=== sbp_pipeline_arbiter_flat ===
Fig. 1: sbp_pipeline_arbiter_flat, PDN straps and rails
Pins as bars on the die edge.
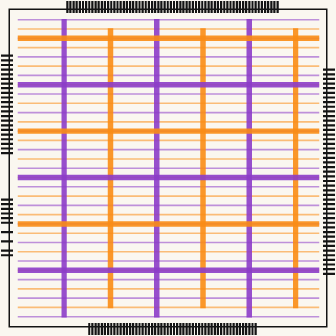
Fig. 2: sbp_pipeline_arbiter_flat, placement by cell class
Scale bar: 20 microns.
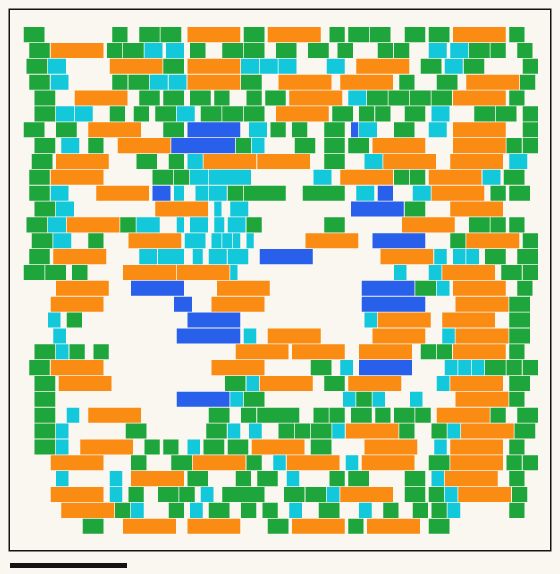
## src/rtl/sbp_pipeline_arbiter_if.sv

```systemverilog
// sbp_pipeline_arbiter_if: request channels and pipeline-head slot
// master drives requests, slave is the arbiter.
interface sbp_pipeline_arbiter_if #(
  parameter int STAGE_ID_BITS = 6,
  parameter int LOCATION_BITS = 11,
  parameter int RESULT_BITS   = 24
);
  logic                     lkp_valid_i;
  logic                     lkp_ready_o;
  logic [31:0]              lkp_ip_addr_i;
  logic                     upd_valid_i;
  logic                     upd_ready_o;
  logic [31:0]              upd_prefix_i;
  logic [5:0]               upd_prefix_len_i;
  logic [STAGE_ID_BITS-1:0] upd_stage_id_i;
  logic [LOCATION_BITS-1:0] upd_location_i;
  logic [RESULT_BITS-1:0]   upd_result_i;
  logic                     valid_o;
  logic                     update_o;
  logic [31:0]              ip_addr_o;
  logic [5:0]               bit_pos_o;
  logic [STAGE_ID_BITS-1:0] stage_id_o;
  logic [LOCATION_BITS-1:0] location_o;
  logic [RESULT_BITS-1:0]   result_o;
  logic                     busy_o;

  modport master (
    output lkp_valid_i, lkp_ip_addr_i,
    output upd_valid_i, upd_prefix_i,
    output upd_prefix_len_i, upd_stage_id_i,
    output upd_location_i, upd_result_i,
    input  lkp_ready_o, upd_ready_o,
    input  valid_o, update_o, ip_addr_o,
    input  bit_pos_o, stage_id_o,
    input  location_o, result_o, busy_o
  );

  modport slave (
    input  lkp_valid_i, lkp_ip_addr_i,
    input  upd_valid_i, upd_prefix_i,
    input  upd_prefix_len_i, upd_stage_id_i,
    input  upd_location_i, upd_result_i,
    output lkp_ready_o, upd_ready_o,
    output valid_o, update_o, ip_addr_o,
    output bit_pos_o, stage_id_o,
    output location_o, result_o, busy_o
  );
endinterface

```

## src/rtl/sbp_pipeline_arbiter.sv

```systemverilog
// sbp_pipeline_arbiter: lookup/update arbiter at the pipeline head.
// SBP_ARB_DRAIN_EN enables the DRAIN state ahead of update bursts.
module sbp_pipeline_arbiter #(
  parameter int STAGE_ID_BITS = 6,
  parameter int LOCATION_BITS = 11,
  parameter int RESULT_BITS   = 24,
  parameter int PIPE_STAGES   = 32,
  parameter int MAX_UPD_BURST = 8
) (
  input logic clk,
  input logic rst,
  sbp_pipeline_arbiter_if.slave bus
);

  localparam int BW = $clog2(MAX_UPD_BURST + 1);

  typedef enum logic [1:0] {
    RUN    = 2'd0,
`ifdef SBP_ARB_DRAIN_EN
    DRAIN  = 2'd1,
`endif
    UPDATE = 2'd2
  } state_t;

  state_t        state_q, state_d;
  logic [BW-1:0] burst_q, burst_d;
  logic          bexit_q, bexit_d;
  logic          lkp_rdy, upd_rdy;
  logic          lkp_fire, upd_fire;

`ifdef SBP_ARB_DRAIN_EN
  localparam int DW = $clog2(PIPE_STAGES + 1);
  logic [DW-1:0] drain_q, drain_d;
`endif

  logic                     v_q, u_q;
  logic [31:0]              addr_q;
  logic [5:0]               bpos_q;
  logic [STAGE_ID_BITS-1:0] stage_q;
  logic [LOCATION_BITS-1:0] loc_q;
  logic [RESULT_BITS-1:0]   res_q;

  assign lkp_fire = bus.lkp_valid_i & lkp_rdy;
  assign upd_fire = bus.upd_valid_i & upd_rdy;

  // next-state, counters and channel readiness
  always_comb begin
    state_d = state_q;
    burst_d = burst_q;
    bexit_d = bexit_q;
    lkp_rdy = 1'b0;
    upd_rdy = 1'b0;
`ifdef SBP_ARB_DRAIN_EN
    drain_d = drain_q;
`endif
    unique case (state_q)
      RUN: begin
        if (bexit_q) begin
          lkp_rdy = 1'b1;
          bexit_d = 1'b0;
        end else begin
          lkp_rdy = ~bus.upd_valid_i;
          if (bus.upd_valid_i) begin
`ifdef SBP_ARB_DRAIN_EN
            state_d = DRAIN;
            drain_d = DW'(PIPE_STAGES);
`else
            state_d = UPDATE;
            burst_d = '0;
`endif
          end
        end
      end
`ifdef SBP_ARB_DRAIN_EN
      DRAIN: begin
        drain_d = drain_q - 1'b1;
        if (drain_q == DW'(1)) begin
          state_d = UPDATE;
          burst_d = '0;
        end
      end
`endif
      UPDATE: begin
        upd_rdy = 1'b1;
        if (!bus.upd_valid_i) begin
          state_d = RUN;
        end else begin
          burst_d = burst_q + 1'b1;
          if (burst_d == BW'(MAX_UPD_BURST)) begin
            state_d = RUN;
            bexit_d = 1'b1;
          end
        end
      end
      default: state_d = RUN;
    endcase
  end

  // state and counter registers
  always_ff @(posedge clk or negedge rst) begin
    if (!rst) begin
      state_q <= RUN;
      burst_q <= '0;
      bexit_q <= 1'b0;
`ifdef SBP_ARB_DRAIN_EN
      drain_q <= '0;
`endif
    end else begin
      state_q <= state_d;
      burst_q <= burst_d;
      bexit_q <= bexit_d;
`ifdef SBP_ARB_DRAIN_EN
      drain_q <= drain_d;
`endif
    end
  end

  // pipeline-head slot: lookup, update or empty
  always_ff @(posedge clk or negedge rst) begin
    if (!rst) begin
      v_q     <= 1'b0;
      u_q     <= 1'b0;
      addr_q  <= '0;
      bpos_q  <= '0;
      stage_q <= '0;
      loc_q   <= '0;
      res_q   <= '0;
    end else if (lkp_fire) begin
      v_q     <= 1'b1;
      u_q     <= 1'b0;
      addr_q  <= bus.lkp_ip_addr_i;
      bpos_q  <= '0;
      stage_q <= STAGE_ID_BITS'(1);
      loc_q   <= '0;
      res_q   <= '0;
    end else if (upd_fire) begin
      v_q     <= 1'b1;
      u_q     <= 1'b1;
      addr_q  <= bus.upd_prefix_i;
      bpos_q  <= bus.upd_prefix_len_i;
      stage_q <= bus.upd_stage_id_i;
      loc_q   <= bus.upd_location_i;
      res_q   <= bus.upd_result_i;
    end else begin
      v_q     <= 1'b0;
      u_q     <= 1'b0;
      addr_q  <= '0;
      bpos_q  <= '0;
      stage_q <= '0;
      loc_q   <= '0;
      res_q   <= '0;
    end
  end

  assign bus.lkp_ready_o = lkp_rdy;
  assign bus.upd_ready_o = upd_rdy;
  assign bus.busy_o      = (state_q != RUN);
  assign bus.valid_o     = v_q;
  assign bus.update_o    = u_q;
  assign bus.ip_addr_o   = addr_q;
  assign bus.bit_pos_o   = bpos_q;
  assign bus.stage_id_o  = stage_q;
  assign bus.location_o  = loc_q;
  assign bus.result_o    = res_q;

endmodule
```

## src/flat_wrapper.sv

```systemverilog
// flat-port wrapper written by rule: the top's interface ports become plain ports
module sbp_pipeline_arbiter_flat 
#(
  parameter int STAGE_ID_BITS = 6,
  parameter int LOCATION_BITS = 11,
  parameter int RESULT_BITS   = 24,
  parameter int PIPE_STAGES   = 32,
  parameter int MAX_UPD_BURST = 8
)
  (clk, rst, bus_lkp_valid_i, bus_lkp_ip_addr_i, bus_upd_valid_i, bus_upd_prefix_i, bus_upd_prefix_len_i, bus_upd_stage_id_i, bus_upd_location_i, bus_upd_result_i, bus_lkp_ready_o, bus_upd_ready_o, bus_valid_o, bus_update_o, bus_ip_addr_o, bus_bit_pos_o, bus_stage_id_o, bus_location_o, bus_result_o, bus_busy_o);
  sbp_pipeline_arbiter_if #(.STAGE_ID_BITS(STAGE_ID_BITS), .LOCATION_BITS(LOCATION_BITS), .RESULT_BITS(RESULT_BITS)) bus_i ();
  input logic clk;
  input logic rst;
  input wire logic [$bits(bus_i.lkp_valid_i)-1:0] bus_lkp_valid_i;
  input wire logic [$bits(bus_i.lkp_ip_addr_i)-1:0] bus_lkp_ip_addr_i;
  input wire logic [$bits(bus_i.upd_valid_i)-1:0] bus_upd_valid_i;
  input wire logic [$bits(bus_i.upd_prefix_i)-1:0] bus_upd_prefix_i;
  input wire logic [$bits(bus_i.upd_prefix_len_i)-1:0] bus_upd_prefix_len_i;
  input wire logic [$bits(bus_i.upd_stage_id_i)-1:0] bus_upd_stage_id_i;
  input wire logic [$bits(bus_i.upd_location_i)-1:0] bus_upd_location_i;
  input wire logic [$bits(bus_i.upd_result_i)-1:0] bus_upd_result_i;
  output wire logic [$bits(bus_i.lkp_ready_o)-1:0] bus_lkp_ready_o;
  output wire logic [$bits(bus_i.upd_ready_o)-1:0] bus_upd_ready_o;
  output wire logic [$bits(bus_i.valid_o)-1:0] bus_valid_o;
  output wire logic [$bits(bus_i.update_o)-1:0] bus_update_o;
  output wire logic [$bits(bus_i.ip_addr_o)-1:0] bus_ip_addr_o;
  output wire logic [$bits(bus_i.bit_pos_o)-1:0] bus_bit_pos_o;
  output wire logic [$bits(bus_i.stage_id_o)-1:0] bus_stage_id_o;
  output wire logic [$bits(bus_i.location_o)-1:0] bus_location_o;
  output wire logic [$bits(bus_i.result_o)-1:0] bus_result_o;
  output wire logic [$bits(bus_i.busy_o)-1:0] bus_busy_o;
  assign bus_i.lkp_valid_i = bus_lkp_valid_i;
  assign bus_i.lkp_ip_addr_i = bus_lkp_ip_addr_i;
  assign bus_i.upd_valid_i = bus_upd_valid_i;
  assign bus_i.upd_prefix_i = bus_upd_prefix_i;
  assign bus_i.upd_prefix_len_i = bus_upd_prefix_len_i;
  assign bus_i.upd_stage_id_i = bus_upd_stage_id_i;
  assign bus_i.upd_location_i = bus_upd_location_i;
  assign bus_i.upd_result_i = bus_upd_result_i;
  assign bus_lkp_ready_o = bus_i.lkp_ready_o;
  assign bus_upd_ready_o = bus_i.upd_ready_o;
  assign bus_valid_o = bus_i.valid_o;
  assign bus_update_o = bus_i.update_o;
  assign bus_ip_addr_o = bus_i.ip_addr_o;
  assign bus_bit_pos_o = bus_i.bit_pos_o;
  assign bus_stage_id_o = bus_i.stage_id_o;
  assign bus_location_o = bus_i.location_o;
  assign bus_result_o = bus_i.result_o;
  assign bus_busy_o = bus_i.busy_o;
  sbp_pipeline_arbiter #(.STAGE_ID_BITS(STAGE_ID_BITS), .LOCATION_BITS(LOCATION_BITS), .RESULT_BITS(RESULT_BITS), .PIPE_STAGES(PIPE_STAGES), .MAX_UPD_BURST(MAX_UPD_BURST)) u_core (.clk(clk), .rst(rst), .bus(bus_i));
endmodule
```

## config.mk

```make
export PLATFORM = sky130hd
export DESIGN_NAME = sbp_pipeline_arbiter_flat
export DESIGN_NICKNAME = d
export VERILOG_FILES = /design/src/rtl/sbp_pipeline_arbiter_if.sv /design/src/rtl/sbp_pipeline_arbiter.sv /design/src/flat_wrapper.sv
export SDC_FILE = /design/constraint.sdc
export NUM_CORES = 1
export LEC_CHECK = 0
export CORE_MARGIN = 2
export CORE_UTILIZATION = 39
export CTS_BUF_LIST = sky130_fd_sc_hd__clkbuf_16
export CTS_CLUSTER_SIZE = 10
export DETAILED_ROUTE_END_ITERATION = 8
export PLACE_DENSITY = 0.86
export SKIP_CTS_REPAIR_TIMING = 1
export SLEW_MARGIN = 20
export SYNTH_ARGS = -nofsm -noshare
export SYNTH_HDL_FRONTEND = slang
export SYNTH_SLANG_ARGS = --single-unit
```

## constraint.sdc

```tcl
create_clock -name clk -period 2.8 [get_ports clk]
set_input_delay 0.7 -clock clk [delete_from_list [all_inputs] [get_ports clk]]
set_output_delay 0.7 -clock clk [all_outputs]
set_load 0.1 [all_outputs]
```

==> datasheet_impl.txt <==
Physical design parameters

Parameter                              Value

Run status
  Result of the run    completed

Pwr
  Internal power component    around 2.5 mW
  Net Sw Frac    a little under a third
  PD cells    just under 700 nW/um^2

Global routing
  Overall fraction of global-route tracks in use    between 15 and 20%

Logic synthesis
  Count of mapped cells out of synthesis    about 210
  Unique cell type count in the Yosys netlist    26
  Synth Register Bits    ~87

Finish
  Largest register FFs    32

Worst hold path
  Hold Crit Class    in -> async

STA
  Hold slack final    330 ps
  Final Hold Violating Endpoints    0

Critical path
  Count of buffering cells on the critical path with inverters included    2
  Reg2Reg Setup Slack    approximately 950 ps
  Register-to-Register Path Depth    3
Notes on Fig. 1 above:
purple -> VSS
orange -> VDD
met4 straps = 6
rows = 32
height of the chip: 92.6 microns
Die Wd: 92.6 microns

Notes on Fig. 2 above:
blue -> clock drivers and dummy loads  # cells 16
orange -> flip-flops  # cells 87
green -> other buffers and delay cells  # cells 205
cyan -> all other logic  # cells 103
Layout Utilization: 68.7%
flop share of the area: 41.3%


=== uart_rx ===
## config.mk

```make
export PLATFORM = sky130hd
export DESIGN_NAME = uart_rx
export DESIGN_NICKNAME = d
export VERILOG_FILES = /design/src/rtl/uart_pkg.sv /design/src/rtl/edge_bit_counter.sv /design/src/rtl/uart_rx.sv
export SDC_FILE = /design/constraint.sdc
export NUM_CORES = 1
export LEC_CHECK = 0
export CAP_MARGIN = 15
export CORE_UTILIZATION = 50
export DETAILED_ROUTE_END_ITERATION = 7
export GPL_ROUTABILITY_DRIVEN = 0
export PLACE_DENSITY = 0.75
export SLEW_MARGIN = 20
export SYNTH_ARGS = -nofsm -noshare
export SYNTH_HDL_FRONTEND = slang
export SYNTH_SLANG_ARGS = --single-unit
```

## constraint.sdc

```tcl
create_clock -name CLK -period 2.2 [get_ports CLK]
set_input_delay 0.55 -clock CLK [delete_from_list [all_inputs] [get_ports CLK]]
set_output_delay 0.55 -clock CLK [all_outputs]
set_load 0.02 [all_outputs]
```

## src/rtl/uart_pkg.sv

```systemverilog
// Shared UART definitions for the receiver and transmitter.
//   - uart_state_e  : receiver FSM states
//   - PRESCALE_X*   : legal oversampling ratios
//   - START_BIT / STOP_BIT : frame delimiter levels
//   - majority3     : 2-of-3 vote used by the bit sampler
package uart_pkg;

  typedef enum logic [2:0] {
    ST_IDLE   = 3'd0,
    ST_START  = 3'd1,
    ST_DATA   = 3'd2,
    ST_PARITY = 3'd3,
    ST_STOP   = 3'd4
  } uart_state_e;

  localparam int unsigned PRESCALE_X8  = 8;
  localparam int unsigned PRESCALE_X16 = 16;
  localparam int unsigned PRESCALE_X32 = 32;

  localparam logic START_BIT = 1'b0;
  localparam logic STOP_BIT  = 1'b1;

  function automatic logic majority3(input logic [2:0] s);
    return (s[0] & s[1]) | (s[0] & s[2]) | (s[1] & s[2]);
  endfunction

endpackage

```

## src/rtl/edge_bit_counter.sv

```systemverilog
// Oversampling edge counter and bit counter for the UART receiver.
//   i_clk, i_rst_n : clock, async active-low reset
//   i_en           : advance the edge counter this cycle
//   i_clr          : force both counters to 0 (wins over i_en)
//   i_prescale     : cycles per bit; edge counter wraps at i_prescale-1
//   o_edge_cnt     : position within the current bit
//   o_bit_cnt      : bits completed since the last clear
module edge_bit_counter #(
  parameter int unsigned EDGE_W = 6,
  parameter int unsigned BIT_W  = 4
) (
  input  logic              i_clk,
  input  logic              i_rst_n,
  input  logic              i_en,
  input  logic              i_clr,
  input  logic [EDGE_W-1:0] i_prescale,
  output logic [EDGE_W-1:0] o_edge_cnt,
  output logic [BIT_W-1:0]  o_bit_cnt
);

  logic [EDGE_W-1:0] r_edge_cnt;
  logic [BIT_W-1:0]  r_bit_cnt;
  logic              w_wrap;

  assign w_wrap     = (r_edge_cnt == (i_prescale - EDGE_W'(1)));
  assign o_edge_cnt = r_edge_cnt;
  assign o_bit_cnt  = r_bit_cnt;

  // Edge counter wraps once per bit period and carries into the bit counter.
  always_ff @(posedge i_clk or negedge i_rst_n) begin
    if (!i_rst_n) begin
      r_edge_cnt <= '0;
      r_bit_cnt  <= '0;
    end else if (i_clr) begin
      r_edge_cnt <= '0;
      r_bit_cnt  <= '0;
    end else if (i_en) begin
      if (w_wrap) begin
        r_edge_cnt <= '0;
        r_bit_cnt  <= r_bit_cnt + BIT_W'(1);
      end else begin
        r_edge_cnt <= r_edge_cnt + EDGE_W'(1);
      end
    end
  end

endmodule

```

## src/rtl/uart_rx.sv

```systemverilog
// UART receiver: start, WIDTH data bits LSB first, optional parity, one stop.
// Each bit is a 2-of-3 majority of RX_IN taken around the bit centre.
//   CLK, RST    : oversampling clock, async active-low reset
//   RX_IN       : serial line (idle high, already synchronous to CLK)
//   PAR_EN      : frame carries a parity bit
//   PAR_TYP     : 0 = even, 1 = odd parity
//   Prescale    : oversampling ratio (8, 16 or 32)
//   P_DATA      : last error-free received word
//   DATA_VALID  : one-cycle pulse when P_DATA is updated
//   PAR_ERR     : one-cycle pulse on parity mismatch
//   STP_ERR     : one-cycle pulse when the stop bit samples low
module uart_rx
  import uart_pkg::*;
#(
  parameter int unsigned WIDTH      = 8,
  parameter int unsigned PRESCALE_W = 6
) (
  input  logic                  CLK,
  input  logic                  RST,
  input  logic                  RX_IN,
  input  logic                  PAR_EN,
  input  logic                  PAR_TYP,
  input  logic [PRESCALE_W-1:0] Prescale,
  output logic [WIDTH-1:0]      P_DATA,
  output logic                  DATA_VALID,
  output logic                  PAR_ERR,
  output logic                  STP_ERR
);

  localparam int unsigned BIT_CNT_W = $clog2(WIDTH + 1);

  uart_state_e           r_state;
  logic [PRESCALE_W-1:0] r_prescale;
  logic                  r_par_en;
  logic                  r_par_typ;
  logic [WIDTH-1:0]      r_shift;
  logic [2:0]            r_smp;
  logic                  r_par_bad;

  logic [PRESCALE_W-1:0] w_edge_cnt;
  logic [PRESCALE_W-1:0] w_half;
  logic [BIT_CNT_W-1:0]  w_bit_cnt;
  logic                  w_start_det;
  logic                  w_bit_end;
  logic                  w_decide;
  logic                  w_maj;
  logic                  w_cnt_en;
  logic                  w_cnt_clr;

  assign w_half      = r_prescale >> 1;
  assign w_start_det = (r_state == ST_IDLE) && (RX_IN == START_BIT);
  assign w_bit_end   = (w_edge_cnt == (r_prescale - PRESCALE_W'(1)));
  assign w_decide    = (w_edge_cnt == (w_half + PRESCALE_W'(2)));
  assign w_maj       = majority3(r_smp);

  // Counting starts in the start-detect cycle so that cycle is edge 0.
  // Clearing at the decision point of START (glitch) or STOP returns to IDLE
  // half a bit early, ready for a back-to-back start edge.
  assign w_cnt_en  = w_start_det || (r_state != ST_IDLE);
  assign w_cnt_clr = w_decide &&
                     (((r_state == ST_START) && (w_maj != START_BIT)) ||
                      (r_state == ST_STOP));

  edge_bit_counter #(
    .EDGE_W (PRESCALE_W),
    .BIT_W  (BIT_CNT_W)
  ) u_cnt (
    .i_clk      (CLK),
    .i_rst_n    (RST),
    .i_en       (w_cnt_en),
    .i_clr      (w_cnt_clr),
    .i_prescale (r_prescale),
    .o_edge_cnt (w_edge_cnt),
    .o_bit_cnt  (w_bit_cnt)
  );

  // Receive FSM with sampler, shift register, parity check and output pulses.
  always_ff @(posedge CLK or negedge RST) begin
    if (!RST) begin
      r_state    <= ST_IDLE;
      r_prescale <= '0;
      r_par_en   <= 1'b0;
      r_par_typ  <= 1'b0;
      r_shift    <= '0;
      r_smp      <= '0;
      r_par_bad  <= 1'b0;
      P_DATA     <= '0;
      DATA_VALID <= 1'b0;
      PAR_ERR    <= 1'b0;
      STP_ERR    <= 1'b0;
    end else begin
      DATA_VALID <= 1'b0;
      PAR_ERR    <= 1'b0;
      STP_ERR    <= 1'b0;

      // Three captures straddling the bit centre.
      if (r_state != ST_IDLE) begin
        if (w_edge_cnt == (w_half - PRESCALE_W'(1))) r_smp[0] <= RX_IN;
        if (w_edge_cnt == w_half)                    r_smp[1] <= RX_IN;
        if (w_edge_cnt == (w_half + PRESCALE_W'(1))) r_smp[2] <= RX_IN;
      end

      case (r_state)
        ST_IDLE: begin
          if (w_start_det) begin
            r_prescale <= Prescale;
            r_par_en   <= PAR_EN;
            r_par_typ  <= PAR_TYP;
            r_par_bad  <= 1'b0;
            r_state    <= ST_START;
          end
        end
        ST_START: begin
          if (w_decide && (w_maj != START_BIT)) begin
            r_state <= ST_IDLE;
          end else if (w_bit_end) begin
            r_state <= ST_DATA;
          end
        end
        ST_DATA: begin
          if (w_decide) begin
            r_shift <= WIDTH'({w_maj, r_shift} >> 1);
          end
          if (w_bit_end && (w_bit_cnt == BIT_CNT_W'(WIDTH))) begin
            r_state <= r_par_en ? ST_PARITY : ST_STOP;
          end
        end
        ST_PARITY: begin
          if (w_decide) begin
            r_par_bad <= (w_maj != ((^r_shift) ^ r_par_typ));
          end
          if (w_bit_end) begin
            r_state <= ST_STOP;
          end
        end
        ST_STOP: begin
          if (w_decide) begin
            if ((w_maj == STOP_BIT) && !r_par_bad) begin
              P_DATA     <= r_shift;
              DATA_VALID <= 1'b1;
            end
            PAR_ERR <= r_par_bad;
            STP_ERR <= (w_maj != STOP_BIT);
            r_state <= ST_IDLE;
          end
        end
        default: r_state <= ST_IDLE;
      endcase
    end
  end

endmodule

```

Fig. 3: uart_rx, PDN straps and rails
Pins as bars on the die edge.
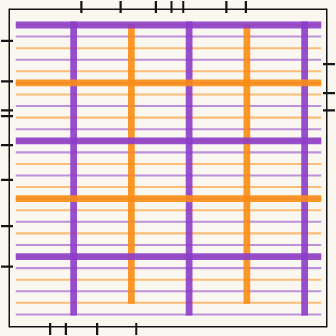
orange -> VDD
purple -> VSS
rows = 25
signal pins = 22
met4 straps = 5
met1 rails = 26
met5 straps = 5
height of the chip: 74.3 microns
Worst IR Drop VDD: 0.913 mV
Die Wd: 74.3 microns
core area: 4880 sq um

==> datasheet_impl.txt <==
Physical design parameters

Parameter                              Value

Detailed routing
  Detailed Routing Iterations Pass 1    4

Run
  Number of warnings the tools reported    33

Die
  Chip area    5510 sq um
  Row cnt    25

Critical path
  Critical Path Sink    P_DATA[3]
  Count of buffering cells on the critical path with inverters included    1
  Cells along the critical path    ha_4 -> o21ba_4 -> a221oi_4 -> nor2_2 -> nor2_2 -> and4b_2 -> buf_6 -> mux2_4
  Reg-to-reg critical path startpoint    r_prescale[3]

Run status
  Violations in the final reports    negative setup slack
  Result of the run    finished with violations

Placement
  Total half-perimeter wirelength after legalization and detailed placement    4.21 mm
  Total placed cells including tap cells    roughly 360

Finish
  Layout Utilization    a little over two thirds
  Post-layout instance area    roughly 3400 sq um
  Inverter count    9

Logic synthesis
  Number of cells in Yosys stat    ~260
  Post-synth design cell area    approximately 2600 sq um
  Top area contributor share    between 40% and 50%
  Number of enable flip-flop cells    0
  Top cells by instance count after synthesis    44 x sky130_fd_sc_hd__dfrtp_1, 24 x sky130_fd_sc_hd__mux2_2, 20 x sky130_fd_sc_hd__xnor2_1
  Mux share of post-synthesis cell area    11.2%

Pwr
  Combinational cell power    ~2.6 mW
  Static Leakage    1.50 nW

STA
  Number of setup violations in the final report    9
  Setup ws final    -54.6 ps
  Final Hold Violating Endpoints    0

Global routing
  Met3 usage in global routing    3.25%

CTS
  Post-cts hold-fix buffer tally    0

=== spi_tx_arbiter ===
Fig. 4: spi_tx_arbiter, PDN straps and rails
Pins as bars on the die edge.
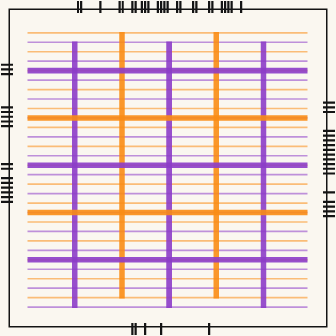
Fig. 5: spi_tx_arbiter, placement by cell class
Scale bar: 20 microns.
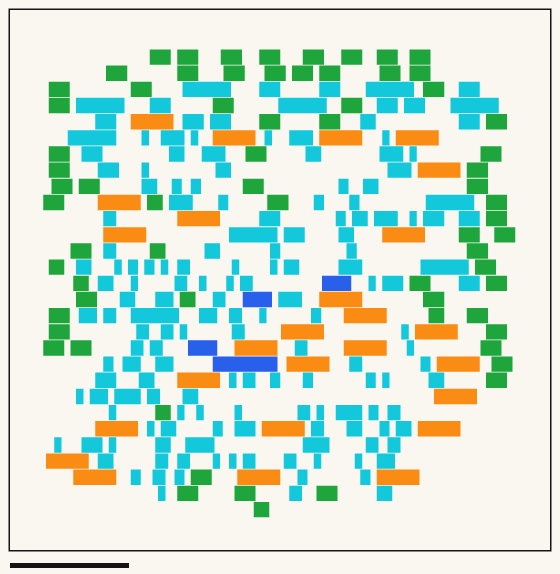
<file path="config.mk">
export PLATFORM = sky130hd
export DESIGN_NAME = spi_tx_arbiter
export DESIGN_NICKNAME = d
export VERILOG_FILES = /design/src/rtl/spi_pkg.sv /design/src/rtl/rr_arbiter.sv /design/src/rtl/spi_tx_arbiter.sv
export SDC_FILE = /design/constraint.sdc
export NUM_CORES = 1
export LEC_CHECK = 0
export CAP_MARGIN = 20
export CELL_PAD_IN_SITES_DETAIL_PLACEMENT = 1
export CELL_PAD_IN_SITES_GLOBAL_PLACEMENT = 2
export CORE_MARGIN = 5
export CORE_UTILIZATION = 28
export CTS_CLUSTER_SIZE = 12
export DETAILED_ROUTE_END_ITERATION = 16
export PLACE_DENSITY_LB_ADDON = 0.1
export SYNTH_ARGS = -nofsm -noshare
export SYNTH_HDL_FRONTEND = slang
export SYNTH_SLANG_ARGS = --single-unit
</file>
<file path="constraint.sdc">
create_clock -name clk -period 5.5 [get_ports clk]
set_input_delay 1.1 -clock clk [delete_from_list [all_inputs] [get_ports clk]]
set_output_delay 1.1 -clock clk [all_outputs]
set_load 0.05 [all_outputs]
</file>
<file path="src/rtl/spi_pkg.sv">
// spi_pkg: shared SPI data width and arbiter FSM state encoding
package spi_pkg;
  localparam int SPI_DATA_W = 8;
  typedef enum logic [2:0] {
    IDLE      = 3'd0,
    ISSUE     = 3'd1,
    WAIT_BUSY = 3'd2,
    WAIT_DONE = 3'd3,
    HOLD      = 3'd4
  } state_t;
endpackage

</file>
<file path="src/rtl/rr_arbiter.sv">
// rr_arbiter: combinational rotate-priority picker; req/ptr in, gnt_valid/gnt_id out, lane ptr+1 searched first
module rr_arbiter #(
  parameter int N = 4
) (
  input  logic [N-1:0]         req,
  input  logic [$clog2(N)-1:0] ptr,
  output logic                 gnt_valid,
  output logic [$clog2(N)-1:0] gnt_id
);
  localparam int IW = $clog2(N);
  logic [IW-1:0] idx;
  always_comb begin
    gnt_valid = 1'b0;
    gnt_id = '0;
    idx = '0;
    for (int k = N; k >= 1; k--) begin
      idx = IW'((int'(ptr) + k) % N);
      if (req[idx]) begin
        gnt_valid = 1'b1;
        gnt_id = idx;
      end
    end
  end
endmodule

</file>
<file path="src/rtl/spi_tx_arbiter.sv">
// spi_tx_arbiter: round-robin packet-locked SPI tx sharing; req_* lanes in, req_ready/done/err/grant_id/active out, m_tx_req/m_tx_data/m_busy to master
module spi_tx_arbiter
  import spi_pkg::*;
#(
  parameter int NUM_REQ     = 4,
  parameter int TIMEOUT_CYC = 16
) (
  input  logic                          clk,
  input  logic                          rst,
  input  logic [NUM_REQ-1:0]            req_valid,
  input  logic [NUM_REQ*SPI_DATA_W-1:0] req_data,
  input  logic [NUM_REQ-1:0]            req_last,
  output logic [NUM_REQ-1:0]            req_ready,
  output logic [NUM_REQ-1:0]            done,
  output logic                          err,
  output logic [$clog2(NUM_REQ)-1:0]    grant_id,
  output logic                          active,
  output logic                          m_tx_req,
  output logic [SPI_DATA_W-1:0]         m_tx_data,
  input  logic                          m_busy
);
  localparam int IW = $clog2(NUM_REQ);
  localparam int CW = $clog2(TIMEOUT_CYC + 1);
  state_t state;
  logic [IW-1:0] ptr, gnt_id;
  logic gnt_valid, last;
  logic [CW-1:0] cnt;
  logic [SPI_DATA_W-1:0] lane_data [NUM_REQ];
  for (genvar i = 0; i < NUM_REQ; i++) begin : g_lane
    assign lane_data[i] = req_data[i*SPI_DATA_W +: SPI_DATA_W];
  end
  rr_arbiter #(.N(NUM_REQ)) u_rr (
    .req(req_valid),
    .ptr(ptr),
    .gnt_valid(gnt_valid),
    .gnt_id(gnt_id)
  );
  assign active = state != IDLE;
  assign m_tx_req = state == ISSUE;
  always_comb
    req_ready = !rst ? '0 :
                (state == IDLE && gnt_valid) ? NUM_REQ'(1) << gnt_id :
                (state == HOLD && req_valid[grant_id]) ? NUM_REQ'(1) << grant_id : '0;
  always_ff @(posedge clk) begin
    if (!rst) begin
      state <= IDLE;
      ptr <= IW'(NUM_REQ - 1);
      grant_id <= '0;
      m_tx_data <= '0;
      last <= 1'b0;
      cnt <= '0;
      done <= '0;
      err <= 1'b0;
    end else begin
      done <= '0;
      err <= 1'b0;
      case (state)
        IDLE: if (gnt_valid) begin
          grant_id <= gnt_id;
          m_tx_data <= lane_data[gnt_id];
          last <= req_last[gnt_id];
          state <= ISSUE;
        end
        ISSUE: begin
          cnt <= '0;
          state <= WAIT_BUSY;
        end
        WAIT_BUSY: if (m_busy) state <= WAIT_DONE;
        else if (cnt == CW'(TIMEOUT_CYC - 1)) begin
          cnt <= CW'(TIMEOUT_CYC);
          err <= 1'b1;
          ptr <= grant_id;
          state <= IDLE;
        end else cnt <= cnt + CW'(1);
        WAIT_DONE: if (!m_busy) begin
          done[grant_id] <= 1'b1;
          if (last) ptr <= grant_id;
          state <= last ? IDLE : HOLD;
        end
        HOLD: if (req_valid[grant_id]) begin
          m_tx_data <= lane_data[grant_id];
          last <= req_last[grant_id];
          state <= ISSUE;
        end
        default: state <= IDLE;
      endcase
    end
  end
endmodule

</file>
==> datasheet_impl.txt <==
Physical design parameters

Parameter                              Value

Run status
  Result of the run    completed

Pwr
  Flop+latch power    221 uW

Logic synthesis
  Post-synth design cell area    1830 sq um

Critical path
  Count of buffering cells on the critical path with inverters included    2
  Reg2Reg Setup Slack    between 3000 and 4000 ps
  Cells along the critical path    clkdlybuf4s50_1 -> mux4_2 -> nand2_2 -> a21boi_1 -> and3_1 -> buf_4

Placement
  Total placed cells including tap cells    between 300 and 400

CTS
  Number of buffers inserted during clock tree synthesis    3

Global routing
  Wire length of the first global-routing pass    a little under 10 mm
  Met3 usage in global routing    ~3%
  Total global routing overflow    0

Detailed routing
  Mean number of vias per cell    between 5 and 6

Finish
  Most frequent logic cell in the layout    sky130_fd_sc_hd__clkdlybuf4s50_1
  Largest register FFs    8

STA
  Peak Freq    approximately 220 MHz

Die
  Initial Utilization    28.8%
Notes on Fig. 4 above:
orange -> VDD
purple -> VSS
met5 straps = 5
met1 rails = 30
met4 straps = 5
height of the chip: 90.9 microns
Die Wd: 90.9 microns

Notes on Fig. 5 above:
orange -> flip-flops  # cells 26
blue -> clock drivers and dummy loads  # cells 4
cyan -> all other logic  # cells 160
green -> other buffers and delay cells  # cells 68
flop share of the area: 20.1%
core area: 6350 sq um
Layout Utilization: 40.8%


=== sap1_datapath ===
### src/rtl/sap1_datapath.sv
// SAP-1 datapath: shared 8-bit bus, PC, MAR, 16x8 RAM, IR, A/B, adder/subtractor
// and output register, all steered by the 12-bit control word from the controller.
module sap1_datapath #(
  parameter int ADDR_W = 4,
  parameter int DATA_W = 8
) (
  input  logic              CLK,
  input  logic              RST,
  input  logic [11:0]       CW,
  input  logic              HLT,
  input  logic              PROG_EN,
  input  logic              PROG_WE,
  input  logic [ADDR_W-1:0] PROG_ADDR,
  input  logic [DATA_W-1:0] PROG_DATA,
  output logic [3:0]        OPC,
  output logic [DATA_W-1:0] BUS,
  output logic [ADDR_W-1:0] PC,
  output logic [DATA_W-1:0] OUT_VAL,
  output logic              OUT_VLD,
  output logic              CARRY,
  output logic              BUS_ERR
);

  logic ce, co, mi, ro, ii, io, ai, ao, su, eo, bi, oi;
  logic active;
  logic multi_drv;
  logic [2:0] drv_cnt;

  logic [ADDR_W-1:0] pc_q;
  logic [ADDR_W-1:0] mar_q;
  logic [DATA_W-1:0] ir_q;
  logic [DATA_W-1:0] a_q;
  logic [DATA_W-1:0] b_q;
  logic [DATA_W-1:0] out_q;
  logic              vld_q;
  logic              carry_q;
  logic              err_q;

  logic [DATA_W-1:0] ram [2**ADDR_W];
  logic [DATA_W-1:0] ram_rd;
  logic [DATA_W:0]   alu_sum;
  logic [DATA_W-1:0] bus_val;

  assign {ce, co, mi, ro, ii, io, ai, ao, su, eo, bi, oi} = CW;

  // Registers only move when the controller is running and we are not programming.
  assign active = !HLT && !PROG_EN;

  assign ram_rd = ram[mar_q];

  // Subtraction is A + ~B + 1, so the top bit reads as "no borrow" when SU is set.
  assign alu_sum = {1'b0, a_q} + {1'b0, (su ? ~b_q : b_q)} + {{DATA_W{1'b0}}, su};

  assign drv_cnt = {2'b00, co} + {2'b00, ro} + {2'b00, io} + {2'b00, ao} + {2'b00, eo};
  assign multi_drv = drv_cnt > 3'd1;

  // Bus mux with fixed priority CO > RO > IO > AO > EO; idle bus reads zero.
  always_comb begin
    bus_val = '0;
    if (co) begin
      bus_val = {{(DATA_W-ADDR_W){1'b0}}, pc_q};
    end else if (ro) begin
      bus_val = ram_rd;
    end else if (io) begin
      bus_val = {{(DATA_W-ADDR_W){1'b0}}, ir_q[ADDR_W-1:0]};
    end else if (ao) begin
      bus_val = a_q;
    end else if (eo) begin
      bus_val = alu_sum[DATA_W-1:0];
    end
  end

  // Programming port is the only RAM writer; contents deliberately survive reset.
  always_ff @(posedge CLK) begin
    if (PROG_EN && PROG_WE) begin
      ram[PROG_ADDR] <= PROG_DATA;
    end
  end

  // All architectural registers; every load samples the pre-edge bus value.
  always_ff @(posedge CLK or posedge RST) begin
    if (RST) begin
      pc_q    <= '0;
      mar_q   <= '0;
      ir_q    <= '0;
      a_q     <= '0;
      b_q     <= '0;
      out_q   <= '0;
      vld_q   <= 1'b0;
      carry_q <= 1'b0;
      err_q   <= 1'b0;
    end else begin
      vld_q <= active && oi;
      if (active) begin
        if (ce) pc_q <= pc_q + 1'b1;
        if (mi) mar_q <= bus_val[ADDR_W-1:0];
        if (ii) ir_q <= bus_val;
        if (ai) a_q <= bus_val;
        if (bi) b_q <= bus_val;
        if (oi) out_q <= bus_val;
        if (eo && ai) carry_q <= alu_sum[DATA_W];
        if (multi_drv) err_q <= 1'b1;
      end
    end
  end

  assign OPC     = ir_q[DATA_W-1:DATA_W-4];
  assign BUS     = bus_val;
  assign PC      = pc_q;
  assign OUT_VAL = out_q;
  assign OUT_VLD = vld_q;
  assign CARRY   = carry_q;
  assign BUS_ERR = err_q;

endmodule

### config.mk
export PLATFORM = sky130hd
export DESIGN_NAME = sap1_datapath
export DESIGN_NICKNAME = d
export VERILOG_FILES = /design/src/rtl/sap1_datapath.sv
export SDC_FILE = /design/constraint.sdc
export NUM_CORES = 1
export LEC_CHECK = 0
export CAP_MARGIN = 0
export CORE_AREA = 4 4 129 131
export CTS_CLUSTER_SIZE = 28
export DETAILED_ROUTE_END_ITERATION = 10
export DIE_AREA = 0 0 133 135
export HOLD_SLACK_MARGIN = 0.02
export PLACE_DENSITY = 0.68
export SETUP_SLACK_MARGIN = 0.3
export SLEW_MARGIN = 15
export SYNTH_ARGS = -nofsm -noshare
export SYNTH_HDL_FRONTEND = slang
export SYNTH_SLANG_ARGS = --single-unit
### constraint.sdc
create_clock -name CLK -period 9.6 [get_ports CLK]
set_input_delay 2.4 -clock CLK [delete_from_list [all_inputs] [get_ports CLK]]
set_output_delay 2.4 -clock CLK [all_outputs]
set_load 0.05 [all_outputs]
Fig. 6: sap1_datapath, placement by cell class
Scale bar: 50 microns.
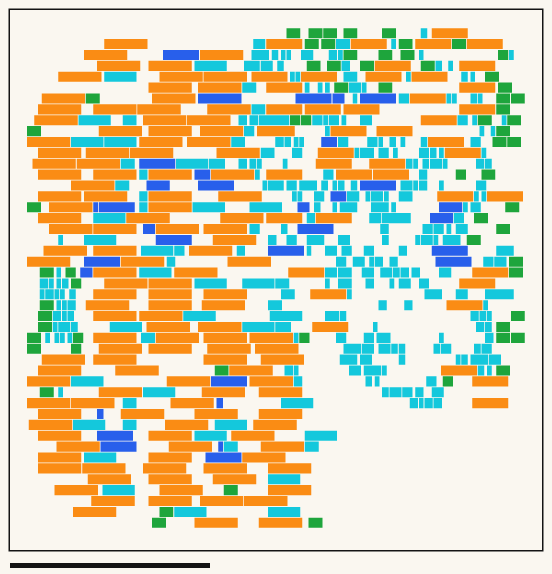
orange -> flip-flops  # cells 171
cyan -> all other logic  # cells 297
green -> other buffers and delay cells  # cells 65
blue -> clock drivers and dummy loads  # cells 32
flop share of the area: 55.7%
post-layout instance area: 8830 sq um
row cnt: 46

Fig. 7: sap1_datapath, signal wires by layer
Two of the layers only.
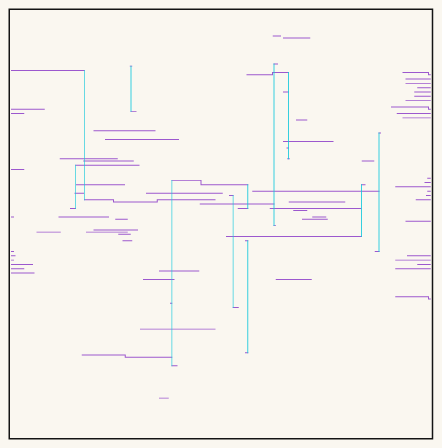
cyan -> met4  # wire length 337 microns
purple -> met3  # wire length 800 microns
final WL: 16.5 mm
overall fraction of global-route tracks in use: 19.4%

==> datasheet_impl.txt <==
Physical design parameters

Parameter                              Value

Logic synthesis
  Most area-consuming cells after synthesis    sky130_fd_sc_hd__edfxtp_1 51%, sky130_fd_sc_hd__dfrtp_1 14%, sky130_fd_sc_hd__mux4_2 9.0%
  Post-synthesis share of cell area spent on and-or and or-and gates    under 10%
  Unique cell type count in the Yosys netlist    58
  Most used DFF post-synth    sky130_fd_sc_hd__edfxtp_1
  Area share of xor/xnor cells in the synthesized design    about 1.3%
  Number of cells in Yosys stat    approximately 500

Global routing
  Total global routing overflow    0
  GR Util met2    between 30 and 40%

Finish
  Largest register by flop count    ram
  Most frequent logic cell in the layout    sky130_fd_sc_hd__edfxtp_1

Detailed routing
  Post-route ant nets    0

CTS
  Clock tree from TritonCTS    done
  Number of buffers inserted during clock tree synthesis    17

STA
  Number of setup violations in the final report    0

Run status
  Result of the run    completed

=== trigger_encoder ===
`config.mk`:
```
export PLATFORM = sky130hd
export DESIGN_NAME = trigger_encoder
export DESIGN_NICKNAME = d
export VERILOG_FILES = /design/src/rtl/trigger_encoder.sv
export SDC_FILE = /design/constraint.sdc
export NUM_CORES = 1
export LEC_CHECK = 0
export CAP_MARGIN = 20
export CELL_PAD_IN_SITES_DETAIL_PLACEMENT = 2
export CELL_PAD_IN_SITES_GLOBAL_PLACEMENT = 2
export CORE_UTILIZATION = 31
export DETAILED_ROUTE_END_ITERATION = 8
export HOLD_SLACK_MARGIN = 0.03
export MAX_ROUTING_LAYER = met4
export PLACE_DENSITY = 0.83
export SYNTH_ARGS = -nofsm -noshare
export SYNTH_HDL_FRONTEND = slang
export SYNTH_SLANG_ARGS = --single-unit
```
`constraint.sdc`:
```
create_clock -name clk -period 3.27 [get_ports clk]
set_input_delay 0.654 -clock clk [delete_from_list [all_inputs] [get_ports clk]]
set_output_delay 0.654 -clock clk [all_outputs]
set_load 0.01 [all_outputs]
```
`src/rtl/trigger_encoder.sv`:
```
// Multi-channel trigger encoder: synchronizes raw trigger lines, detects
// level/edge hits per channel and emits one-cycle trigger strobes with holdoff.
module trigger_encoder #(
    parameter int SYNC_STAGES = 2,
    parameter int HOLDOFF_W   = 16
) (
    input  logic                 clk,
    input  logic                 rst,
    input  logic                 arm,
    input  logic                 disarm,
    input  logic                 auto_rearm,
    input  logic [3:0]           trig_in,
    input  logic [3:0]           trig_mask,
    input  logic [3:0]           trig_mode,
    input  logic [HOLDOFF_W-1:0] holdoff,
    output logic                 trigger_ready,
    output logic [3:0]           trigger_vector,
    output logic                 armed,
    output logic [HOLDOFF_W-1:0] fire_count
);

    typedef enum logic [1:0] {
        IDLE,
        ARMED,
        HOLDOFF
    } state_t;

    state_t               state;
    logic [3:0]           sync [SYNC_STAGES];
    logic [3:0]           s;
    logic [3:0]           p;
    logic [3:0]           h;
    logic                 fire;
    logic [HOLDOFF_W-1:0] hold_lat;
    logic [HOLDOFF_W-1:0] cnt;

    always_ff @(posedge clk) begin
        if (rst) begin
            for (int i = 0; i < SYNC_STAGES; i++) sync[i] <= '0;
            p <= '0;
        end else begin
            sync[0] <= trig_in;
            for (int i = 1; i < SYNC_STAGES; i++) sync[i] <= sync[i-1];
            p <= s;
        end
    end

    assign s = sync[SYNC_STAGES-1];

    always_comb begin
        h    = trig_mask & ((trig_mode & s & ~p) | (~trig_mode & s));
        fire = (state == ARMED) && (|h) && !disarm;
    end

    always_ff @(posedge clk) begin
        if (rst) begin
            state          <= IDLE;
            armed          <= 1'b0;
            trigger_ready  <= 1'b0;
            trigger_vector <= '0;
            fire_count     <= '0;
            hold_lat       <= '0;
            cnt            <= '0;
        end else begin
            trigger_ready  <= 1'b0;
            trigger_vector <= '0;
            if (fire) begin
                trigger_ready  <= 1'b1;
                trigger_vector <= h;
                if (fire_count != '1) fire_count <= fire_count + 1'b1;
            end
            if (disarm) begin
                state <= IDLE;
                armed <= 1'b0;
            end else begin
                unique case (state)
                    IDLE: begin
                        if (arm) begin
                            state    <= ARMED;
                            armed    <= 1'b1;
                            hold_lat <= holdoff;
                        end
                    end
                    ARMED: begin
                        if (|h) begin
                            // zero holdoff skips the dead-time state entirely
                            if (hold_lat == '0) begin
                                state <= auto_rearm ? ARMED : IDLE;
                                armed <= auto_rearm;
                            end else begin
                                state <= HOLDOFF;
                                armed <= 1'b0;
                                cnt   <= hold_lat - 1'b1;
                            end
                        end
                    end
                    HOLDOFF: begin
                        if (cnt == '0) begin
                            state <= auto_rearm ? ARMED : IDLE;
                            armed <= auto_rearm;
                        end else begin
                            cnt <= cnt - 1'b1;
                        end
                    end
                    default: begin
                        state <= IDLE;
                        armed <= 1'b0;
                    end
                endcase
            end
        end
    end

endmodule

```
Fig. 8: trigger_encoder, PDN straps and rails
Pins as bars on the die edge.
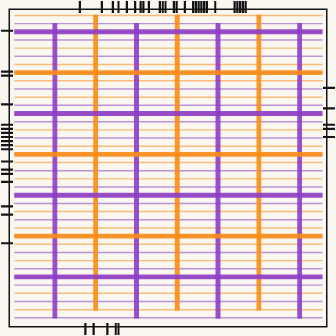
orange -> VDD
purple -> VSS
met1 rails = 38
rows = 37
height of the chip: 105 microns
Worst IR Drop VDD: 0.184 mV
core area: 10300 sq um

Fig. 9: trigger_encoder, placement by cell class
Scale bar: 20 microns.
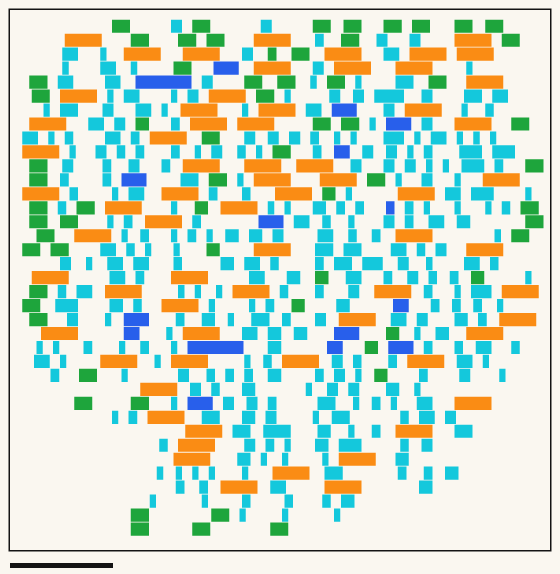
cyan -> all other logic  # cells 316
blue -> clock drivers and dummy loads  # cells 16
orange -> flip-flops  # cells 67
green -> other buffers and delay cells  # cells 64
row cnt: 37
Layout Utilization: 40.9%
flop share of the area: 31.7%
post-layout instance area: 4230 sq um

==> datasheet_impl.txt <==
Physical design parameters

Parameter                              Value

Finish
  Antenna cells    0
  Area used by sequential logic in the layout    1340 sq um
  Flop count    between 60 and 70
  Clock buffers and inverters, area share    under 10%
  Post-route insts no fill    about 600
  Number of nets in the layout    496

Run
  Number of warnings the tools reported    29

Critical path
  Cells along the critical path    or4_1 -> nor4_1 -> nand4_1 -> and3_1 -> a32oi_1 -> o221ai_2
  Required @ worst endpoint    roughly 3500 ps
  Maximum fanout along the worst path    16
  Reg2Reg Setup Slack    330 ps
  Crit Path Class    reg -> reg

Logic synthesis
  Synth Area per Inst    ~8.2 sq um
  Top cell type by instance count after synthesis    sky130_fd_sc_hd__dfxtp_1
  Top area contributor share    40.7%
  Count of mapped cells out of synthesis    403
  Synth Register Bits    67

Pwr
  Internal power component    around 1.4 mW
  Combinational cell power    313 uW

Global routing
  Overall fraction of global-route tracks in use    between 20 and 25%
  Maximum number of pins on one net before global-route repair    33
  Most crowded layer after global routing    met2

STA
  Hold slack final    around 450 ps
  Worst slew pin tran    a little under 800 ps
  Final Hold Violating Endpoints    0

Placement
  Total placed cells including tap cells    approximately 580

Run status
  Result of the run    completed

=== piso_shiftreg ===
### src/rtl/piso_shiftreg.sv
// Parallel-in, serial-out transmitter with valid/ready load and back-to-back streaming.
// Optional even-parity trailer cycle when PISO_PARITY_EN is defined.
module piso_shiftreg #(
   parameter int WIDTH     = 4,
   parameter bit MSB_FIRST = 1'b0
) (
   input  logic             clk,
   input  logic             rst,
   input  logic             load_valid,
   output logic             load_ready,
   input  logic [WIDTH-1:0] din,
   output logic             sout,
   output logic             sout_valid,
   output logic             busy,
   output logic             done
);

`ifdef PISO_PARITY_EN
   localparam int LAST = WIDTH + 1;
`else
   localparam int LAST = WIDTH;
`endif
   localparam int CW = $clog2(LAST + 1);
   localparam logic [CW-1:0] LAST_CNT = CW'(LAST);
   localparam logic [CW-1:0] ONE_CNT  = CW'(1);
`ifdef PISO_PARITY_EN
   localparam logic [CW-1:0] PAR_CNT  = CW'(WIDTH);
`endif

   typedef enum logic {IDLE, SHIFT} state_e;

   state_e           state_q, state_d;
   logic [CW-1:0]    cnt_q, cnt_d;
   logic [WIDTH-1:0] shreg_q, shreg_d;
   logic             sout_q, sout_d;
   logic             valid_q, valid_d;
   logic             busy_q, busy_d;
`ifdef PISO_PARITY_EN
   logic             parity_q, parity_d;
`endif

   logic             accept;
   logic             first_bit, next_bit;
   logic [WIDTH-1:0] load_rest, shifted;

   // State register.
   // NOTE: async reset clears every register, so a partial word can never resume.
   always_ff @(posedge clk or negedge rst) begin
      if (!rst) begin
         state_q  <= IDLE;
         cnt_q    <= '0;
         shreg_q  <= '0;
         sout_q   <= 1'b0;
         valid_q  <= 1'b0;
         busy_q   <= 1'b0;
`ifdef PISO_PARITY_EN
         parity_q <= 1'b0;
`endif
      end else begin
         // NOTE: non-blocking so every register samples the pre-edge values.
         state_q  <= state_d;
         cnt_q    <= cnt_d;
         shreg_q  <= shreg_d;
         sout_q   <= sout_d;
         valid_q  <= valid_d;
         busy_q   <= busy_d;
`ifdef PISO_PARITY_EN
         parity_q <= parity_d;
`endif
      end
   end

   // Bit-order selection: the shift register always holds the bits still to be sent.
   always_comb begin
      if (MSB_FIRST) begin
         first_bit = din[WIDTH-1];
         load_rest = din << 1;
         next_bit  = shreg_q[WIDTH-1];
         shifted   = shreg_q << 1;
      end else begin
         first_bit = din[0];
         load_rest = din >> 1;
         next_bit  = shreg_q[0];
         shifted   = shreg_q >> 1;
      end
   end

   assign accept = load_valid && load_ready;

   // Next-state logic.
   always_comb begin
      // NOTE: hold-by-default assignments keep this block free of inferred latches.
      state_d  = state_q;
      cnt_d    = cnt_q;
      shreg_d  = shreg_q;
      sout_d   = sout_q;
      valid_d  = valid_q;
      busy_d   = busy_q;
`ifdef PISO_PARITY_EN
      parity_d = parity_q;
`endif
      if (accept) begin
         state_d  = SHIFT;
         cnt_d    = ONE_CNT;
         shreg_d  = load_rest;
         sout_d   = first_bit;
         valid_d  = 1'b1;
         busy_d   = 1'b1;
`ifdef PISO_PARITY_EN
         parity_d = ^din;
`endif
      end else if (state_q == SHIFT) begin
         if (cnt_q != LAST_CNT) begin
            cnt_d   = cnt_q + ONE_CNT;
            shreg_d = shifted;
            sout_d  = next_bit;
`ifdef PISO_PARITY_EN
            if (cnt_q == PAR_CNT) sout_d = parity_q;
`endif
         end else begin
            state_d = IDLE;
            cnt_d   = '0;
            sout_d  = 1'b0;
            valid_d = 1'b0;
            busy_d  = 1'b0;
         end
      end
   end

   // Outputs: handshake and done decode from registered state only.
   always_comb begin
      load_ready = (state_q == IDLE) || (cnt_q == LAST_CNT);
      done       = (state_q == SHIFT) && (cnt_q == LAST_CNT);
      sout       = sout_q;
      sout_valid = valid_q;
      busy       = busy_q;
   end

endmodule

### config.mk
export PLATFORM = sky130hd
export DESIGN_NAME = piso_shiftreg
export DESIGN_NICKNAME = d
export VERILOG_FILES = /design/src/rtl/piso_shiftreg.sv
export SDC_FILE = /design/constraint.sdc
export NUM_CORES = 1
export LEC_CHECK = 0
export ABC_AREA = 1
export CORE_AREA = 2 2 39 41
export CTS_BUF_LIST = sky130_fd_sc_hd__clkbuf_16
export DETAILED_ROUTE_END_ITERATION = 10
export DIE_AREA = 0 0 41 43
export PLACE_DENSITY_LB_ADDON = 0.1
export SLEW_MARGIN = 20
export SYNTH_ARGS = -nofsm -noshare
export SYNTH_HDL_FRONTEND = slang
export SYNTH_SLANG_ARGS = --single-unit
### constraint.sdc
create_clock -name clk -period 1.7 [get_ports clk]
set_clock_uncertainty 0.15 [all_clocks]
set_input_delay 0.17 -clock clk [delete_from_list [all_inputs] [get_ports clk]]
set_output_delay 0.17 -clock clk [all_outputs]
set_load 0.03 [all_outputs]
Fig. 10: piso_shiftreg, PDN straps and rails
Pins as bars on the die edge.
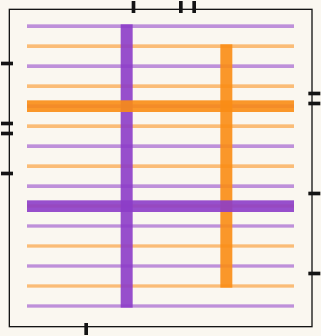
purple -> VSS
orange -> VDD
met4 straps = 2
signal pins = 12
rows = 14
Die Wd: 41 microns
core area: 1380 sq um
Worst IR Drop VDD: 1.02 mV
height of the chip: 43 microns

==> datasheet_impl.txt <==
Physical design parameters

Parameter                              Value

Run status
  Result of the run    completed

Placement
  Placement-stage cell area    between 500 and 600 sq um
  Total half-perimeter wirelength after legalization and detailed placement    just under 700 microns

Pwr
  Combinational cell power    585 uW

STA
  Hold slack final    approximately 93 ps
  Slew HR    71.5%

Logic synthesis
  Simple-gate area share of the yosys netlist    between 30 and 40%
  Synth Area per Inst    ~8.3 sq um
  Mux share of post-synthesis cell area    0%

Critical path
  Crit Path Class    reg -> out
  Register-to-Register Path Depth    7

Finish
  Area Overhead vs Synth    46.2%
  Commonest non-fill, non-tap cells in the layout    15 x sky130_fd_sc_hd__nand2_1, 9 x sky130_fd_sc_hd__nand3_1, 9 x sky130_fd_sc_hd__dfrtp_1, 9 x sky130_fd_sc_hd__clkdlybuf4s50_1, 8 x sky130_fd_sc_hd__inv_1
  Count of clock-net buffers in the final layout    3

Die
  Chip area    1760 sq um

Detailed routing
  Detailed Routing Iterations Pass 1    4
Fig. 11: piso_shiftreg, placement by cell class
Scale bar: 10 microns.
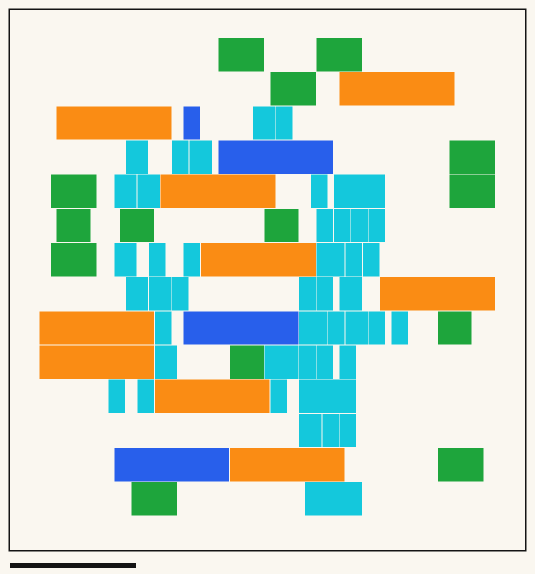
orange -> flip-flops  # cells 9
green -> other buffers and delay cells  # cells 14
cyan -> all other logic  # cells 44
blue -> clock drivers and dummy loads  # cells 4
post-layout instance area: 666 sq um
flop share of the area: 33.8%
row cnt: 14
Layout Utilization: 48.1%


=== zombie_spawner ===
Fig. 12: zombie_spawner, PDN straps and rails
Pins as bars on the die edge.
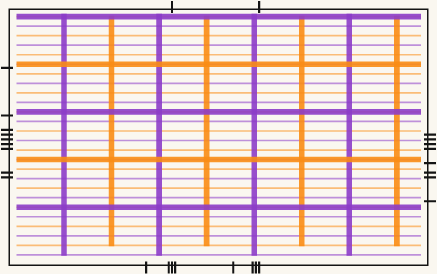
===== src/rtl/zombie_spawner.sv =====
// Whack-a-zombie game core: LFSR-placed zombie on one of three LEDs,
// scored against debounced buttons over a fixed number of game ticks.
module zombie_spawner #(
  parameter int         TICK_DIV   = 4,
  parameter int         SHOW_TICKS = 3,
  parameter int         GAP_TICKS  = 1,
  parameter int         GAME_TICKS = 20,
  parameter logic [7:0] SEED       = 8'h01
) (
  input  logic       clk,
  input  logic       rst,
  input  logic       start,
  input  logic       btn1,
  input  logic       btn2,
  input  logic       btn3,
  output logic [2:0] led,
  output logic [7:0] score,
  output logic [7:0] misses,
  output logic       hit,
  output logic       gameover
);

  localparam int PW   = $clog2(TICK_DIV);
  localparam int SMAX = (SHOW_TICKS > GAP_TICKS) ? SHOW_TICKS : GAP_TICKS;
  localparam int SW   = $clog2(SMAX + 1);
  localparam int GW   = $clog2(GAME_TICKS + 1);

  localparam logic [PW-1:0] PRE_LAST  = PW'(TICK_DIV - 1);
  localparam logic [SW-1:0] SHOW_LAST = SW'(SHOW_TICKS - 1);
  localparam logic [SW-1:0] GAP_LAST  = SW'(GAP_TICKS - 1);
  localparam logic [GW-1:0] GAME_LAST = GW'(GAME_TICKS - 1);

  typedef enum logic [2:0] {
    IDLE, SPAWN, SHOW, GAP, FINISH
  } state_t;

  state_t        state, state_n;
  logic [PW-1:0] presc, presc_n;
  logic [SW-1:0] sg_cnt, sg_n;
  logic [GW-1:0] game_cnt, game_n;
  logic [7:0]    lfsr, lfsr_n;
  logic [2:0]    hist;
  logic [2:0]    led_n;
  logic [7:0]    score_n, misses_n;
  logic          hit_n, gameover_n;

  logic [2:0] btn, edges;
  logic       running, tick, game_end;
  logic       good, bad, timeout;
  logic [1:0] miss_inc;

  function automatic logic [7:0] sat_add(logic [7:0] a, logic [1:0] b);
    logic [8:0] s;
    s = {1'b0, a} + {7'd0, b};
    return s[8] ? 8'hff : s[7:0];
  endfunction

  function automatic logic [2:0] onehot(logic [1:0] p);
    logic [2:0] r;
    case (p)
      2'd0:    r = 3'b001;
      2'd1:    r = 3'b010;
      2'd2:    r = 3'b100;
      default: r = 3'b000;
    endcase
    return r;
  endfunction

  assign btn      = {btn3, btn2, btn1};
  assign edges    = btn & ~hist;
  assign running  = (state == SPAWN) || (state == SHOW) || (state == GAP);
  assign tick     = running && (presc == PRE_LAST);
  assign game_end = tick && (game_cnt == GAME_LAST);
  // led is one-hot, so equality also guarantees a single edge
  assign good     = (edges != 3'b000) && (edges == led);
  assign bad      = (edges != 3'b000) && !good;
  assign timeout  = tick && (sg_cnt == SHOW_LAST);
  assign miss_inc = {1'b0, bad} + {1'b0, timeout};

  always_comb begin
    state_n  = state;
    presc_n  = presc;
    sg_n     = sg_cnt;
    game_n   = game_cnt;
    lfsr_n   = lfsr;
    led_n    = led;
    score_n  = score;
    misses_n = misses;
    hit_n    = 1'b0;

    if (running) begin
      presc_n = tick ? '0 : presc + 1'b1;
      if (tick) game_n = game_cnt + 1'b1;
    end

    unique case (state)
      IDLE, FINISH: begin
        if (start) begin
          state_n  = SPAWN;
          presc_n  = '0;
          sg_n     = '0;
          game_n   = '0;
          score_n  = '0;
          misses_n = '0;
        end
      end
      SPAWN: begin
        lfsr_n  = {lfsr[6:0], lfsr[7] ^ lfsr[5] ^ lfsr[4] ^ lfsr[3]};
        led_n   = onehot(lfsr_n[1:0]);
        sg_n    = '0;
        state_n = SHOW;
      end
      SHOW: begin
        if (good) begin
          score_n = sat_add(score, 2'd1);
          hit_n   = 1'b1;
          led_n   = '0;
          sg_n    = '0;
          state_n = GAP;
        end else begin
          misses_n = sat_add(misses, miss_inc);
          if (timeout) begin
            led_n   = '0;
            sg_n    = '0;
            state_n = GAP;
          end else if (tick) begin
            sg_n = sg_cnt + 1'b1;
          end
        end
      end
      GAP: begin
        if (tick) begin
          if (sg_cnt == GAP_LAST) begin
            sg_n    = '0;
            state_n = SPAWN;
          end else begin
            sg_n = sg_cnt + 1'b1;
          end
        end
      end
      default: state_n = IDLE;
    endcase

    // end of game wins over any in-game transition
    if (game_end) begin
      state_n = FINISH;
      led_n   = '0;
      hit_n   = 1'b0;
    end

    gameover_n = (state_n == FINISH);
  end

  always_ff @(posedge clk or posedge rst) begin
    if (rst) begin
      state    <= IDLE;
      presc    <= '0;
      sg_cnt   <= '0;
      game_cnt <= '0;
      lfsr     <= SEED;
      hist     <= '0;
      led      <= '0;
      score    <= '0;
      misses   <= '0;
      hit      <= 1'b0;
      gameover <= 1'b0;
    end else begin
      state    <= state_n;
      presc    <= presc_n;
      sg_cnt   <= sg_n;
      game_cnt <= game_n;
      lfsr     <= lfsr_n;
      hist     <= btn;
      led      <= led_n;
      score    <= score_n;
      misses   <= misses_n;
      hit      <= hit_n;
      gameover <= gameover_n;
    end
  end

endmodule


===== config.mk =====
export PLATFORM = sky130hd
export DESIGN_NAME = zombie_spawner
export DESIGN_NICKNAME = d
export VERILOG_FILES = /design/src/rtl/zombie_spawner.sv
export SDC_FILE = /design/constraint.sdc
export NUM_CORES = 1
export LEC_CHECK = 0
export ABC_CLOCK_PERIOD_IN_PS = 8100
export CORE_ASPECT_RATIO = 0.6
export CORE_MARGIN = 1.5
export CORE_UTILIZATION = 30
export CTS_CLUSTER_DIAMETER = 150
export CTS_CLUSTER_SIZE = 10
export DETAILED_ROUTE_END_ITERATION = 10
export HOLD_SLACK_MARGIN = 0.03
export RECOVER_POWER = 25
export SETUP_SLACK_MARGIN = 0.4
export SYNTH_ARGS = -nofsm -noshare
export SYNTH_HDL_FRONTEND = slang
export SYNTH_SLANG_ARGS = --single-unit

===== constraint.sdc =====
create_clock -name clk -period 8.1 [get_ports clk]
set_input_delay 1.62 -clock clk [delete_from_list [all_inputs] [get_ports clk]]
set_output_delay 1.62 -clock clk [all_outputs]
set_load 0.05 [all_outputs]

==> datasheet_impl.txt <==
Physical design parameters

Parameter                              Value

Critical path
  Critical Path Sink    misses[5]
  Register-to-Register Path Depth    10
  Worst r2r dst    misses[5]
  Type of destination of the critical path    flop
  Reg2Reg Setup Slack    4850 ps
  Kind of cell adding the most delay to the critical path    simple AND/OR/NAND/NOR gates
  Start point of the critical path    btn2

Finish
  Flop share of the area    a little under two fifths
  Flop count    about 44

Pwr
  Static Leakage    approximately 1.2 nW
  Clock Power    about 240 uW

Global routing
  Total global routing overflow    0
  Met1 track utilization from global routing    21.2%

Logic synthesis
  Seq share, synth    45.5%
  Share of synthesized cell area in full adder, half adder and majority cells    3.93%
  Top area contributor share    between 40% and 50%
  Main kind of combinational logic by area    AND-OR/OR-AND gates

Worst hold path
  Min-Delay Startpoint    lfsr[1]

Detailed routing
  Total via count after detailed routing    between 1500 and 2000
  Final WL    between 5 and 6 mm

Run
  MaxCap Viol Count    1
  Number of warnings the tools reported    27

CTS
  Clock network latency to the later pin of the worst-skew pair    about 280 ps

Run status
  Result of the run    finished with violations
  Violations in the final reports    max-capacitance violations, max-slew violations

Placement
  Total placed cells including tap cells    between 300 and 400

STA
  Final number of max-transition violations    45
## Picture notes: Fig. 12
purple -> VSS
orange -> VDD
met1 rails = 26
rows = 25
met5 straps = 5
signal pins = 27
Worst IR Drop VDD: 0.125 mV
core area: 7850 sq um
Die Wd: 119 microns
height of the chip: 72.6 microns


=== mem_debug_viewer ===
Fig. 13: mem_debug_viewer, PDN straps and rails
Pins as bars on the die edge.
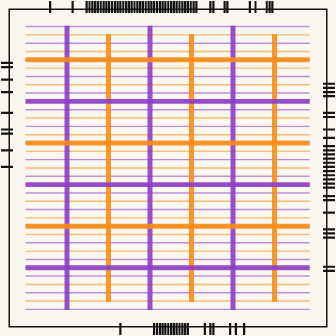
Fig. 14: mem_debug_viewer, placement by cell class
Scale bar: 20 microns.
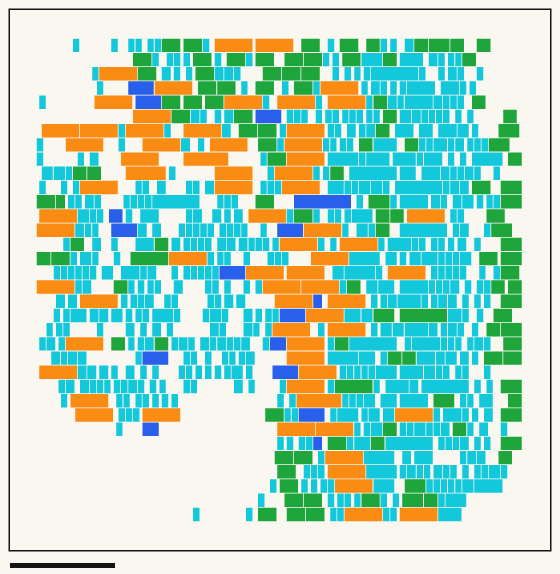
Fig. 15: mem_debug_viewer, clock distribution
Scale bar: 20 microns.
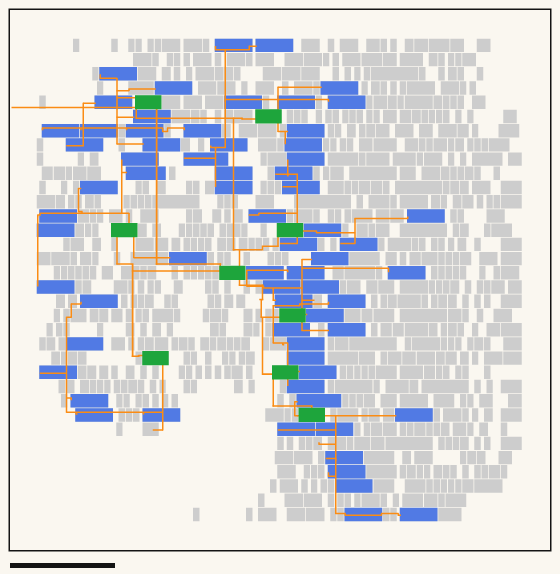
File: src/rtl/mem_debug_viewer_pkg.sv
// Shared types, segment glyph table and nibble decoder for the memory debug viewer.
// Imported by the step debouncer and the mem_debug_viewer top level.
package mem_debug_pkg;

   typedef enum logic [1:0] {
      IDLE         = 2'd0,
      PRESS_WAIT   = 2'd1,
      HELD         = 2'd2,
      RELEASE_WAIT = 2'd3
   } deb_state_t;

   localparam logic [6:0] SEG_BLANK = 7'h7F;

   // Active-low {g,f,e,d,c,b,a}; entry 0 is the rightmost element, lowercase b and d.
   localparam logic [15:0][6:0] SEG_TABLE = {
      7'h0E,   // F
      7'h06,   // E
      7'h21,   // d
      7'h46,   // C
      7'h03,   // b
      7'h08,   // A
      7'h10,   // 9
      7'h00,   // 8
      7'h78,   // 7
      7'h02,   // 6
      7'h12,   // 5
      7'h19,   // 4
      7'h30,   // 3
      7'h24,   // 2
      7'h79,   // 1
      7'h40    // 0
   };

   function automatic logic [6:0] hex_to_seg(input logic [3:0] nib);
      return SEG_TABLE[nib];
   endfunction

endpackage

File: src/rtl/mem_debug_viewer_step_debouncer.sv
// Push-button synchroniser and debounce FSM producing one writeEnable pulse per
// accepted press; a button held through reset must be released before it can fire.
module step_debouncer
   import mem_debug_pkg::*;
#(
   parameter int DEBOUNCE_CYCLES = 50000
) (
   input  logic Clk,
   input  logic Rst,
   input  logic btnStep_n,
   output logic writeEnable
);

   localparam int CNT_NEED = $clog2(DEBOUNCE_CYCLES + 1);
   localparam int CNT_BITS = (CNT_NEED > 16) ? CNT_NEED : 16;
   localparam logic [CNT_BITS-1:0] CNT_LAST = CNT_BITS'(DEBOUNCE_CYCLES - 1);
   localparam logic [CNT_BITS-1:0] CNT_MAX  = '1;
   localparam logic [CNT_BITS-1:0] CNT_ONE  = CNT_BITS'(1);

   logic                sync1_reg;
   logic                sync2_reg;
   logic [1:0]          valid_reg;
   logic                armed_reg;
   deb_state_t          state_reg;
   deb_state_t          state_next;
   logic [CNT_BITS-1:0] cnt_reg;
   logic [CNT_BITS-1:0] cnt_next;
   logic                pulse_next;
   logic                pressed;

   assign pressed = ~sync2_reg;

   // valid_reg marks when sync2 holds a real pin sample rather than its reset value;
   // only a genuine release observed after reset arms the FSM.
   always_ff @(posedge Clk) begin
      if (!Rst) begin
         sync1_reg <= 1'b1;
         sync2_reg <= 1'b1;
         valid_reg <= 2'b00;
         armed_reg <= 1'b0;
         state_reg <= IDLE;
         cnt_reg   <= '0;
      end else begin
         sync1_reg <= btnStep_n;
         sync2_reg <= sync1_reg;
         valid_reg <= {valid_reg[0], 1'b1};
         armed_reg <= armed_reg | (valid_reg[1] & ~pressed);
         state_reg <= state_next;
         cnt_reg   <= cnt_next;
      end
   end

   always_comb begin
      state_next = state_reg;
      cnt_next   = cnt_reg;
      pulse_next = 1'b0;
      case (state_reg)
         IDLE: begin
            if (pressed && armed_reg) begin
               state_next = PRESS_WAIT;
               cnt_next   = '0;
            end
         end
         PRESS_WAIT: begin
            if (!pressed) begin
               state_next = IDLE;
            end else if (cnt_reg == CNT_LAST) begin
               state_next = HELD;
               pulse_next = 1'b1;
            end else if (cnt_reg != CNT_MAX) begin
               cnt_next = cnt_reg + CNT_ONE;
            end
         end
         HELD: begin
            if (!pressed) begin
               state_next = RELEASE_WAIT;
               cnt_next   = '0;
            end
         end
         RELEASE_WAIT: begin
            // A re-press here is release bounce: return to HELD without a pulse.
            if (pressed) begin
               state_next = HELD;
            end else if (cnt_reg == CNT_LAST) begin
               state_next = IDLE;
            end else if (cnt_reg != CNT_MAX) begin
               cnt_next = cnt_reg + CNT_ONE;
            end
         end
         default: begin
            state_next = IDLE;
            cnt_next   = '0;
         end
      endcase
   end

   assign writeEnable = pulse_next;

endmodule

File: src/rtl/mem_debug_viewer.sv
// Front-panel debug initiator: clamped peek address, debounced step pulse and hex display.
// Define MEM_DEBUG_STEP_COUNT_EN to add the stepCount pulse counter output.
module mem_debug_viewer
   import mem_debug_pkg::*;
#(
   parameter int DEBOUNCE_CYCLES = 50000,
   parameter int ADDR_BITS       = 9,
   parameter int PEEK_LIMIT      = 128
) (
   input  logic                 Clk,
   input  logic                 Rst,
   input  logic [ADDR_BITS-1:0] sw,
   input  logic                 halfSel,
   input  logic                 btnStep_n,
   input  logic [31:0]          peekData,
   output logic [31:0]          peekAddr,
   output logic                 writeEnable,
   output logic                 overRange,
   output logic [6:0]           hex3,
   output logic [6:0]           hex2,
   output logic [6:0]           hex1,
   output logic [6:0]           hex0
`ifdef MEM_DEBUG_STEP_COUNT_EN
   ,
   output logic [15:0]          stepCount
`endif
);

   localparam logic [31:0] LIMIT_W = 32'(PEEK_LIMIT);

   logic [31:0]      sw_wide;
   logic             in_range;
   logic [31:0]      addr_next;
   logic [31:0]      peek_addr_reg;
   logic             over_range_reg;
   logic [31:0]      data_reg;
   logic             half_sel_reg;
   logic             blank_reg;
   logic [15:0]      half_word;
   logic [3:0][6:0]  hex_seg;
   logic             step_pulse;

   assign sw_wide   = 32'(sw);
   assign in_range  = (sw_wide < LIMIT_W);
   assign addr_next = in_range ? sw_wide : (LIMIT_W - 32'd1);

   always_ff @(posedge Clk) begin
      if (!Rst) begin
         peek_addr_reg  <= '0;
         over_range_reg <= 1'b0;
      end else begin
         peek_addr_reg  <= addr_next;
         over_range_reg <= ~in_range;
      end
   end

   assign peekAddr  = peek_addr_reg;
   assign overRange = over_range_reg;

   // halfSel is captured with the data so a toggle shows up with the same one-cycle latency.
   always_ff @(posedge Clk) begin
      if (!Rst) begin
         data_reg     <= '0;
         half_sel_reg <= 1'b0;
         blank_reg    <= 1'b1;
      end else begin
         data_reg     <= peekData;
         half_sel_reg <= halfSel;
         blank_reg    <= 1'b0;
      end
   end

   assign half_word = half_sel_reg ? data_reg[31:16] : data_reg[15:0];

   genvar gi;
   generate
      for (gi = 0; gi < 4; gi++) begin : g_digit
         assign hex_seg[gi] = blank_reg ? SEG_BLANK : hex_to_seg(half_word[gi*4 +: 4]);
      end
   endgenerate

   assign hex0 = hex_seg[0];
   assign hex1 = hex_seg[1];
   assign hex2 = hex_seg[2];
   assign hex3 = hex_seg[3];

   step_debouncer #(
      .DEBOUNCE_CYCLES (DEBOUNCE_CYCLES)
   ) u_step (
      .Clk         (Clk),
      .Rst         (Rst),
      .btnStep_n   (btnStep_n),
      .writeEnable (step_pulse)
   );

   assign writeEnable = step_pulse;

`ifdef MEM_DEBUG_STEP_COUNT_EN
   logic [15:0] step_count_reg;

   always_ff @(posedge Clk) begin
      if (!Rst) begin
         step_count_reg <= '0;
      end else if (step_pulse) begin
         step_count_reg <= step_count_reg + 16'd1;
      end
   end

   assign stepCount = step_count_reg;
`endif

endmodule

File: config.mk
export PLATFORM = sky130hd
export DESIGN_NAME = mem_debug_viewer
export DESIGN_NICKNAME = d
export VERILOG_FILES = /design/src/rtl/mem_debug_viewer_pkg.sv /design/src/rtl/mem_debug_viewer_step_debouncer.sv /design/src/rtl/mem_debug_viewer.sv
export SDC_FILE = /design/constraint.sdc
export NUM_CORES = 1
export LEC_CHECK = 0
export ABC_AREA = 1
export ABC_CLOCK_PERIOD_IN_PS = 1900
export CAP_MARGIN = 30
export CORE_MARGIN = 5
export CORE_UTILIZATION = 50
export DETAILED_ROUTE_END_ITERATION = 10
export PLACE_DENSITY = 0.84
export SLEW_MARGIN = 15
export SYNTH_ARGS = -nofsm -noshare
export SYNTH_HDL_FRONTEND = slang
export SYNTH_HIERARCHICAL = 1
export SYNTH_SLANG_ARGS = --single-unit
File: constraint.sdc
create_clock -name Clk -period 1.9 [get_ports Clk]
set_input_delay 0.285 -clock Clk [delete_from_list [all_inputs] [get_ports Clk]]
set_output_delay 0.285 -clock Clk [all_outputs]
set_load 0.03 [all_outputs]
==> datasheet_impl.txt <==
Physical design parameters

Parameter                              Value

Pwr
  Flop+latch power    roughly 1.5 mW
  PD cells    647 nW/um^2

Logic synthesis
  Count of yosys warnings during synthesis    6
  Simple-gate area share of the yosys netlist    between 30% and 40%
  Share of flip-flops with an asynchronous set or reset    0%
  Most used DFF post-synth    sky130_fd_sc_hd__dfxtp_1

STA
  Setup ws final    -279 ps
  RSZ-0062 raised after global routing    true
  Share of the clock period used by the worst path after layout    115%
  Number of setup violations in the final report    28

Global routing
  Most crowded layer after global routing    met2
  Vias in the first global route    approximately 4200

Run status
  Violations in the final reports    negative setup slack
  Result of the run    finished with violations

Detailed routing
  Top routing layer in use    met4

Die
  Row cnt    34

CTS
  Maximum level of the CTS H-tree    3

Finish
  Flop count    between 60 and 70
  Area Overhead vs Synth    34.7%
  Inverter count    slightly above 100
  Post-route insts no fill    914
  Cell kind with the greatest summed area    combinational gates

Critical path
  Reg-to-reg critical path startpoint    u_step/cnt_reg[0]
Notes on Fig. 13 above:
purple -> VSS
orange -> VDD
met4 straps = 6
met1 rails = 35
core area: 8590 sq um
Die Wd: 103 microns
Worst IR Drop VDD: 0.538 mV
height of the chip: 103 microns

Notes on Fig. 14 above:
orange -> flip-flops  # cells 67
green -> other buffers and delay cells  # cells 114
cyan -> all other logic  # cells 609
blue -> clock drivers and dummy loads  # cells 16
flop share of the area: 23.0%
post-layout instance area: 5870 sq um
Layout Utilization: 68.3%

Notes on Fig. 15 above:
orange -> clock wires  # length 775 microns
blue -> flip-flops  # count 67
green -> cells driving clock nets  # count 9
routed clock nets = 10
Clock Power: 1.18 mW
final clock skew: 11.3 ps
power share of the clock group: 31.0%
clock network latency to the later pin of the worst-skew pair: 340 ps


=== memacc_fifo_drain ===
Fig. 16: memacc_fifo_drain, PDN straps and rails
Pins as bars on the die edge.
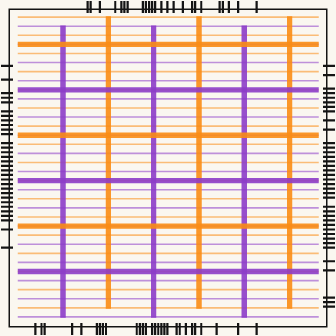
Fig. 17: memacc_fifo_drain, the clock network
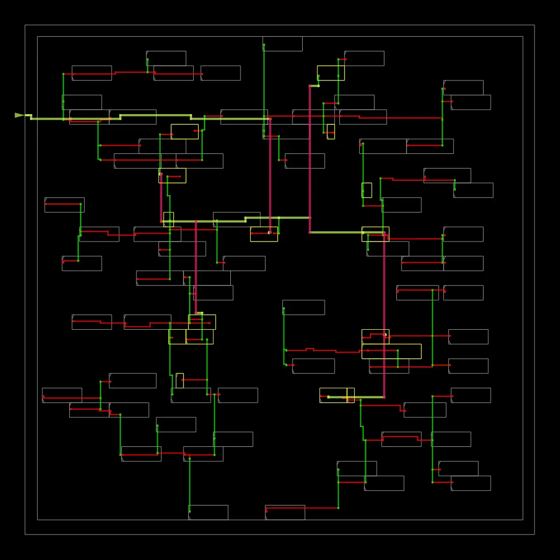
Fig. 18: memacc_fifo_drain, clock distribution
Scale bar: 20 microns.
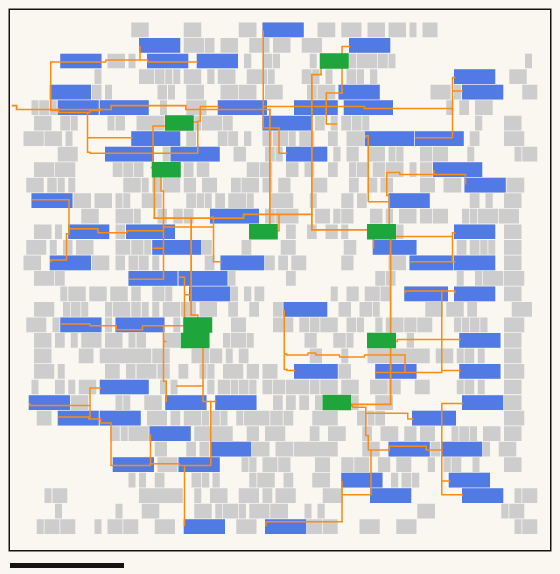
==> src/rtl/memacc_fifo_drain.sv <==
// Drains address/data entries from the MEMACC FIFO and turns them into memory writes
// at an auto-incrementing address. Define MEMACC_DRAIN_WRCNT_EN to build the write counter.
module memacc_fifo_drain (
   input  logic        wb_clk_i,
   input  logic        rst_i,
   input  logic        ft_memacc_rd_empty_i,
   output logic        ft_memacc_rd_req_o,
   input  logic        ft_memacc_ad_sel_i,
   input  logic [31:0] ft_memacc_ad_i,
   output logic [31:0] mem_addr_o,
   output logic [31:0] mem_data_o,
   output logic        mem_we_o,
   input  logic        mem_ack_i,
   output logic        addr_valid_o,
   output logic        err_o,
   output logic [15:0] wr_count_o
);

   typedef enum logic [1:0] {
      ST_IDLE  = 2'd0,
      ST_LATCH = 2'd1,
      ST_WRITE = 2'd2
   } state_t;

   state_t      r_state;
   state_t      w_nextState;
   logic [31:0] r_addr;
   logic [31:0] r_data;
   logic        r_addrValid;
   logic        r_err;
   logic        w_rdReq;
   logic        w_loadAddr;
   logic        w_loadData;
   logic        w_setErr;
   logic        w_writeDone;

   always_ff @(posedge wb_clk_i) begin
      if (rst_i) begin
         r_state <= ST_IDLE;
      end else begin
         r_state <= w_nextState;
      end
   end

   // Popping only from IDLE is what lets a slow mem_ack_i back-pressure the FIFO.
   always_comb begin
      w_nextState = r_state;
      w_rdReq     = 1'b0;
      w_loadAddr  = 1'b0;
      w_loadData  = 1'b0;
      w_setErr    = 1'b0;
      w_writeDone = 1'b0;
      case (r_state)
         ST_IDLE: begin
            w_rdReq = ~ft_memacc_rd_empty_i & ~rst_i;
            if (w_rdReq) begin
               w_nextState = ST_LATCH;
            end
         end
         ST_LATCH: begin
            if (!ft_memacc_ad_sel_i) begin
               w_loadAddr  = 1'b1;
               w_nextState = ST_IDLE;
            end else if (r_addrValid) begin
               w_loadData  = 1'b1;
               w_nextState = ST_WRITE;
            end else begin
               w_setErr    = 1'b1;
               w_nextState = ST_IDLE;
            end
         end
         ST_WRITE: begin
            if (mem_ack_i) begin
               w_writeDone = 1'b1;
               w_nextState = ST_IDLE;
            end
         end
         default: begin
            w_nextState = ST_IDLE;
         end
      endcase
   end

   always_ff @(posedge wb_clk_i) begin
      if (rst_i) begin
         r_addr      <= 32'd0;
         r_data      <= 32'd0;
         r_addrValid <= 1'b0;
         r_err       <= 1'b0;
      end else begin
         if (w_loadAddr) begin
            r_addr      <= ft_memacc_ad_i;
            r_addrValid <= 1'b1;
         end else if (w_writeDone) begin
            r_addr <= r_addr + 32'd1;
         end
         if (w_loadData) begin
            r_data <= ft_memacc_ad_i;
         end
         if (w_setErr) begin
            r_err <= 1'b1;
         end
      end
   end

`ifdef MEMACC_DRAIN_WRCNT_EN
   logic [15:0] r_wrCount;

   always_ff @(posedge wb_clk_i) begin
      if (rst_i) begin
         r_wrCount <= 16'd0;
      end else if (w_writeDone) begin
         r_wrCount <= r_wrCount + 16'd1;
      end
   end

   assign wr_count_o = r_wrCount;
`else
   assign wr_count_o = 16'd0;
`endif

   assign ft_memacc_rd_req_o = w_rdReq;
   assign mem_we_o           = (r_state == ST_WRITE);
   assign mem_addr_o         = r_addr;
   assign mem_data_o         = r_data;
   assign addr_valid_o       = r_addrValid;
   assign err_o              = r_err;

endmodule

==> config.mk <==
export PLATFORM = sky130hd
export DESIGN_NAME = memacc_fifo_drain
export DESIGN_NICKNAME = d
export VERILOG_FILES = /design/src/rtl/memacc_fifo_drain.sv
export SDC_FILE = /design/constraint.sdc
export NUM_CORES = 1
export LEC_CHECK = 0
export CORE_MARGIN = 2
export CORE_UTILIZATION = 40
export DETAILED_ROUTE_END_ITERATION = 16
export GPL_TIMING_DRIVEN = 0
export PLACE_DENSITY = 0.75
export SLEW_MARGIN = 15
export SYNTH_ARGS = -nofsm -noshare
export SYNTH_HDL_FRONTEND = slang
export SYNTH_SLANG_ARGS = --single-unit
==> constraint.sdc <==
create_clock -name wb_clk_i -period 2.2 [get_ports wb_clk_i]
set_input_delay 0.44 -clock wb_clk_i [delete_from_list [all_inputs] [get_ports wb_clk_i]]
set_output_delay 0.44 -clock wb_clk_i [all_outputs]
set_load 0.1 [all_outputs]
==> datasheet_impl.txt <==
Physical design parameters

Parameter                              Value

CTS
  Post-CTS resize count    about 86
  Clock-pin slew on the worst setup and hold paths    about 70 ps
  Post-cts hold-fix buffer tally    0
  Setup repair bufs after CTS    2
  Clock tree from TritonCTS    done

Finish
  # fillers    788
  Clock buffers and inverters, area share    3.85%

Logic synthesis
  Mux share of post-synthesis cell area    less than 1%
  Most area-consuming cells after synthesis    sky130_fd_sc_hd__dfxtp_1 41%, sky130_fd_sc_hd__nand2_1 9.3%, sky130_fd_sc_hd__a21oi_1 8.5%
  Main kind of combinational logic by area    simple AND/OR/NAND/NOR gates

Placement
  Placement-stage cell area    4620 sq um
  RD Place Congestion    between 0.8 and 0.9
  Total of buffers placed on input and output ports    103

Critical path
  Maximum fanout along the worst path    6
  Start point of the critical path    mem_addr_o[25]

STA
  Share of the clock period used by the worst path after layout    approximately 100%

Detailed routing
  Met2 Wirelength    approximately 5 mm

Run
  MaxCap Viol Count    0

Die
  Num ports    around 120

Global routing
  Overall fraction of global-route tracks in use    approximately a quarter

Run status
  Result of the run    completed
## Picture notes: Fig. 16
orange -> VDD
purple -> VSS
rows = 33
signal pins = 121
met5 straps = 6
met1 rails = 34
height of the chip: 94.6 microns
Die Wd: 94.6 microns
Worst IR Drop VDD: 0.315 mV
core area: 8090 sq um

## Picture notes: Fig. 17
Clock Power: 1.00 mW
clock network latency to the later pin of the worst-skew pair: 350 ps

## Picture notes: Fig. 18
blue -> flip-flops  # count 68
orange -> clock wires  # length 929 microns
green -> cells driving clock nets  # count 9
routed clock nets = 10
flops lie = all over the die
final clock skew: 9.80 ps
power share of the clock group: 35.4%


=== spi_reg_if ===
Fig. 19: spi_reg_if, PDN straps and rails
Pins as bars on the die edge.
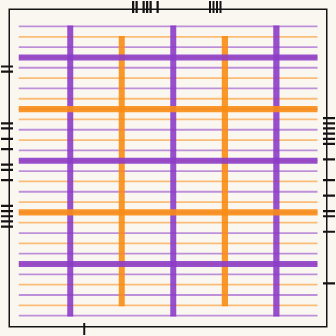
Fig. 20: spi_reg_if, placement by cell class
Scale bar: 20 microns.
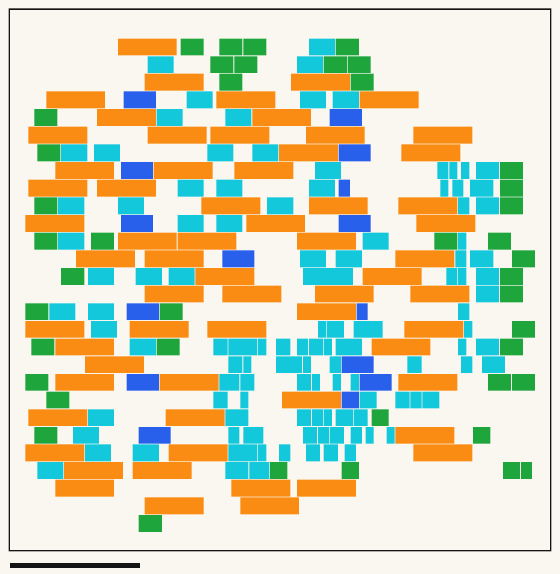
Fig. 21: spi_reg_if, clock distribution
Scale bar: 20 microns.
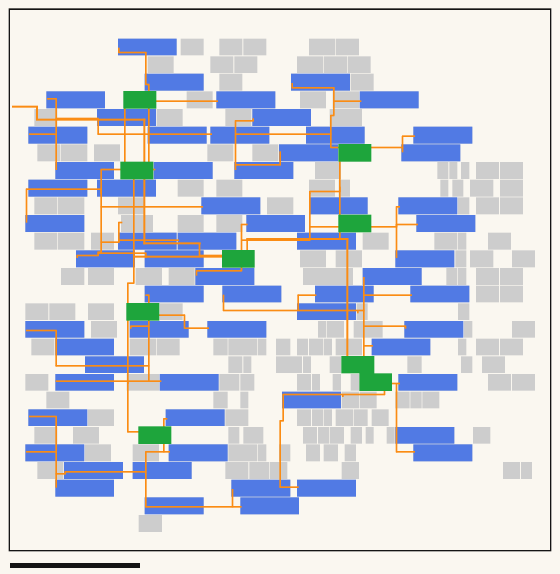
$ cat src/rtl/calc_pkg.sv
// calc_pkg: frame constants, SPI front-end states and calculator register map
package calc_pkg;
    localparam int FRAME_BITS = 16;
    localparam int HDR_BITS = 8;
    localparam logic [4:0] HDR_LAST = 5'(HDR_BITS - 1);
    localparam logic [4:0] FRAME_LAST = 5'(FRAME_BITS - 1);
    localparam logic [6:0] ADDR_OPERAND = 7'd1;
    localparam logic [6:0] ADDR_CMD = 7'd2;
    localparam logic [6:0] ADDR_RESULT = 7'd4;
    typedef enum logic [2:0] {IDLE, HDR, WDATA, RDATA, DONE} state_e;
endpackage

$ cat src/rtl/sync_edge.sv
// sync_edge: multi-stage synchronizer with rise/fall pulses on the synchronized level
module sync_edge #(
    parameter int STAGES = 2
) (
    input  logic clk,
    input  logic rst_n,
    input  logic d,
    output logic level,
    output logic rise,
    output logic fall
);
    logic [STAGES-1:0] sync_q, sync_d;
    logic prev_q, prev_d;
    always_comb begin
        sync_d = {sync_q[STAGES-2:0], d};
        prev_d = sync_q[STAGES-1];
    end
    // Resetting to 0 means a cs_n held low across reset release is not seen as a new frame
    always_ff @(posedge clk or negedge rst_n) begin
        if (!rst_n) begin
            sync_q <= '0;
            prev_q <= 1'b0;
        end else begin
            sync_q <= sync_d;
            prev_q <= prev_d;
        end
    end
    assign level = sync_q[STAGES-1];
    assign rise = level & ~prev_q;
    assign fall = ~level & prev_q;
endmodule

$ cat src/rtl/spi_reg_if.sv
// spi_reg_if: oversampled SPI slave decoding 16-bit frames into register write/read requests
module spi_reg_if
    import calc_pkg::*;
#(
    parameter int ADDR_W = 7,
    parameter int DATA_W = 8,
    parameter int SYNC_STAGES = 2
) (
    input  logic              clk,
    input  logic              rst_n,
    input  logic              sclk,
    input  logic              cs_n,
    input  logic              mosi,
    output logic              miso,
    output logic              wr_en,
    output logic [ADDR_W-1:0] wr_addr,
    output logic [DATA_W-1:0] wr_data,
    output logic              rd_req,
    output logic [ADDR_W-1:0] rd_addr,
    input  logic [DATA_W-1:0] rd_data
);
    localparam int RX_W = ADDR_W + DATA_W - 1;
    logic sclk_level, sclk_rise, sclk_fall;
    logic cs_level, cs_rise, cs_fall;
    logic [SYNC_STAGES-1:0] mosi_sync_q, mosi_sync_d;
    logic mosi_s, active;
    state_e state_q, state_d;
    logic [4:0] cnt_q, cnt_d;
    logic [RX_W-1:0] rx_q, rx_d;
    logic [DATA_W-1:0] tx_q, tx_d;
    logic miso_q, miso_d;
    logic wr_en_q, wr_en_d;
    logic [ADDR_W-1:0] wr_addr_q, wr_addr_d;
    logic [DATA_W-1:0] wr_data_q, wr_data_d;
    logic rd_req_q, rd_req_d;
    logic [ADDR_W-1:0] rd_addr_q, rd_addr_d;

    sync_edge #(.STAGES(SYNC_STAGES)) u_sclk (
        .clk(clk), .rst_n(rst_n), .d(sclk),
        .level(sclk_level), .rise(sclk_rise), .fall(sclk_fall)
    );
    sync_edge #(.STAGES(SYNC_STAGES)) u_cs (
        .clk(clk), .rst_n(rst_n), .d(cs_n),
        .level(cs_level), .rise(cs_rise), .fall(cs_fall)
    );

    assign mosi_s = mosi_sync_q[SYNC_STAGES-1];
    assign active = (state_q == HDR) || (state_q == WDATA) || (state_q == RDATA);

    always_comb begin
        mosi_sync_d = {mosi_sync_q[SYNC_STAGES-2:0], mosi};
        state_d = state_q;
        cnt_d = cnt_q;
        rx_d = rx_q;
        tx_d = rd_req_q ? rd_data : tx_q;
        miso_d = miso_q;
        wr_en_d = 1'b0;
        wr_addr_d = wr_addr_q;
        wr_data_d = wr_data_q;
        rd_req_d = 1'b0;
        rd_addr_d = rd_addr_q;
        if (cs_rise) begin
            state_d = IDLE;
            miso_d = 1'b0;
        end else if (cs_fall && state_q == IDLE) begin
            state_d = HDR;
            cnt_d = '0;
        end else begin
            if (sclk_rise && state_q == RDATA) begin
                miso_d = tx_q[DATA_W-1];
                tx_d = {tx_q[DATA_W-2:0], 1'b0};
            end
            if (sclk_fall && active) begin
                rx_d = {rx_q[RX_W-2:0], mosi_s};
                cnt_d = cnt_q + 5'd1;
                // rx_q[ADDR_W-1] holds the R/W bit once seven header bits have arrived
                if (state_q == HDR && cnt_q == HDR_LAST) begin
                    state_d = rx_q[ADDR_W-1] ? RDATA : WDATA;
                    rd_req_d = rx_q[ADDR_W-1];
                    if (rx_q[ADDR_W-1])
                        rd_addr_d = {rx_q[ADDR_W-2:0], mosi_s};
                end
                if (state_q != HDR && cnt_q == FRAME_LAST) begin
                    state_d = DONE;
                    wr_en_d = (state_q == WDATA);
                    if (state_q == WDATA) begin
                        wr_addr_d = rx_q[RX_W-1:DATA_W-1];
                        wr_data_d = {rx_q[DATA_W-2:0], mosi_s};
                    end
                end
            end
        end
    end

    always_ff @(posedge clk or negedge rst_n) begin
        if (!rst_n) begin
            mosi_sync_q <= '0;
            state_q <= IDLE;
            cnt_q <= '0;
            rx_q <= '0;
            tx_q <= '0;
            miso_q <= 1'b0;
            wr_en_q <= 1'b0;
            wr_addr_q <= '0;
            wr_data_q <= '0;
            rd_req_q <= 1'b0;
            rd_addr_q <= '0;
        end else begin
            mosi_sync_q <= mosi_sync_d;
            state_q <= state_d;
            cnt_q <= cnt_d;
            rx_q <= rx_d;
            tx_q <= tx_d;
            miso_q <= miso_d;
            wr_en_q <= wr_en_d;
            wr_addr_q <= wr_addr_d;
            wr_data_q <= wr_data_d;
            rd_req_q <= rd_req_d;
            rd_addr_q <= rd_addr_d;
        end
    end

    assign miso = miso_q;
    assign wr_en = wr_en_q;
    assign wr_addr = wr_addr_q;
    assign wr_data = wr_data_q;
    assign rd_req = rd_req_q;
    assign rd_addr = rd_addr_q;
endmodule

$ cat config.mk
export PLATFORM = sky130hd
export DESIGN_NAME = spi_reg_if
export DESIGN_NICKNAME = d
export VERILOG_FILES = /design/src/rtl/calc_pkg.sv /design/src/rtl/sync_edge.sv /design/src/rtl/spi_reg_if.sv
export SDC_FILE = /design/constraint.sdc
export NUM_CORES = 1
export LEC_CHECK = 0
export CAP_MARGIN = 10
export CORE_MARGIN = 2
export CORE_UTILIZATION = 40
export DETAILED_ROUTE_END_ITERATION = 8
export PLACE_DENSITY = 0.62
export SLEW_MARGIN = 25
export SYNTH_ARGS = -nofsm -noshare
export SYNTH_HDL_FRONTEND = slang
export SYNTH_SLANG_ARGS = --single-unit
$ cat constraint.sdc
create_clock -name clk -period 3.1 [get_ports clk]
set_input_delay 0.93 -clock clk [delete_from_list [all_inputs] [get_ports clk]]
set_output_delay 0.93 -clock clk [all_outputs]
set_load 0.05 [all_outputs]
==> datasheet_impl.txt <==
Physical design parameters

Parameter                              Value

Run status
  Result of the run    completed

Detailed routing
  Final WL    4.50 mm
  Post-route ant nets    0
  DR DRC count    0

STA
  Final clock skew    roughly 5.3 ps

Global routing
  Maximum number of pins on one net before global-route repair    64
  Vias in the first global route    around 1600

Finish
  Cell kind with the greatest summed area    flip-flops and latches
  Count of multi-input gates    109

Worst hold path
  Hold endpoint    mosi_sync_q[1]

Critical path
  Library cell contributing the largest single delay on the critical path    sky130_fd_sc_hd__clkdlybuf4s50_1

Logic synthesis
  Unique cell type count in the Yosys netlist    30
  Top cells by instance count after synthesis    63 x sky130_fd_sc_hd__dfrtp_1, 36 x sky130_fd_sc_hd__mux2_2, 13 x sky130_fd_sc_hd__nor2_1
  Area share of xor/xnor cells in the synthesized design    less than 1%

CTS
  Post-CTS resize count    0
Notes on Fig. 19 above:
purple -> VSS
orange -> VDD
signal pins = 38
met5 straps = 5
rows = 28
met1 rails = 29
Worst IR Drop VDD: 0.272 mV
height of the chip: 83.2 microns
core area: 5990 sq um
Die Wd: 83.2 microns

Notes on Fig. 20 above:
green -> other buffers and delay cells  # cells 42
cyan -> all other logic  # cells 111
blue -> clock drivers and dummy loads  # cells 15
orange -> flip-flops  # cells 63
Layout Utilization: 52.7%
row cnt: 28
flop share of the area: 49.9%
post-layout instance area: 3160 sq um

Notes on Fig. 21 above:
blue -> flip-flops  # count 63
orange -> clock wires  # length 727 microns
green -> cells driving clock nets  # count 9
routed clock nets = 10
Clock Power: 633 uW
clock network latency to the later pin of the worst-skew pair: 320 ps
power share of the clock group: 37.9%


=== regfile_wb_arbiter ===
==> config.mk <==
export PLATFORM = sky130hd
export DESIGN_NAME = regfile_wb_arbiter
export DESIGN_NICKNAME = d
export VERILOG_FILES = /design/src/rtl/regfile_wb_arbiter.sv
export SDC_FILE = /design/constraint.sdc
export NUM_CORES = 1
export LEC_CHECK = 0
export ABC_AREA = 1
export ABC_CLOCK_PERIOD_IN_PS = 3200
export CAP_MARGIN = 10
export CORE_UTILIZATION = 50
export CTS_CLUSTER_DIAMETER = 150
export DETAILED_ROUTE_END_ITERATION = 7
export PLACE_DENSITY = 0.8
export SLEW_MARGIN = 20
export SYNTH_ARGS = -nofsm -noshare
export SYNTH_HDL_FRONTEND = slang
export SYNTH_SLANG_ARGS = --single-unit
==> constraint.sdc <==
create_clock -name clk -period 3.2 [get_ports clk]
set_clock_uncertainty 0.2 [all_clocks]
set_input_delay 0.48 -clock clk [delete_from_list [all_inputs] [get_ports clk]]
set_output_delay 0.48 -clock clk [all_outputs]
set_load 0.02 [all_outputs]
==> src/rtl/regfile_wb_arbiter.sv <==
// rtl/regfile_wb_arbiter.sv - register file write-port arbiter with result FIFO and scoreboard
// ALU writeback has fixed priority; long-latency results queue in a small FIFO.
module regfile_wb_arbiter #(
  parameter int DEPTH        = 2,
  parameter int STARVE_LIMIT = 4
) (
  input  logic        clk,
  input  logic        rst,
  input  logic        aWrite,
  input  logic [4:0]  aRd,
  input  logic [31:0] aData,
  input  logic        bValid,
  input  logic [4:0]  bRd,
  input  logic [31:0] bData,
  output logic        bReady,
  input  logic        issueValid,
  input  logic [4:0]  issueRd,
  input  logic [4:0]  chkRs,
  input  logic [4:0]  chkRt,
  input  logic [4:0]  chkRd,
  output logic        stall,
  output logic        starve,
  output logic        regWrite,
  output logic [4:0]  rd,
  output logic [31:0] dataIn,
  output logic [31:0] busyMask
);

  localparam int PTR_W = $clog2(DEPTH);
  localparam int CNT_W = PTR_W + 1;

  logic [4:0]       fifoRd   [DEPTH];
  logic [31:0]      fifoData [DEPTH];
  logic [PTR_W-1:0] wrPtr;
  logic [PTR_W-1:0] rdPtr;
  logic [CNT_W-1:0] count;
  logic [3:0]       starveCnt;

  logic        aValid;
  logic        fifoEmpty;
  logic        pop;
  logic        push;
  logic        headWrite;
  logic [4:0]  headRd;
  logic [31:0] headData;
  logic [31:0] busyNext;

  assign aValid    = aWrite && (aRd != 5'd0);
  assign fifoEmpty = (count == '0);
  assign headRd    = fifoRd[rdPtr];
  assign headData  = fifoData[rdPtr];

  // Readiness comes from the pre-pop count, so a full FIFO never pushes while popping.
  assign bReady    = (count < CNT_W'(DEPTH));
  assign push      = bValid && bReady;
  assign pop       = !aValid && !fifoEmpty;
  assign headWrite = pop && (headRd != 5'd0);

  assign stall = ((chkRs != 5'd0) && busyMask[chkRs]) ||
                 ((chkRt != 5'd0) && busyMask[chkRt]) ||
                 ((chkRd != 5'd0) && busyMask[chkRd]);

  // Issue is applied after completion so a same-cycle set beats the clear.
  always_comb begin
    busyNext = busyMask;
    if (headWrite) busyNext[headRd] = 1'b0;
    if (issueValid && (issueRd != 5'd0)) busyNext[issueRd] = 1'b1;
    busyNext[0] = 1'b0;
  end

  always_ff @(posedge clk) begin
    if (push) begin
      fifoRd[wrPtr]   <= bRd;
      fifoData[wrPtr] <= bData;
    end
  end

  always_ff @(posedge clk) begin
    if (rst) begin
      wrPtr <= '0;
      rdPtr <= '0;
      count <= '0;
    end else begin
      if (push) wrPtr <= wrPtr + 1'b1;
      if (pop)  rdPtr <= rdPtr + 1'b1;
      case ({push, pop})
        2'b10:   count <= count + 1'b1;
        2'b01:   count <= count - 1'b1;
        default: count <= count;
      endcase
    end
  end

  always_ff @(posedge clk) begin
    if (rst) begin
      regWrite <= 1'b0;
      rd       <= 5'd0;
      dataIn   <= 32'd0;
    end else if (aValid) begin
      regWrite <= 1'b1;
      rd       <= aRd;
      dataIn   <= aData;
    end else if (headWrite) begin
      regWrite <= 1'b1;
      rd       <= headRd;
      dataIn   <= headData;
    end else begin
      regWrite <= 1'b0;
    end
  end

  // A non-empty FIFO that does not pop has necessarily lost to a valid A request.
  always_ff @(posedge clk) begin
    if (rst) begin
      starveCnt <= 4'd0;
      starve    <= 1'b0;
    end else if (pop || fifoEmpty) begin
      starveCnt <= 4'd0;
      starve    <= 1'b0;
    end else if (starveCnt == 4'(STARVE_LIMIT - 1)) begin
      starveCnt <= 4'd0;
      starve    <= 1'b1;
    end else begin
      starveCnt <= starveCnt + 4'd1;
      starve    <= 1'b0;
    end
  end

  always_ff @(posedge clk) begin
    if (rst) busyMask <= 32'd0;
    else     busyMask <= busyNext;
  end

endmodule

Fig. 22: regfile_wb_arbiter, PDN straps and rails
Pins as bars on the die edge.
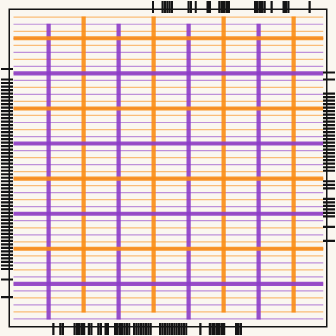
orange -> VDD
purple -> VSS
met1 rails = 44
met5 straps = 8
rows = 43
height of the chip: 122 microns
core area: 14000 sq um

==> datasheet_impl.txt <==
Physical design parameters

Parameter                              Value

Global routing
  Total global routing overflow    0
  Overall fraction of global-route tracks in use    between 20 and 30%

Critical path
  Type of destination of the critical path    primary output
  Maximum fanout along the worst path    12

Pwr
  Power share of the clock group    approximately a third
  Top power consumer group    registers
  PD cells    between 600 and 700 nW/um^2
  Total chip power    roughly 6.1 mW

STA
  Peak Freq    334 MHz

Logic synthesis
  Most area-consuming cells after synthesis    sky130_fd_sc_hd__edfxtp_1 31%, sky130_fd_sc_hd__dfxtp_1 22%, sky130_fd_sc_hd__nand2_1 12%
  Top cells by instance count after synthesis    233 x sky130_fd_sc_hd__nand2_1, 111 x sky130_fd_sc_hd__nor2_1, 79 x sky130_fd_sc_hd__dfxtp_1
  Cell taking the most area after synthesis    sky130_fd_sc_hd__edfxtp_1
  Main kind of combinational logic by area    simple AND/OR/NAND/NOR gates
  Simple-gate area share of the yosys netlist    about a quarter
  Unique cell type count in the Yosys netlist    31

Finish
  # fillers    between 1000 and 1500
  Count of multi-input gates    roughly 620
  Inverter count    about 75
  Antenna cells    0

Placement
  Total half-perimeter wirelength after legalization and detailed placement    about 15 mm

Worst hold path
  Hold Path Cell Cnt    1

CTS
  Clock tree from TritonCTS    done

Run status
  Result of the run    completed

Die
  Total number of tap cells    around 180
Fig. 23: regfile_wb_arbiter, placement by cell class
Scale bar: 20 microns.
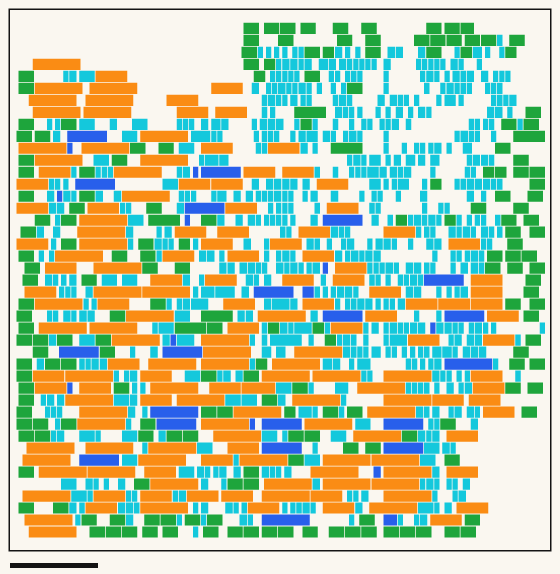
green -> other buffers and delay cells  # cells 193
cyan -> all other logic  # cells 698
blue -> clock drivers and dummy loads  # cells 32
orange -> flip-flops  # cells 153
post-layout instance area: 9790 sq um
flop share of the area: 38.9%


=== regfile_param ===
Fig. 24: regfile_param, PDN straps and rails
Pins as bars on the die edge.
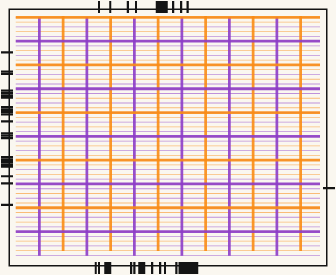
[src/rtl/regfile_param_pkg.sv]
// rtl/regfile_param_pkg.sv - shared types and default sizes for the parametrised register file
package regfile_param_pkg;

   typedef enum logic {
      IDLE  = 1'b0,
      CLEAR = 1'b1
   } clr_state_t;

   localparam int RF_WIDTH = 16;
   localparam int RF_DEPTH = 16;

endpackage

[src/rtl/regfile_param_clr_seq.sv]
// rtl/regfile_param_clr_seq.sv - clear sequencer: walks cnt over every entry while busy
module regfile_param_clr_seq
   import regfile_param_pkg::*;
#(
   parameter int  DEPTH        = RF_DEPTH,
   parameter bit  CLR_ON_RESET = 1'b1,
   localparam int ABITS        = $clog2(DEPTH)
) (
   input  logic             clk,
   input  logic             reset,
   input  logic             clr,
   output logic             busy,
   output logic [ABITS-1:0] cnt,
   output logic             clr_we
);

   clr_state_t state;

   always_ff @(posedge clk or posedge reset) begin
      if (reset) begin
         state <= CLR_ON_RESET ? CLEAR : IDLE;
         busy  <= CLR_ON_RESET;
         cnt   <= '0;
      end else begin
         case (state)
            IDLE: begin
               if (clr) begin
                  state <= CLEAR;
                  busy  <= 1'b1;
                  cnt   <= '0;
               end
            end
            CLEAR: begin
               // clr is ignored here; the sweep always runs to the last entry
               cnt <= cnt + 1'b1;
               if (cnt == ABITS'(DEPTH - 1)) begin
                  state <= IDLE;
                  busy  <= 1'b0;
               end
            end
            default: begin
               state <= IDLE;
               busy  <= 1'b0;
            end
         endcase
      end
   end

   assign clr_we = busy;

endmodule

[src/rtl/regfile_param.sv]
// rtl/regfile_param.sv - 2-read/1-write register file with zero register, bypass and clear engine
module regfile_param
   import regfile_param_pkg::*;
#(
   parameter int  WIDTH        = RF_WIDTH,
   parameter int  DEPTH        = RF_DEPTH,
   parameter bit  ZERO_REG     = 1'b1,
   parameter bit  BYPASS       = 1'b0,
   parameter bit  CLR_ON_RESET = 1'b1,
   localparam int ABITS        = $clog2(DEPTH)
) (
   input  logic             clk,
   input  logic             reset,
   input  logic             clr,
   input  logic             we3,
   input  logic [ABITS-1:0] wa3,
   input  logic [WIDTH-1:0] wd3,
   input  logic [ABITS-1:0] ra1,
   input  logic [ABITS-1:0] ra2,
   output logic [WIDTH-1:0] rd1,
   output logic [WIDTH-1:0] rd2,
   output logic             busy,
   output logic             wdrop
);

   logic [WIDTH-1:0] mem [DEPTH];
   logic [ABITS-1:0] cnt;
   logic             clr_we;
   logic             user_we;

   regfile_param_clr_seq #(
      .DEPTH        (DEPTH),
      .CLR_ON_RESET (CLR_ON_RESET)
   ) u_clr_seq (
      .clk    (clk),
      .reset  (reset),
      .clr    (clr),
      .busy   (busy),
      .cnt    (cnt),
      .clr_we (clr_we)
   );

   assign user_we = we3 && !busy && !(ZERO_REG && wa3 == '0);

   // The clear engine owns the write port while it runs
   always_ff @(posedge clk) begin
      if (clr_we)
         mem[cnt] <= '0;
      else if (user_we)
         mem[wa3] <= wd3;
   end

   always_ff @(posedge clk or posedge reset) begin
      if (reset)
         wdrop <= 1'b0;
      else
         wdrop <= we3 && busy;
   end

   assign rd1 = busy                          ? '0  :
                (ZERO_REG && ra1 == '0)       ? '0  :
                (BYPASS && we3 && ra1 == wa3) ? wd3 :
                                                mem[ra1];

   assign rd2 = busy                          ? '0  :
                (ZERO_REG && ra2 == '0)       ? '0  :
                (BYPASS && we3 && ra2 == wa3) ? wd3 :
                                                mem[ra2];

endmodule

[config.mk]
export PLATFORM = sky130hd
export DESIGN_NAME = regfile_param
export DESIGN_NICKNAME = d
export VERILOG_FILES = /design/src/rtl/regfile_param_pkg.sv /design/src/rtl/regfile_param_clr_seq.sv /design/src/rtl/regfile_param.sv
export SDC_FILE = /design/constraint.sdc
export NUM_CORES = 1
export LEC_CHECK = 0
export CORE_ASPECT_RATIO = 0.8
export CORE_MARGIN = 3
export CORE_UTILIZATION = 51
export CTS_CLUSTER_SIZE = 24
export DETAILED_ROUTE_END_ITERATION = 7
export GPL_ROUTABILITY_DRIVEN = 0
export PLACE_DENSITY = 0.77
export SYNTH_ARGS = -nofsm -noshare
export SYNTH_HDL_FRONTEND = slang
export SYNTH_SLANG_ARGS = --single-unit
[constraint.sdc]
create_clock -name clk -period 4.6 [get_ports clk]
set_input_delay 0.92 -clock clk [delete_from_list [all_inputs] [get_ports clk]]
set_output_delay 0.92 -clock clk [all_outputs]
set_load 0.02 [all_outputs]
==> datasheet_impl.txt <==
Physical design parameters

Parameter                              Value

Run status
  Result of the run    completed

Detailed routing
  Violation tally from detailed-route iteration zero    between 800 and 900
  Metal3 WL    between 3 and 4 mm
  M1 WL    12.0 mm

Logic synthesis
  Number of cells in Yosys stat    between 600 and 700
  Chip area from the yosys synthesis statistics    roughly 12000 sq um
  Count of mapped cells out of synthesis    between 600 and 700
  Synth Area per Inst    around 19 sq um
  Seq share, synth    a little over three fifths
  Main kind of combinational logic by area    multiplexers
  Mux share of post-synthesis cell area    between 20% and 30%

Finish
  Multi-input gate area    4310 sq um
  Most frequent logic cell in the layout    sky130_fd_sc_hd__edfxtp_1
  Post-route insts no fill    1076
  Layout Utilization    between 60% and 70%
  Largest register FFs    roughly 260
  Post-layout instance area    ~15000 sq um

STA
  Slew HR    about a fifth

Critical path
  Launching element type of the critical path    input pin
  Cells along the critical path    clkdlybuf4s50_1 -> and3b_1 -> buf_4 -> a22oi_1 -> o211ai_1 -> clkdlybuf4s50_1
  Critical path depth in cells    6
  Start point of the critical path    ra2[3]

CTS
  Number of buffers inserted during clock tree synthesis    28
  # clock sinks    263

Run
  Number of warnings the tools reported    26

Die
  Initial Utilization    about 53%
## Picture notes: Fig. 24
orange -> VDD
purple -> VSS
signal pins = 66
rows = 50
met4 straps = 12
core area: 23600 sq um
Worst IR Drop VDD: 0.333 mV


=== imm_control_sequencer ===
Fig. 25: imm_control_sequencer, PDN straps and rails
Pins as bars on the die edge.
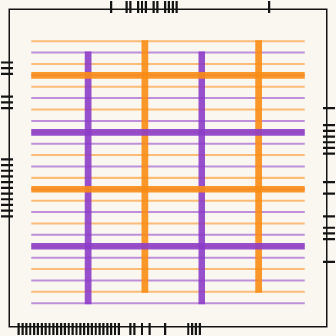
Fig. 26: imm_control_sequencer, placement by cell class
Scale bar: 20 microns.
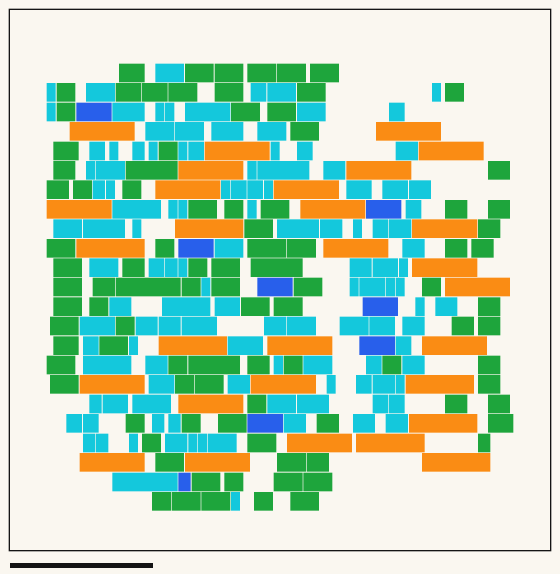
Fig. 27: imm_control_sequencer, clock distribution
Scale bar: 20 microns.
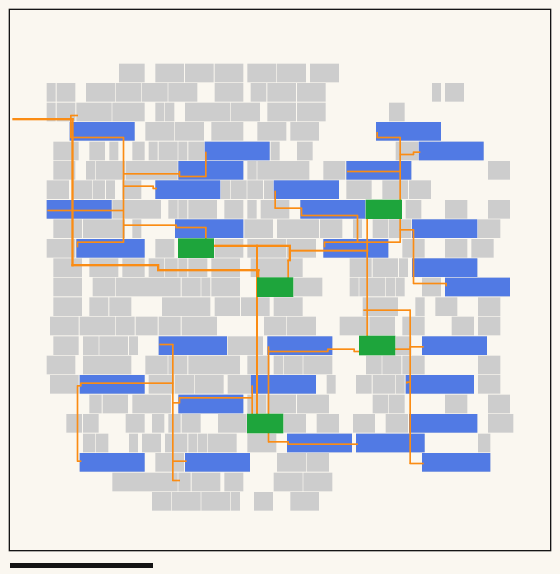
[config.mk]
export PLATFORM = sky130hd
export DESIGN_NAME = imm_control_sequencer
export DESIGN_NICKNAME = d
export VERILOG_FILES = /design/src/rtl/imm_control_sequencer.sv
export SDC_FILE = /design/constraint.sdc
export NUM_CORES = 1
export LEC_CHECK = 0
export CAP_MARGIN = 10
export CORE_MARGIN = 5
export CORE_UTILIZATION = 36
export CTS_CLUSTER_SIZE = 14
export DETAILED_ROUTE_END_ITERATION = 8
export GPL_TIMING_DRIVEN = 0
export PLACE_DENSITY_LB_ADDON = 0.3
export SLEW_MARGIN = 20
export SYNTH_ARGS = -nofsm -noshare
export SYNTH_HDL_FRONTEND = slang
export SYNTH_SLANG_ARGS = --single-unit
[constraint.sdc]
create_clock -name clk -period 1.5 [get_ports clk]
set_input_delay 0.225 -clock clk [delete_from_list [all_inputs] [get_ports clk]]
set_output_delay 0.225 -clock clk [all_outputs]
set_load 0.03 [all_outputs]
[src/rtl/imm_control_sequencer.sv]
// imm_control_sequencer: hardwired T0-T5 control sequencer covering instruction
// fetch and the immediate family (ldi, addi, andi, ori, halt) with memory wait,
// run/idle handshake, illegal-opcode trap and a retired-instruction counter.
//
//   state | meaning
//   IDLE  | no activity; leaves for T0 when run is high
//   T0    | PC onto bus, load MAR
//   T1    | memory read, held MEM_WAIT+1 cycles; PC increments in the last one
//   T2    | MDR onto bus, load IR
//   T3    | decode IR opcode; ldi/alu-imm operand into Y, halt/undefined trap
//   T4    | ALU operation into Z
//   T5    | Z_LO written back to Ra; instruction retires
//   HALT  | terminal until reset; illegal flags an undefined opcode
module imm_control_sequencer #(
   parameter int unsigned MEM_WAIT = 0,
   parameter int unsigned COUNT_W  = 16,
   parameter logic [4:0]  OP_LDI   = 5'b01000,
   parameter logic [4:0]  OP_ADDI  = 5'b01001,
   parameter logic [4:0]  OP_ANDI  = 5'b01010,
   parameter logic [4:0]  OP_ORI   = 5'b01011,
   parameter logic [4:0]  OP_HALT  = 5'b11011,
   parameter logic [4:0]  ALU_LDI  = 5'b00001,
   parameter logic [4:0]  ALU_ADD  = 5'b00011,
   parameter logic [4:0]  ALU_AND  = 5'b00101,
   parameter logic [4:0]  ALU_OR   = 5'b00110
) (
   input  logic               clk,
   input  logic               reset_n,
   input  logic               run,
   input  logic [31:0]        IR_Data,
   output logic               PC_select,
   output logic               MAR_enable,
   output logic               PC_increment_enable,
   output logic               read,
   output logic               MDR_enable,
   output logic               MDR_select,
   output logic               IR_enable,
   output logic               Gra,
   output logic               Grb,
   output logic               ba_select,
   output logic               r_select,
   output logic               r_enable,
   output logic               c_select,
   output logic               Y_enable,
   output logic               Z_enable,
   output logic               Z_LO_select,
   output logic               write,
   output logic [4:0]         alu_instruction,
   output logic               busy,
   output logic               halted,
   output logic               illegal,
   output logic [COUNT_W-1:0] instr_count,
   output logic [3:0]         state
);

   typedef enum logic [3:0] {
      S_IDLE = 4'd0, S_T0 = 4'd1, S_T1 = 4'd2, S_T2 = 4'd3,
      S_T3   = 4'd4, S_T4 = 4'd5, S_T5 = 4'd6, S_HALT = 4'd7
   } state_e;

   localparam logic [3:0] WAIT_INIT = 4'(MEM_WAIT);

   state_e             state_q;
   logic [3:0]         wait_q;
   logic [4:0]         op_q;
   logic [COUNT_W-1:0] count_q;
   logic               illegal_q;

   logic [4:0] ir_op;
   logic       ir_legal;
   logic       unused_ir;

   // IR is loaded by the datapath at the end of T2, so T3 decodes it live
   // and the opcode is latched on the T3 exit edge for T4/T5.
   assign ir_op     = IR_Data[31:27];
   assign ir_legal  = (ir_op == OP_LDI) || (ir_op == OP_ADDI) ||
                      (ir_op == OP_ANDI) || (ir_op == OP_ORI);
   assign unused_ir = ^IR_Data[26:0];

   // State, wait counter, opcode latch, retire counter and trap flag.
   always_ff @(posedge clk or negedge reset_n) begin
      if (!reset_n) begin
         state_q   <= S_IDLE;
         wait_q    <= '0;
         op_q      <= '0;
         count_q   <= '0;
         illegal_q <= 1'b0;
      end else begin
         case (state_q)
            S_IDLE: if (run) state_q <= S_T0;
            S_T0: begin
               wait_q  <= WAIT_INIT;
               state_q <= S_T1;
            end
            S_T1: begin
               if (wait_q == 4'd0) state_q <= S_T2;
               else                wait_q  <= wait_q - 4'd1;
            end
            S_T2: state_q <= S_T3;
            S_T3: begin
               op_q <= ir_op;
               if (ir_legal) begin
                  state_q <= S_T4;
               end else begin
                  state_q   <= S_HALT;
                  illegal_q <= (ir_op != OP_HALT);
               end
            end
            S_T4: state_q <= S_T5;
            S_T5: begin
               count_q <= count_q + COUNT_W'(1);
               state_q <= run ? S_T0 : S_IDLE;
            end
            S_HALT: state_q <= S_HALT;
            default: state_q <= S_IDLE;
         endcase
      end
   end

   // Moore decode of the control word from state, wait counter and opcode.
   always_comb begin
      PC_select           = 1'b0;
      MAR_enable          = 1'b0;
      PC_increment_enable = 1'b0;
      read                = 1'b0;
      MDR_enable          = 1'b0;
      MDR_select          = 1'b0;
      IR_enable           = 1'b0;
      Gra                 = 1'b0;
      Grb                 = 1'b0;
      ba_select           = 1'b0;
      r_select            = 1'b0;
      r_enable            = 1'b0;
      c_select            = 1'b0;
      Y_enable            = 1'b0;
      Z_enable            = 1'b0;
      Z_LO_select         = 1'b0;
      alu_instruction     = 5'b00000;
      case (state_q)
         S_T0: begin
            PC_select  = 1'b1;
            MAR_enable = 1'b1;
         end
         S_T1: begin
            read                = 1'b1;
            MDR_enable          = 1'b1;
            PC_increment_enable = (wait_q == 4'd0);
         end
         S_T2: begin
            MDR_select = 1'b1;
            IR_enable  = 1'b1;
         end
         S_T3: begin
            if (ir_op == OP_LDI) begin
               Grb       = 1'b1;
               ba_select = 1'b1;
               Y_enable  = 1'b1;
            end else if (ir_legal) begin
               c_select = 1'b1;
               Y_enable = 1'b1;
            end
         end
         S_T4: begin
            Z_enable = 1'b1;
            if (op_q == OP_LDI) begin
               c_select        = 1'b1;
               alu_instruction = ALU_LDI;
            end else begin
               Grb      = 1'b1;
               r_select = 1'b1;
               if (op_q == OP_ADDI)      alu_instruction = ALU_ADD;
               else if (op_q == OP_ANDI) alu_instruction = ALU_AND;
               else                      alu_instruction = ALU_OR;
            end
         end
         S_T5: begin
            Z_LO_select = 1'b1;
            Gra         = 1'b1;
            r_enable    = 1'b1;
         end
         default: ;
      endcase
   end

   assign write       = 1'b0;
   assign busy        = (state_q != S_IDLE) && (state_q != S_HALT);
   assign halted      = (state_q == S_HALT);
   assign illegal     = illegal_q;
   assign instr_count = count_q;
   assign state       = state_q;

endmodule
==> datasheet_impl.txt <==
Physical design parameters

Parameter                              Value

Run status
  Violations in the final reports    negative setup slack
  Result of the run    finished with violations

Pwr
  Top power consumer group    combinational cells

Logic synthesis
  Main kind of combinational logic by area    simple AND/OR/NAND/NOR gates
  Top cells by instance count after synthesis    29 x sky130_fd_sc_hd__dfrtp_1, 24 x sky130_fd_sc_hd__nand2_1, 16 x sky130_fd_sc_hd__nor2_1

STA
  Number of setup violations in the final report    26
  Setup ws final    -367 ps

CTS
  # clock sinks    29

Critical path
  Cells along the critical path    inv_2 -> ha_4 -> or3b_4 -> nor3b_4 -> buf_6
  Type of destination of the critical path    primary output
  Start point of the critical path    wait_q[1]
  Reg2Reg Setup Slack    -200 ps
  Critical path depth in cells    5

Finish
  Count of multi-input gates    around 120
  Combinational share of cell area    33.7%

Worst hold path
  Hold Path Cell Cnt    2
Notes on Fig. 25 above:
purple -> VSS
orange -> VDD
met4 straps = 4
met1 rails = 24
signal pins = 80
core area: 4090 sq um
height of the chip: 75.4 microns

Notes on Fig. 26 above:
green -> other buffers and delay cells  # cells 95
cyan -> all other logic  # cells 120
orange -> flip-flops  # cells 29
blue -> clock drivers and dummy loads  # cells 8
Layout Utilization: 69.2%
post-layout instance area: 2830 sq um

Notes on Fig. 27 above:
green -> cells driving clock nets  # count 5
blue -> flip-flops  # count 29
orange -> clock wires  # length 436 microns
routed clock nets = 6
power share of the clock group: 13.1%
final clock skew: 4.06 ps
clock network latency to the later pin of the worst-skew pair: 280 ps


=== axi_mem_slave ===
$ cat config.mk
export PLATFORM = sky130hd
export DESIGN_NAME = axi_mem_slave
export DESIGN_NICKNAME = d
export VERILOG_FILES = /design/src/rtl/axi_mem_slave_pkg.sv /design/src/rtl/axi_mem_array.sv /design/src/rtl/axi_mem_slave.sv
export SDC_FILE = /design/constraint.sdc
export NUM_CORES = 1
export LEC_CHECK = 0
export CORE_MARGIN = 5
export CORE_UTILIZATION = 40
export DETAILED_ROUTE_END_ITERATION = 10
export SLEW_MARGIN = 30
export SYNTH_ARGS = -nofsm -noshare
export SYNTH_HDL_FRONTEND = slang
export SYNTH_SLANG_ARGS = --single-unit
$ cat constraint.sdc
create_clock -name clk -period 2.29 [get_ports clk]
set_input_delay 0.3435 -clock clk [delete_from_list [all_inputs] [get_ports clk]]
set_output_delay 0.3435 -clock clk [all_outputs]
set_load 0.1 [all_outputs]
$ cat src/rtl/axi_mem_slave_pkg.sv
// Shared definitions for the AXI-style memory responder: default widths,
// write-response codes and the read-channel state encoding.
package axi_mem_slave_pkg;

    localparam int ID_W_DEF   = 3;
    localparam int ADDR_W_DEF = 3;
    localparam int DATA_W_DEF = 8;

    localparam logic RESP_OKAY = 1'b0;
    localparam logic RESP_ERR  = 1'b1;

    typedef enum logic {
        R_IDLE = 1'b0,
        R_DATA = 1'b1
    } rd_state_e;

endpackage

$ cat src/rtl/axi_mem_array.sv
// DEPTH x DATA_W register file: async clear, combinational read port,
// synchronous write port with write enable.
module axi_mem_array #(
    parameter int ADDR_W = 3,
    parameter int DATA_W = 8,
    parameter int DEPTH  = 2 ** ADDR_W
) (
    input  logic              clk,
    input  logic              rst_n,
    input  logic              we,
    input  logic [ADDR_W-1:0] waddr,
    input  logic [DATA_W-1:0] wdata,
    input  logic [ADDR_W-1:0] raddr,
    output logic [DATA_W-1:0] rdata
);

    logic [DATA_W-1:0] mem [DEPTH];

    // Storage: cleared on reset, written on enable.
    // NOTE: this array carries a reset because clearing it is visible behaviour
    // (reads after reset must return zero); a plain RAM would normally have none.
    always_ff @(posedge clk or negedge rst_n) begin
        if (!rst_n) begin
            for (int i = 0; i < DEPTH; i++) begin
                mem[i] <= '0;
            end
        end else if (we) begin
            mem[waddr] <= wdata;
        end
    end

    // Read port sees the pre-edge contents, so a same-edge read returns old data.
    assign rdata = mem[raddr];

endmodule

$ cat src/rtl/axi_mem_slave.sv
// AXI-style memory responder: independent read FSM and write collection /
// commit path in front of a small register file.
module axi_mem_slave
    import axi_mem_slave_pkg::*;
#(
    parameter int ID_W   = ID_W_DEF,
    parameter int ADDR_W = ADDR_W_DEF,
    parameter int DATA_W = DATA_W_DEF
) (
    input  logic              clk,
    input  logic              rst_n,
    // read address channel
    input  logic [ID_W-1:0]   ARID,
    input  logic [ADDR_W-1:0] ARADDR,
    input  logic              ARVLD,
    output logic              ARRDY,
    // read data channel
    output logic [ID_W-1:0]   RID,
    output logic [DATA_W-1:0] RDATA,
    output logic              RVLD,
    input  logic              RRDY,
    // write address channel
    input  logic [ID_W-1:0]   AWID,
    input  logic [ADDR_W-1:0] AWADDR,
    input  logic              AWVLD,
    output logic              AWRDY,
    // write data channel
    input  logic [ID_W-1:0]   WID,
    input  logic [DATA_W-1:0] WDATA,
    input  logic              WVLD,
    output logic              WRDY,
    // write response channel
    output logic [ID_W-1:0]   BID,
    output logic              BRESP,
    output logic              BVLD,
    input  logic              BRDY
);

    // ------------------------------------------------------------------
    // Read path
    // ------------------------------------------------------------------
    rd_state_e         rd_state, rd_state_nxt;
    logic [DATA_W-1:0] mem_rdata;
    logic              ar_hs;

    assign ar_hs = ARVLD && ARRDY;

    // Read FSM state register.
    // NOTE: sequential state uses non-blocking assignments so every register
    // samples pre-edge values regardless of process ordering.
    always_ff @(posedge clk or negedge rst_n) begin
        if (!rst_n) begin
            rd_state <= R_IDLE;
        end else begin
            rd_state <= rd_state_nxt;
        end
    end

    // Read FSM next state and channel handshake outputs.
    // NOTE: every output gets a default first so no path leaves it unassigned
    // (which would infer a latch).
    always_comb begin
        rd_state_nxt = rd_state;
        ARRDY        = 1'b0;
        RVLD         = 1'b0;
        case (rd_state)
            R_IDLE: begin
                ARRDY = 1'b1;
                if (ARVLD) rd_state_nxt = R_DATA;
            end
            R_DATA: begin
                RVLD = 1'b1;
                if (RRDY) rd_state_nxt = R_IDLE;
            end
            default: rd_state_nxt = R_IDLE;
        endcase
    end

    // Read payload: captured on the AR handshake, held until the next one.
    always_ff @(posedge clk or negedge rst_n) begin
        if (!rst_n) begin
            RID   <= '0;
            RDATA <= '0;
        end else if (ar_hs) begin
            RID   <= ARID;
            RDATA <= mem_rdata;
        end
    end

    // ------------------------------------------------------------------
    // Write path
    // ------------------------------------------------------------------
    logic              aw_held, w_held;
    logic [ID_W-1:0]   aw_id, w_id;
    logic [ADDR_W-1:0] aw_addr;
    logic [DATA_W-1:0] w_data;
    logic              aw_hs, w_hs, commit, id_match;

    assign AWRDY    = !aw_held && !BVLD;
    assign WRDY     = !w_held && !BVLD;
    assign aw_hs    = AWVLD && AWRDY;
    assign w_hs     = WVLD && WRDY;
    assign commit   = aw_held && w_held;
    assign id_match = (w_id == aw_id);

    // Write collection: AW and W latch independently; both clear on commit.
    always_ff @(posedge clk or negedge rst_n) begin
        if (!rst_n) begin
            aw_held <= 1'b0;
            aw_id   <= '0;
            aw_addr <= '0;
            w_held  <= 1'b0;
            w_id    <= '0;
            w_data  <= '0;
        end else if (commit) begin
            aw_held <= 1'b0;
            w_held  <= 1'b0;
        end else begin
            if (aw_hs) begin
                aw_held <= 1'b1;
                aw_id   <= AWID;
                aw_addr <= AWADDR;
            end
            if (w_hs) begin
                w_held <= 1'b1;
                w_id   <= WID;
                w_data <= WDATA;
            end
        end
    end

    // B channel: loaded on commit, held until the B handshake.
    always_ff @(posedge clk or negedge rst_n) begin
        if (!rst_n) begin
            BVLD  <= 1'b0;
            BID   <= '0;
            BRESP <= RESP_OKAY;
        end else if (commit) begin
            BVLD  <= 1'b1;
            BID   <= aw_id;
            BRESP <= id_match ? RESP_OKAY : RESP_ERR;
        end else if (BVLD && BRDY) begin
            BVLD  <= 1'b0;
        end
    end

    axi_mem_array #(
        .ADDR_W (ADDR_W),
        .DATA_W (DATA_W)
    ) u_mem (
        .clk   (clk),
        .rst_n (rst_n),
        .we    (commit && id_match),
        .waddr (aw_addr),
        .wdata (w_data),
        .raddr (ARADDR),
        .rdata (mem_rdata)
    );

endmodule

==> datasheet_impl.txt <==
Physical design parameters

Parameter                              Value

Run status
  Result of the run    completed

Pwr
  Net Sw Power    2.40 mW
  PD cells    between 1000 and 1500 nW/um^2

Critical path
  Count of buffering cells on the critical path with inverters included    0
  Start point of the critical path    aw_id[2]
  Maximum fanout along the worst path    8
  Register-to-Register Path Depth    4

Placement
  Total half-perimeter wirelength after legalization and detailed placement    6.15 mm
  Total of buffers placed on input and output ports    approximately 49

Finish
  Buffer count excluding the clock tree in the final layout    just over 60
  Count of clock-net buffers in the final layout    12
  Most frequent logic cell in the layout    sky130_fd_sc_hd__dfrtp_1

Die
  Row cnt    38

Detailed routing
  Top routing layer in use    met4

CTS
  CTS root buf    sky130_fd_sc_hd__clkbuf_8

Logic synthesis
  Share of synthesized cell area in full adder, half adder and majority cells    0%
  Simple-gate area share of the yosys netlist    approximately 6.9%
  Seq share, synth    roughly three fifths

Global routing
  Maximum number of pins on one net before global-route repair    between 40 and 50
  Total global routing overflow    0
  Wire length of the first global-routing pass    about 15 mm

STA
  Final clock skew    between 10 and 15 ps

Run
  Number of warnings the tools reported    26
Fig. 28: axi_mem_slave, PDN straps and rails
Pins as bars on the die edge.
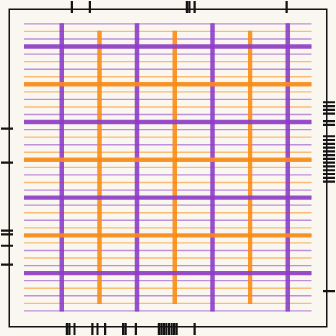
orange -> VDD
purple -> VSS
met5 straps = 7
met1 rails = 39
signal pins = 50
Die Wd: 114 microns
Worst IR Drop VDD: 0.984 mV
height of the chip: 114 microns
core area: 10700 sq um


=== hid_inject_scheduler ===
$ cat src/rtl/hid_inject_pkg.sv
// rtl/hid_inject_pkg.sv - shared encodings for the HID injection scheduler
// Purpose: source encoding, per-source report lengths and FSM state encoding
//          used by hid_inject_scheduler.
package hid_inject_pkg;

  // Source select; also the value driven on inj_src for the whole packet.
  typedef enum logic {
    SRC_KBD   = 1'b0,
    SRC_MOUSE = 1'b1
  } src_e;

  // Report lengths in bytes.
  localparam logic [3:0] KBD_LEN   = 4'd8;
  localparam logic [3:0] MOUSE_LEN = 4'd5;

  typedef enum logic [1:0] {
    ST_IDLE = 2'd0,
    ST_SEND = 2'd1,
    ST_DONE = 2'd2
  } state_e;

endpackage

$ cat src/rtl/hid_holdoff_timer.sv
// rtl/hid_holdoff_timer.sv - per-source holdoff down-counter
// Purpose: after load_i the counter holds MIN_GAP_CYCLES and then counts down
//          by one per cycle to zero; zero_o flags that the source may be granted.
// Ports:
//   clk_i   system clock
//   rst_i   synchronous active-high reset (counter cleared)
//   load_i  load MIN_GAP_CYCLES (takes priority over counting)
//   zero_o  counter is zero
module hid_holdoff_timer #(
  parameter int MIN_GAP_CYCLES = 60000
) (
  input  logic clk_i,
  input  logic rst_i,
  input  logic load_i,
  output logic zero_o
);

  // A gap of 0 or 1 still needs a one-bit counter.
  localparam int W = (MIN_GAP_CYCLES > 1) ? $clog2(MIN_GAP_CYCLES + 1) : 1;
  localparam logic [W-1:0] LOAD_VAL = W'(MIN_GAP_CYCLES);

  logic [W-1:0] cnt_q;
  logic [W-1:0] cnt_d;

  always_comb begin
    cnt_d = cnt_q;
    if (load_i) begin
      cnt_d = LOAD_VAL;
    end else if (cnt_q != '0) begin
      cnt_d = cnt_q - W'(1);
    end
  end

  always_ff @(posedge clk_i) begin
    if (rst_i) begin
      cnt_q <= '0;
    end else begin
      cnt_q <= cnt_d;
    end
  end

  assign zero_o = (cnt_q == '0);

endmodule

$ cat src/rtl/hid_inject_scheduler.sv
// rtl/hid_inject_scheduler.sv - round-robin keyboard/mouse HID report injector
// Purpose: arbitrates keyboard and mouse injection requests onto one byte
//          port, serializes the granted report LSB byte first with a
//          ready/valid handshake, acks the requester and rate-limits each
//          source with a holdoff timer.
// Ports:
//   clk, rst                     clock, synchronous active-high reset
//   enable                       allow new grants
//   inject_kbd_report/valid/ack  keyboard request (64-bit report), ack pulse
//   inject_mouse_report/valid/ack mouse request (40-bit report), ack pulse
//   inj_data/valid/ready         byte stream towards the endpoint mux
//   inj_first/inj_last/inj_src   byte position flags and packet source
//   busy                         FSM not idle
//   kbd_sent_count/mouse_sent_count saturating completed-packet counters
module hid_inject_scheduler
  import hid_inject_pkg::*;
#(
  parameter int MIN_GAP_CYCLES = 60000,
  parameter int CNT_W          = 16
) (
  input  logic             clk,
  input  logic             rst,
  input  logic             enable,
  input  logic [63:0]      inject_kbd_report,
  input  logic             inject_kbd_valid,
  output logic             inject_kbd_ack,
  input  logic [39:0]      inject_mouse_report,
  input  logic             inject_mouse_valid,
  output logic             inject_mouse_ack,
  output logic [7:0]       inj_data,
  output logic             inj_valid,
  input  logic             inj_ready,
  output logic             inj_first,
  output logic             inj_last,
  output logic             inj_src,
  output logic             busy,
  output logic [CNT_W-1:0] kbd_sent_count,
  output logic [CNT_W-1:0] mouse_sent_count
);

  state_e           state_q;
  logic [63:0]      shift_q;
  logic [3:0]       idx_q;
  logic [3:0]       len_q;
  src_e             src_q;
  src_e             last_grant_q;
  logic             valid_q;
  logic             first_q;
  logic             last_q;
  logic             kbd_ack_q;
  logic             mouse_ack_q;
  logic [CNT_W-1:0] kbd_cnt_q;
  logic [CNT_W-1:0] kbd_cnt_d;
  logic [CNT_W-1:0] mouse_cnt_q;
  logic [CNT_W-1:0] mouse_cnt_d;

  logic kbd_zero;
  logic mouse_zero;
  logic kbd_elig;
  logic mouse_elig;
  logic grant;
  logic grant_mouse;
  logic handshake;
  logic kbd_load;
  logic mouse_load;

  assign kbd_elig   = enable & inject_kbd_valid & kbd_zero;
  assign mouse_elig = enable & inject_mouse_valid & mouse_zero;
  assign grant      = kbd_elig | mouse_elig;
  // On a tie the source that was not granted last time wins.
  assign grant_mouse = mouse_elig & (~kbd_elig | (last_grant_q == SRC_KBD));
  assign handshake   = valid_q & inj_ready;

  // The DONE cycle both restarts the holdoff and counts the packet.
  assign kbd_load   = (state_q == ST_DONE) & (src_q == SRC_KBD);
  assign mouse_load = (state_q == ST_DONE) & (src_q == SRC_MOUSE);

  hid_holdoff_timer #(.MIN_GAP_CYCLES(MIN_GAP_CYCLES)) u_kbd_holdoff (
    .clk_i  (clk),
    .rst_i  (rst),
    .load_i (kbd_load),
    .zero_o (kbd_zero)
  );

  hid_holdoff_timer #(.MIN_GAP_CYCLES(MIN_GAP_CYCLES)) u_mouse_holdoff (
    .clk_i  (clk),
    .rst_i  (rst),
    .load_i (mouse_load),
    .zero_o (mouse_zero)
  );

  always_ff @(posedge clk) begin
    if (rst) begin
      state_q      <= ST_IDLE;
      shift_q      <= '0;
      idx_q        <= '0;
      len_q        <= '0;
      src_q        <= SRC_KBD;
      last_grant_q <= SRC_MOUSE;
      valid_q      <= 1'b0;
      first_q      <= 1'b0;
      last_q       <= 1'b0;
      kbd_ack_q    <= 1'b0;
      mouse_ack_q  <= 1'b0;
    end else begin
      kbd_ack_q   <= 1'b0;
      mouse_ack_q <= 1'b0;
      case (state_q)
        ST_IDLE: begin
          if (grant) begin
            if (grant_mouse) begin
              shift_q      <= {24'd0, inject_mouse_report};
              len_q        <= MOUSE_LEN;
              src_q        <= SRC_MOUSE;
              last_grant_q <= SRC_MOUSE;
            end else begin
              shift_q      <= inject_kbd_report;
              len_q        <= KBD_LEN;
              src_q        <= SRC_KBD;
              last_grant_q <= SRC_KBD;
            end
            idx_q   <= '0;
            valid_q <= 1'b1;
            first_q <= 1'b1;
            last_q  <= 1'b0;
            state_q <= ST_SEND;
          end
        end
        ST_SEND: begin
          if (handshake) begin
            shift_q <= {8'd0, shift_q[63:8]};
            idx_q   <= idx_q + 4'd1;
            first_q <= 1'b0;
            // Next byte index is idx+1; it is the last one when idx+1 == len-1.
            last_q  <= ((idx_q + 4'd2) == len_q);
            if (last_q) begin
              valid_q     <= 1'b0;
              kbd_ack_q   <= (src_q == SRC_KBD);
              mouse_ack_q <= (src_q == SRC_MOUSE);
              state_q     <= ST_DONE;
            end
          end
        end
        ST_DONE: begin
          state_q <= ST_IDLE;
        end
        default: begin
          state_q <= ST_IDLE;
        end
      endcase
    end
  end

  always_comb begin
    kbd_cnt_d = kbd_cnt_q;
    if (kbd_load && (kbd_cnt_q != '1)) begin
      kbd_cnt_d = kbd_cnt_q + CNT_W'(1);
    end
  end

  always_comb begin
    mouse_cnt_d = mouse_cnt_q;
    if (mouse_load && (mouse_cnt_q != '1)) begin
      mouse_cnt_d = mouse_cnt_q + CNT_W'(1);
    end
  end

  always_ff @(posedge clk) begin
    if (rst) begin
      kbd_cnt_q   <= '0;
      mouse_cnt_q <= '0;
    end else begin
      kbd_cnt_q   <= kbd_cnt_d;
      mouse_cnt_q <= mouse_cnt_d;
    end
  end

  assign inj_data         = shift_q[7:0];
  assign inj_valid        = valid_q;
  assign inj_first        = first_q;
  assign inj_last         = last_q;
  assign inj_src          = src_q;
  assign busy             = (state_q != ST_IDLE);
  assign inject_kbd_ack   = kbd_ack_q;
  assign inject_mouse_ack = mouse_ack_q;
  assign kbd_sent_count   = kbd_cnt_q;
  assign mouse_sent_count = mouse_cnt_q;

endmodule

$ cat config.mk
export PLATFORM = sky130hd
export DESIGN_NAME = hid_inject_scheduler
export DESIGN_NICKNAME = d
export VERILOG_FILES = /design/src/rtl/hid_inject_pkg.sv /design/src/rtl/hid_holdoff_timer.sv /design/src/rtl/hid_inject_scheduler.sv
export SDC_FILE = /design/constraint.sdc
export NUM_CORES = 1
export LEC_CHECK = 0
export CORE_MARGIN = 10
export CORE_UTILIZATION = 50
export CTS_CLUSTER_SIZE = 10
export DETAILED_ROUTE_END_ITERATION = 6
export GPL_TIMING_DRIVEN = 0
export PLACE_DENSITY = 0.92
export SLEW_MARGIN = 40
export SYNTH_ARGS = -nofsm -noshare
export SYNTH_HDL_FRONTEND = slang
export SYNTH_SLANG_ARGS = --single-unit
$ cat constraint.sdc
create_clock -name clk -period 2.7 [get_ports clk]
set_input_delay 0.27 -clock clk [delete_from_list [all_inputs] [get_ports clk]]
set_output_delay 0.27 -clock clk [all_outputs]
set_load 0.01 [all_outputs]
Fig. 29: hid_inject_scheduler, PDN straps and rails
Pins as bars on the die edge.
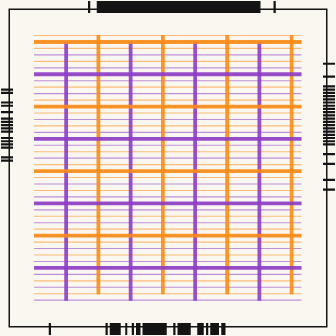
orange -> VDD
purple -> VSS
rows = 41
met1 rails = 42
met5 straps = 8
signal pins = 157
met4 straps = 8
Die Wd: 133 microns
height of the chip: 133 microns
core area: 12600 sq um

Fig. 30: hid_inject_scheduler, placement by cell class
Scale bar: 50 microns.
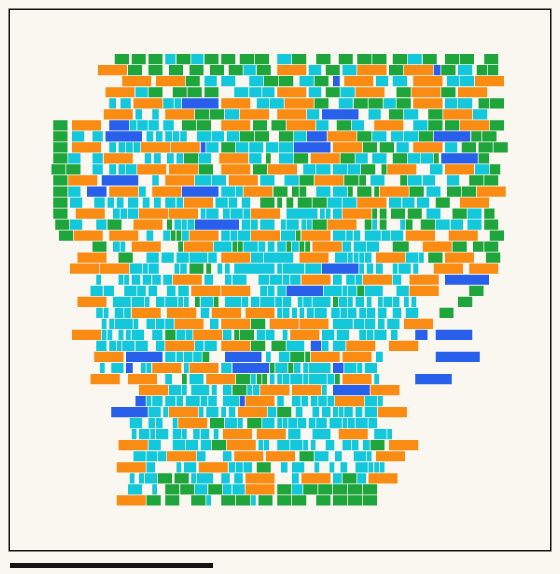
cyan -> all other logic  # cells 490
blue -> clock drivers and dummy loads  # cells 32
green -> other buffers and delay cells  # cells 206
orange -> flip-flops  # cells 142
row cnt: 41
flop share of the area: 32.1%
post-layout instance area: 8860 sq um
Layout Utilization: 70.5%

==> datasheet_impl.txt <==
Physical design parameters

Parameter                              Value

Logic synthesis
  Post-synthesis share of cell area spent on and-or and or-and gates    approximately 22%
  Chip area from the yosys synthesis statistics    approximately 6400 sq um
  Cell taking the most area after synthesis    sky130_fd_sc_hd__dfxtp_1
  Number of cells in Yosys stat    681

CTS
  Setup repair bufs after CTS    0
  Clock tree from TritonCTS    done

STA
  Slew HR    48.0%
  Final clock skew    slightly above 9 ps

Finish
  Commonest non-fill, non-tap cells in the layout    156 x sky130_fd_sc_hd__clkdlybuf4s50_1, 142 x sky130_fd_sc_hd__dfxtp_1, 59 x sky130_fd_sc_hd__nor2_1
  Flop count    142
  Multi-input gate area    between 3000 and 4000 sq um
  Cell kind with the greatest summed area    combinational gates
  Count of clock-net buffers in the final layout    22

Critical path
  Worst r2r dst    shift_q[37]
  Cells along the critical path    inv_1 -> ha_1 -> or4b_4 -> nor4_4 -> a2111oi_2 -> buf_2 -> buf_2 -> a221o_1
  Cell repeated most along the worst path    sky130_fd_sc_hd__buf_2

Pwr
  Internal power component    ~5.0 mW
  Net Sw Frac    about 33%
  Net Sw Power    2.50 mW
  Worst IR Drop VDD    0.588 mV
  Combinational cell power    roughly 2.3 mW

Detailed routing
  Total via count after detailed routing    6395
  Met2 Wirelength    between 10 and 15 mm

Run status
  Result of the run    completed

Worst hold path
  Hold Crit Class    in -> reg

Placement
  DP Worst Slack    -15.4 ps

Die
  Initial Utilization    between 50% and 60%

=== fifo_wr_arbiter ===
Fig. 31: fifo_wr_arbiter, PDN straps and rails
Pins as bars on the die edge.
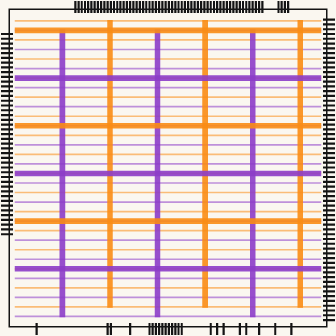
Fig. 32: fifo_wr_arbiter, placement by cell class
Scale bar: 20 microns.
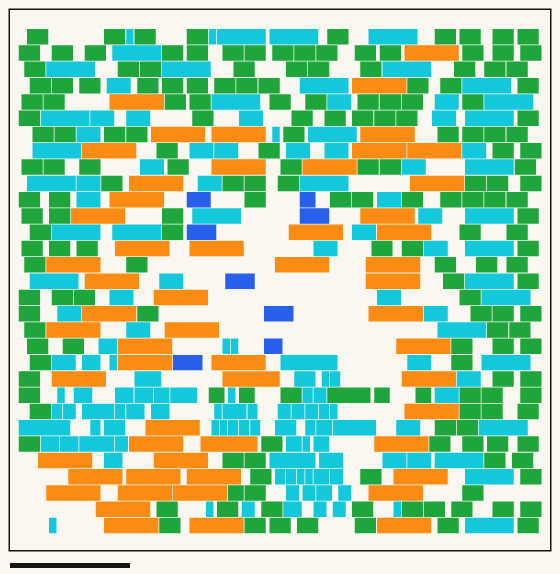
Fig. 33: fifo_wr_arbiter, clock distribution
Scale bar: 20 microns.
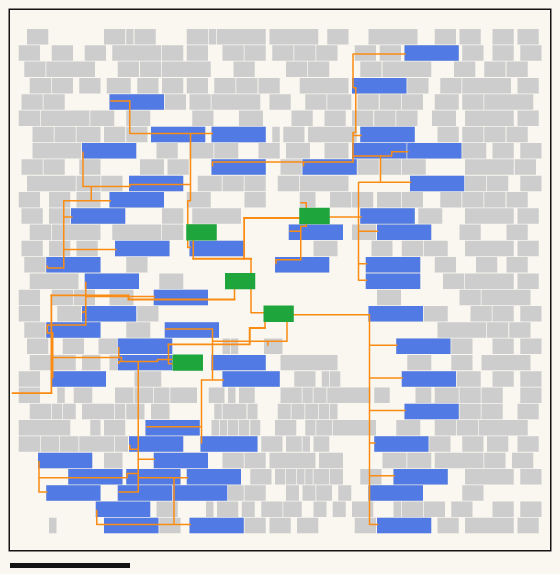
[src/rtl/asyn_fifo_pkg.sv]
// Shared asynchronous-FIFO definitions: default geometry and binary/Gray pointer conversions.
package asyn_fifo_pkg;

    localparam int unsigned ADDR_WIDTH_DEF = 4;
    localparam int unsigned DATA_WIDTH_DEF = 32;
    localparam int unsigned GRAY_MAX_W     = 32;

    // Operands are zero-extended to GRAY_MAX_W, so any pointer width up to that converts unchanged.
    function automatic logic [GRAY_MAX_W-1:0] bin2gray(input logic [GRAY_MAX_W-1:0] b);
        return b ^ (b >> 1);
    endfunction

    function automatic logic [GRAY_MAX_W-1:0] gray2bin(input logic [GRAY_MAX_W-1:0] g);
        logic [GRAY_MAX_W-1:0] b;
        b = '0;
        for (int i = 0; i < int'(GRAY_MAX_W); i++) begin
            b[i] = ^(g >> i);
        end
        return b;
    endfunction

endpackage

[src/rtl/rr_arbiter.sv]
// Round-robin arbiter: priority starts just after last_grant_i and wraps; one-hot plus encoded grant.
module rr_arbiter #(
    parameter int unsigned NUM_REQ = 4
) (
    input  logic [NUM_REQ-1:0]         req_i,
    input  logic [$clog2(NUM_REQ)-1:0] last_grant_i,
    output logic [NUM_REQ-1:0]         grant_c_o,
    output logic [$clog2(NUM_REQ)-1:0] grant_idx_c_o
);

    localparam int unsigned IDX_W = $clog2(NUM_REQ);

    logic [IDX_W-1:0] cand_c;

    // Walk from lowest to highest priority so the highest-priority requester is written last.
    always_comb begin
        cand_c        = '0;
        grant_idx_c_o = '0;
        for (int k = int'(NUM_REQ); k >= 1; k--) begin
            cand_c = IDX_W'((int'(last_grant_i) + k) % int'(NUM_REQ));
            if (req_i[cand_c]) begin
                grant_idx_c_o = cand_c;
            end
        end
        grant_c_o = (|req_i) ? (NUM_REQ'(1) << grant_idx_c_o) : '0;
    end

endmodule

[src/rtl/fifo_wr_arbiter.sv]
// Write-domain front end of the async FIFO: round-robin write-port sharing, write pointer and wfull.
// Optional FIFO_WR_ARB_LEVEL_EN adds a registered occupancy estimate on wlevel.
module fifo_wr_arbiter
    import asyn_fifo_pkg::*;
#(
    parameter int unsigned ADDR_WIDTH = ADDR_WIDTH_DEF,
    parameter int unsigned DATA_WIDTH = DATA_WIDTH_DEF,
    parameter int unsigned NUM_REQ    = 4
) (
    input  logic                            wclk,
    input  logic                            wrst,
    input  logic [NUM_REQ-1:0]              req_valid,
    input  logic [NUM_REQ*DATA_WIDTH-1:0]   req_data,
    output logic [NUM_REQ-1:0]              req_ready,
    input  logic [ADDR_WIDTH:0]             wq2_rptr,
    output logic                            winc,
    output logic [ADDR_WIDTH-1:0]           waddr,
    output logic [DATA_WIDTH-1:0]           wdata,
    output logic [ADDR_WIDTH:0]             wptr,
    output logic                            wfull,
    output logic [$clog2(NUM_REQ)-1:0]      grant_id,
    output logic [ADDR_WIDTH:0]             wlevel
);

    localparam int unsigned PTR_W = ADDR_WIDTH + 1;
    localparam int unsigned IDX_W = $clog2(NUM_REQ);

    logic [PTR_W-1:0]      wbin_q, wbin_d;
    logic [PTR_W-1:0]      wgray_q, wgray_d;
    logic [PTR_W-1:0]      wptr_q;
    logic                  winc_q;
    logic [ADDR_WIDTH-1:0] waddr_q, waddr_d;
    logic [DATA_WIDTH-1:0] wdata_q, wdata_d;
    logic                  wfull_q, wfull_d;
    logic [IDX_W-1:0]      grant_id_q, grant_id_d;
    logic [IDX_W-1:0]      last_grant_q, last_grant_d;

    logic                  accept_c;
    logic [NUM_REQ-1:0]    grant_c;
    logic [IDX_W-1:0]      grant_idx_c;
    logic [PTR_W-1:0]      full_match_c;

    rr_arbiter #(
        .NUM_REQ (NUM_REQ)
    ) u_rr_arbiter (
        .req_i         (req_valid),
        .last_grant_i  (last_grant_q),
        .grant_c_o     (grant_c),
        .grant_idx_c_o (grant_idx_c)
    );

    // Full when the next write pointer equals the read pointer with its two MSBs inverted.
    always_comb begin
        accept_c     = (|req_valid) && !wfull_q;
        wbin_d       = wbin_q + PTR_W'(accept_c);
        wgray_d      = PTR_W'(bin2gray(GRAY_MAX_W'(wbin_d)));
        full_match_c = {~wq2_rptr[ADDR_WIDTH:ADDR_WIDTH-1], wq2_rptr[ADDR_WIDTH-2:0]};
        wfull_d      = (wgray_d == full_match_c);
        waddr_d      = waddr_q;
        wdata_d      = wdata_q;
        grant_id_d   = grant_id_q;
        last_grant_d = last_grant_q;
        if (accept_c) begin
            waddr_d      = wbin_q[ADDR_WIDTH-1:0];
            wdata_d      = req_data[int'(grant_idx_c)*int'(DATA_WIDTH) +: DATA_WIDTH];
            grant_id_d   = grant_idx_c;
            last_grant_d = grant_idx_c;
        end
    end

    // wptr takes the previous wgray so the slot is published on the edge its data lands in memory.
    always_ff @(posedge wclk or posedge wrst) begin
        if (wrst) begin
            wbin_q       <= '0;
            wgray_q      <= '0;
            wptr_q       <= '0;
            winc_q       <= 1'b0;
            waddr_q      <= '0;
            wdata_q      <= '0;
            wfull_q      <= 1'b0;
            grant_id_q   <= '0;
            last_grant_q <= IDX_W'(NUM_REQ - 1);
        end else begin
            wbin_q       <= wbin_d;
            wgray_q      <= wgray_d;
            wptr_q       <= wgray_q;
            winc_q       <= accept_c;
            waddr_q      <= waddr_d;
            wdata_q      <= wdata_d;
            wfull_q      <= wfull_d;
            grant_id_q   <= grant_id_d;
            last_grant_q <= last_grant_d;
        end
    end

`ifdef FIFO_WR_ARB_LEVEL_EN
    logic [PTR_W-1:0] wlevel_q, wlevel_d;

    assign wlevel_d = wbin_d - PTR_W'(gray2bin(GRAY_MAX_W'(wq2_rptr)));

    always_ff @(posedge wclk or posedge wrst) begin
        if (wrst) begin
            wlevel_q <= '0;
        end else begin
            wlevel_q <= wlevel_d;
        end
    end

    assign wlevel = wlevel_q;
`else
    assign wlevel = '0;
`endif

    assign req_ready = accept_c ? grant_c : '0;
    assign winc      = winc_q;
    assign waddr     = waddr_q;
    assign wdata     = wdata_q;
    assign wptr      = wptr_q;
    assign wfull     = wfull_q;
    assign grant_id  = grant_id_q;

endmodule

[config.mk]
export PLATFORM = sky130hd
export DESIGN_NAME = fifo_wr_arbiter
export DESIGN_NICKNAME = d
export VERILOG_FILES = /design/src/rtl/asyn_fifo_pkg.sv /design/src/rtl/rr_arbiter.sv /design/src/rtl/fifo_wr_arbiter.sv
export SDC_FILE = /design/constraint.sdc
export NUM_CORES = 1
export LEC_CHECK = 0
export CAP_MARGIN = 5
export CORE_UTILIZATION = 41
export DETAILED_ROUTE_END_ITERATION = 6
export GPL_ROUTABILITY_DRIVEN = 0
export PLACE_DENSITY = 0.87
export SLEW_MARGIN = 20
export SYNTH_ARGS = -nofsm -noshare
export SYNTH_HDL_FRONTEND = slang
export SYNTH_HIERARCHICAL = 1
export SYNTH_SLANG_ARGS = --single-unit
[constraint.sdc]
create_clock -name wclk -period 4 [get_ports wclk]
set_input_delay 0.6 -clock wclk [delete_from_list [all_inputs] [get_ports wclk]]
set_output_delay 0.6 -clock wclk [all_outputs]
set_load 0.01 [all_outputs]
==> datasheet_impl.txt <==
Physical design parameters

Parameter                              Value

Detailed routing
  Mean number of vias per cell    between 5 and 6
  Metal3 WL    698 microns

Pwr
  PD cells    ~650 nW/um^2
  Flop+latch power    about 1.1 mW
  Top power consumer group    combinational cells

CTS
  Clock tree from TritonCTS    done
  Post-cts hold-fix buffer tally    0

Global routing
  Met1 track utilization from global routing    25.7%
  Number of antenna violations at the first check in global routing    0

Finish
  Commonest non-fill, non-tap cells in the layout    187 x sky130_fd_sc_hd__clkdlybuf4s50_1, 54 x sky130_fd_sc_hd__dfrtp_1, 36 x sky130_fd_sc_hd__mux2_2
  Count of clock-net buffers in the final layout    5
  Area Overhead vs Synth    64.5%

Critical path
  Start point of the critical path    req_valid[0]
  Cell repeated most along the worst path    sky130_fd_sc_hd__clkdlybuf4s50_1
  Crit path DAT    ~2600 ps
  Kind of cell adding the most delay to the critical path    buffers and inverters
  Launching element type of the critical path    input pin

Run status
  Result of the run    completed

STA
  Slew HR    approximately three fifths

Logic synthesis
  Synth Area per Inst    between 10 and 15 sq um
  Cell taking the most area after synthesis    sky130_fd_sc_hd__dfrtp_1
  Most used DFF post-synth    sky130_fd_sc_hd__dfrtp_1
  Number of cells in Yosys stat    216

Worst hold path
  Hold Crit Class    reg -> reg
  Hold endpoint    wptr[1]
About Fig. 31:
purple -> VSS
orange -> VDD
met1 rails = 32
met5 straps = 6
signal pins = 193
met4 straps = 6
height of the chip: 90.1 microns
core area: 7370 sq um
Die Wd: 90.1 microns
Worst IR Drop VDD: 0.458 mV

About Fig. 32:
green -> other buffers and delay cells  # cells 193
orange -> flip-flops  # cells 56
cyan -> all other logic  # cells 143
blue -> clock drivers and dummy loads  # cells 8
post-layout instance area: 5240 sq um
Layout Utilization: 71.1%
flop share of the area: 26.8%
row cnt: 31

About Fig. 33:
blue -> flip-flops  # count 56
orange -> clock wires  # length 638 microns
green -> cells driving clock nets  # count 5
flops lie = all over the die
routed clock nets = 6
final clock skew: 6.66 ps
clock network latency to the later pin of the worst-skew pair: 310 ps


=== instruction_prefetch_buffer ===
File: src/rtl/instruction_prefetch_buffer.sv
// Instruction prefetch FIFO feeding a registered opcode/operand IR with flush and underflow flag.
// Optional per-entry even-parity checking when IR_PARITY_EN is defined.
module instruction_prefetch_buffer #(
   parameter int INSTR_WIDTH  = 8,
   parameter int OPCODE_WIDTH = 4,
   parameter int DEPTH        = 4
) (
   input  logic                                i_clock,
   input  logic                                i_reset,
   input  logic                                i_fetch_valid,
   input  logic [INSTR_WIDTH-1:0]              i_fetch_instr,
`ifdef IR_PARITY_EN
   input  logic                                i_fetch_parity,
   output logic                                o_parity_err,
`endif
   output logic                                o_fetch_ready,
   input  logic                                i_load_ir,
   input  logic                                i_flush,
   output logic [OPCODE_WIDTH-1:0]             o_opcode,
   output logic [INSTR_WIDTH-OPCODE_WIDTH-1:0] o_data_out,
   output logic                                o_ir_valid,
   output logic [$clog2(DEPTH):0]              o_count,
   output logic                                o_underflow
);

   localparam int PTR_W  = $clog2(DEPTH);
   localparam int CNT_W  = PTR_W + 1;
   localparam int DATA_W = INSTR_WIDTH - OPCODE_WIDTH;
   localparam logic [CNT_W-1:0] FULL = CNT_W'(DEPTH);

   logic [INSTR_WIDTH-1:0]  r_mem [DEPTH];
   logic [PTR_W-1:0]        r_wr_ptr;
   logic [PTR_W-1:0]        r_rd_ptr;
   logic [CNT_W-1:0]        r_count;
   logic [OPCODE_WIDTH-1:0] r_opcode;
   logic [DATA_W-1:0]       r_data_out;
   logic                    r_ir_valid;
   logic                    r_underflow;

   logic                    w_empty;
   logic                    w_push;
   logic                    w_pop;
   logic [INSTR_WIDTH-1:0]  w_head;

   // Push and pop both look only at the pre-edge count: no bypass, no same-cycle room on full.
   assign w_empty = (r_count == '0);
   assign w_push  = i_fetch_valid && o_fetch_ready && !i_flush;
   assign w_pop   = i_load_ir && !w_empty && !i_flush;
   assign w_head  = r_mem[r_rd_ptr];

   assign o_fetch_ready = (r_count != FULL);
   assign o_count       = r_count;
   assign o_opcode      = r_opcode;
   assign o_data_out    = r_data_out;
   assign o_ir_valid    = r_ir_valid;
   assign o_underflow   = r_underflow;

   always_ff @(posedge i_clock) begin
      if (w_push) begin
         r_mem[r_wr_ptr] <= i_fetch_instr;
      end
   end

   always_ff @(posedge i_clock or posedge i_reset) begin
      if (i_reset) begin
         r_wr_ptr    <= '0;
         r_rd_ptr    <= '0;
         r_count     <= '0;
         r_opcode    <= '0;
         r_data_out  <= '0;
         r_ir_valid  <= 1'b0;
         r_underflow <= 1'b0;
      end else if (i_flush) begin
         r_wr_ptr    <= '0;
         r_rd_ptr    <= '0;
         r_count     <= '0;
         r_opcode    <= '0;
         r_data_out  <= '0;
         r_ir_valid  <= 1'b0;
         r_underflow <= 1'b0;
      end else begin
         r_underflow <= i_load_ir && w_empty;
         if (w_push) begin
            r_wr_ptr <= r_wr_ptr + PTR_W'(1);
         end
         if (w_pop) begin
            r_rd_ptr   <= r_rd_ptr + PTR_W'(1);
            r_opcode   <= w_head[INSTR_WIDTH-1 -: OPCODE_WIDTH];
            r_data_out <= w_head[DATA_W-1:0];
            r_ir_valid <= 1'b1;
         end else if (i_load_ir) begin
            r_ir_valid <= 1'b0;
         end
         if (w_push && !w_pop) begin
            r_count <= r_count + CNT_W'(1);
         end else if (w_pop && !w_push) begin
            r_count <= r_count - CNT_W'(1);
         end
      end
   end

`ifdef IR_PARITY_EN
   logic r_par [DEPTH];
   logic r_parity_err;

   assign o_parity_err = r_parity_err;

   always_ff @(posedge i_clock) begin
      if (w_push) begin
         r_par[r_wr_ptr] <= i_fetch_parity;
      end
   end

   always_ff @(posedge i_clock or posedge i_reset) begin
      if (i_reset) begin
         r_parity_err <= 1'b0;
      end else if (i_flush) begin
         r_parity_err <= 1'b0;
      end else if (w_pop) begin
         r_parity_err <= (r_par[r_rd_ptr] != (^w_head));
      end
   end
`endif

endmodule

File: config.mk
export PLATFORM = sky130hd
export DESIGN_NAME = instruction_prefetch_buffer
export DESIGN_NICKNAME = d
export VERILOG_FILES = /design/src/rtl/instruction_prefetch_buffer.sv
export SDC_FILE = /design/constraint.sdc
export NUM_CORES = 1
export LEC_CHECK = 0
export ABC_AREA = 1
export CAP_MARGIN = 15
export CELL_PAD_IN_SITES_DETAIL_PLACEMENT = 1
export CELL_PAD_IN_SITES_GLOBAL_PLACEMENT = 2
export CORE_AREA = 5 5 90 92
export DETAILED_ROUTE_END_ITERATION = 6
export DIE_AREA = 0 0 95 97
export PLACE_DENSITY_LB_ADDON = 0.12
export SLEW_MARGIN = 25
export SYNTH_ARGS = -nofsm -noshare
export SYNTH_HDL_FRONTEND = slang
export SYNTH_SLANG_ARGS = --single-unit
File: constraint.sdc
create_clock -name i_clock -period 2.56 [get_ports i_clock]
set_clock_uncertainty 0.15 [all_clocks]
set_input_delay 0.512 -clock i_clock [delete_from_list [all_inputs] [get_ports i_clock]]
set_output_delay 0.512 -clock i_clock [all_outputs]
set_load 0.01 [all_outputs]
Fig. 34: instruction_prefetch_buffer, PDN straps and rails
Pins as bars on the die edge.
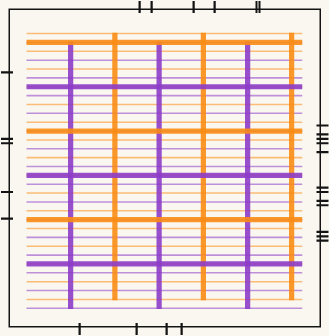
purple -> VSS
orange -> VDD
met1 rails = 32
met4 straps = 6
Worst IR Drop VDD: 0.319 mV
core area: 7140 sq um

Fig. 35: instruction_prefetch_buffer, placement by cell class
Scale bar: 20 microns.
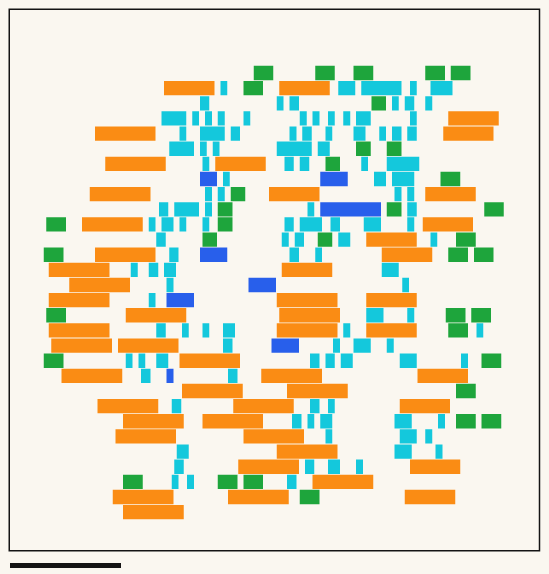
green -> other buffers and delay cells  # cells 36
blue -> clock drivers and dummy loads  # cells 8
cyan -> all other logic  # cells 121
orange -> flip-flops  # cells 49
row cnt: 31
flop share of the area: 52.8%

Fig. 36: instruction_prefetch_buffer, clock distribution
Scale bar: 20 microns.
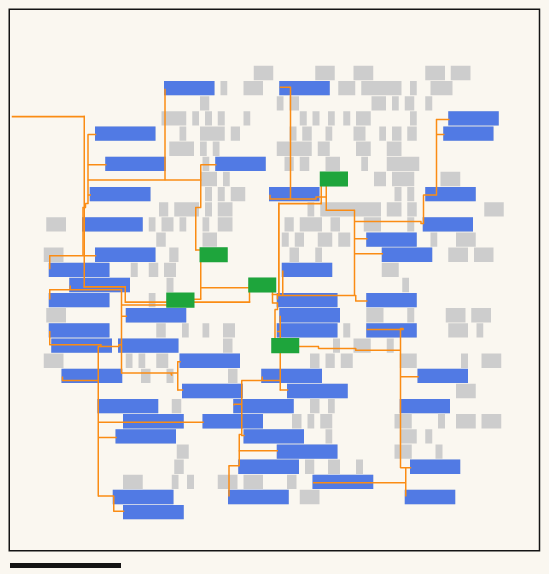
orange -> clock wires  # length 652 microns
green -> cells driving clock nets  # count 5
blue -> flip-flops  # count 49
routed clock nets = 6
Clock Power: 560 uW
clock network latency to the later pin of the worst-skew pair: 290 ps

==> datasheet_impl.txt <==
Physical design parameters

Parameter                              Value

Critical path
  Kind of cell adding the most delay to the critical path    buffers and inverters
  Start point of the critical path    o_count[0]

Global routing
  Met1 track utilization from global routing    around 15%
  Number of antenna violations at the first check in global routing    0

Placement
  RD Place Congestion    0.738

Finish
  Combinational share of cell area    between 20% and 30%
  Non-clock buffer share of cell area    12.8%
  Most frequent logic cell in the layout    sky130_fd_sc_hd__edfxtp_1
  Area Overhead vs Synth    26.0%

Run status
  Result of the run    completed

Worst hold path
  Hold Crit Class    reg -> reg

Pwr
  Comb power frac    between 20 and 30%
  Total chip power    approximately 2.2 mW

Detailed routing
  Mean number of vias per cell    between 4 and 5

STA
  Final critical path time including I/O delays and setup    between 2000 and 2500 ps

Run
  Number of warnings the tools reported    29

=== fetch_queue ===
===== config.mk =====
export PLATFORM = sky130hd
export DESIGN_NAME = fetch_queue
export DESIGN_NICKNAME = d
export VERILOG_FILES = /design/src/rtl/fetch_queue_pkg.sv /design/src/rtl/fetch_queue_sync_fifo_ptr.sv /design/src/rtl/fetch_queue.sv
export SDC_FILE = /design/constraint.sdc
export NUM_CORES = 1
export LEC_CHECK = 0
export ABC_AREA = 1
export CAP_MARGIN = 10
export CORE_AREA = 5 5 197 199
export DETAILED_ROUTE_END_ITERATION = 8
export DIE_AREA = 0 0 202 204
export PLACE_DENSITY_LB_ADDON = 0.25
export SYNTH_ARGS = -nofsm -noshare
export SYNTH_HDL_FRONTEND = slang
export SYNTH_SLANG_ARGS = --single-unit

===== constraint.sdc =====
create_clock -name clk_in -period 4.5 [get_ports clk_in]
set_input_delay 0.9 -clock clk_in [delete_from_list [all_inputs] [get_ports clk_in]]
set_output_delay 0.9 -clock clk_in [all_outputs]
set_load 0.02 [all_outputs]

===== src/rtl/fetch_queue_pkg.sv =====
// Shared types for the instruction prefetch queue.
package fetch_queue_pkg;

  localparam int unsigned XLEN = 32;

  typedef struct packed {
    logic [XLEN-1:0] pc;
    logic [XLEN-1:0] inst;
  } FetchQEntry;

  typedef struct packed {
    logic [XLEN-1:0] pc;
    logic            epoch;
  } FetchQTag;

  typedef enum logic [1:0] {
    BOOT = 2'd0,
    RUN  = 2'd1,
    HOLD = 2'd2
  } FetchQState;

endpackage


===== src/rtl/fetch_queue_sync_fifo_ptr.sv =====
// Pointer-based synchronous FIFO with occupancy count and synchronous clear.
module sync_fifo_ptr #(
  parameter int unsigned WIDTH = 32,
  parameter int unsigned DEPTH = 4
) (
  input  logic                     clk_in,
  input  logic                     rst_n_in,
  input  logic                     clr,
  input  logic                     push,
  input  logic [WIDTH-1:0]         push_data,
  input  logic                     pop,
  output logic [WIDTH-1:0]         head_data,
  output logic                     full,
  output logic                     empty,
  output logic [$clog2(DEPTH):0]   count
);

  localparam int unsigned AW = $clog2(DEPTH);
  localparam int unsigned CW = AW + 1;

  logic [WIDTH-1:0] mem [DEPTH];
  logic [AW-1:0]    wr_ptr_q;
  logic [AW-1:0]    rd_ptr_q;
  logic [CW-1:0]    count_q;
  logic             do_push;
  logic             do_pop;

  assign empty     = (count_q == '0);
  assign full      = (count_q == CW'(DEPTH));
  assign count     = count_q;
  assign head_data = mem[rd_ptr_q];

  // A push into a full FIFO is accepted when a pop frees the head in the same cycle.
  assign do_pop  = pop && !empty;
  assign do_push = push && (!full || do_pop);

  always_ff @(posedge clk_in or negedge rst_n_in) begin
    if (!rst_n_in) begin
      wr_ptr_q <= '0;
      rd_ptr_q <= '0;
      count_q  <= '0;
    end else if (clr) begin
      wr_ptr_q <= '0;
      rd_ptr_q <= '0;
      count_q  <= '0;
    end else begin
      if (do_push) wr_ptr_q <= wr_ptr_q + AW'(1);
      if (do_pop)  rd_ptr_q <= rd_ptr_q + AW'(1);
      count_q <= count_q + CW'(do_push) - CW'(do_pop);
    end
  end

  always_ff @(posedge clk_in) begin
    if (do_push && !clr) mem[wr_ptr_q] <= push_data;
  end

endmodule


===== src/rtl/fetch_queue.sv =====
// Instruction prefetch queue with epoch-based redirect flush.
// Optional performance counters are enabled by defining FETCHQ_PERF_EN.
module fetch_queue
  import fetch_queue_pkg::*;
#(
  parameter int unsigned DEPTH    = 4,
  parameter logic [31:0] RESET_PC = 32'h0,
  parameter int unsigned PC_STEP  = 4
) (
  input  logic        clk_in,
  input  logic        rst_n_in,
  input  logic        redirect_in,
  input  logic [31:0] redirect_pc_in,
  input  logic        deq_in,
  output logic        out_valid,
  output logic [31:0] out_pc,
  output logic [31:0] out_inst,
  output logic        mem_req_out,
  output logic [31:0] mem_addr_out,
  input  logic [31:0] mem_data_in,
  input  logic        mem_valid_in,
  output logic        busy_out
`ifdef FETCHQ_PERF_EN
  ,
  output logic [31:0] perf_issued,
  output logic [31:0] perf_discarded,
  output logic [31:0] perf_hold_cycles
`endif
);

  localparam int unsigned CW = $clog2(DEPTH) + 1;
  localparam int unsigned SW = CW + 1;

  FetchQState  state_q, state_d;
  logic [31:0] fetch_pc_q, fetch_pc_d;
  logic        epoch_q, epoch_d;
  logic [CW-1:0] stale_q, stale_d;
  logic        hold_issue_q, hold_issue_d;

  FetchQTag    tag_push, tag_head;
  FetchQEntry  ent_push, ent_head;
  logic        tag_full, tag_empty, ent_full, ent_empty;
  logic [CW-1:0] tag_cnt, ent_cnt;

  logic        credit_c, credit_next_c;
  logic        issue_c, tag_pop_c, accept_c, deq_c, stale_dec_c;
  logic [CW-1:0] ent_next_c, tag_next_c, stale_left_c;

  assign credit_c  = (SW'(ent_cnt) + SW'(tag_cnt)) < SW'(DEPTH);
  assign issue_c   = (state_q == RUN) && credit_c && !redirect_in && !hold_issue_q;
  assign tag_pop_c = mem_valid_in && !tag_empty;
  // Tags issued before the latest redirect are always stale, whatever their epoch bit says.
  assign accept_c  = tag_pop_c && !redirect_in && (stale_q == '0) && (tag_head.epoch == epoch_q);
  assign deq_c     = deq_in && !ent_empty && !redirect_in;

  assign tag_push = '{pc: fetch_pc_q, epoch: epoch_q};
  assign ent_push = '{pc: tag_head.pc, inst: mem_data_in};

  sync_fifo_ptr #(.WIDTH($bits(FetchQTag)), .DEPTH(DEPTH)) u_tag_fifo (
    .clk_in    (clk_in),
    .rst_n_in  (rst_n_in),
    .clr       (1'b0),
    .push      (issue_c),
    .push_data (tag_push),
    .pop       (tag_pop_c),
    .head_data (tag_head),
    .full      (tag_full),
    .empty     (tag_empty),
    .count     (tag_cnt)
  );

  sync_fifo_ptr #(.WIDTH($bits(FetchQEntry)), .DEPTH(DEPTH)) u_entry_fifo (
    .clk_in    (clk_in),
    .rst_n_in  (rst_n_in),
    .clr       (redirect_in),
    .push      (accept_c),
    .push_data (ent_push),
    .pop       (deq_c),
    .head_data (ent_head),
    .full      (ent_full),
    .empty     (ent_empty),
    .count     (ent_cnt)
  );

  assign ent_next_c    = redirect_in ? '0 : (ent_cnt + CW'(accept_c) - CW'(deq_c));
  assign tag_next_c    = tag_cnt + CW'(issue_c) - CW'(tag_pop_c);
  assign credit_next_c = (SW'(ent_next_c) + SW'(tag_next_c)) < SW'(DEPTH);
  assign stale_dec_c   = tag_pop_c && (stale_q != '0);
  assign stale_left_c  = stale_q - CW'(stale_dec_c);

  // Next-state logic: RUN tracks next-cycle credit, stale tags and issue hold after redirect.
  always_comb begin
    state_d      = state_q;
    fetch_pc_d   = fetch_pc_q;
    epoch_d      = epoch_q;
    stale_d      = stale_left_c;
    hold_issue_d = hold_issue_q && (stale_left_c != '0);
    case (state_q)
      BOOT:    state_d = RUN;
      RUN:     if (!credit_next_c) state_d = HOLD;
      HOLD:    if (credit_next_c)  state_d = RUN;
      default: state_d = BOOT;
    endcase
    if (redirect_in) begin
      fetch_pc_d   = redirect_pc_in;
      epoch_d      = ~epoch_q;
      stale_d      = tag_cnt - CW'(tag_pop_c);
      hold_issue_d = (stale_left_c != '0);
    end else if (issue_c) begin
      fetch_pc_d = fetch_pc_q + 32'(PC_STEP);
    end
  end

  always_ff @(posedge clk_in or negedge rst_n_in) begin
    if (!rst_n_in) begin
      state_q      <= BOOT;
      fetch_pc_q   <= RESET_PC;
      epoch_q      <= 1'b0;
      stale_q      <= '0;
      hold_issue_q <= 1'b0;
    end else begin
      state_q      <= state_d;
      fetch_pc_q   <= fetch_pc_d;
      epoch_q      <= epoch_d;
      stale_q      <= stale_d;
      hold_issue_q <= hold_issue_d;
    end
  end

  assign out_valid    = !ent_empty;
  assign out_pc       = ent_empty ? 32'h0 : ent_head.pc;
  assign out_inst     = ent_empty ? 32'h0 : ent_head.inst;
  assign mem_req_out  = issue_c;
  assign mem_addr_out = issue_c ? fetch_pc_q : 32'h0;
  assign busy_out     = (state_q != RUN) || (tag_cnt != '0);

`ifdef FETCHQ_PERF_EN
  always_ff @(posedge clk_in or negedge rst_n_in) begin
    if (!rst_n_in) begin
      perf_issued      <= 32'h0;
      perf_discarded   <= 32'h0;
      perf_hold_cycles <= 32'h0;
    end else begin
      if (issue_c && (perf_issued != 32'hFFFF_FFFF))
        perf_issued <= perf_issued + 32'h1;
      if (mem_valid_in && !accept_c && (perf_discarded != 32'hFFFF_FFFF))
        perf_discarded <= perf_discarded + 32'h1;
      if ((state_q == HOLD) && (perf_hold_cycles != 32'hFFFF_FFFF))
        perf_hold_cycles <= perf_hold_cycles + 32'h1;
    end
  end
`endif

  // Orphan responses are only expected right after reset, while still in BOOT.
  orphan_resp_a: assert property (@(posedge clk_in) disable iff (!rst_n_in)
    (mem_valid_in && (state_q != BOOT)) |-> !tag_empty);
  tag_overflow_a: assert property (@(posedge clk_in) disable iff (!rst_n_in)
    issue_c |-> !tag_full);
  entry_overflow_a: assert property (@(posedge clk_in) disable iff (!rst_n_in)
    accept_c |-> (!ent_full || deq_c));

endmodule


==> datasheet_impl.txt <==
Physical design parameters

Parameter                              Value

Run status
  Result of the run    completed

Finish
  Largest registers    u_entry_fifo.mem x256, u_tag_fifo.mem x132, fetch_pc_q x32
  Largest register by flop count    u_entry_fifo.mem
  Clock buffers and inverters, area share    6.20%
  Post-route insts no fill    between 2000 and 2500
  Area Overhead vs Synth    19.0%

Pwr
  Net Sw Frac    33.8%
  Combinational cell power    ~3.8 mW
  Top power consumer group    registers

Placement
  Placement-stage cell area    ~21000 sq um
  RD Place Congestion    around 0.86

CTS
  Setup repair bufs after CTS    0
  Post-CTS resize count    0

Detailed routing
  Mean number of vias per cell    5.42
  Metal3 WL    2.83 mm
  Post-route ant nets    0
  M1 WL    around 19 mm

Logic synthesis
  Main kind of combinational logic by area    simple AND/OR/NAND/NOR gates
  Unique cell type count in the Yosys netlist    39
  Cell taking the most area after synthesis    sky130_fd_sc_hd__edfxtp_1
  Chip area from the yosys synthesis statistics    approximately 19000 sq um

STA
  RSZ-0062 raised after global routing    false
  Setup ws final    469 ps
  Number of setup violations in the final report    0

Global routing
  Met3 usage in global routing    3.67%
  Overall fraction of global-route tracks in use    20.3%

Critical path
  Worst r2r dst    state_q[1]
Fig. 37: fetch_queue, PDN straps and rails
Pins as bars on the die edge.
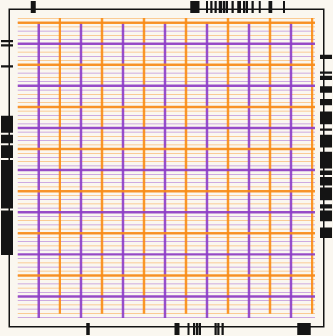
orange -> VDD
purple -> VSS
met5 straps = 14
met1 rails = 72
core area: 37000 sq um
Worst IR Drop VDD: 0.284 mV
Die Wd: 202 microns
height of the chip: 204 microns

Fig. 38: fetch_queue, placement by cell class
Scale bar: 50 microns.
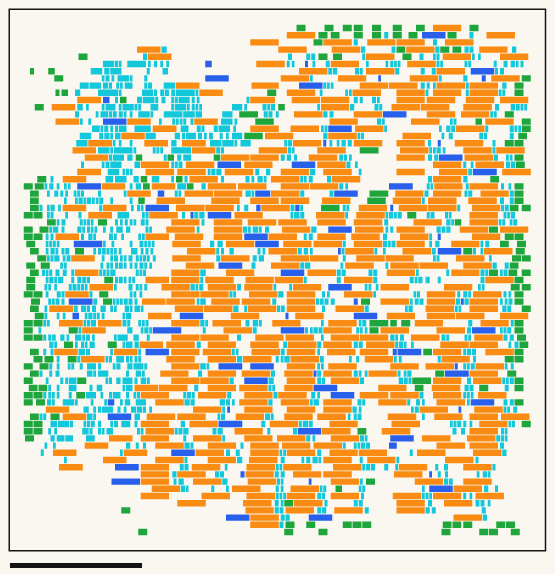
blue -> clock drivers and dummy loads  # cells 78
orange -> flip-flops  # cells 441
green -> other buffers and delay cells  # cells 192
cyan -> all other logic  # cells 1157
post-layout instance area: 22500 sq um
flop share of the area: 57.8%
Layout Utilization: 60.6%
row cnt: 71


=== ctrl_reg_bank ===
Fig. 39: ctrl_reg_bank, PDN straps and rails
Pins as bars on the die edge.
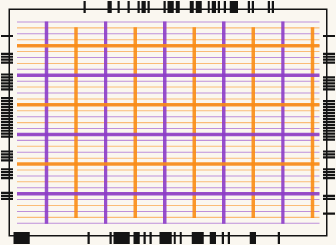
Fig. 40: ctrl_reg_bank, placement by cell class
Scale bar: 50 microns.
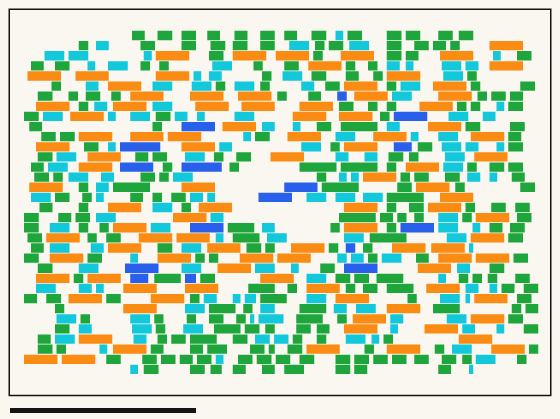
[src/rtl/ctrl_reg_bank.sv]
// Memory-mapped control register bank: NUM_REGS CTRL registers plus optional sticky IRQ status/mask.
// Interrupt logic is built only when CTRL_REG_BANK_IRQ_EN is defined; otherwise addresses 0/1 are unmapped.

module ctrl_reg_lane #(
  parameter int DATA_WIDTH = 32
) (
  input  logic                  clk,
  input  logic                  rst_n,
  input  logic                  wr_en,
  input  logic [DATA_WIDTH-1:0] wr_data,
  output logic [DATA_WIDTH-1:0] q,
  output logic                  wr_pulse
);
  always_ff @(posedge clk or negedge rst_n) begin
    if (!rst_n) begin
      q        <= '0;
      wr_pulse <= 1'b0;
    end else begin
      wr_pulse <= wr_en;
      if (wr_en) q <= wr_data;
    end
  end
endmodule

module ctrl_reg_bank #(
  parameter int DATA_WIDTH = 32,
  parameter int NUM_REGS   = 2,
  parameter int ADDR_W     = 4,
  parameter int NUM_IRQ    = 8
) (
  input  logic                           clk,
  input  logic                           rst_n,
  input  logic                           we,
  input  logic                           re,
  input  logic [ADDR_W-1:0]              addr,
  input  logic [DATA_WIDTH-1:0]          wr_data,
  output logic [DATA_WIDTH-1:0]          rd_data,
  output logic                           rd_valid,
  output logic [NUM_REGS*DATA_WIDTH-1:0] ctrl_out,
  output logic [NUM_REGS-1:0]            wr_pulse,
  output logic                           done,
  input  logic [NUM_IRQ-1:0]             irq_src,
  output logic                           irq
);
  typedef struct packed {
    logic                  we;
    logic                  re;
    logic [ADDR_W-1:0]     addr;
    logic [DATA_WIDTH-1:0] data;
  } bus_req_t;

  bus_req_t req;
  assign req.we   = we;
  assign req.re   = re;
  assign req.addr = addr;
  assign req.data = wr_data;

  logic [NUM_REGS-1:0][DATA_WIDTH-1:0] ctrl_q;
  logic [NUM_REGS-1:0]                 ctrl_hit;
  logic                                stat_hit, mask_hit;
  logic [NUM_IRQ-1:0]                  irq_status, irq_mask;
  logic [DATA_WIDTH-1:0]               rd_mux;

  // CTRL[i] lives at address i+2
  for (genvar i = 0; i < NUM_REGS; i++) begin : g_lane
    assign ctrl_hit[i] = (req.addr == ADDR_W'(i + 2));
    ctrl_reg_lane #(.DATA_WIDTH(DATA_WIDTH)) u_lane (
      .clk      (clk),
      .rst_n    (rst_n),
      .wr_en    (req.we & ctrl_hit[i]),
      .wr_data  (req.data),
      .q        (ctrl_q[i]),
      .wr_pulse (wr_pulse[i])
    );
  end

  assign ctrl_out = ctrl_q;

`ifdef CTRL_REG_BANK_IRQ_EN
  logic [NUM_IRQ-1:0] irq_src_q, irq_rise, irq_w1c;

  assign stat_hit = (req.addr == ADDR_W'(0));
  assign mask_hit = (req.addr == ADDR_W'(1));
  assign irq_rise = irq_src & ~irq_src_q;
  assign irq_w1c  = (req.we && stat_hit) ? req.data[NUM_IRQ-1:0] : '0;

  // Clear first, then OR in new events so a same-edge set beats W1C
  always_ff @(posedge clk or negedge rst_n) begin
    if (!rst_n) begin
      irq_src_q  <= '0;
      irq_status <= '0;
      irq_mask   <= '0;
      irq        <= 1'b0;
    end else begin
      irq_src_q  <= irq_src;
      irq_status <= (irq_status & ~irq_w1c) | irq_rise;
      if (req.we && mask_hit) irq_mask <= req.data[NUM_IRQ-1:0];
      irq        <= |(irq_status & irq_mask);
    end
  end
`else
  logic unused_irq_src;

  assign stat_hit       = 1'b0;
  assign mask_hit       = 1'b0;
  assign irq_status     = '0;
  assign irq_mask       = '0;
  assign irq            = 1'b0;
  assign unused_irq_src = ^irq_src;
`endif

  always_comb begin
    rd_mux = '0;
    if (stat_hit) rd_mux[NUM_IRQ-1:0] = irq_status;
    if (mask_hit) rd_mux[NUM_IRQ-1:0] = irq_mask;
    for (int i = 0; i < NUM_REGS; i++)
      if (ctrl_hit[i]) rd_mux = ctrl_q[i];
  end

  // Reads sample current (pre-write) contents, so a same-edge write is not visible
  always_ff @(posedge clk or negedge rst_n) begin
    if (!rst_n) begin
      rd_data  <= '0;
      rd_valid <= 1'b0;
      done     <= 1'b0;
    end else begin
      rd_valid <= req.re;
      if (req.re) rd_data <= rd_mux;
      done     <= req.we & (|ctrl_hit | stat_hit | mask_hit);
    end
  end
endmodule
[config.mk]
export PLATFORM = sky130hd
export DESIGN_NAME = ctrl_reg_bank
export DESIGN_NICKNAME = d
export VERILOG_FILES = /design/src/rtl/ctrl_reg_bank.sv
export SDC_FILE = /design/constraint.sdc
export NUM_CORES = 1
export LEC_CHECK = 0
export CELL_PAD_IN_SITES_DETAIL_PLACEMENT = 1
export CELL_PAD_IN_SITES_GLOBAL_PLACEMENT = 2
export CORE_ASPECT_RATIO = 0.7
export CORE_MARGIN = 3
export CORE_UTILIZATION = 29
export CTS_CLUSTER_DIAMETER = 60
export DETAILED_ROUTE_END_ITERATION = 10
export PLACE_DENSITY_LB_ADDON = 0.1
export SYNTH_ARGS = -nofsm -noshare
export SYNTH_HDL_FRONTEND = slang
export SYNTH_SLANG_ARGS = --single-unit
[constraint.sdc]
create_clock -name clk -period 1 [get_ports clk]
set_input_delay 0.25 -clock clk [delete_from_list [all_inputs] [get_ports clk]]
set_output_delay 0.25 -clock clk [all_outputs]
set_load 0.02 [all_outputs]
==> datasheet_impl.txt <==
Physical design parameters

Parameter                              Value

STA
  Final TNS setup    -24570 ps
  Setup ws final    -198 ps
  Number of setup violations in the final report    a little under 200
  RSZ-0062 raised after global routing    true

Global routing
  Number of antenna violations at the first check in global routing    0
  Total global routing overflow    0

CTS
  # clock sinks    ~100
  Number of buffers inserted during clock tree synthesis    9
  Clock tree from TritonCTS    done
  CTS root buf    sky130_fd_sc_hd__clkbuf_16

Pwr
  Worst IR Drop VDD    between 0.8 and 0.9 mV
  Net Sw Power    between 4 and 5 mW
  Static Leakage    around 3.8 nW

Finish
  Post-route insts no fill    694
  Flop count    ~100
  Multi-input gate area    around 1600 sq um

Logic synthesis
  Top cells by instance count after synthesis    100 x sky130_fd_sc_hd__dfrtp_1, 64 x sky130_fd_sc_hd__mux2_1, 32 x sky130_fd_sc_hd__a221o_1
  Synth Register Bits    100
  Post-synthesis share of cell area spent on and-or and or-and gates    between 8 and 9%

Detailed routing
  Total via count after detailed routing    between 3000 and 4000
  Top routing layer in use    met4
  Post-route ant nets    0

Run status
  Violations in the final reports    negative setup slack
  Result of the run    finished with violations
## Picture notes: Fig. 39
orange -> VDD
purple -> VSS
met4 straps = 10
met1 rails = 35
signal pins = 149
met5 straps = 6
Die Wd: 145 microns
height of the chip: 103 microns
core area: 12800 sq um

## Picture notes: Fig. 40
blue -> clock drivers and dummy loads  # cells 16
cyan -> all other logic  # cells 139
green -> other buffers and delay cells  # cells 259
orange -> flip-flops  # cells 100
flop share of the area: 33.7%
row cnt: 34
post-layout instance area: 7420 sq um
Layout Utilization: 57.7%


=== tap_controller ===
[src/rtl/tap_controller.sv]
// IEEE 1149.1 TAP controller with IR, bypass, 3D-config and optional IDCODE DRs.
// Ports: TCK/TRST_N (sync active-low) clock/reset; TMS, TDI serial inputs;
//   config_tdo serial out of the external 8-bit config DR; tap_state, IR
//   registered state/instruction; TDO combinational serial out; tdo_en shift
//   window. Define TAP_IDCODE_EN to build the 32-bit IDCODE register.
module tap_controller #(
  parameter logic [31:0] IDCODE_VALUE    = 32'h1000_3A01,
  parameter logic [3:0]  IR_RESET_BYPASS = 4'hF
) (
  input  logic       TCK,
  input  logic       TRST_N,
  input  logic       TMS,
  input  logic       TDI,
  input  logic       config_tdo,
  output logic [3:0] tap_state,
  output logic [3:0] IR,
  output logic       TDO,
  output logic       tdo_en
);

  typedef enum logic [3:0] {
    TLR        = 4'd0,
    RTI        = 4'd1,
    SEL_DR     = 4'd2,
    CAP_DR     = 4'd3,
    SHIFT_DR   = 4'd4,
    EXIT1_DR   = 4'd5,
    PAUSE_DR   = 4'd6,
    EXIT2_DR   = 4'd7,
    UPDATE_DR  = 4'd8,
    SEL_IR     = 4'd9,
    CAP_IR     = 4'd10,
    SHIFT_IR   = 4'd11,
    EXIT1_IR   = 4'd12,
    PAUSE_IR   = 4'd13,
    EXIT2_IR   = 4'd14,
    UPDATE_IR  = 4'd15
  } state_t;

  localparam logic [3:0] INSTR_IDCODE = 4'h1;
  localparam logic [3:0] INSTR_CONFIG = 4'h3;
  localparam logic [3:0] IR_CAPTURE   = 4'b0001;

`ifdef TAP_IDCODE_EN
  localparam logic [3:0] IR_RESET = INSTR_IDCODE;
  logic unused_ir_reset;
  assign unused_ir_reset = ^IR_RESET_BYPASS;
`else
  localparam logic [3:0] IR_RESET = IR_RESET_BYPASS;
  logic unused_idcode;
  assign unused_idcode = ^IDCODE_VALUE ^ ^INSTR_IDCODE;
`endif

  state_t     state_q;
  state_t     state_d;
  logic [3:0] ir_q;
  logic [3:0] ir_sr;
  logic       byp_q;
  logic       cfg_sel;
  logic       byp_sel;

`ifdef TAP_IDCODE_EN
  logic [31:0] id_sr;
  logic        id_sel;
  assign id_sel  = (ir_q == INSTR_IDCODE);
  assign byp_sel = !cfg_sel && !id_sel;
`else
  assign byp_sel = !cfg_sel;
`endif

  assign cfg_sel   = (ir_q == INSTR_CONFIG);
  assign tap_state = state_q;
  assign IR        = ir_q;

  // State register
  always_ff @(posedge TCK) begin
    if (!TRST_N) begin
      state_q <= TLR;
    end else begin
      state_q <= state_d;
    end
  end

  // Next-state logic
  always_comb begin
    state_d = state_q;
    unique case (state_q)
      TLR:       state_d = TMS ? TLR       : RTI;
      RTI:       state_d = TMS ? SEL_DR    : RTI;
      SEL_DR:    state_d = TMS ? SEL_IR    : CAP_DR;
      CAP_DR:    state_d = TMS ? EXIT1_DR  : SHIFT_DR;
      SHIFT_DR:  state_d = TMS ? EXIT1_DR  : SHIFT_DR;
      EXIT1_DR:  state_d = TMS ? UPDATE_DR : PAUSE_DR;
      PAUSE_DR:  state_d = TMS ? EXIT2_DR  : PAUSE_DR;
      EXIT2_DR:  state_d = TMS ? UPDATE_DR : SHIFT_DR;
      UPDATE_DR: state_d = TMS ? SEL_DR    : RTI;
      SEL_IR:    state_d = TMS ? TLR       : CAP_IR;
      CAP_IR:    state_d = TMS ? EXIT1_IR  : SHIFT_IR;
      SHIFT_IR:  state_d = TMS ? EXIT1_IR  : SHIFT_IR;
      EXIT1_IR:  state_d = TMS ? UPDATE_IR : PAUSE_IR;
      PAUSE_IR:  state_d = TMS ? EXIT2_IR  : PAUSE_IR;
      EXIT2_IR:  state_d = TMS ? UPDATE_IR : SHIFT_IR;
      UPDATE_IR: state_d = TMS ? SEL_DR    : RTI;
      default:   state_d = TLR;
    endcase
  end

  // Instruction path: actions keyed on the state being left
  always_ff @(posedge TCK) begin
    if (!TRST_N) begin
      ir_sr <= IR_CAPTURE;
      ir_q  <= IR_RESET;
    end else begin
      if (state_q == CAP_IR) begin
        ir_sr <= IR_CAPTURE;
      end else if (state_q == SHIFT_IR) begin
        ir_sr <= {TDI, ir_sr[3:1]};
      end
      if (state_q == TLR) begin
        ir_q <= IR_RESET;
      end else if (state_q == UPDATE_IR) begin
        ir_q <= ir_sr;
      end
    end
  end

  // Bypass register: captures 0 so the first shifted bit is defined
  always_ff @(posedge TCK) begin
    if (!TRST_N) begin
      byp_q <= 1'b0;
    end else if (byp_sel) begin
      if (state_q == CAP_DR) begin
        byp_q <= 1'b0;
      end else if (state_q == SHIFT_DR) begin
        byp_q <= TDI;
      end
    end
  end

`ifdef TAP_IDCODE_EN
  always_ff @(posedge TCK) begin
    if (!TRST_N) begin
      id_sr <= IDCODE_VALUE;
    end else if (state_q == CAP_DR) begin
      id_sr <= IDCODE_VALUE;
    end else if (state_q == SHIFT_DR && id_sel) begin
      id_sr <= {TDI, id_sr[31:1]};
    end
  end
`endif

  // Output logic
  always_comb begin
    TDO    = 1'b0;
    tdo_en = 1'b0;
    if (state_q == SHIFT_IR) begin
      tdo_en = 1'b1;
      TDO    = ir_sr[0];
    end else if (state_q == SHIFT_DR) begin
      tdo_en = 1'b1;
      unique case (1'b1)
        cfg_sel: TDO = config_tdo;
`ifdef TAP_IDCODE_EN
        id_sel:  TDO = id_sr[0];
`endif
        default: TDO = byp_q;
      endcase
    end
  end

endmodule

[config.mk]
export PLATFORM = sky130hd
export DESIGN_NAME = tap_controller
export DESIGN_NICKNAME = d
export VERILOG_FILES = /design/src/rtl/tap_controller.sv
export SDC_FILE = /design/constraint.sdc
export NUM_CORES = 1
export LEC_CHECK = 0
export CORE_MARGIN = 8
export CORE_UTILIZATION = 48
export CTS_CLUSTER_SIZE = 12
export DETAILED_ROUTE_END_ITERATION = 8
export GPL_TIMING_DRIVEN = 0
export PLACE_DENSITY = 0.87
export SYNTH_ARGS = -nofsm -noshare
export SYNTH_HDL_FRONTEND = slang
export SYNTH_SLANG_ARGS = --single-unit
[constraint.sdc]
create_clock -name TCK -period 1.9 [get_ports TCK]
set_clock_uncertainty 0.1 [all_clocks]
set_input_delay 0.285 -clock TCK [delete_from_list [all_inputs] [get_ports TCK]]
set_output_delay 0.285 -clock TCK [all_outputs]
set_load 0.02 [all_outputs]
Fig. 41: tap_controller, PDN straps and rails
Pins as bars on the die edge.
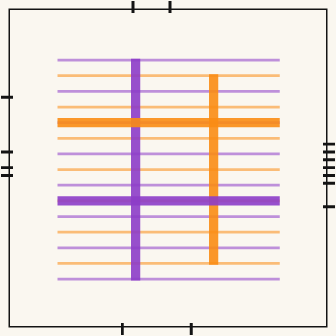
orange -> VDD
purple -> VSS
met1 rails = 15
signal pins = 15
met5 straps = 2
met4 straps = 2
rows = 14
core area: 1470 sq um
Worst IR Drop VDD: 0.440 mV

==> datasheet_impl.txt <==
Physical design parameters

Parameter                              Value

Pwr
  Internal power component    between 400 and 500 uW
  Flop+latch power    ~290 uW
  Comb power frac    20.5%
  Flop pwr share    between 40% and 50%

Finish
  Buffer count excluding the clock tree in the final layout    19

Critical path
  Maximum fanout along the worst path    3
  Launching element type of the critical path    flop

Placement
  Total of buffers placed on input and output ports    13
  Total half-perimeter wirelength after legalization and detailed placement    1.30 mm

Logic synthesis
  Chip area from the yosys synthesis statistics    between 700 and 800 sq um
  Mux share of post-synthesis cell area    approximately 8.2%
  Number of cells in Yosys stat    ~89

Detailed routing
  Top routing layer in use    met4
  M1 WL    about 760 microns

Run status
  Result of the run    completed
Fig. 42: tap_controller, placement by cell class
Scale bar: 20 microns.
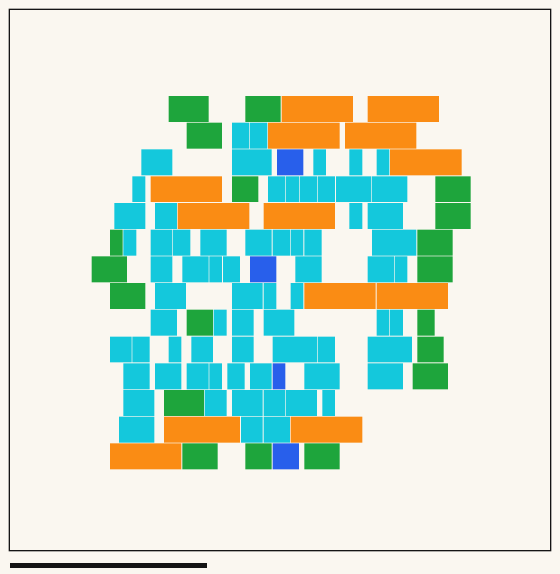
cyan -> all other logic  # cells 69
blue -> clock drivers and dummy loads  # cells 4
green -> other buffers and delay cells  # cells 19
orange -> flip-flops  # cells 13
post-layout instance area: 928 sq um
Layout Utilization: 63.1%



## Gallery

Placement by cell class.
shot_01.png
Scale bar: 50 microns.
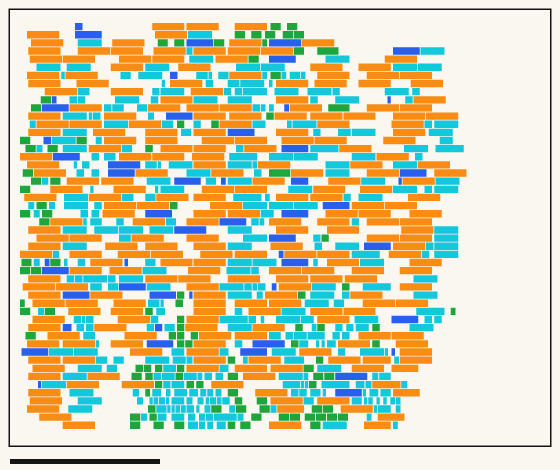
shot_02.png
Scale bar: 20 microns.
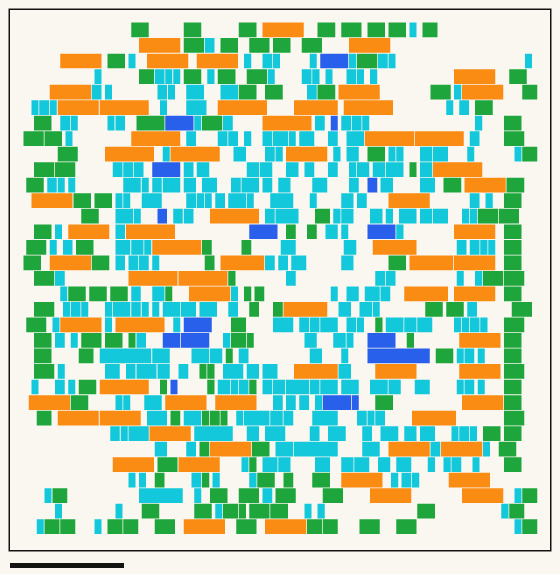
shot_03.png
Scale bar: 20 microns.
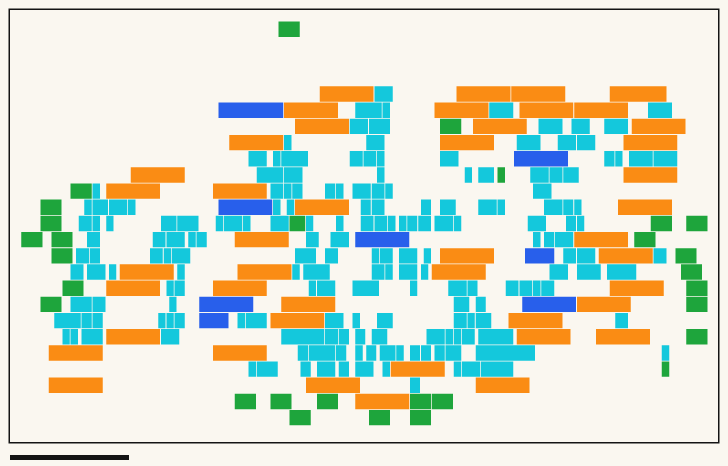
shot_04.png
Scale bar: 20 microns.
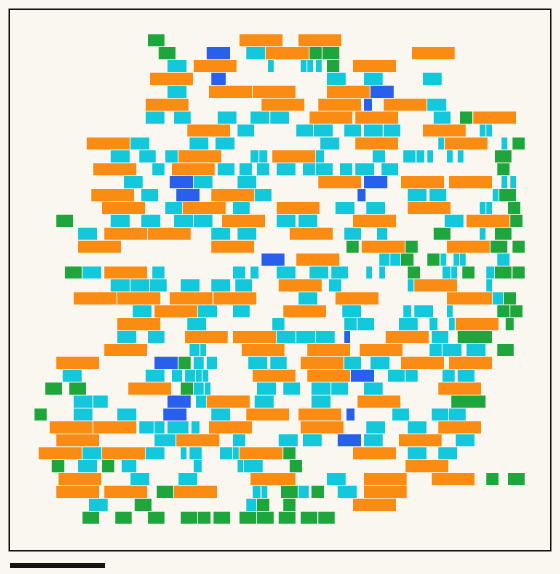
shot_05.png
Scale bar: 20 microns.
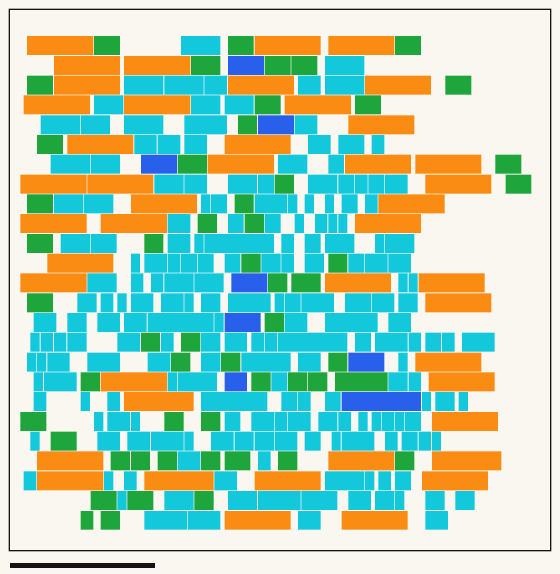
memacc_fifo_drain -> shot_02.png
regfile_param -> shot_01.png
uart_rx -> shot_05.png
axi_mem_slave -> shot_04.png
zombie_spawner -> shot_03.png
The one with the most sequential cells is shot_01.png.

Key to shot_01.png:
blue -> clock drivers and dummy loads  # cells 51
green -> other buffers and delay cells  # cells 105
orange -> flip-flops  # cells 263
cyan -> all other logic  # cells 345


==> gallery <==
Clock distribution.
picture 1
Scale bar: 20 microns.
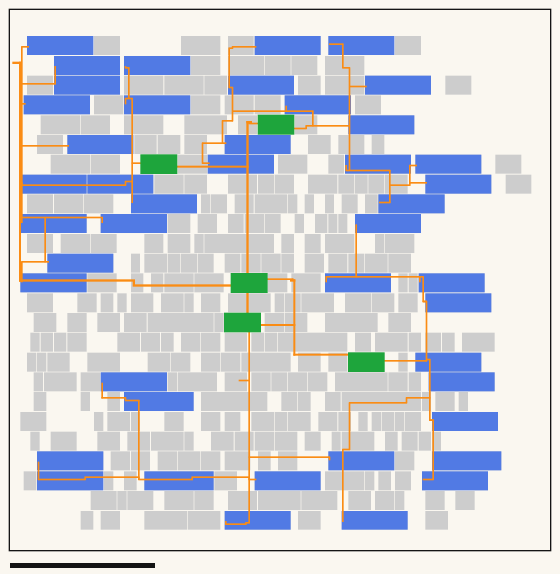
picture 2
Scale bar: 20 microns.
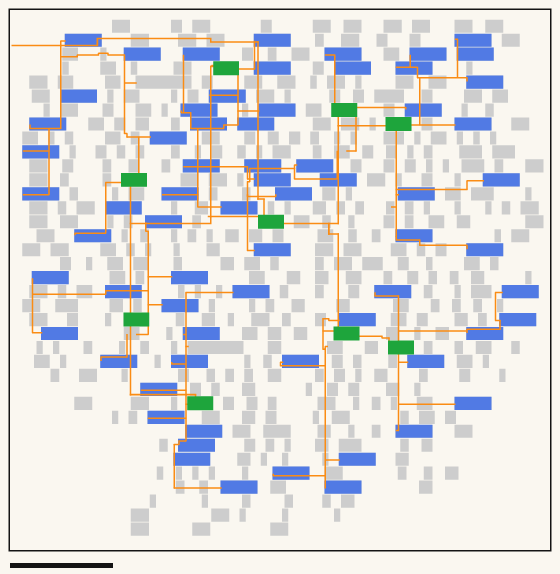
picture 3
Scale bar: 20 microns.
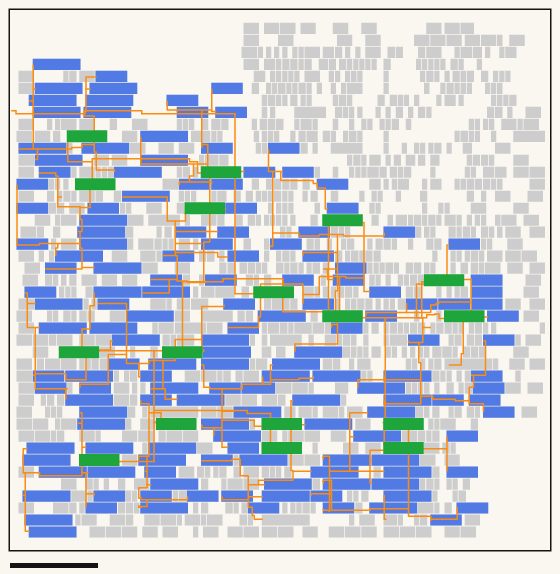
picture 4
Scale bar: 50 microns.
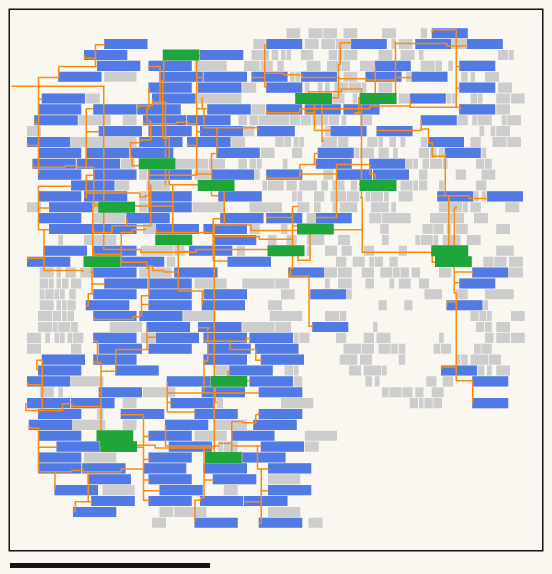
picture 5
Scale bar: 20 microns.
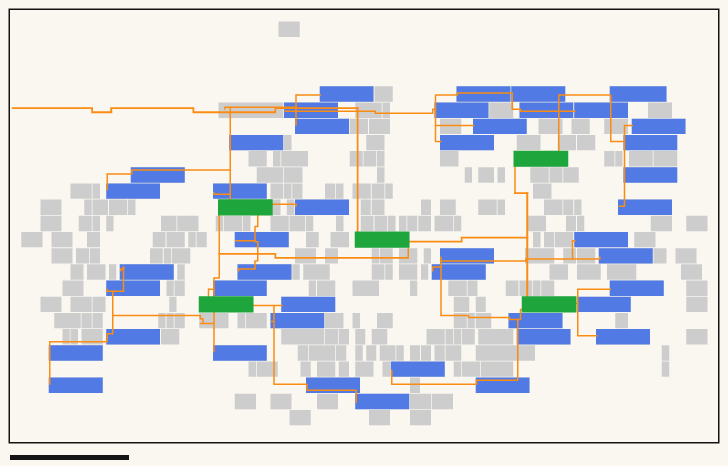
picture 6
Scale bar: 50 microns.
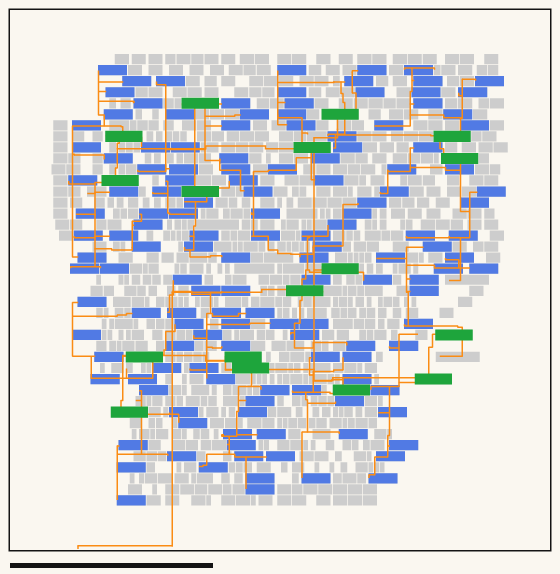
sap1_datapath is picture 4.
zombie_spawner is picture 5.
regfile_wb_arbiter is picture 3.
hid_inject_scheduler is picture 6.
uart_rx is picture 1.
trigger_encoder is picture 2.
The one with the smallest die is picture 1.

Power and IR drop assume default switching activity.
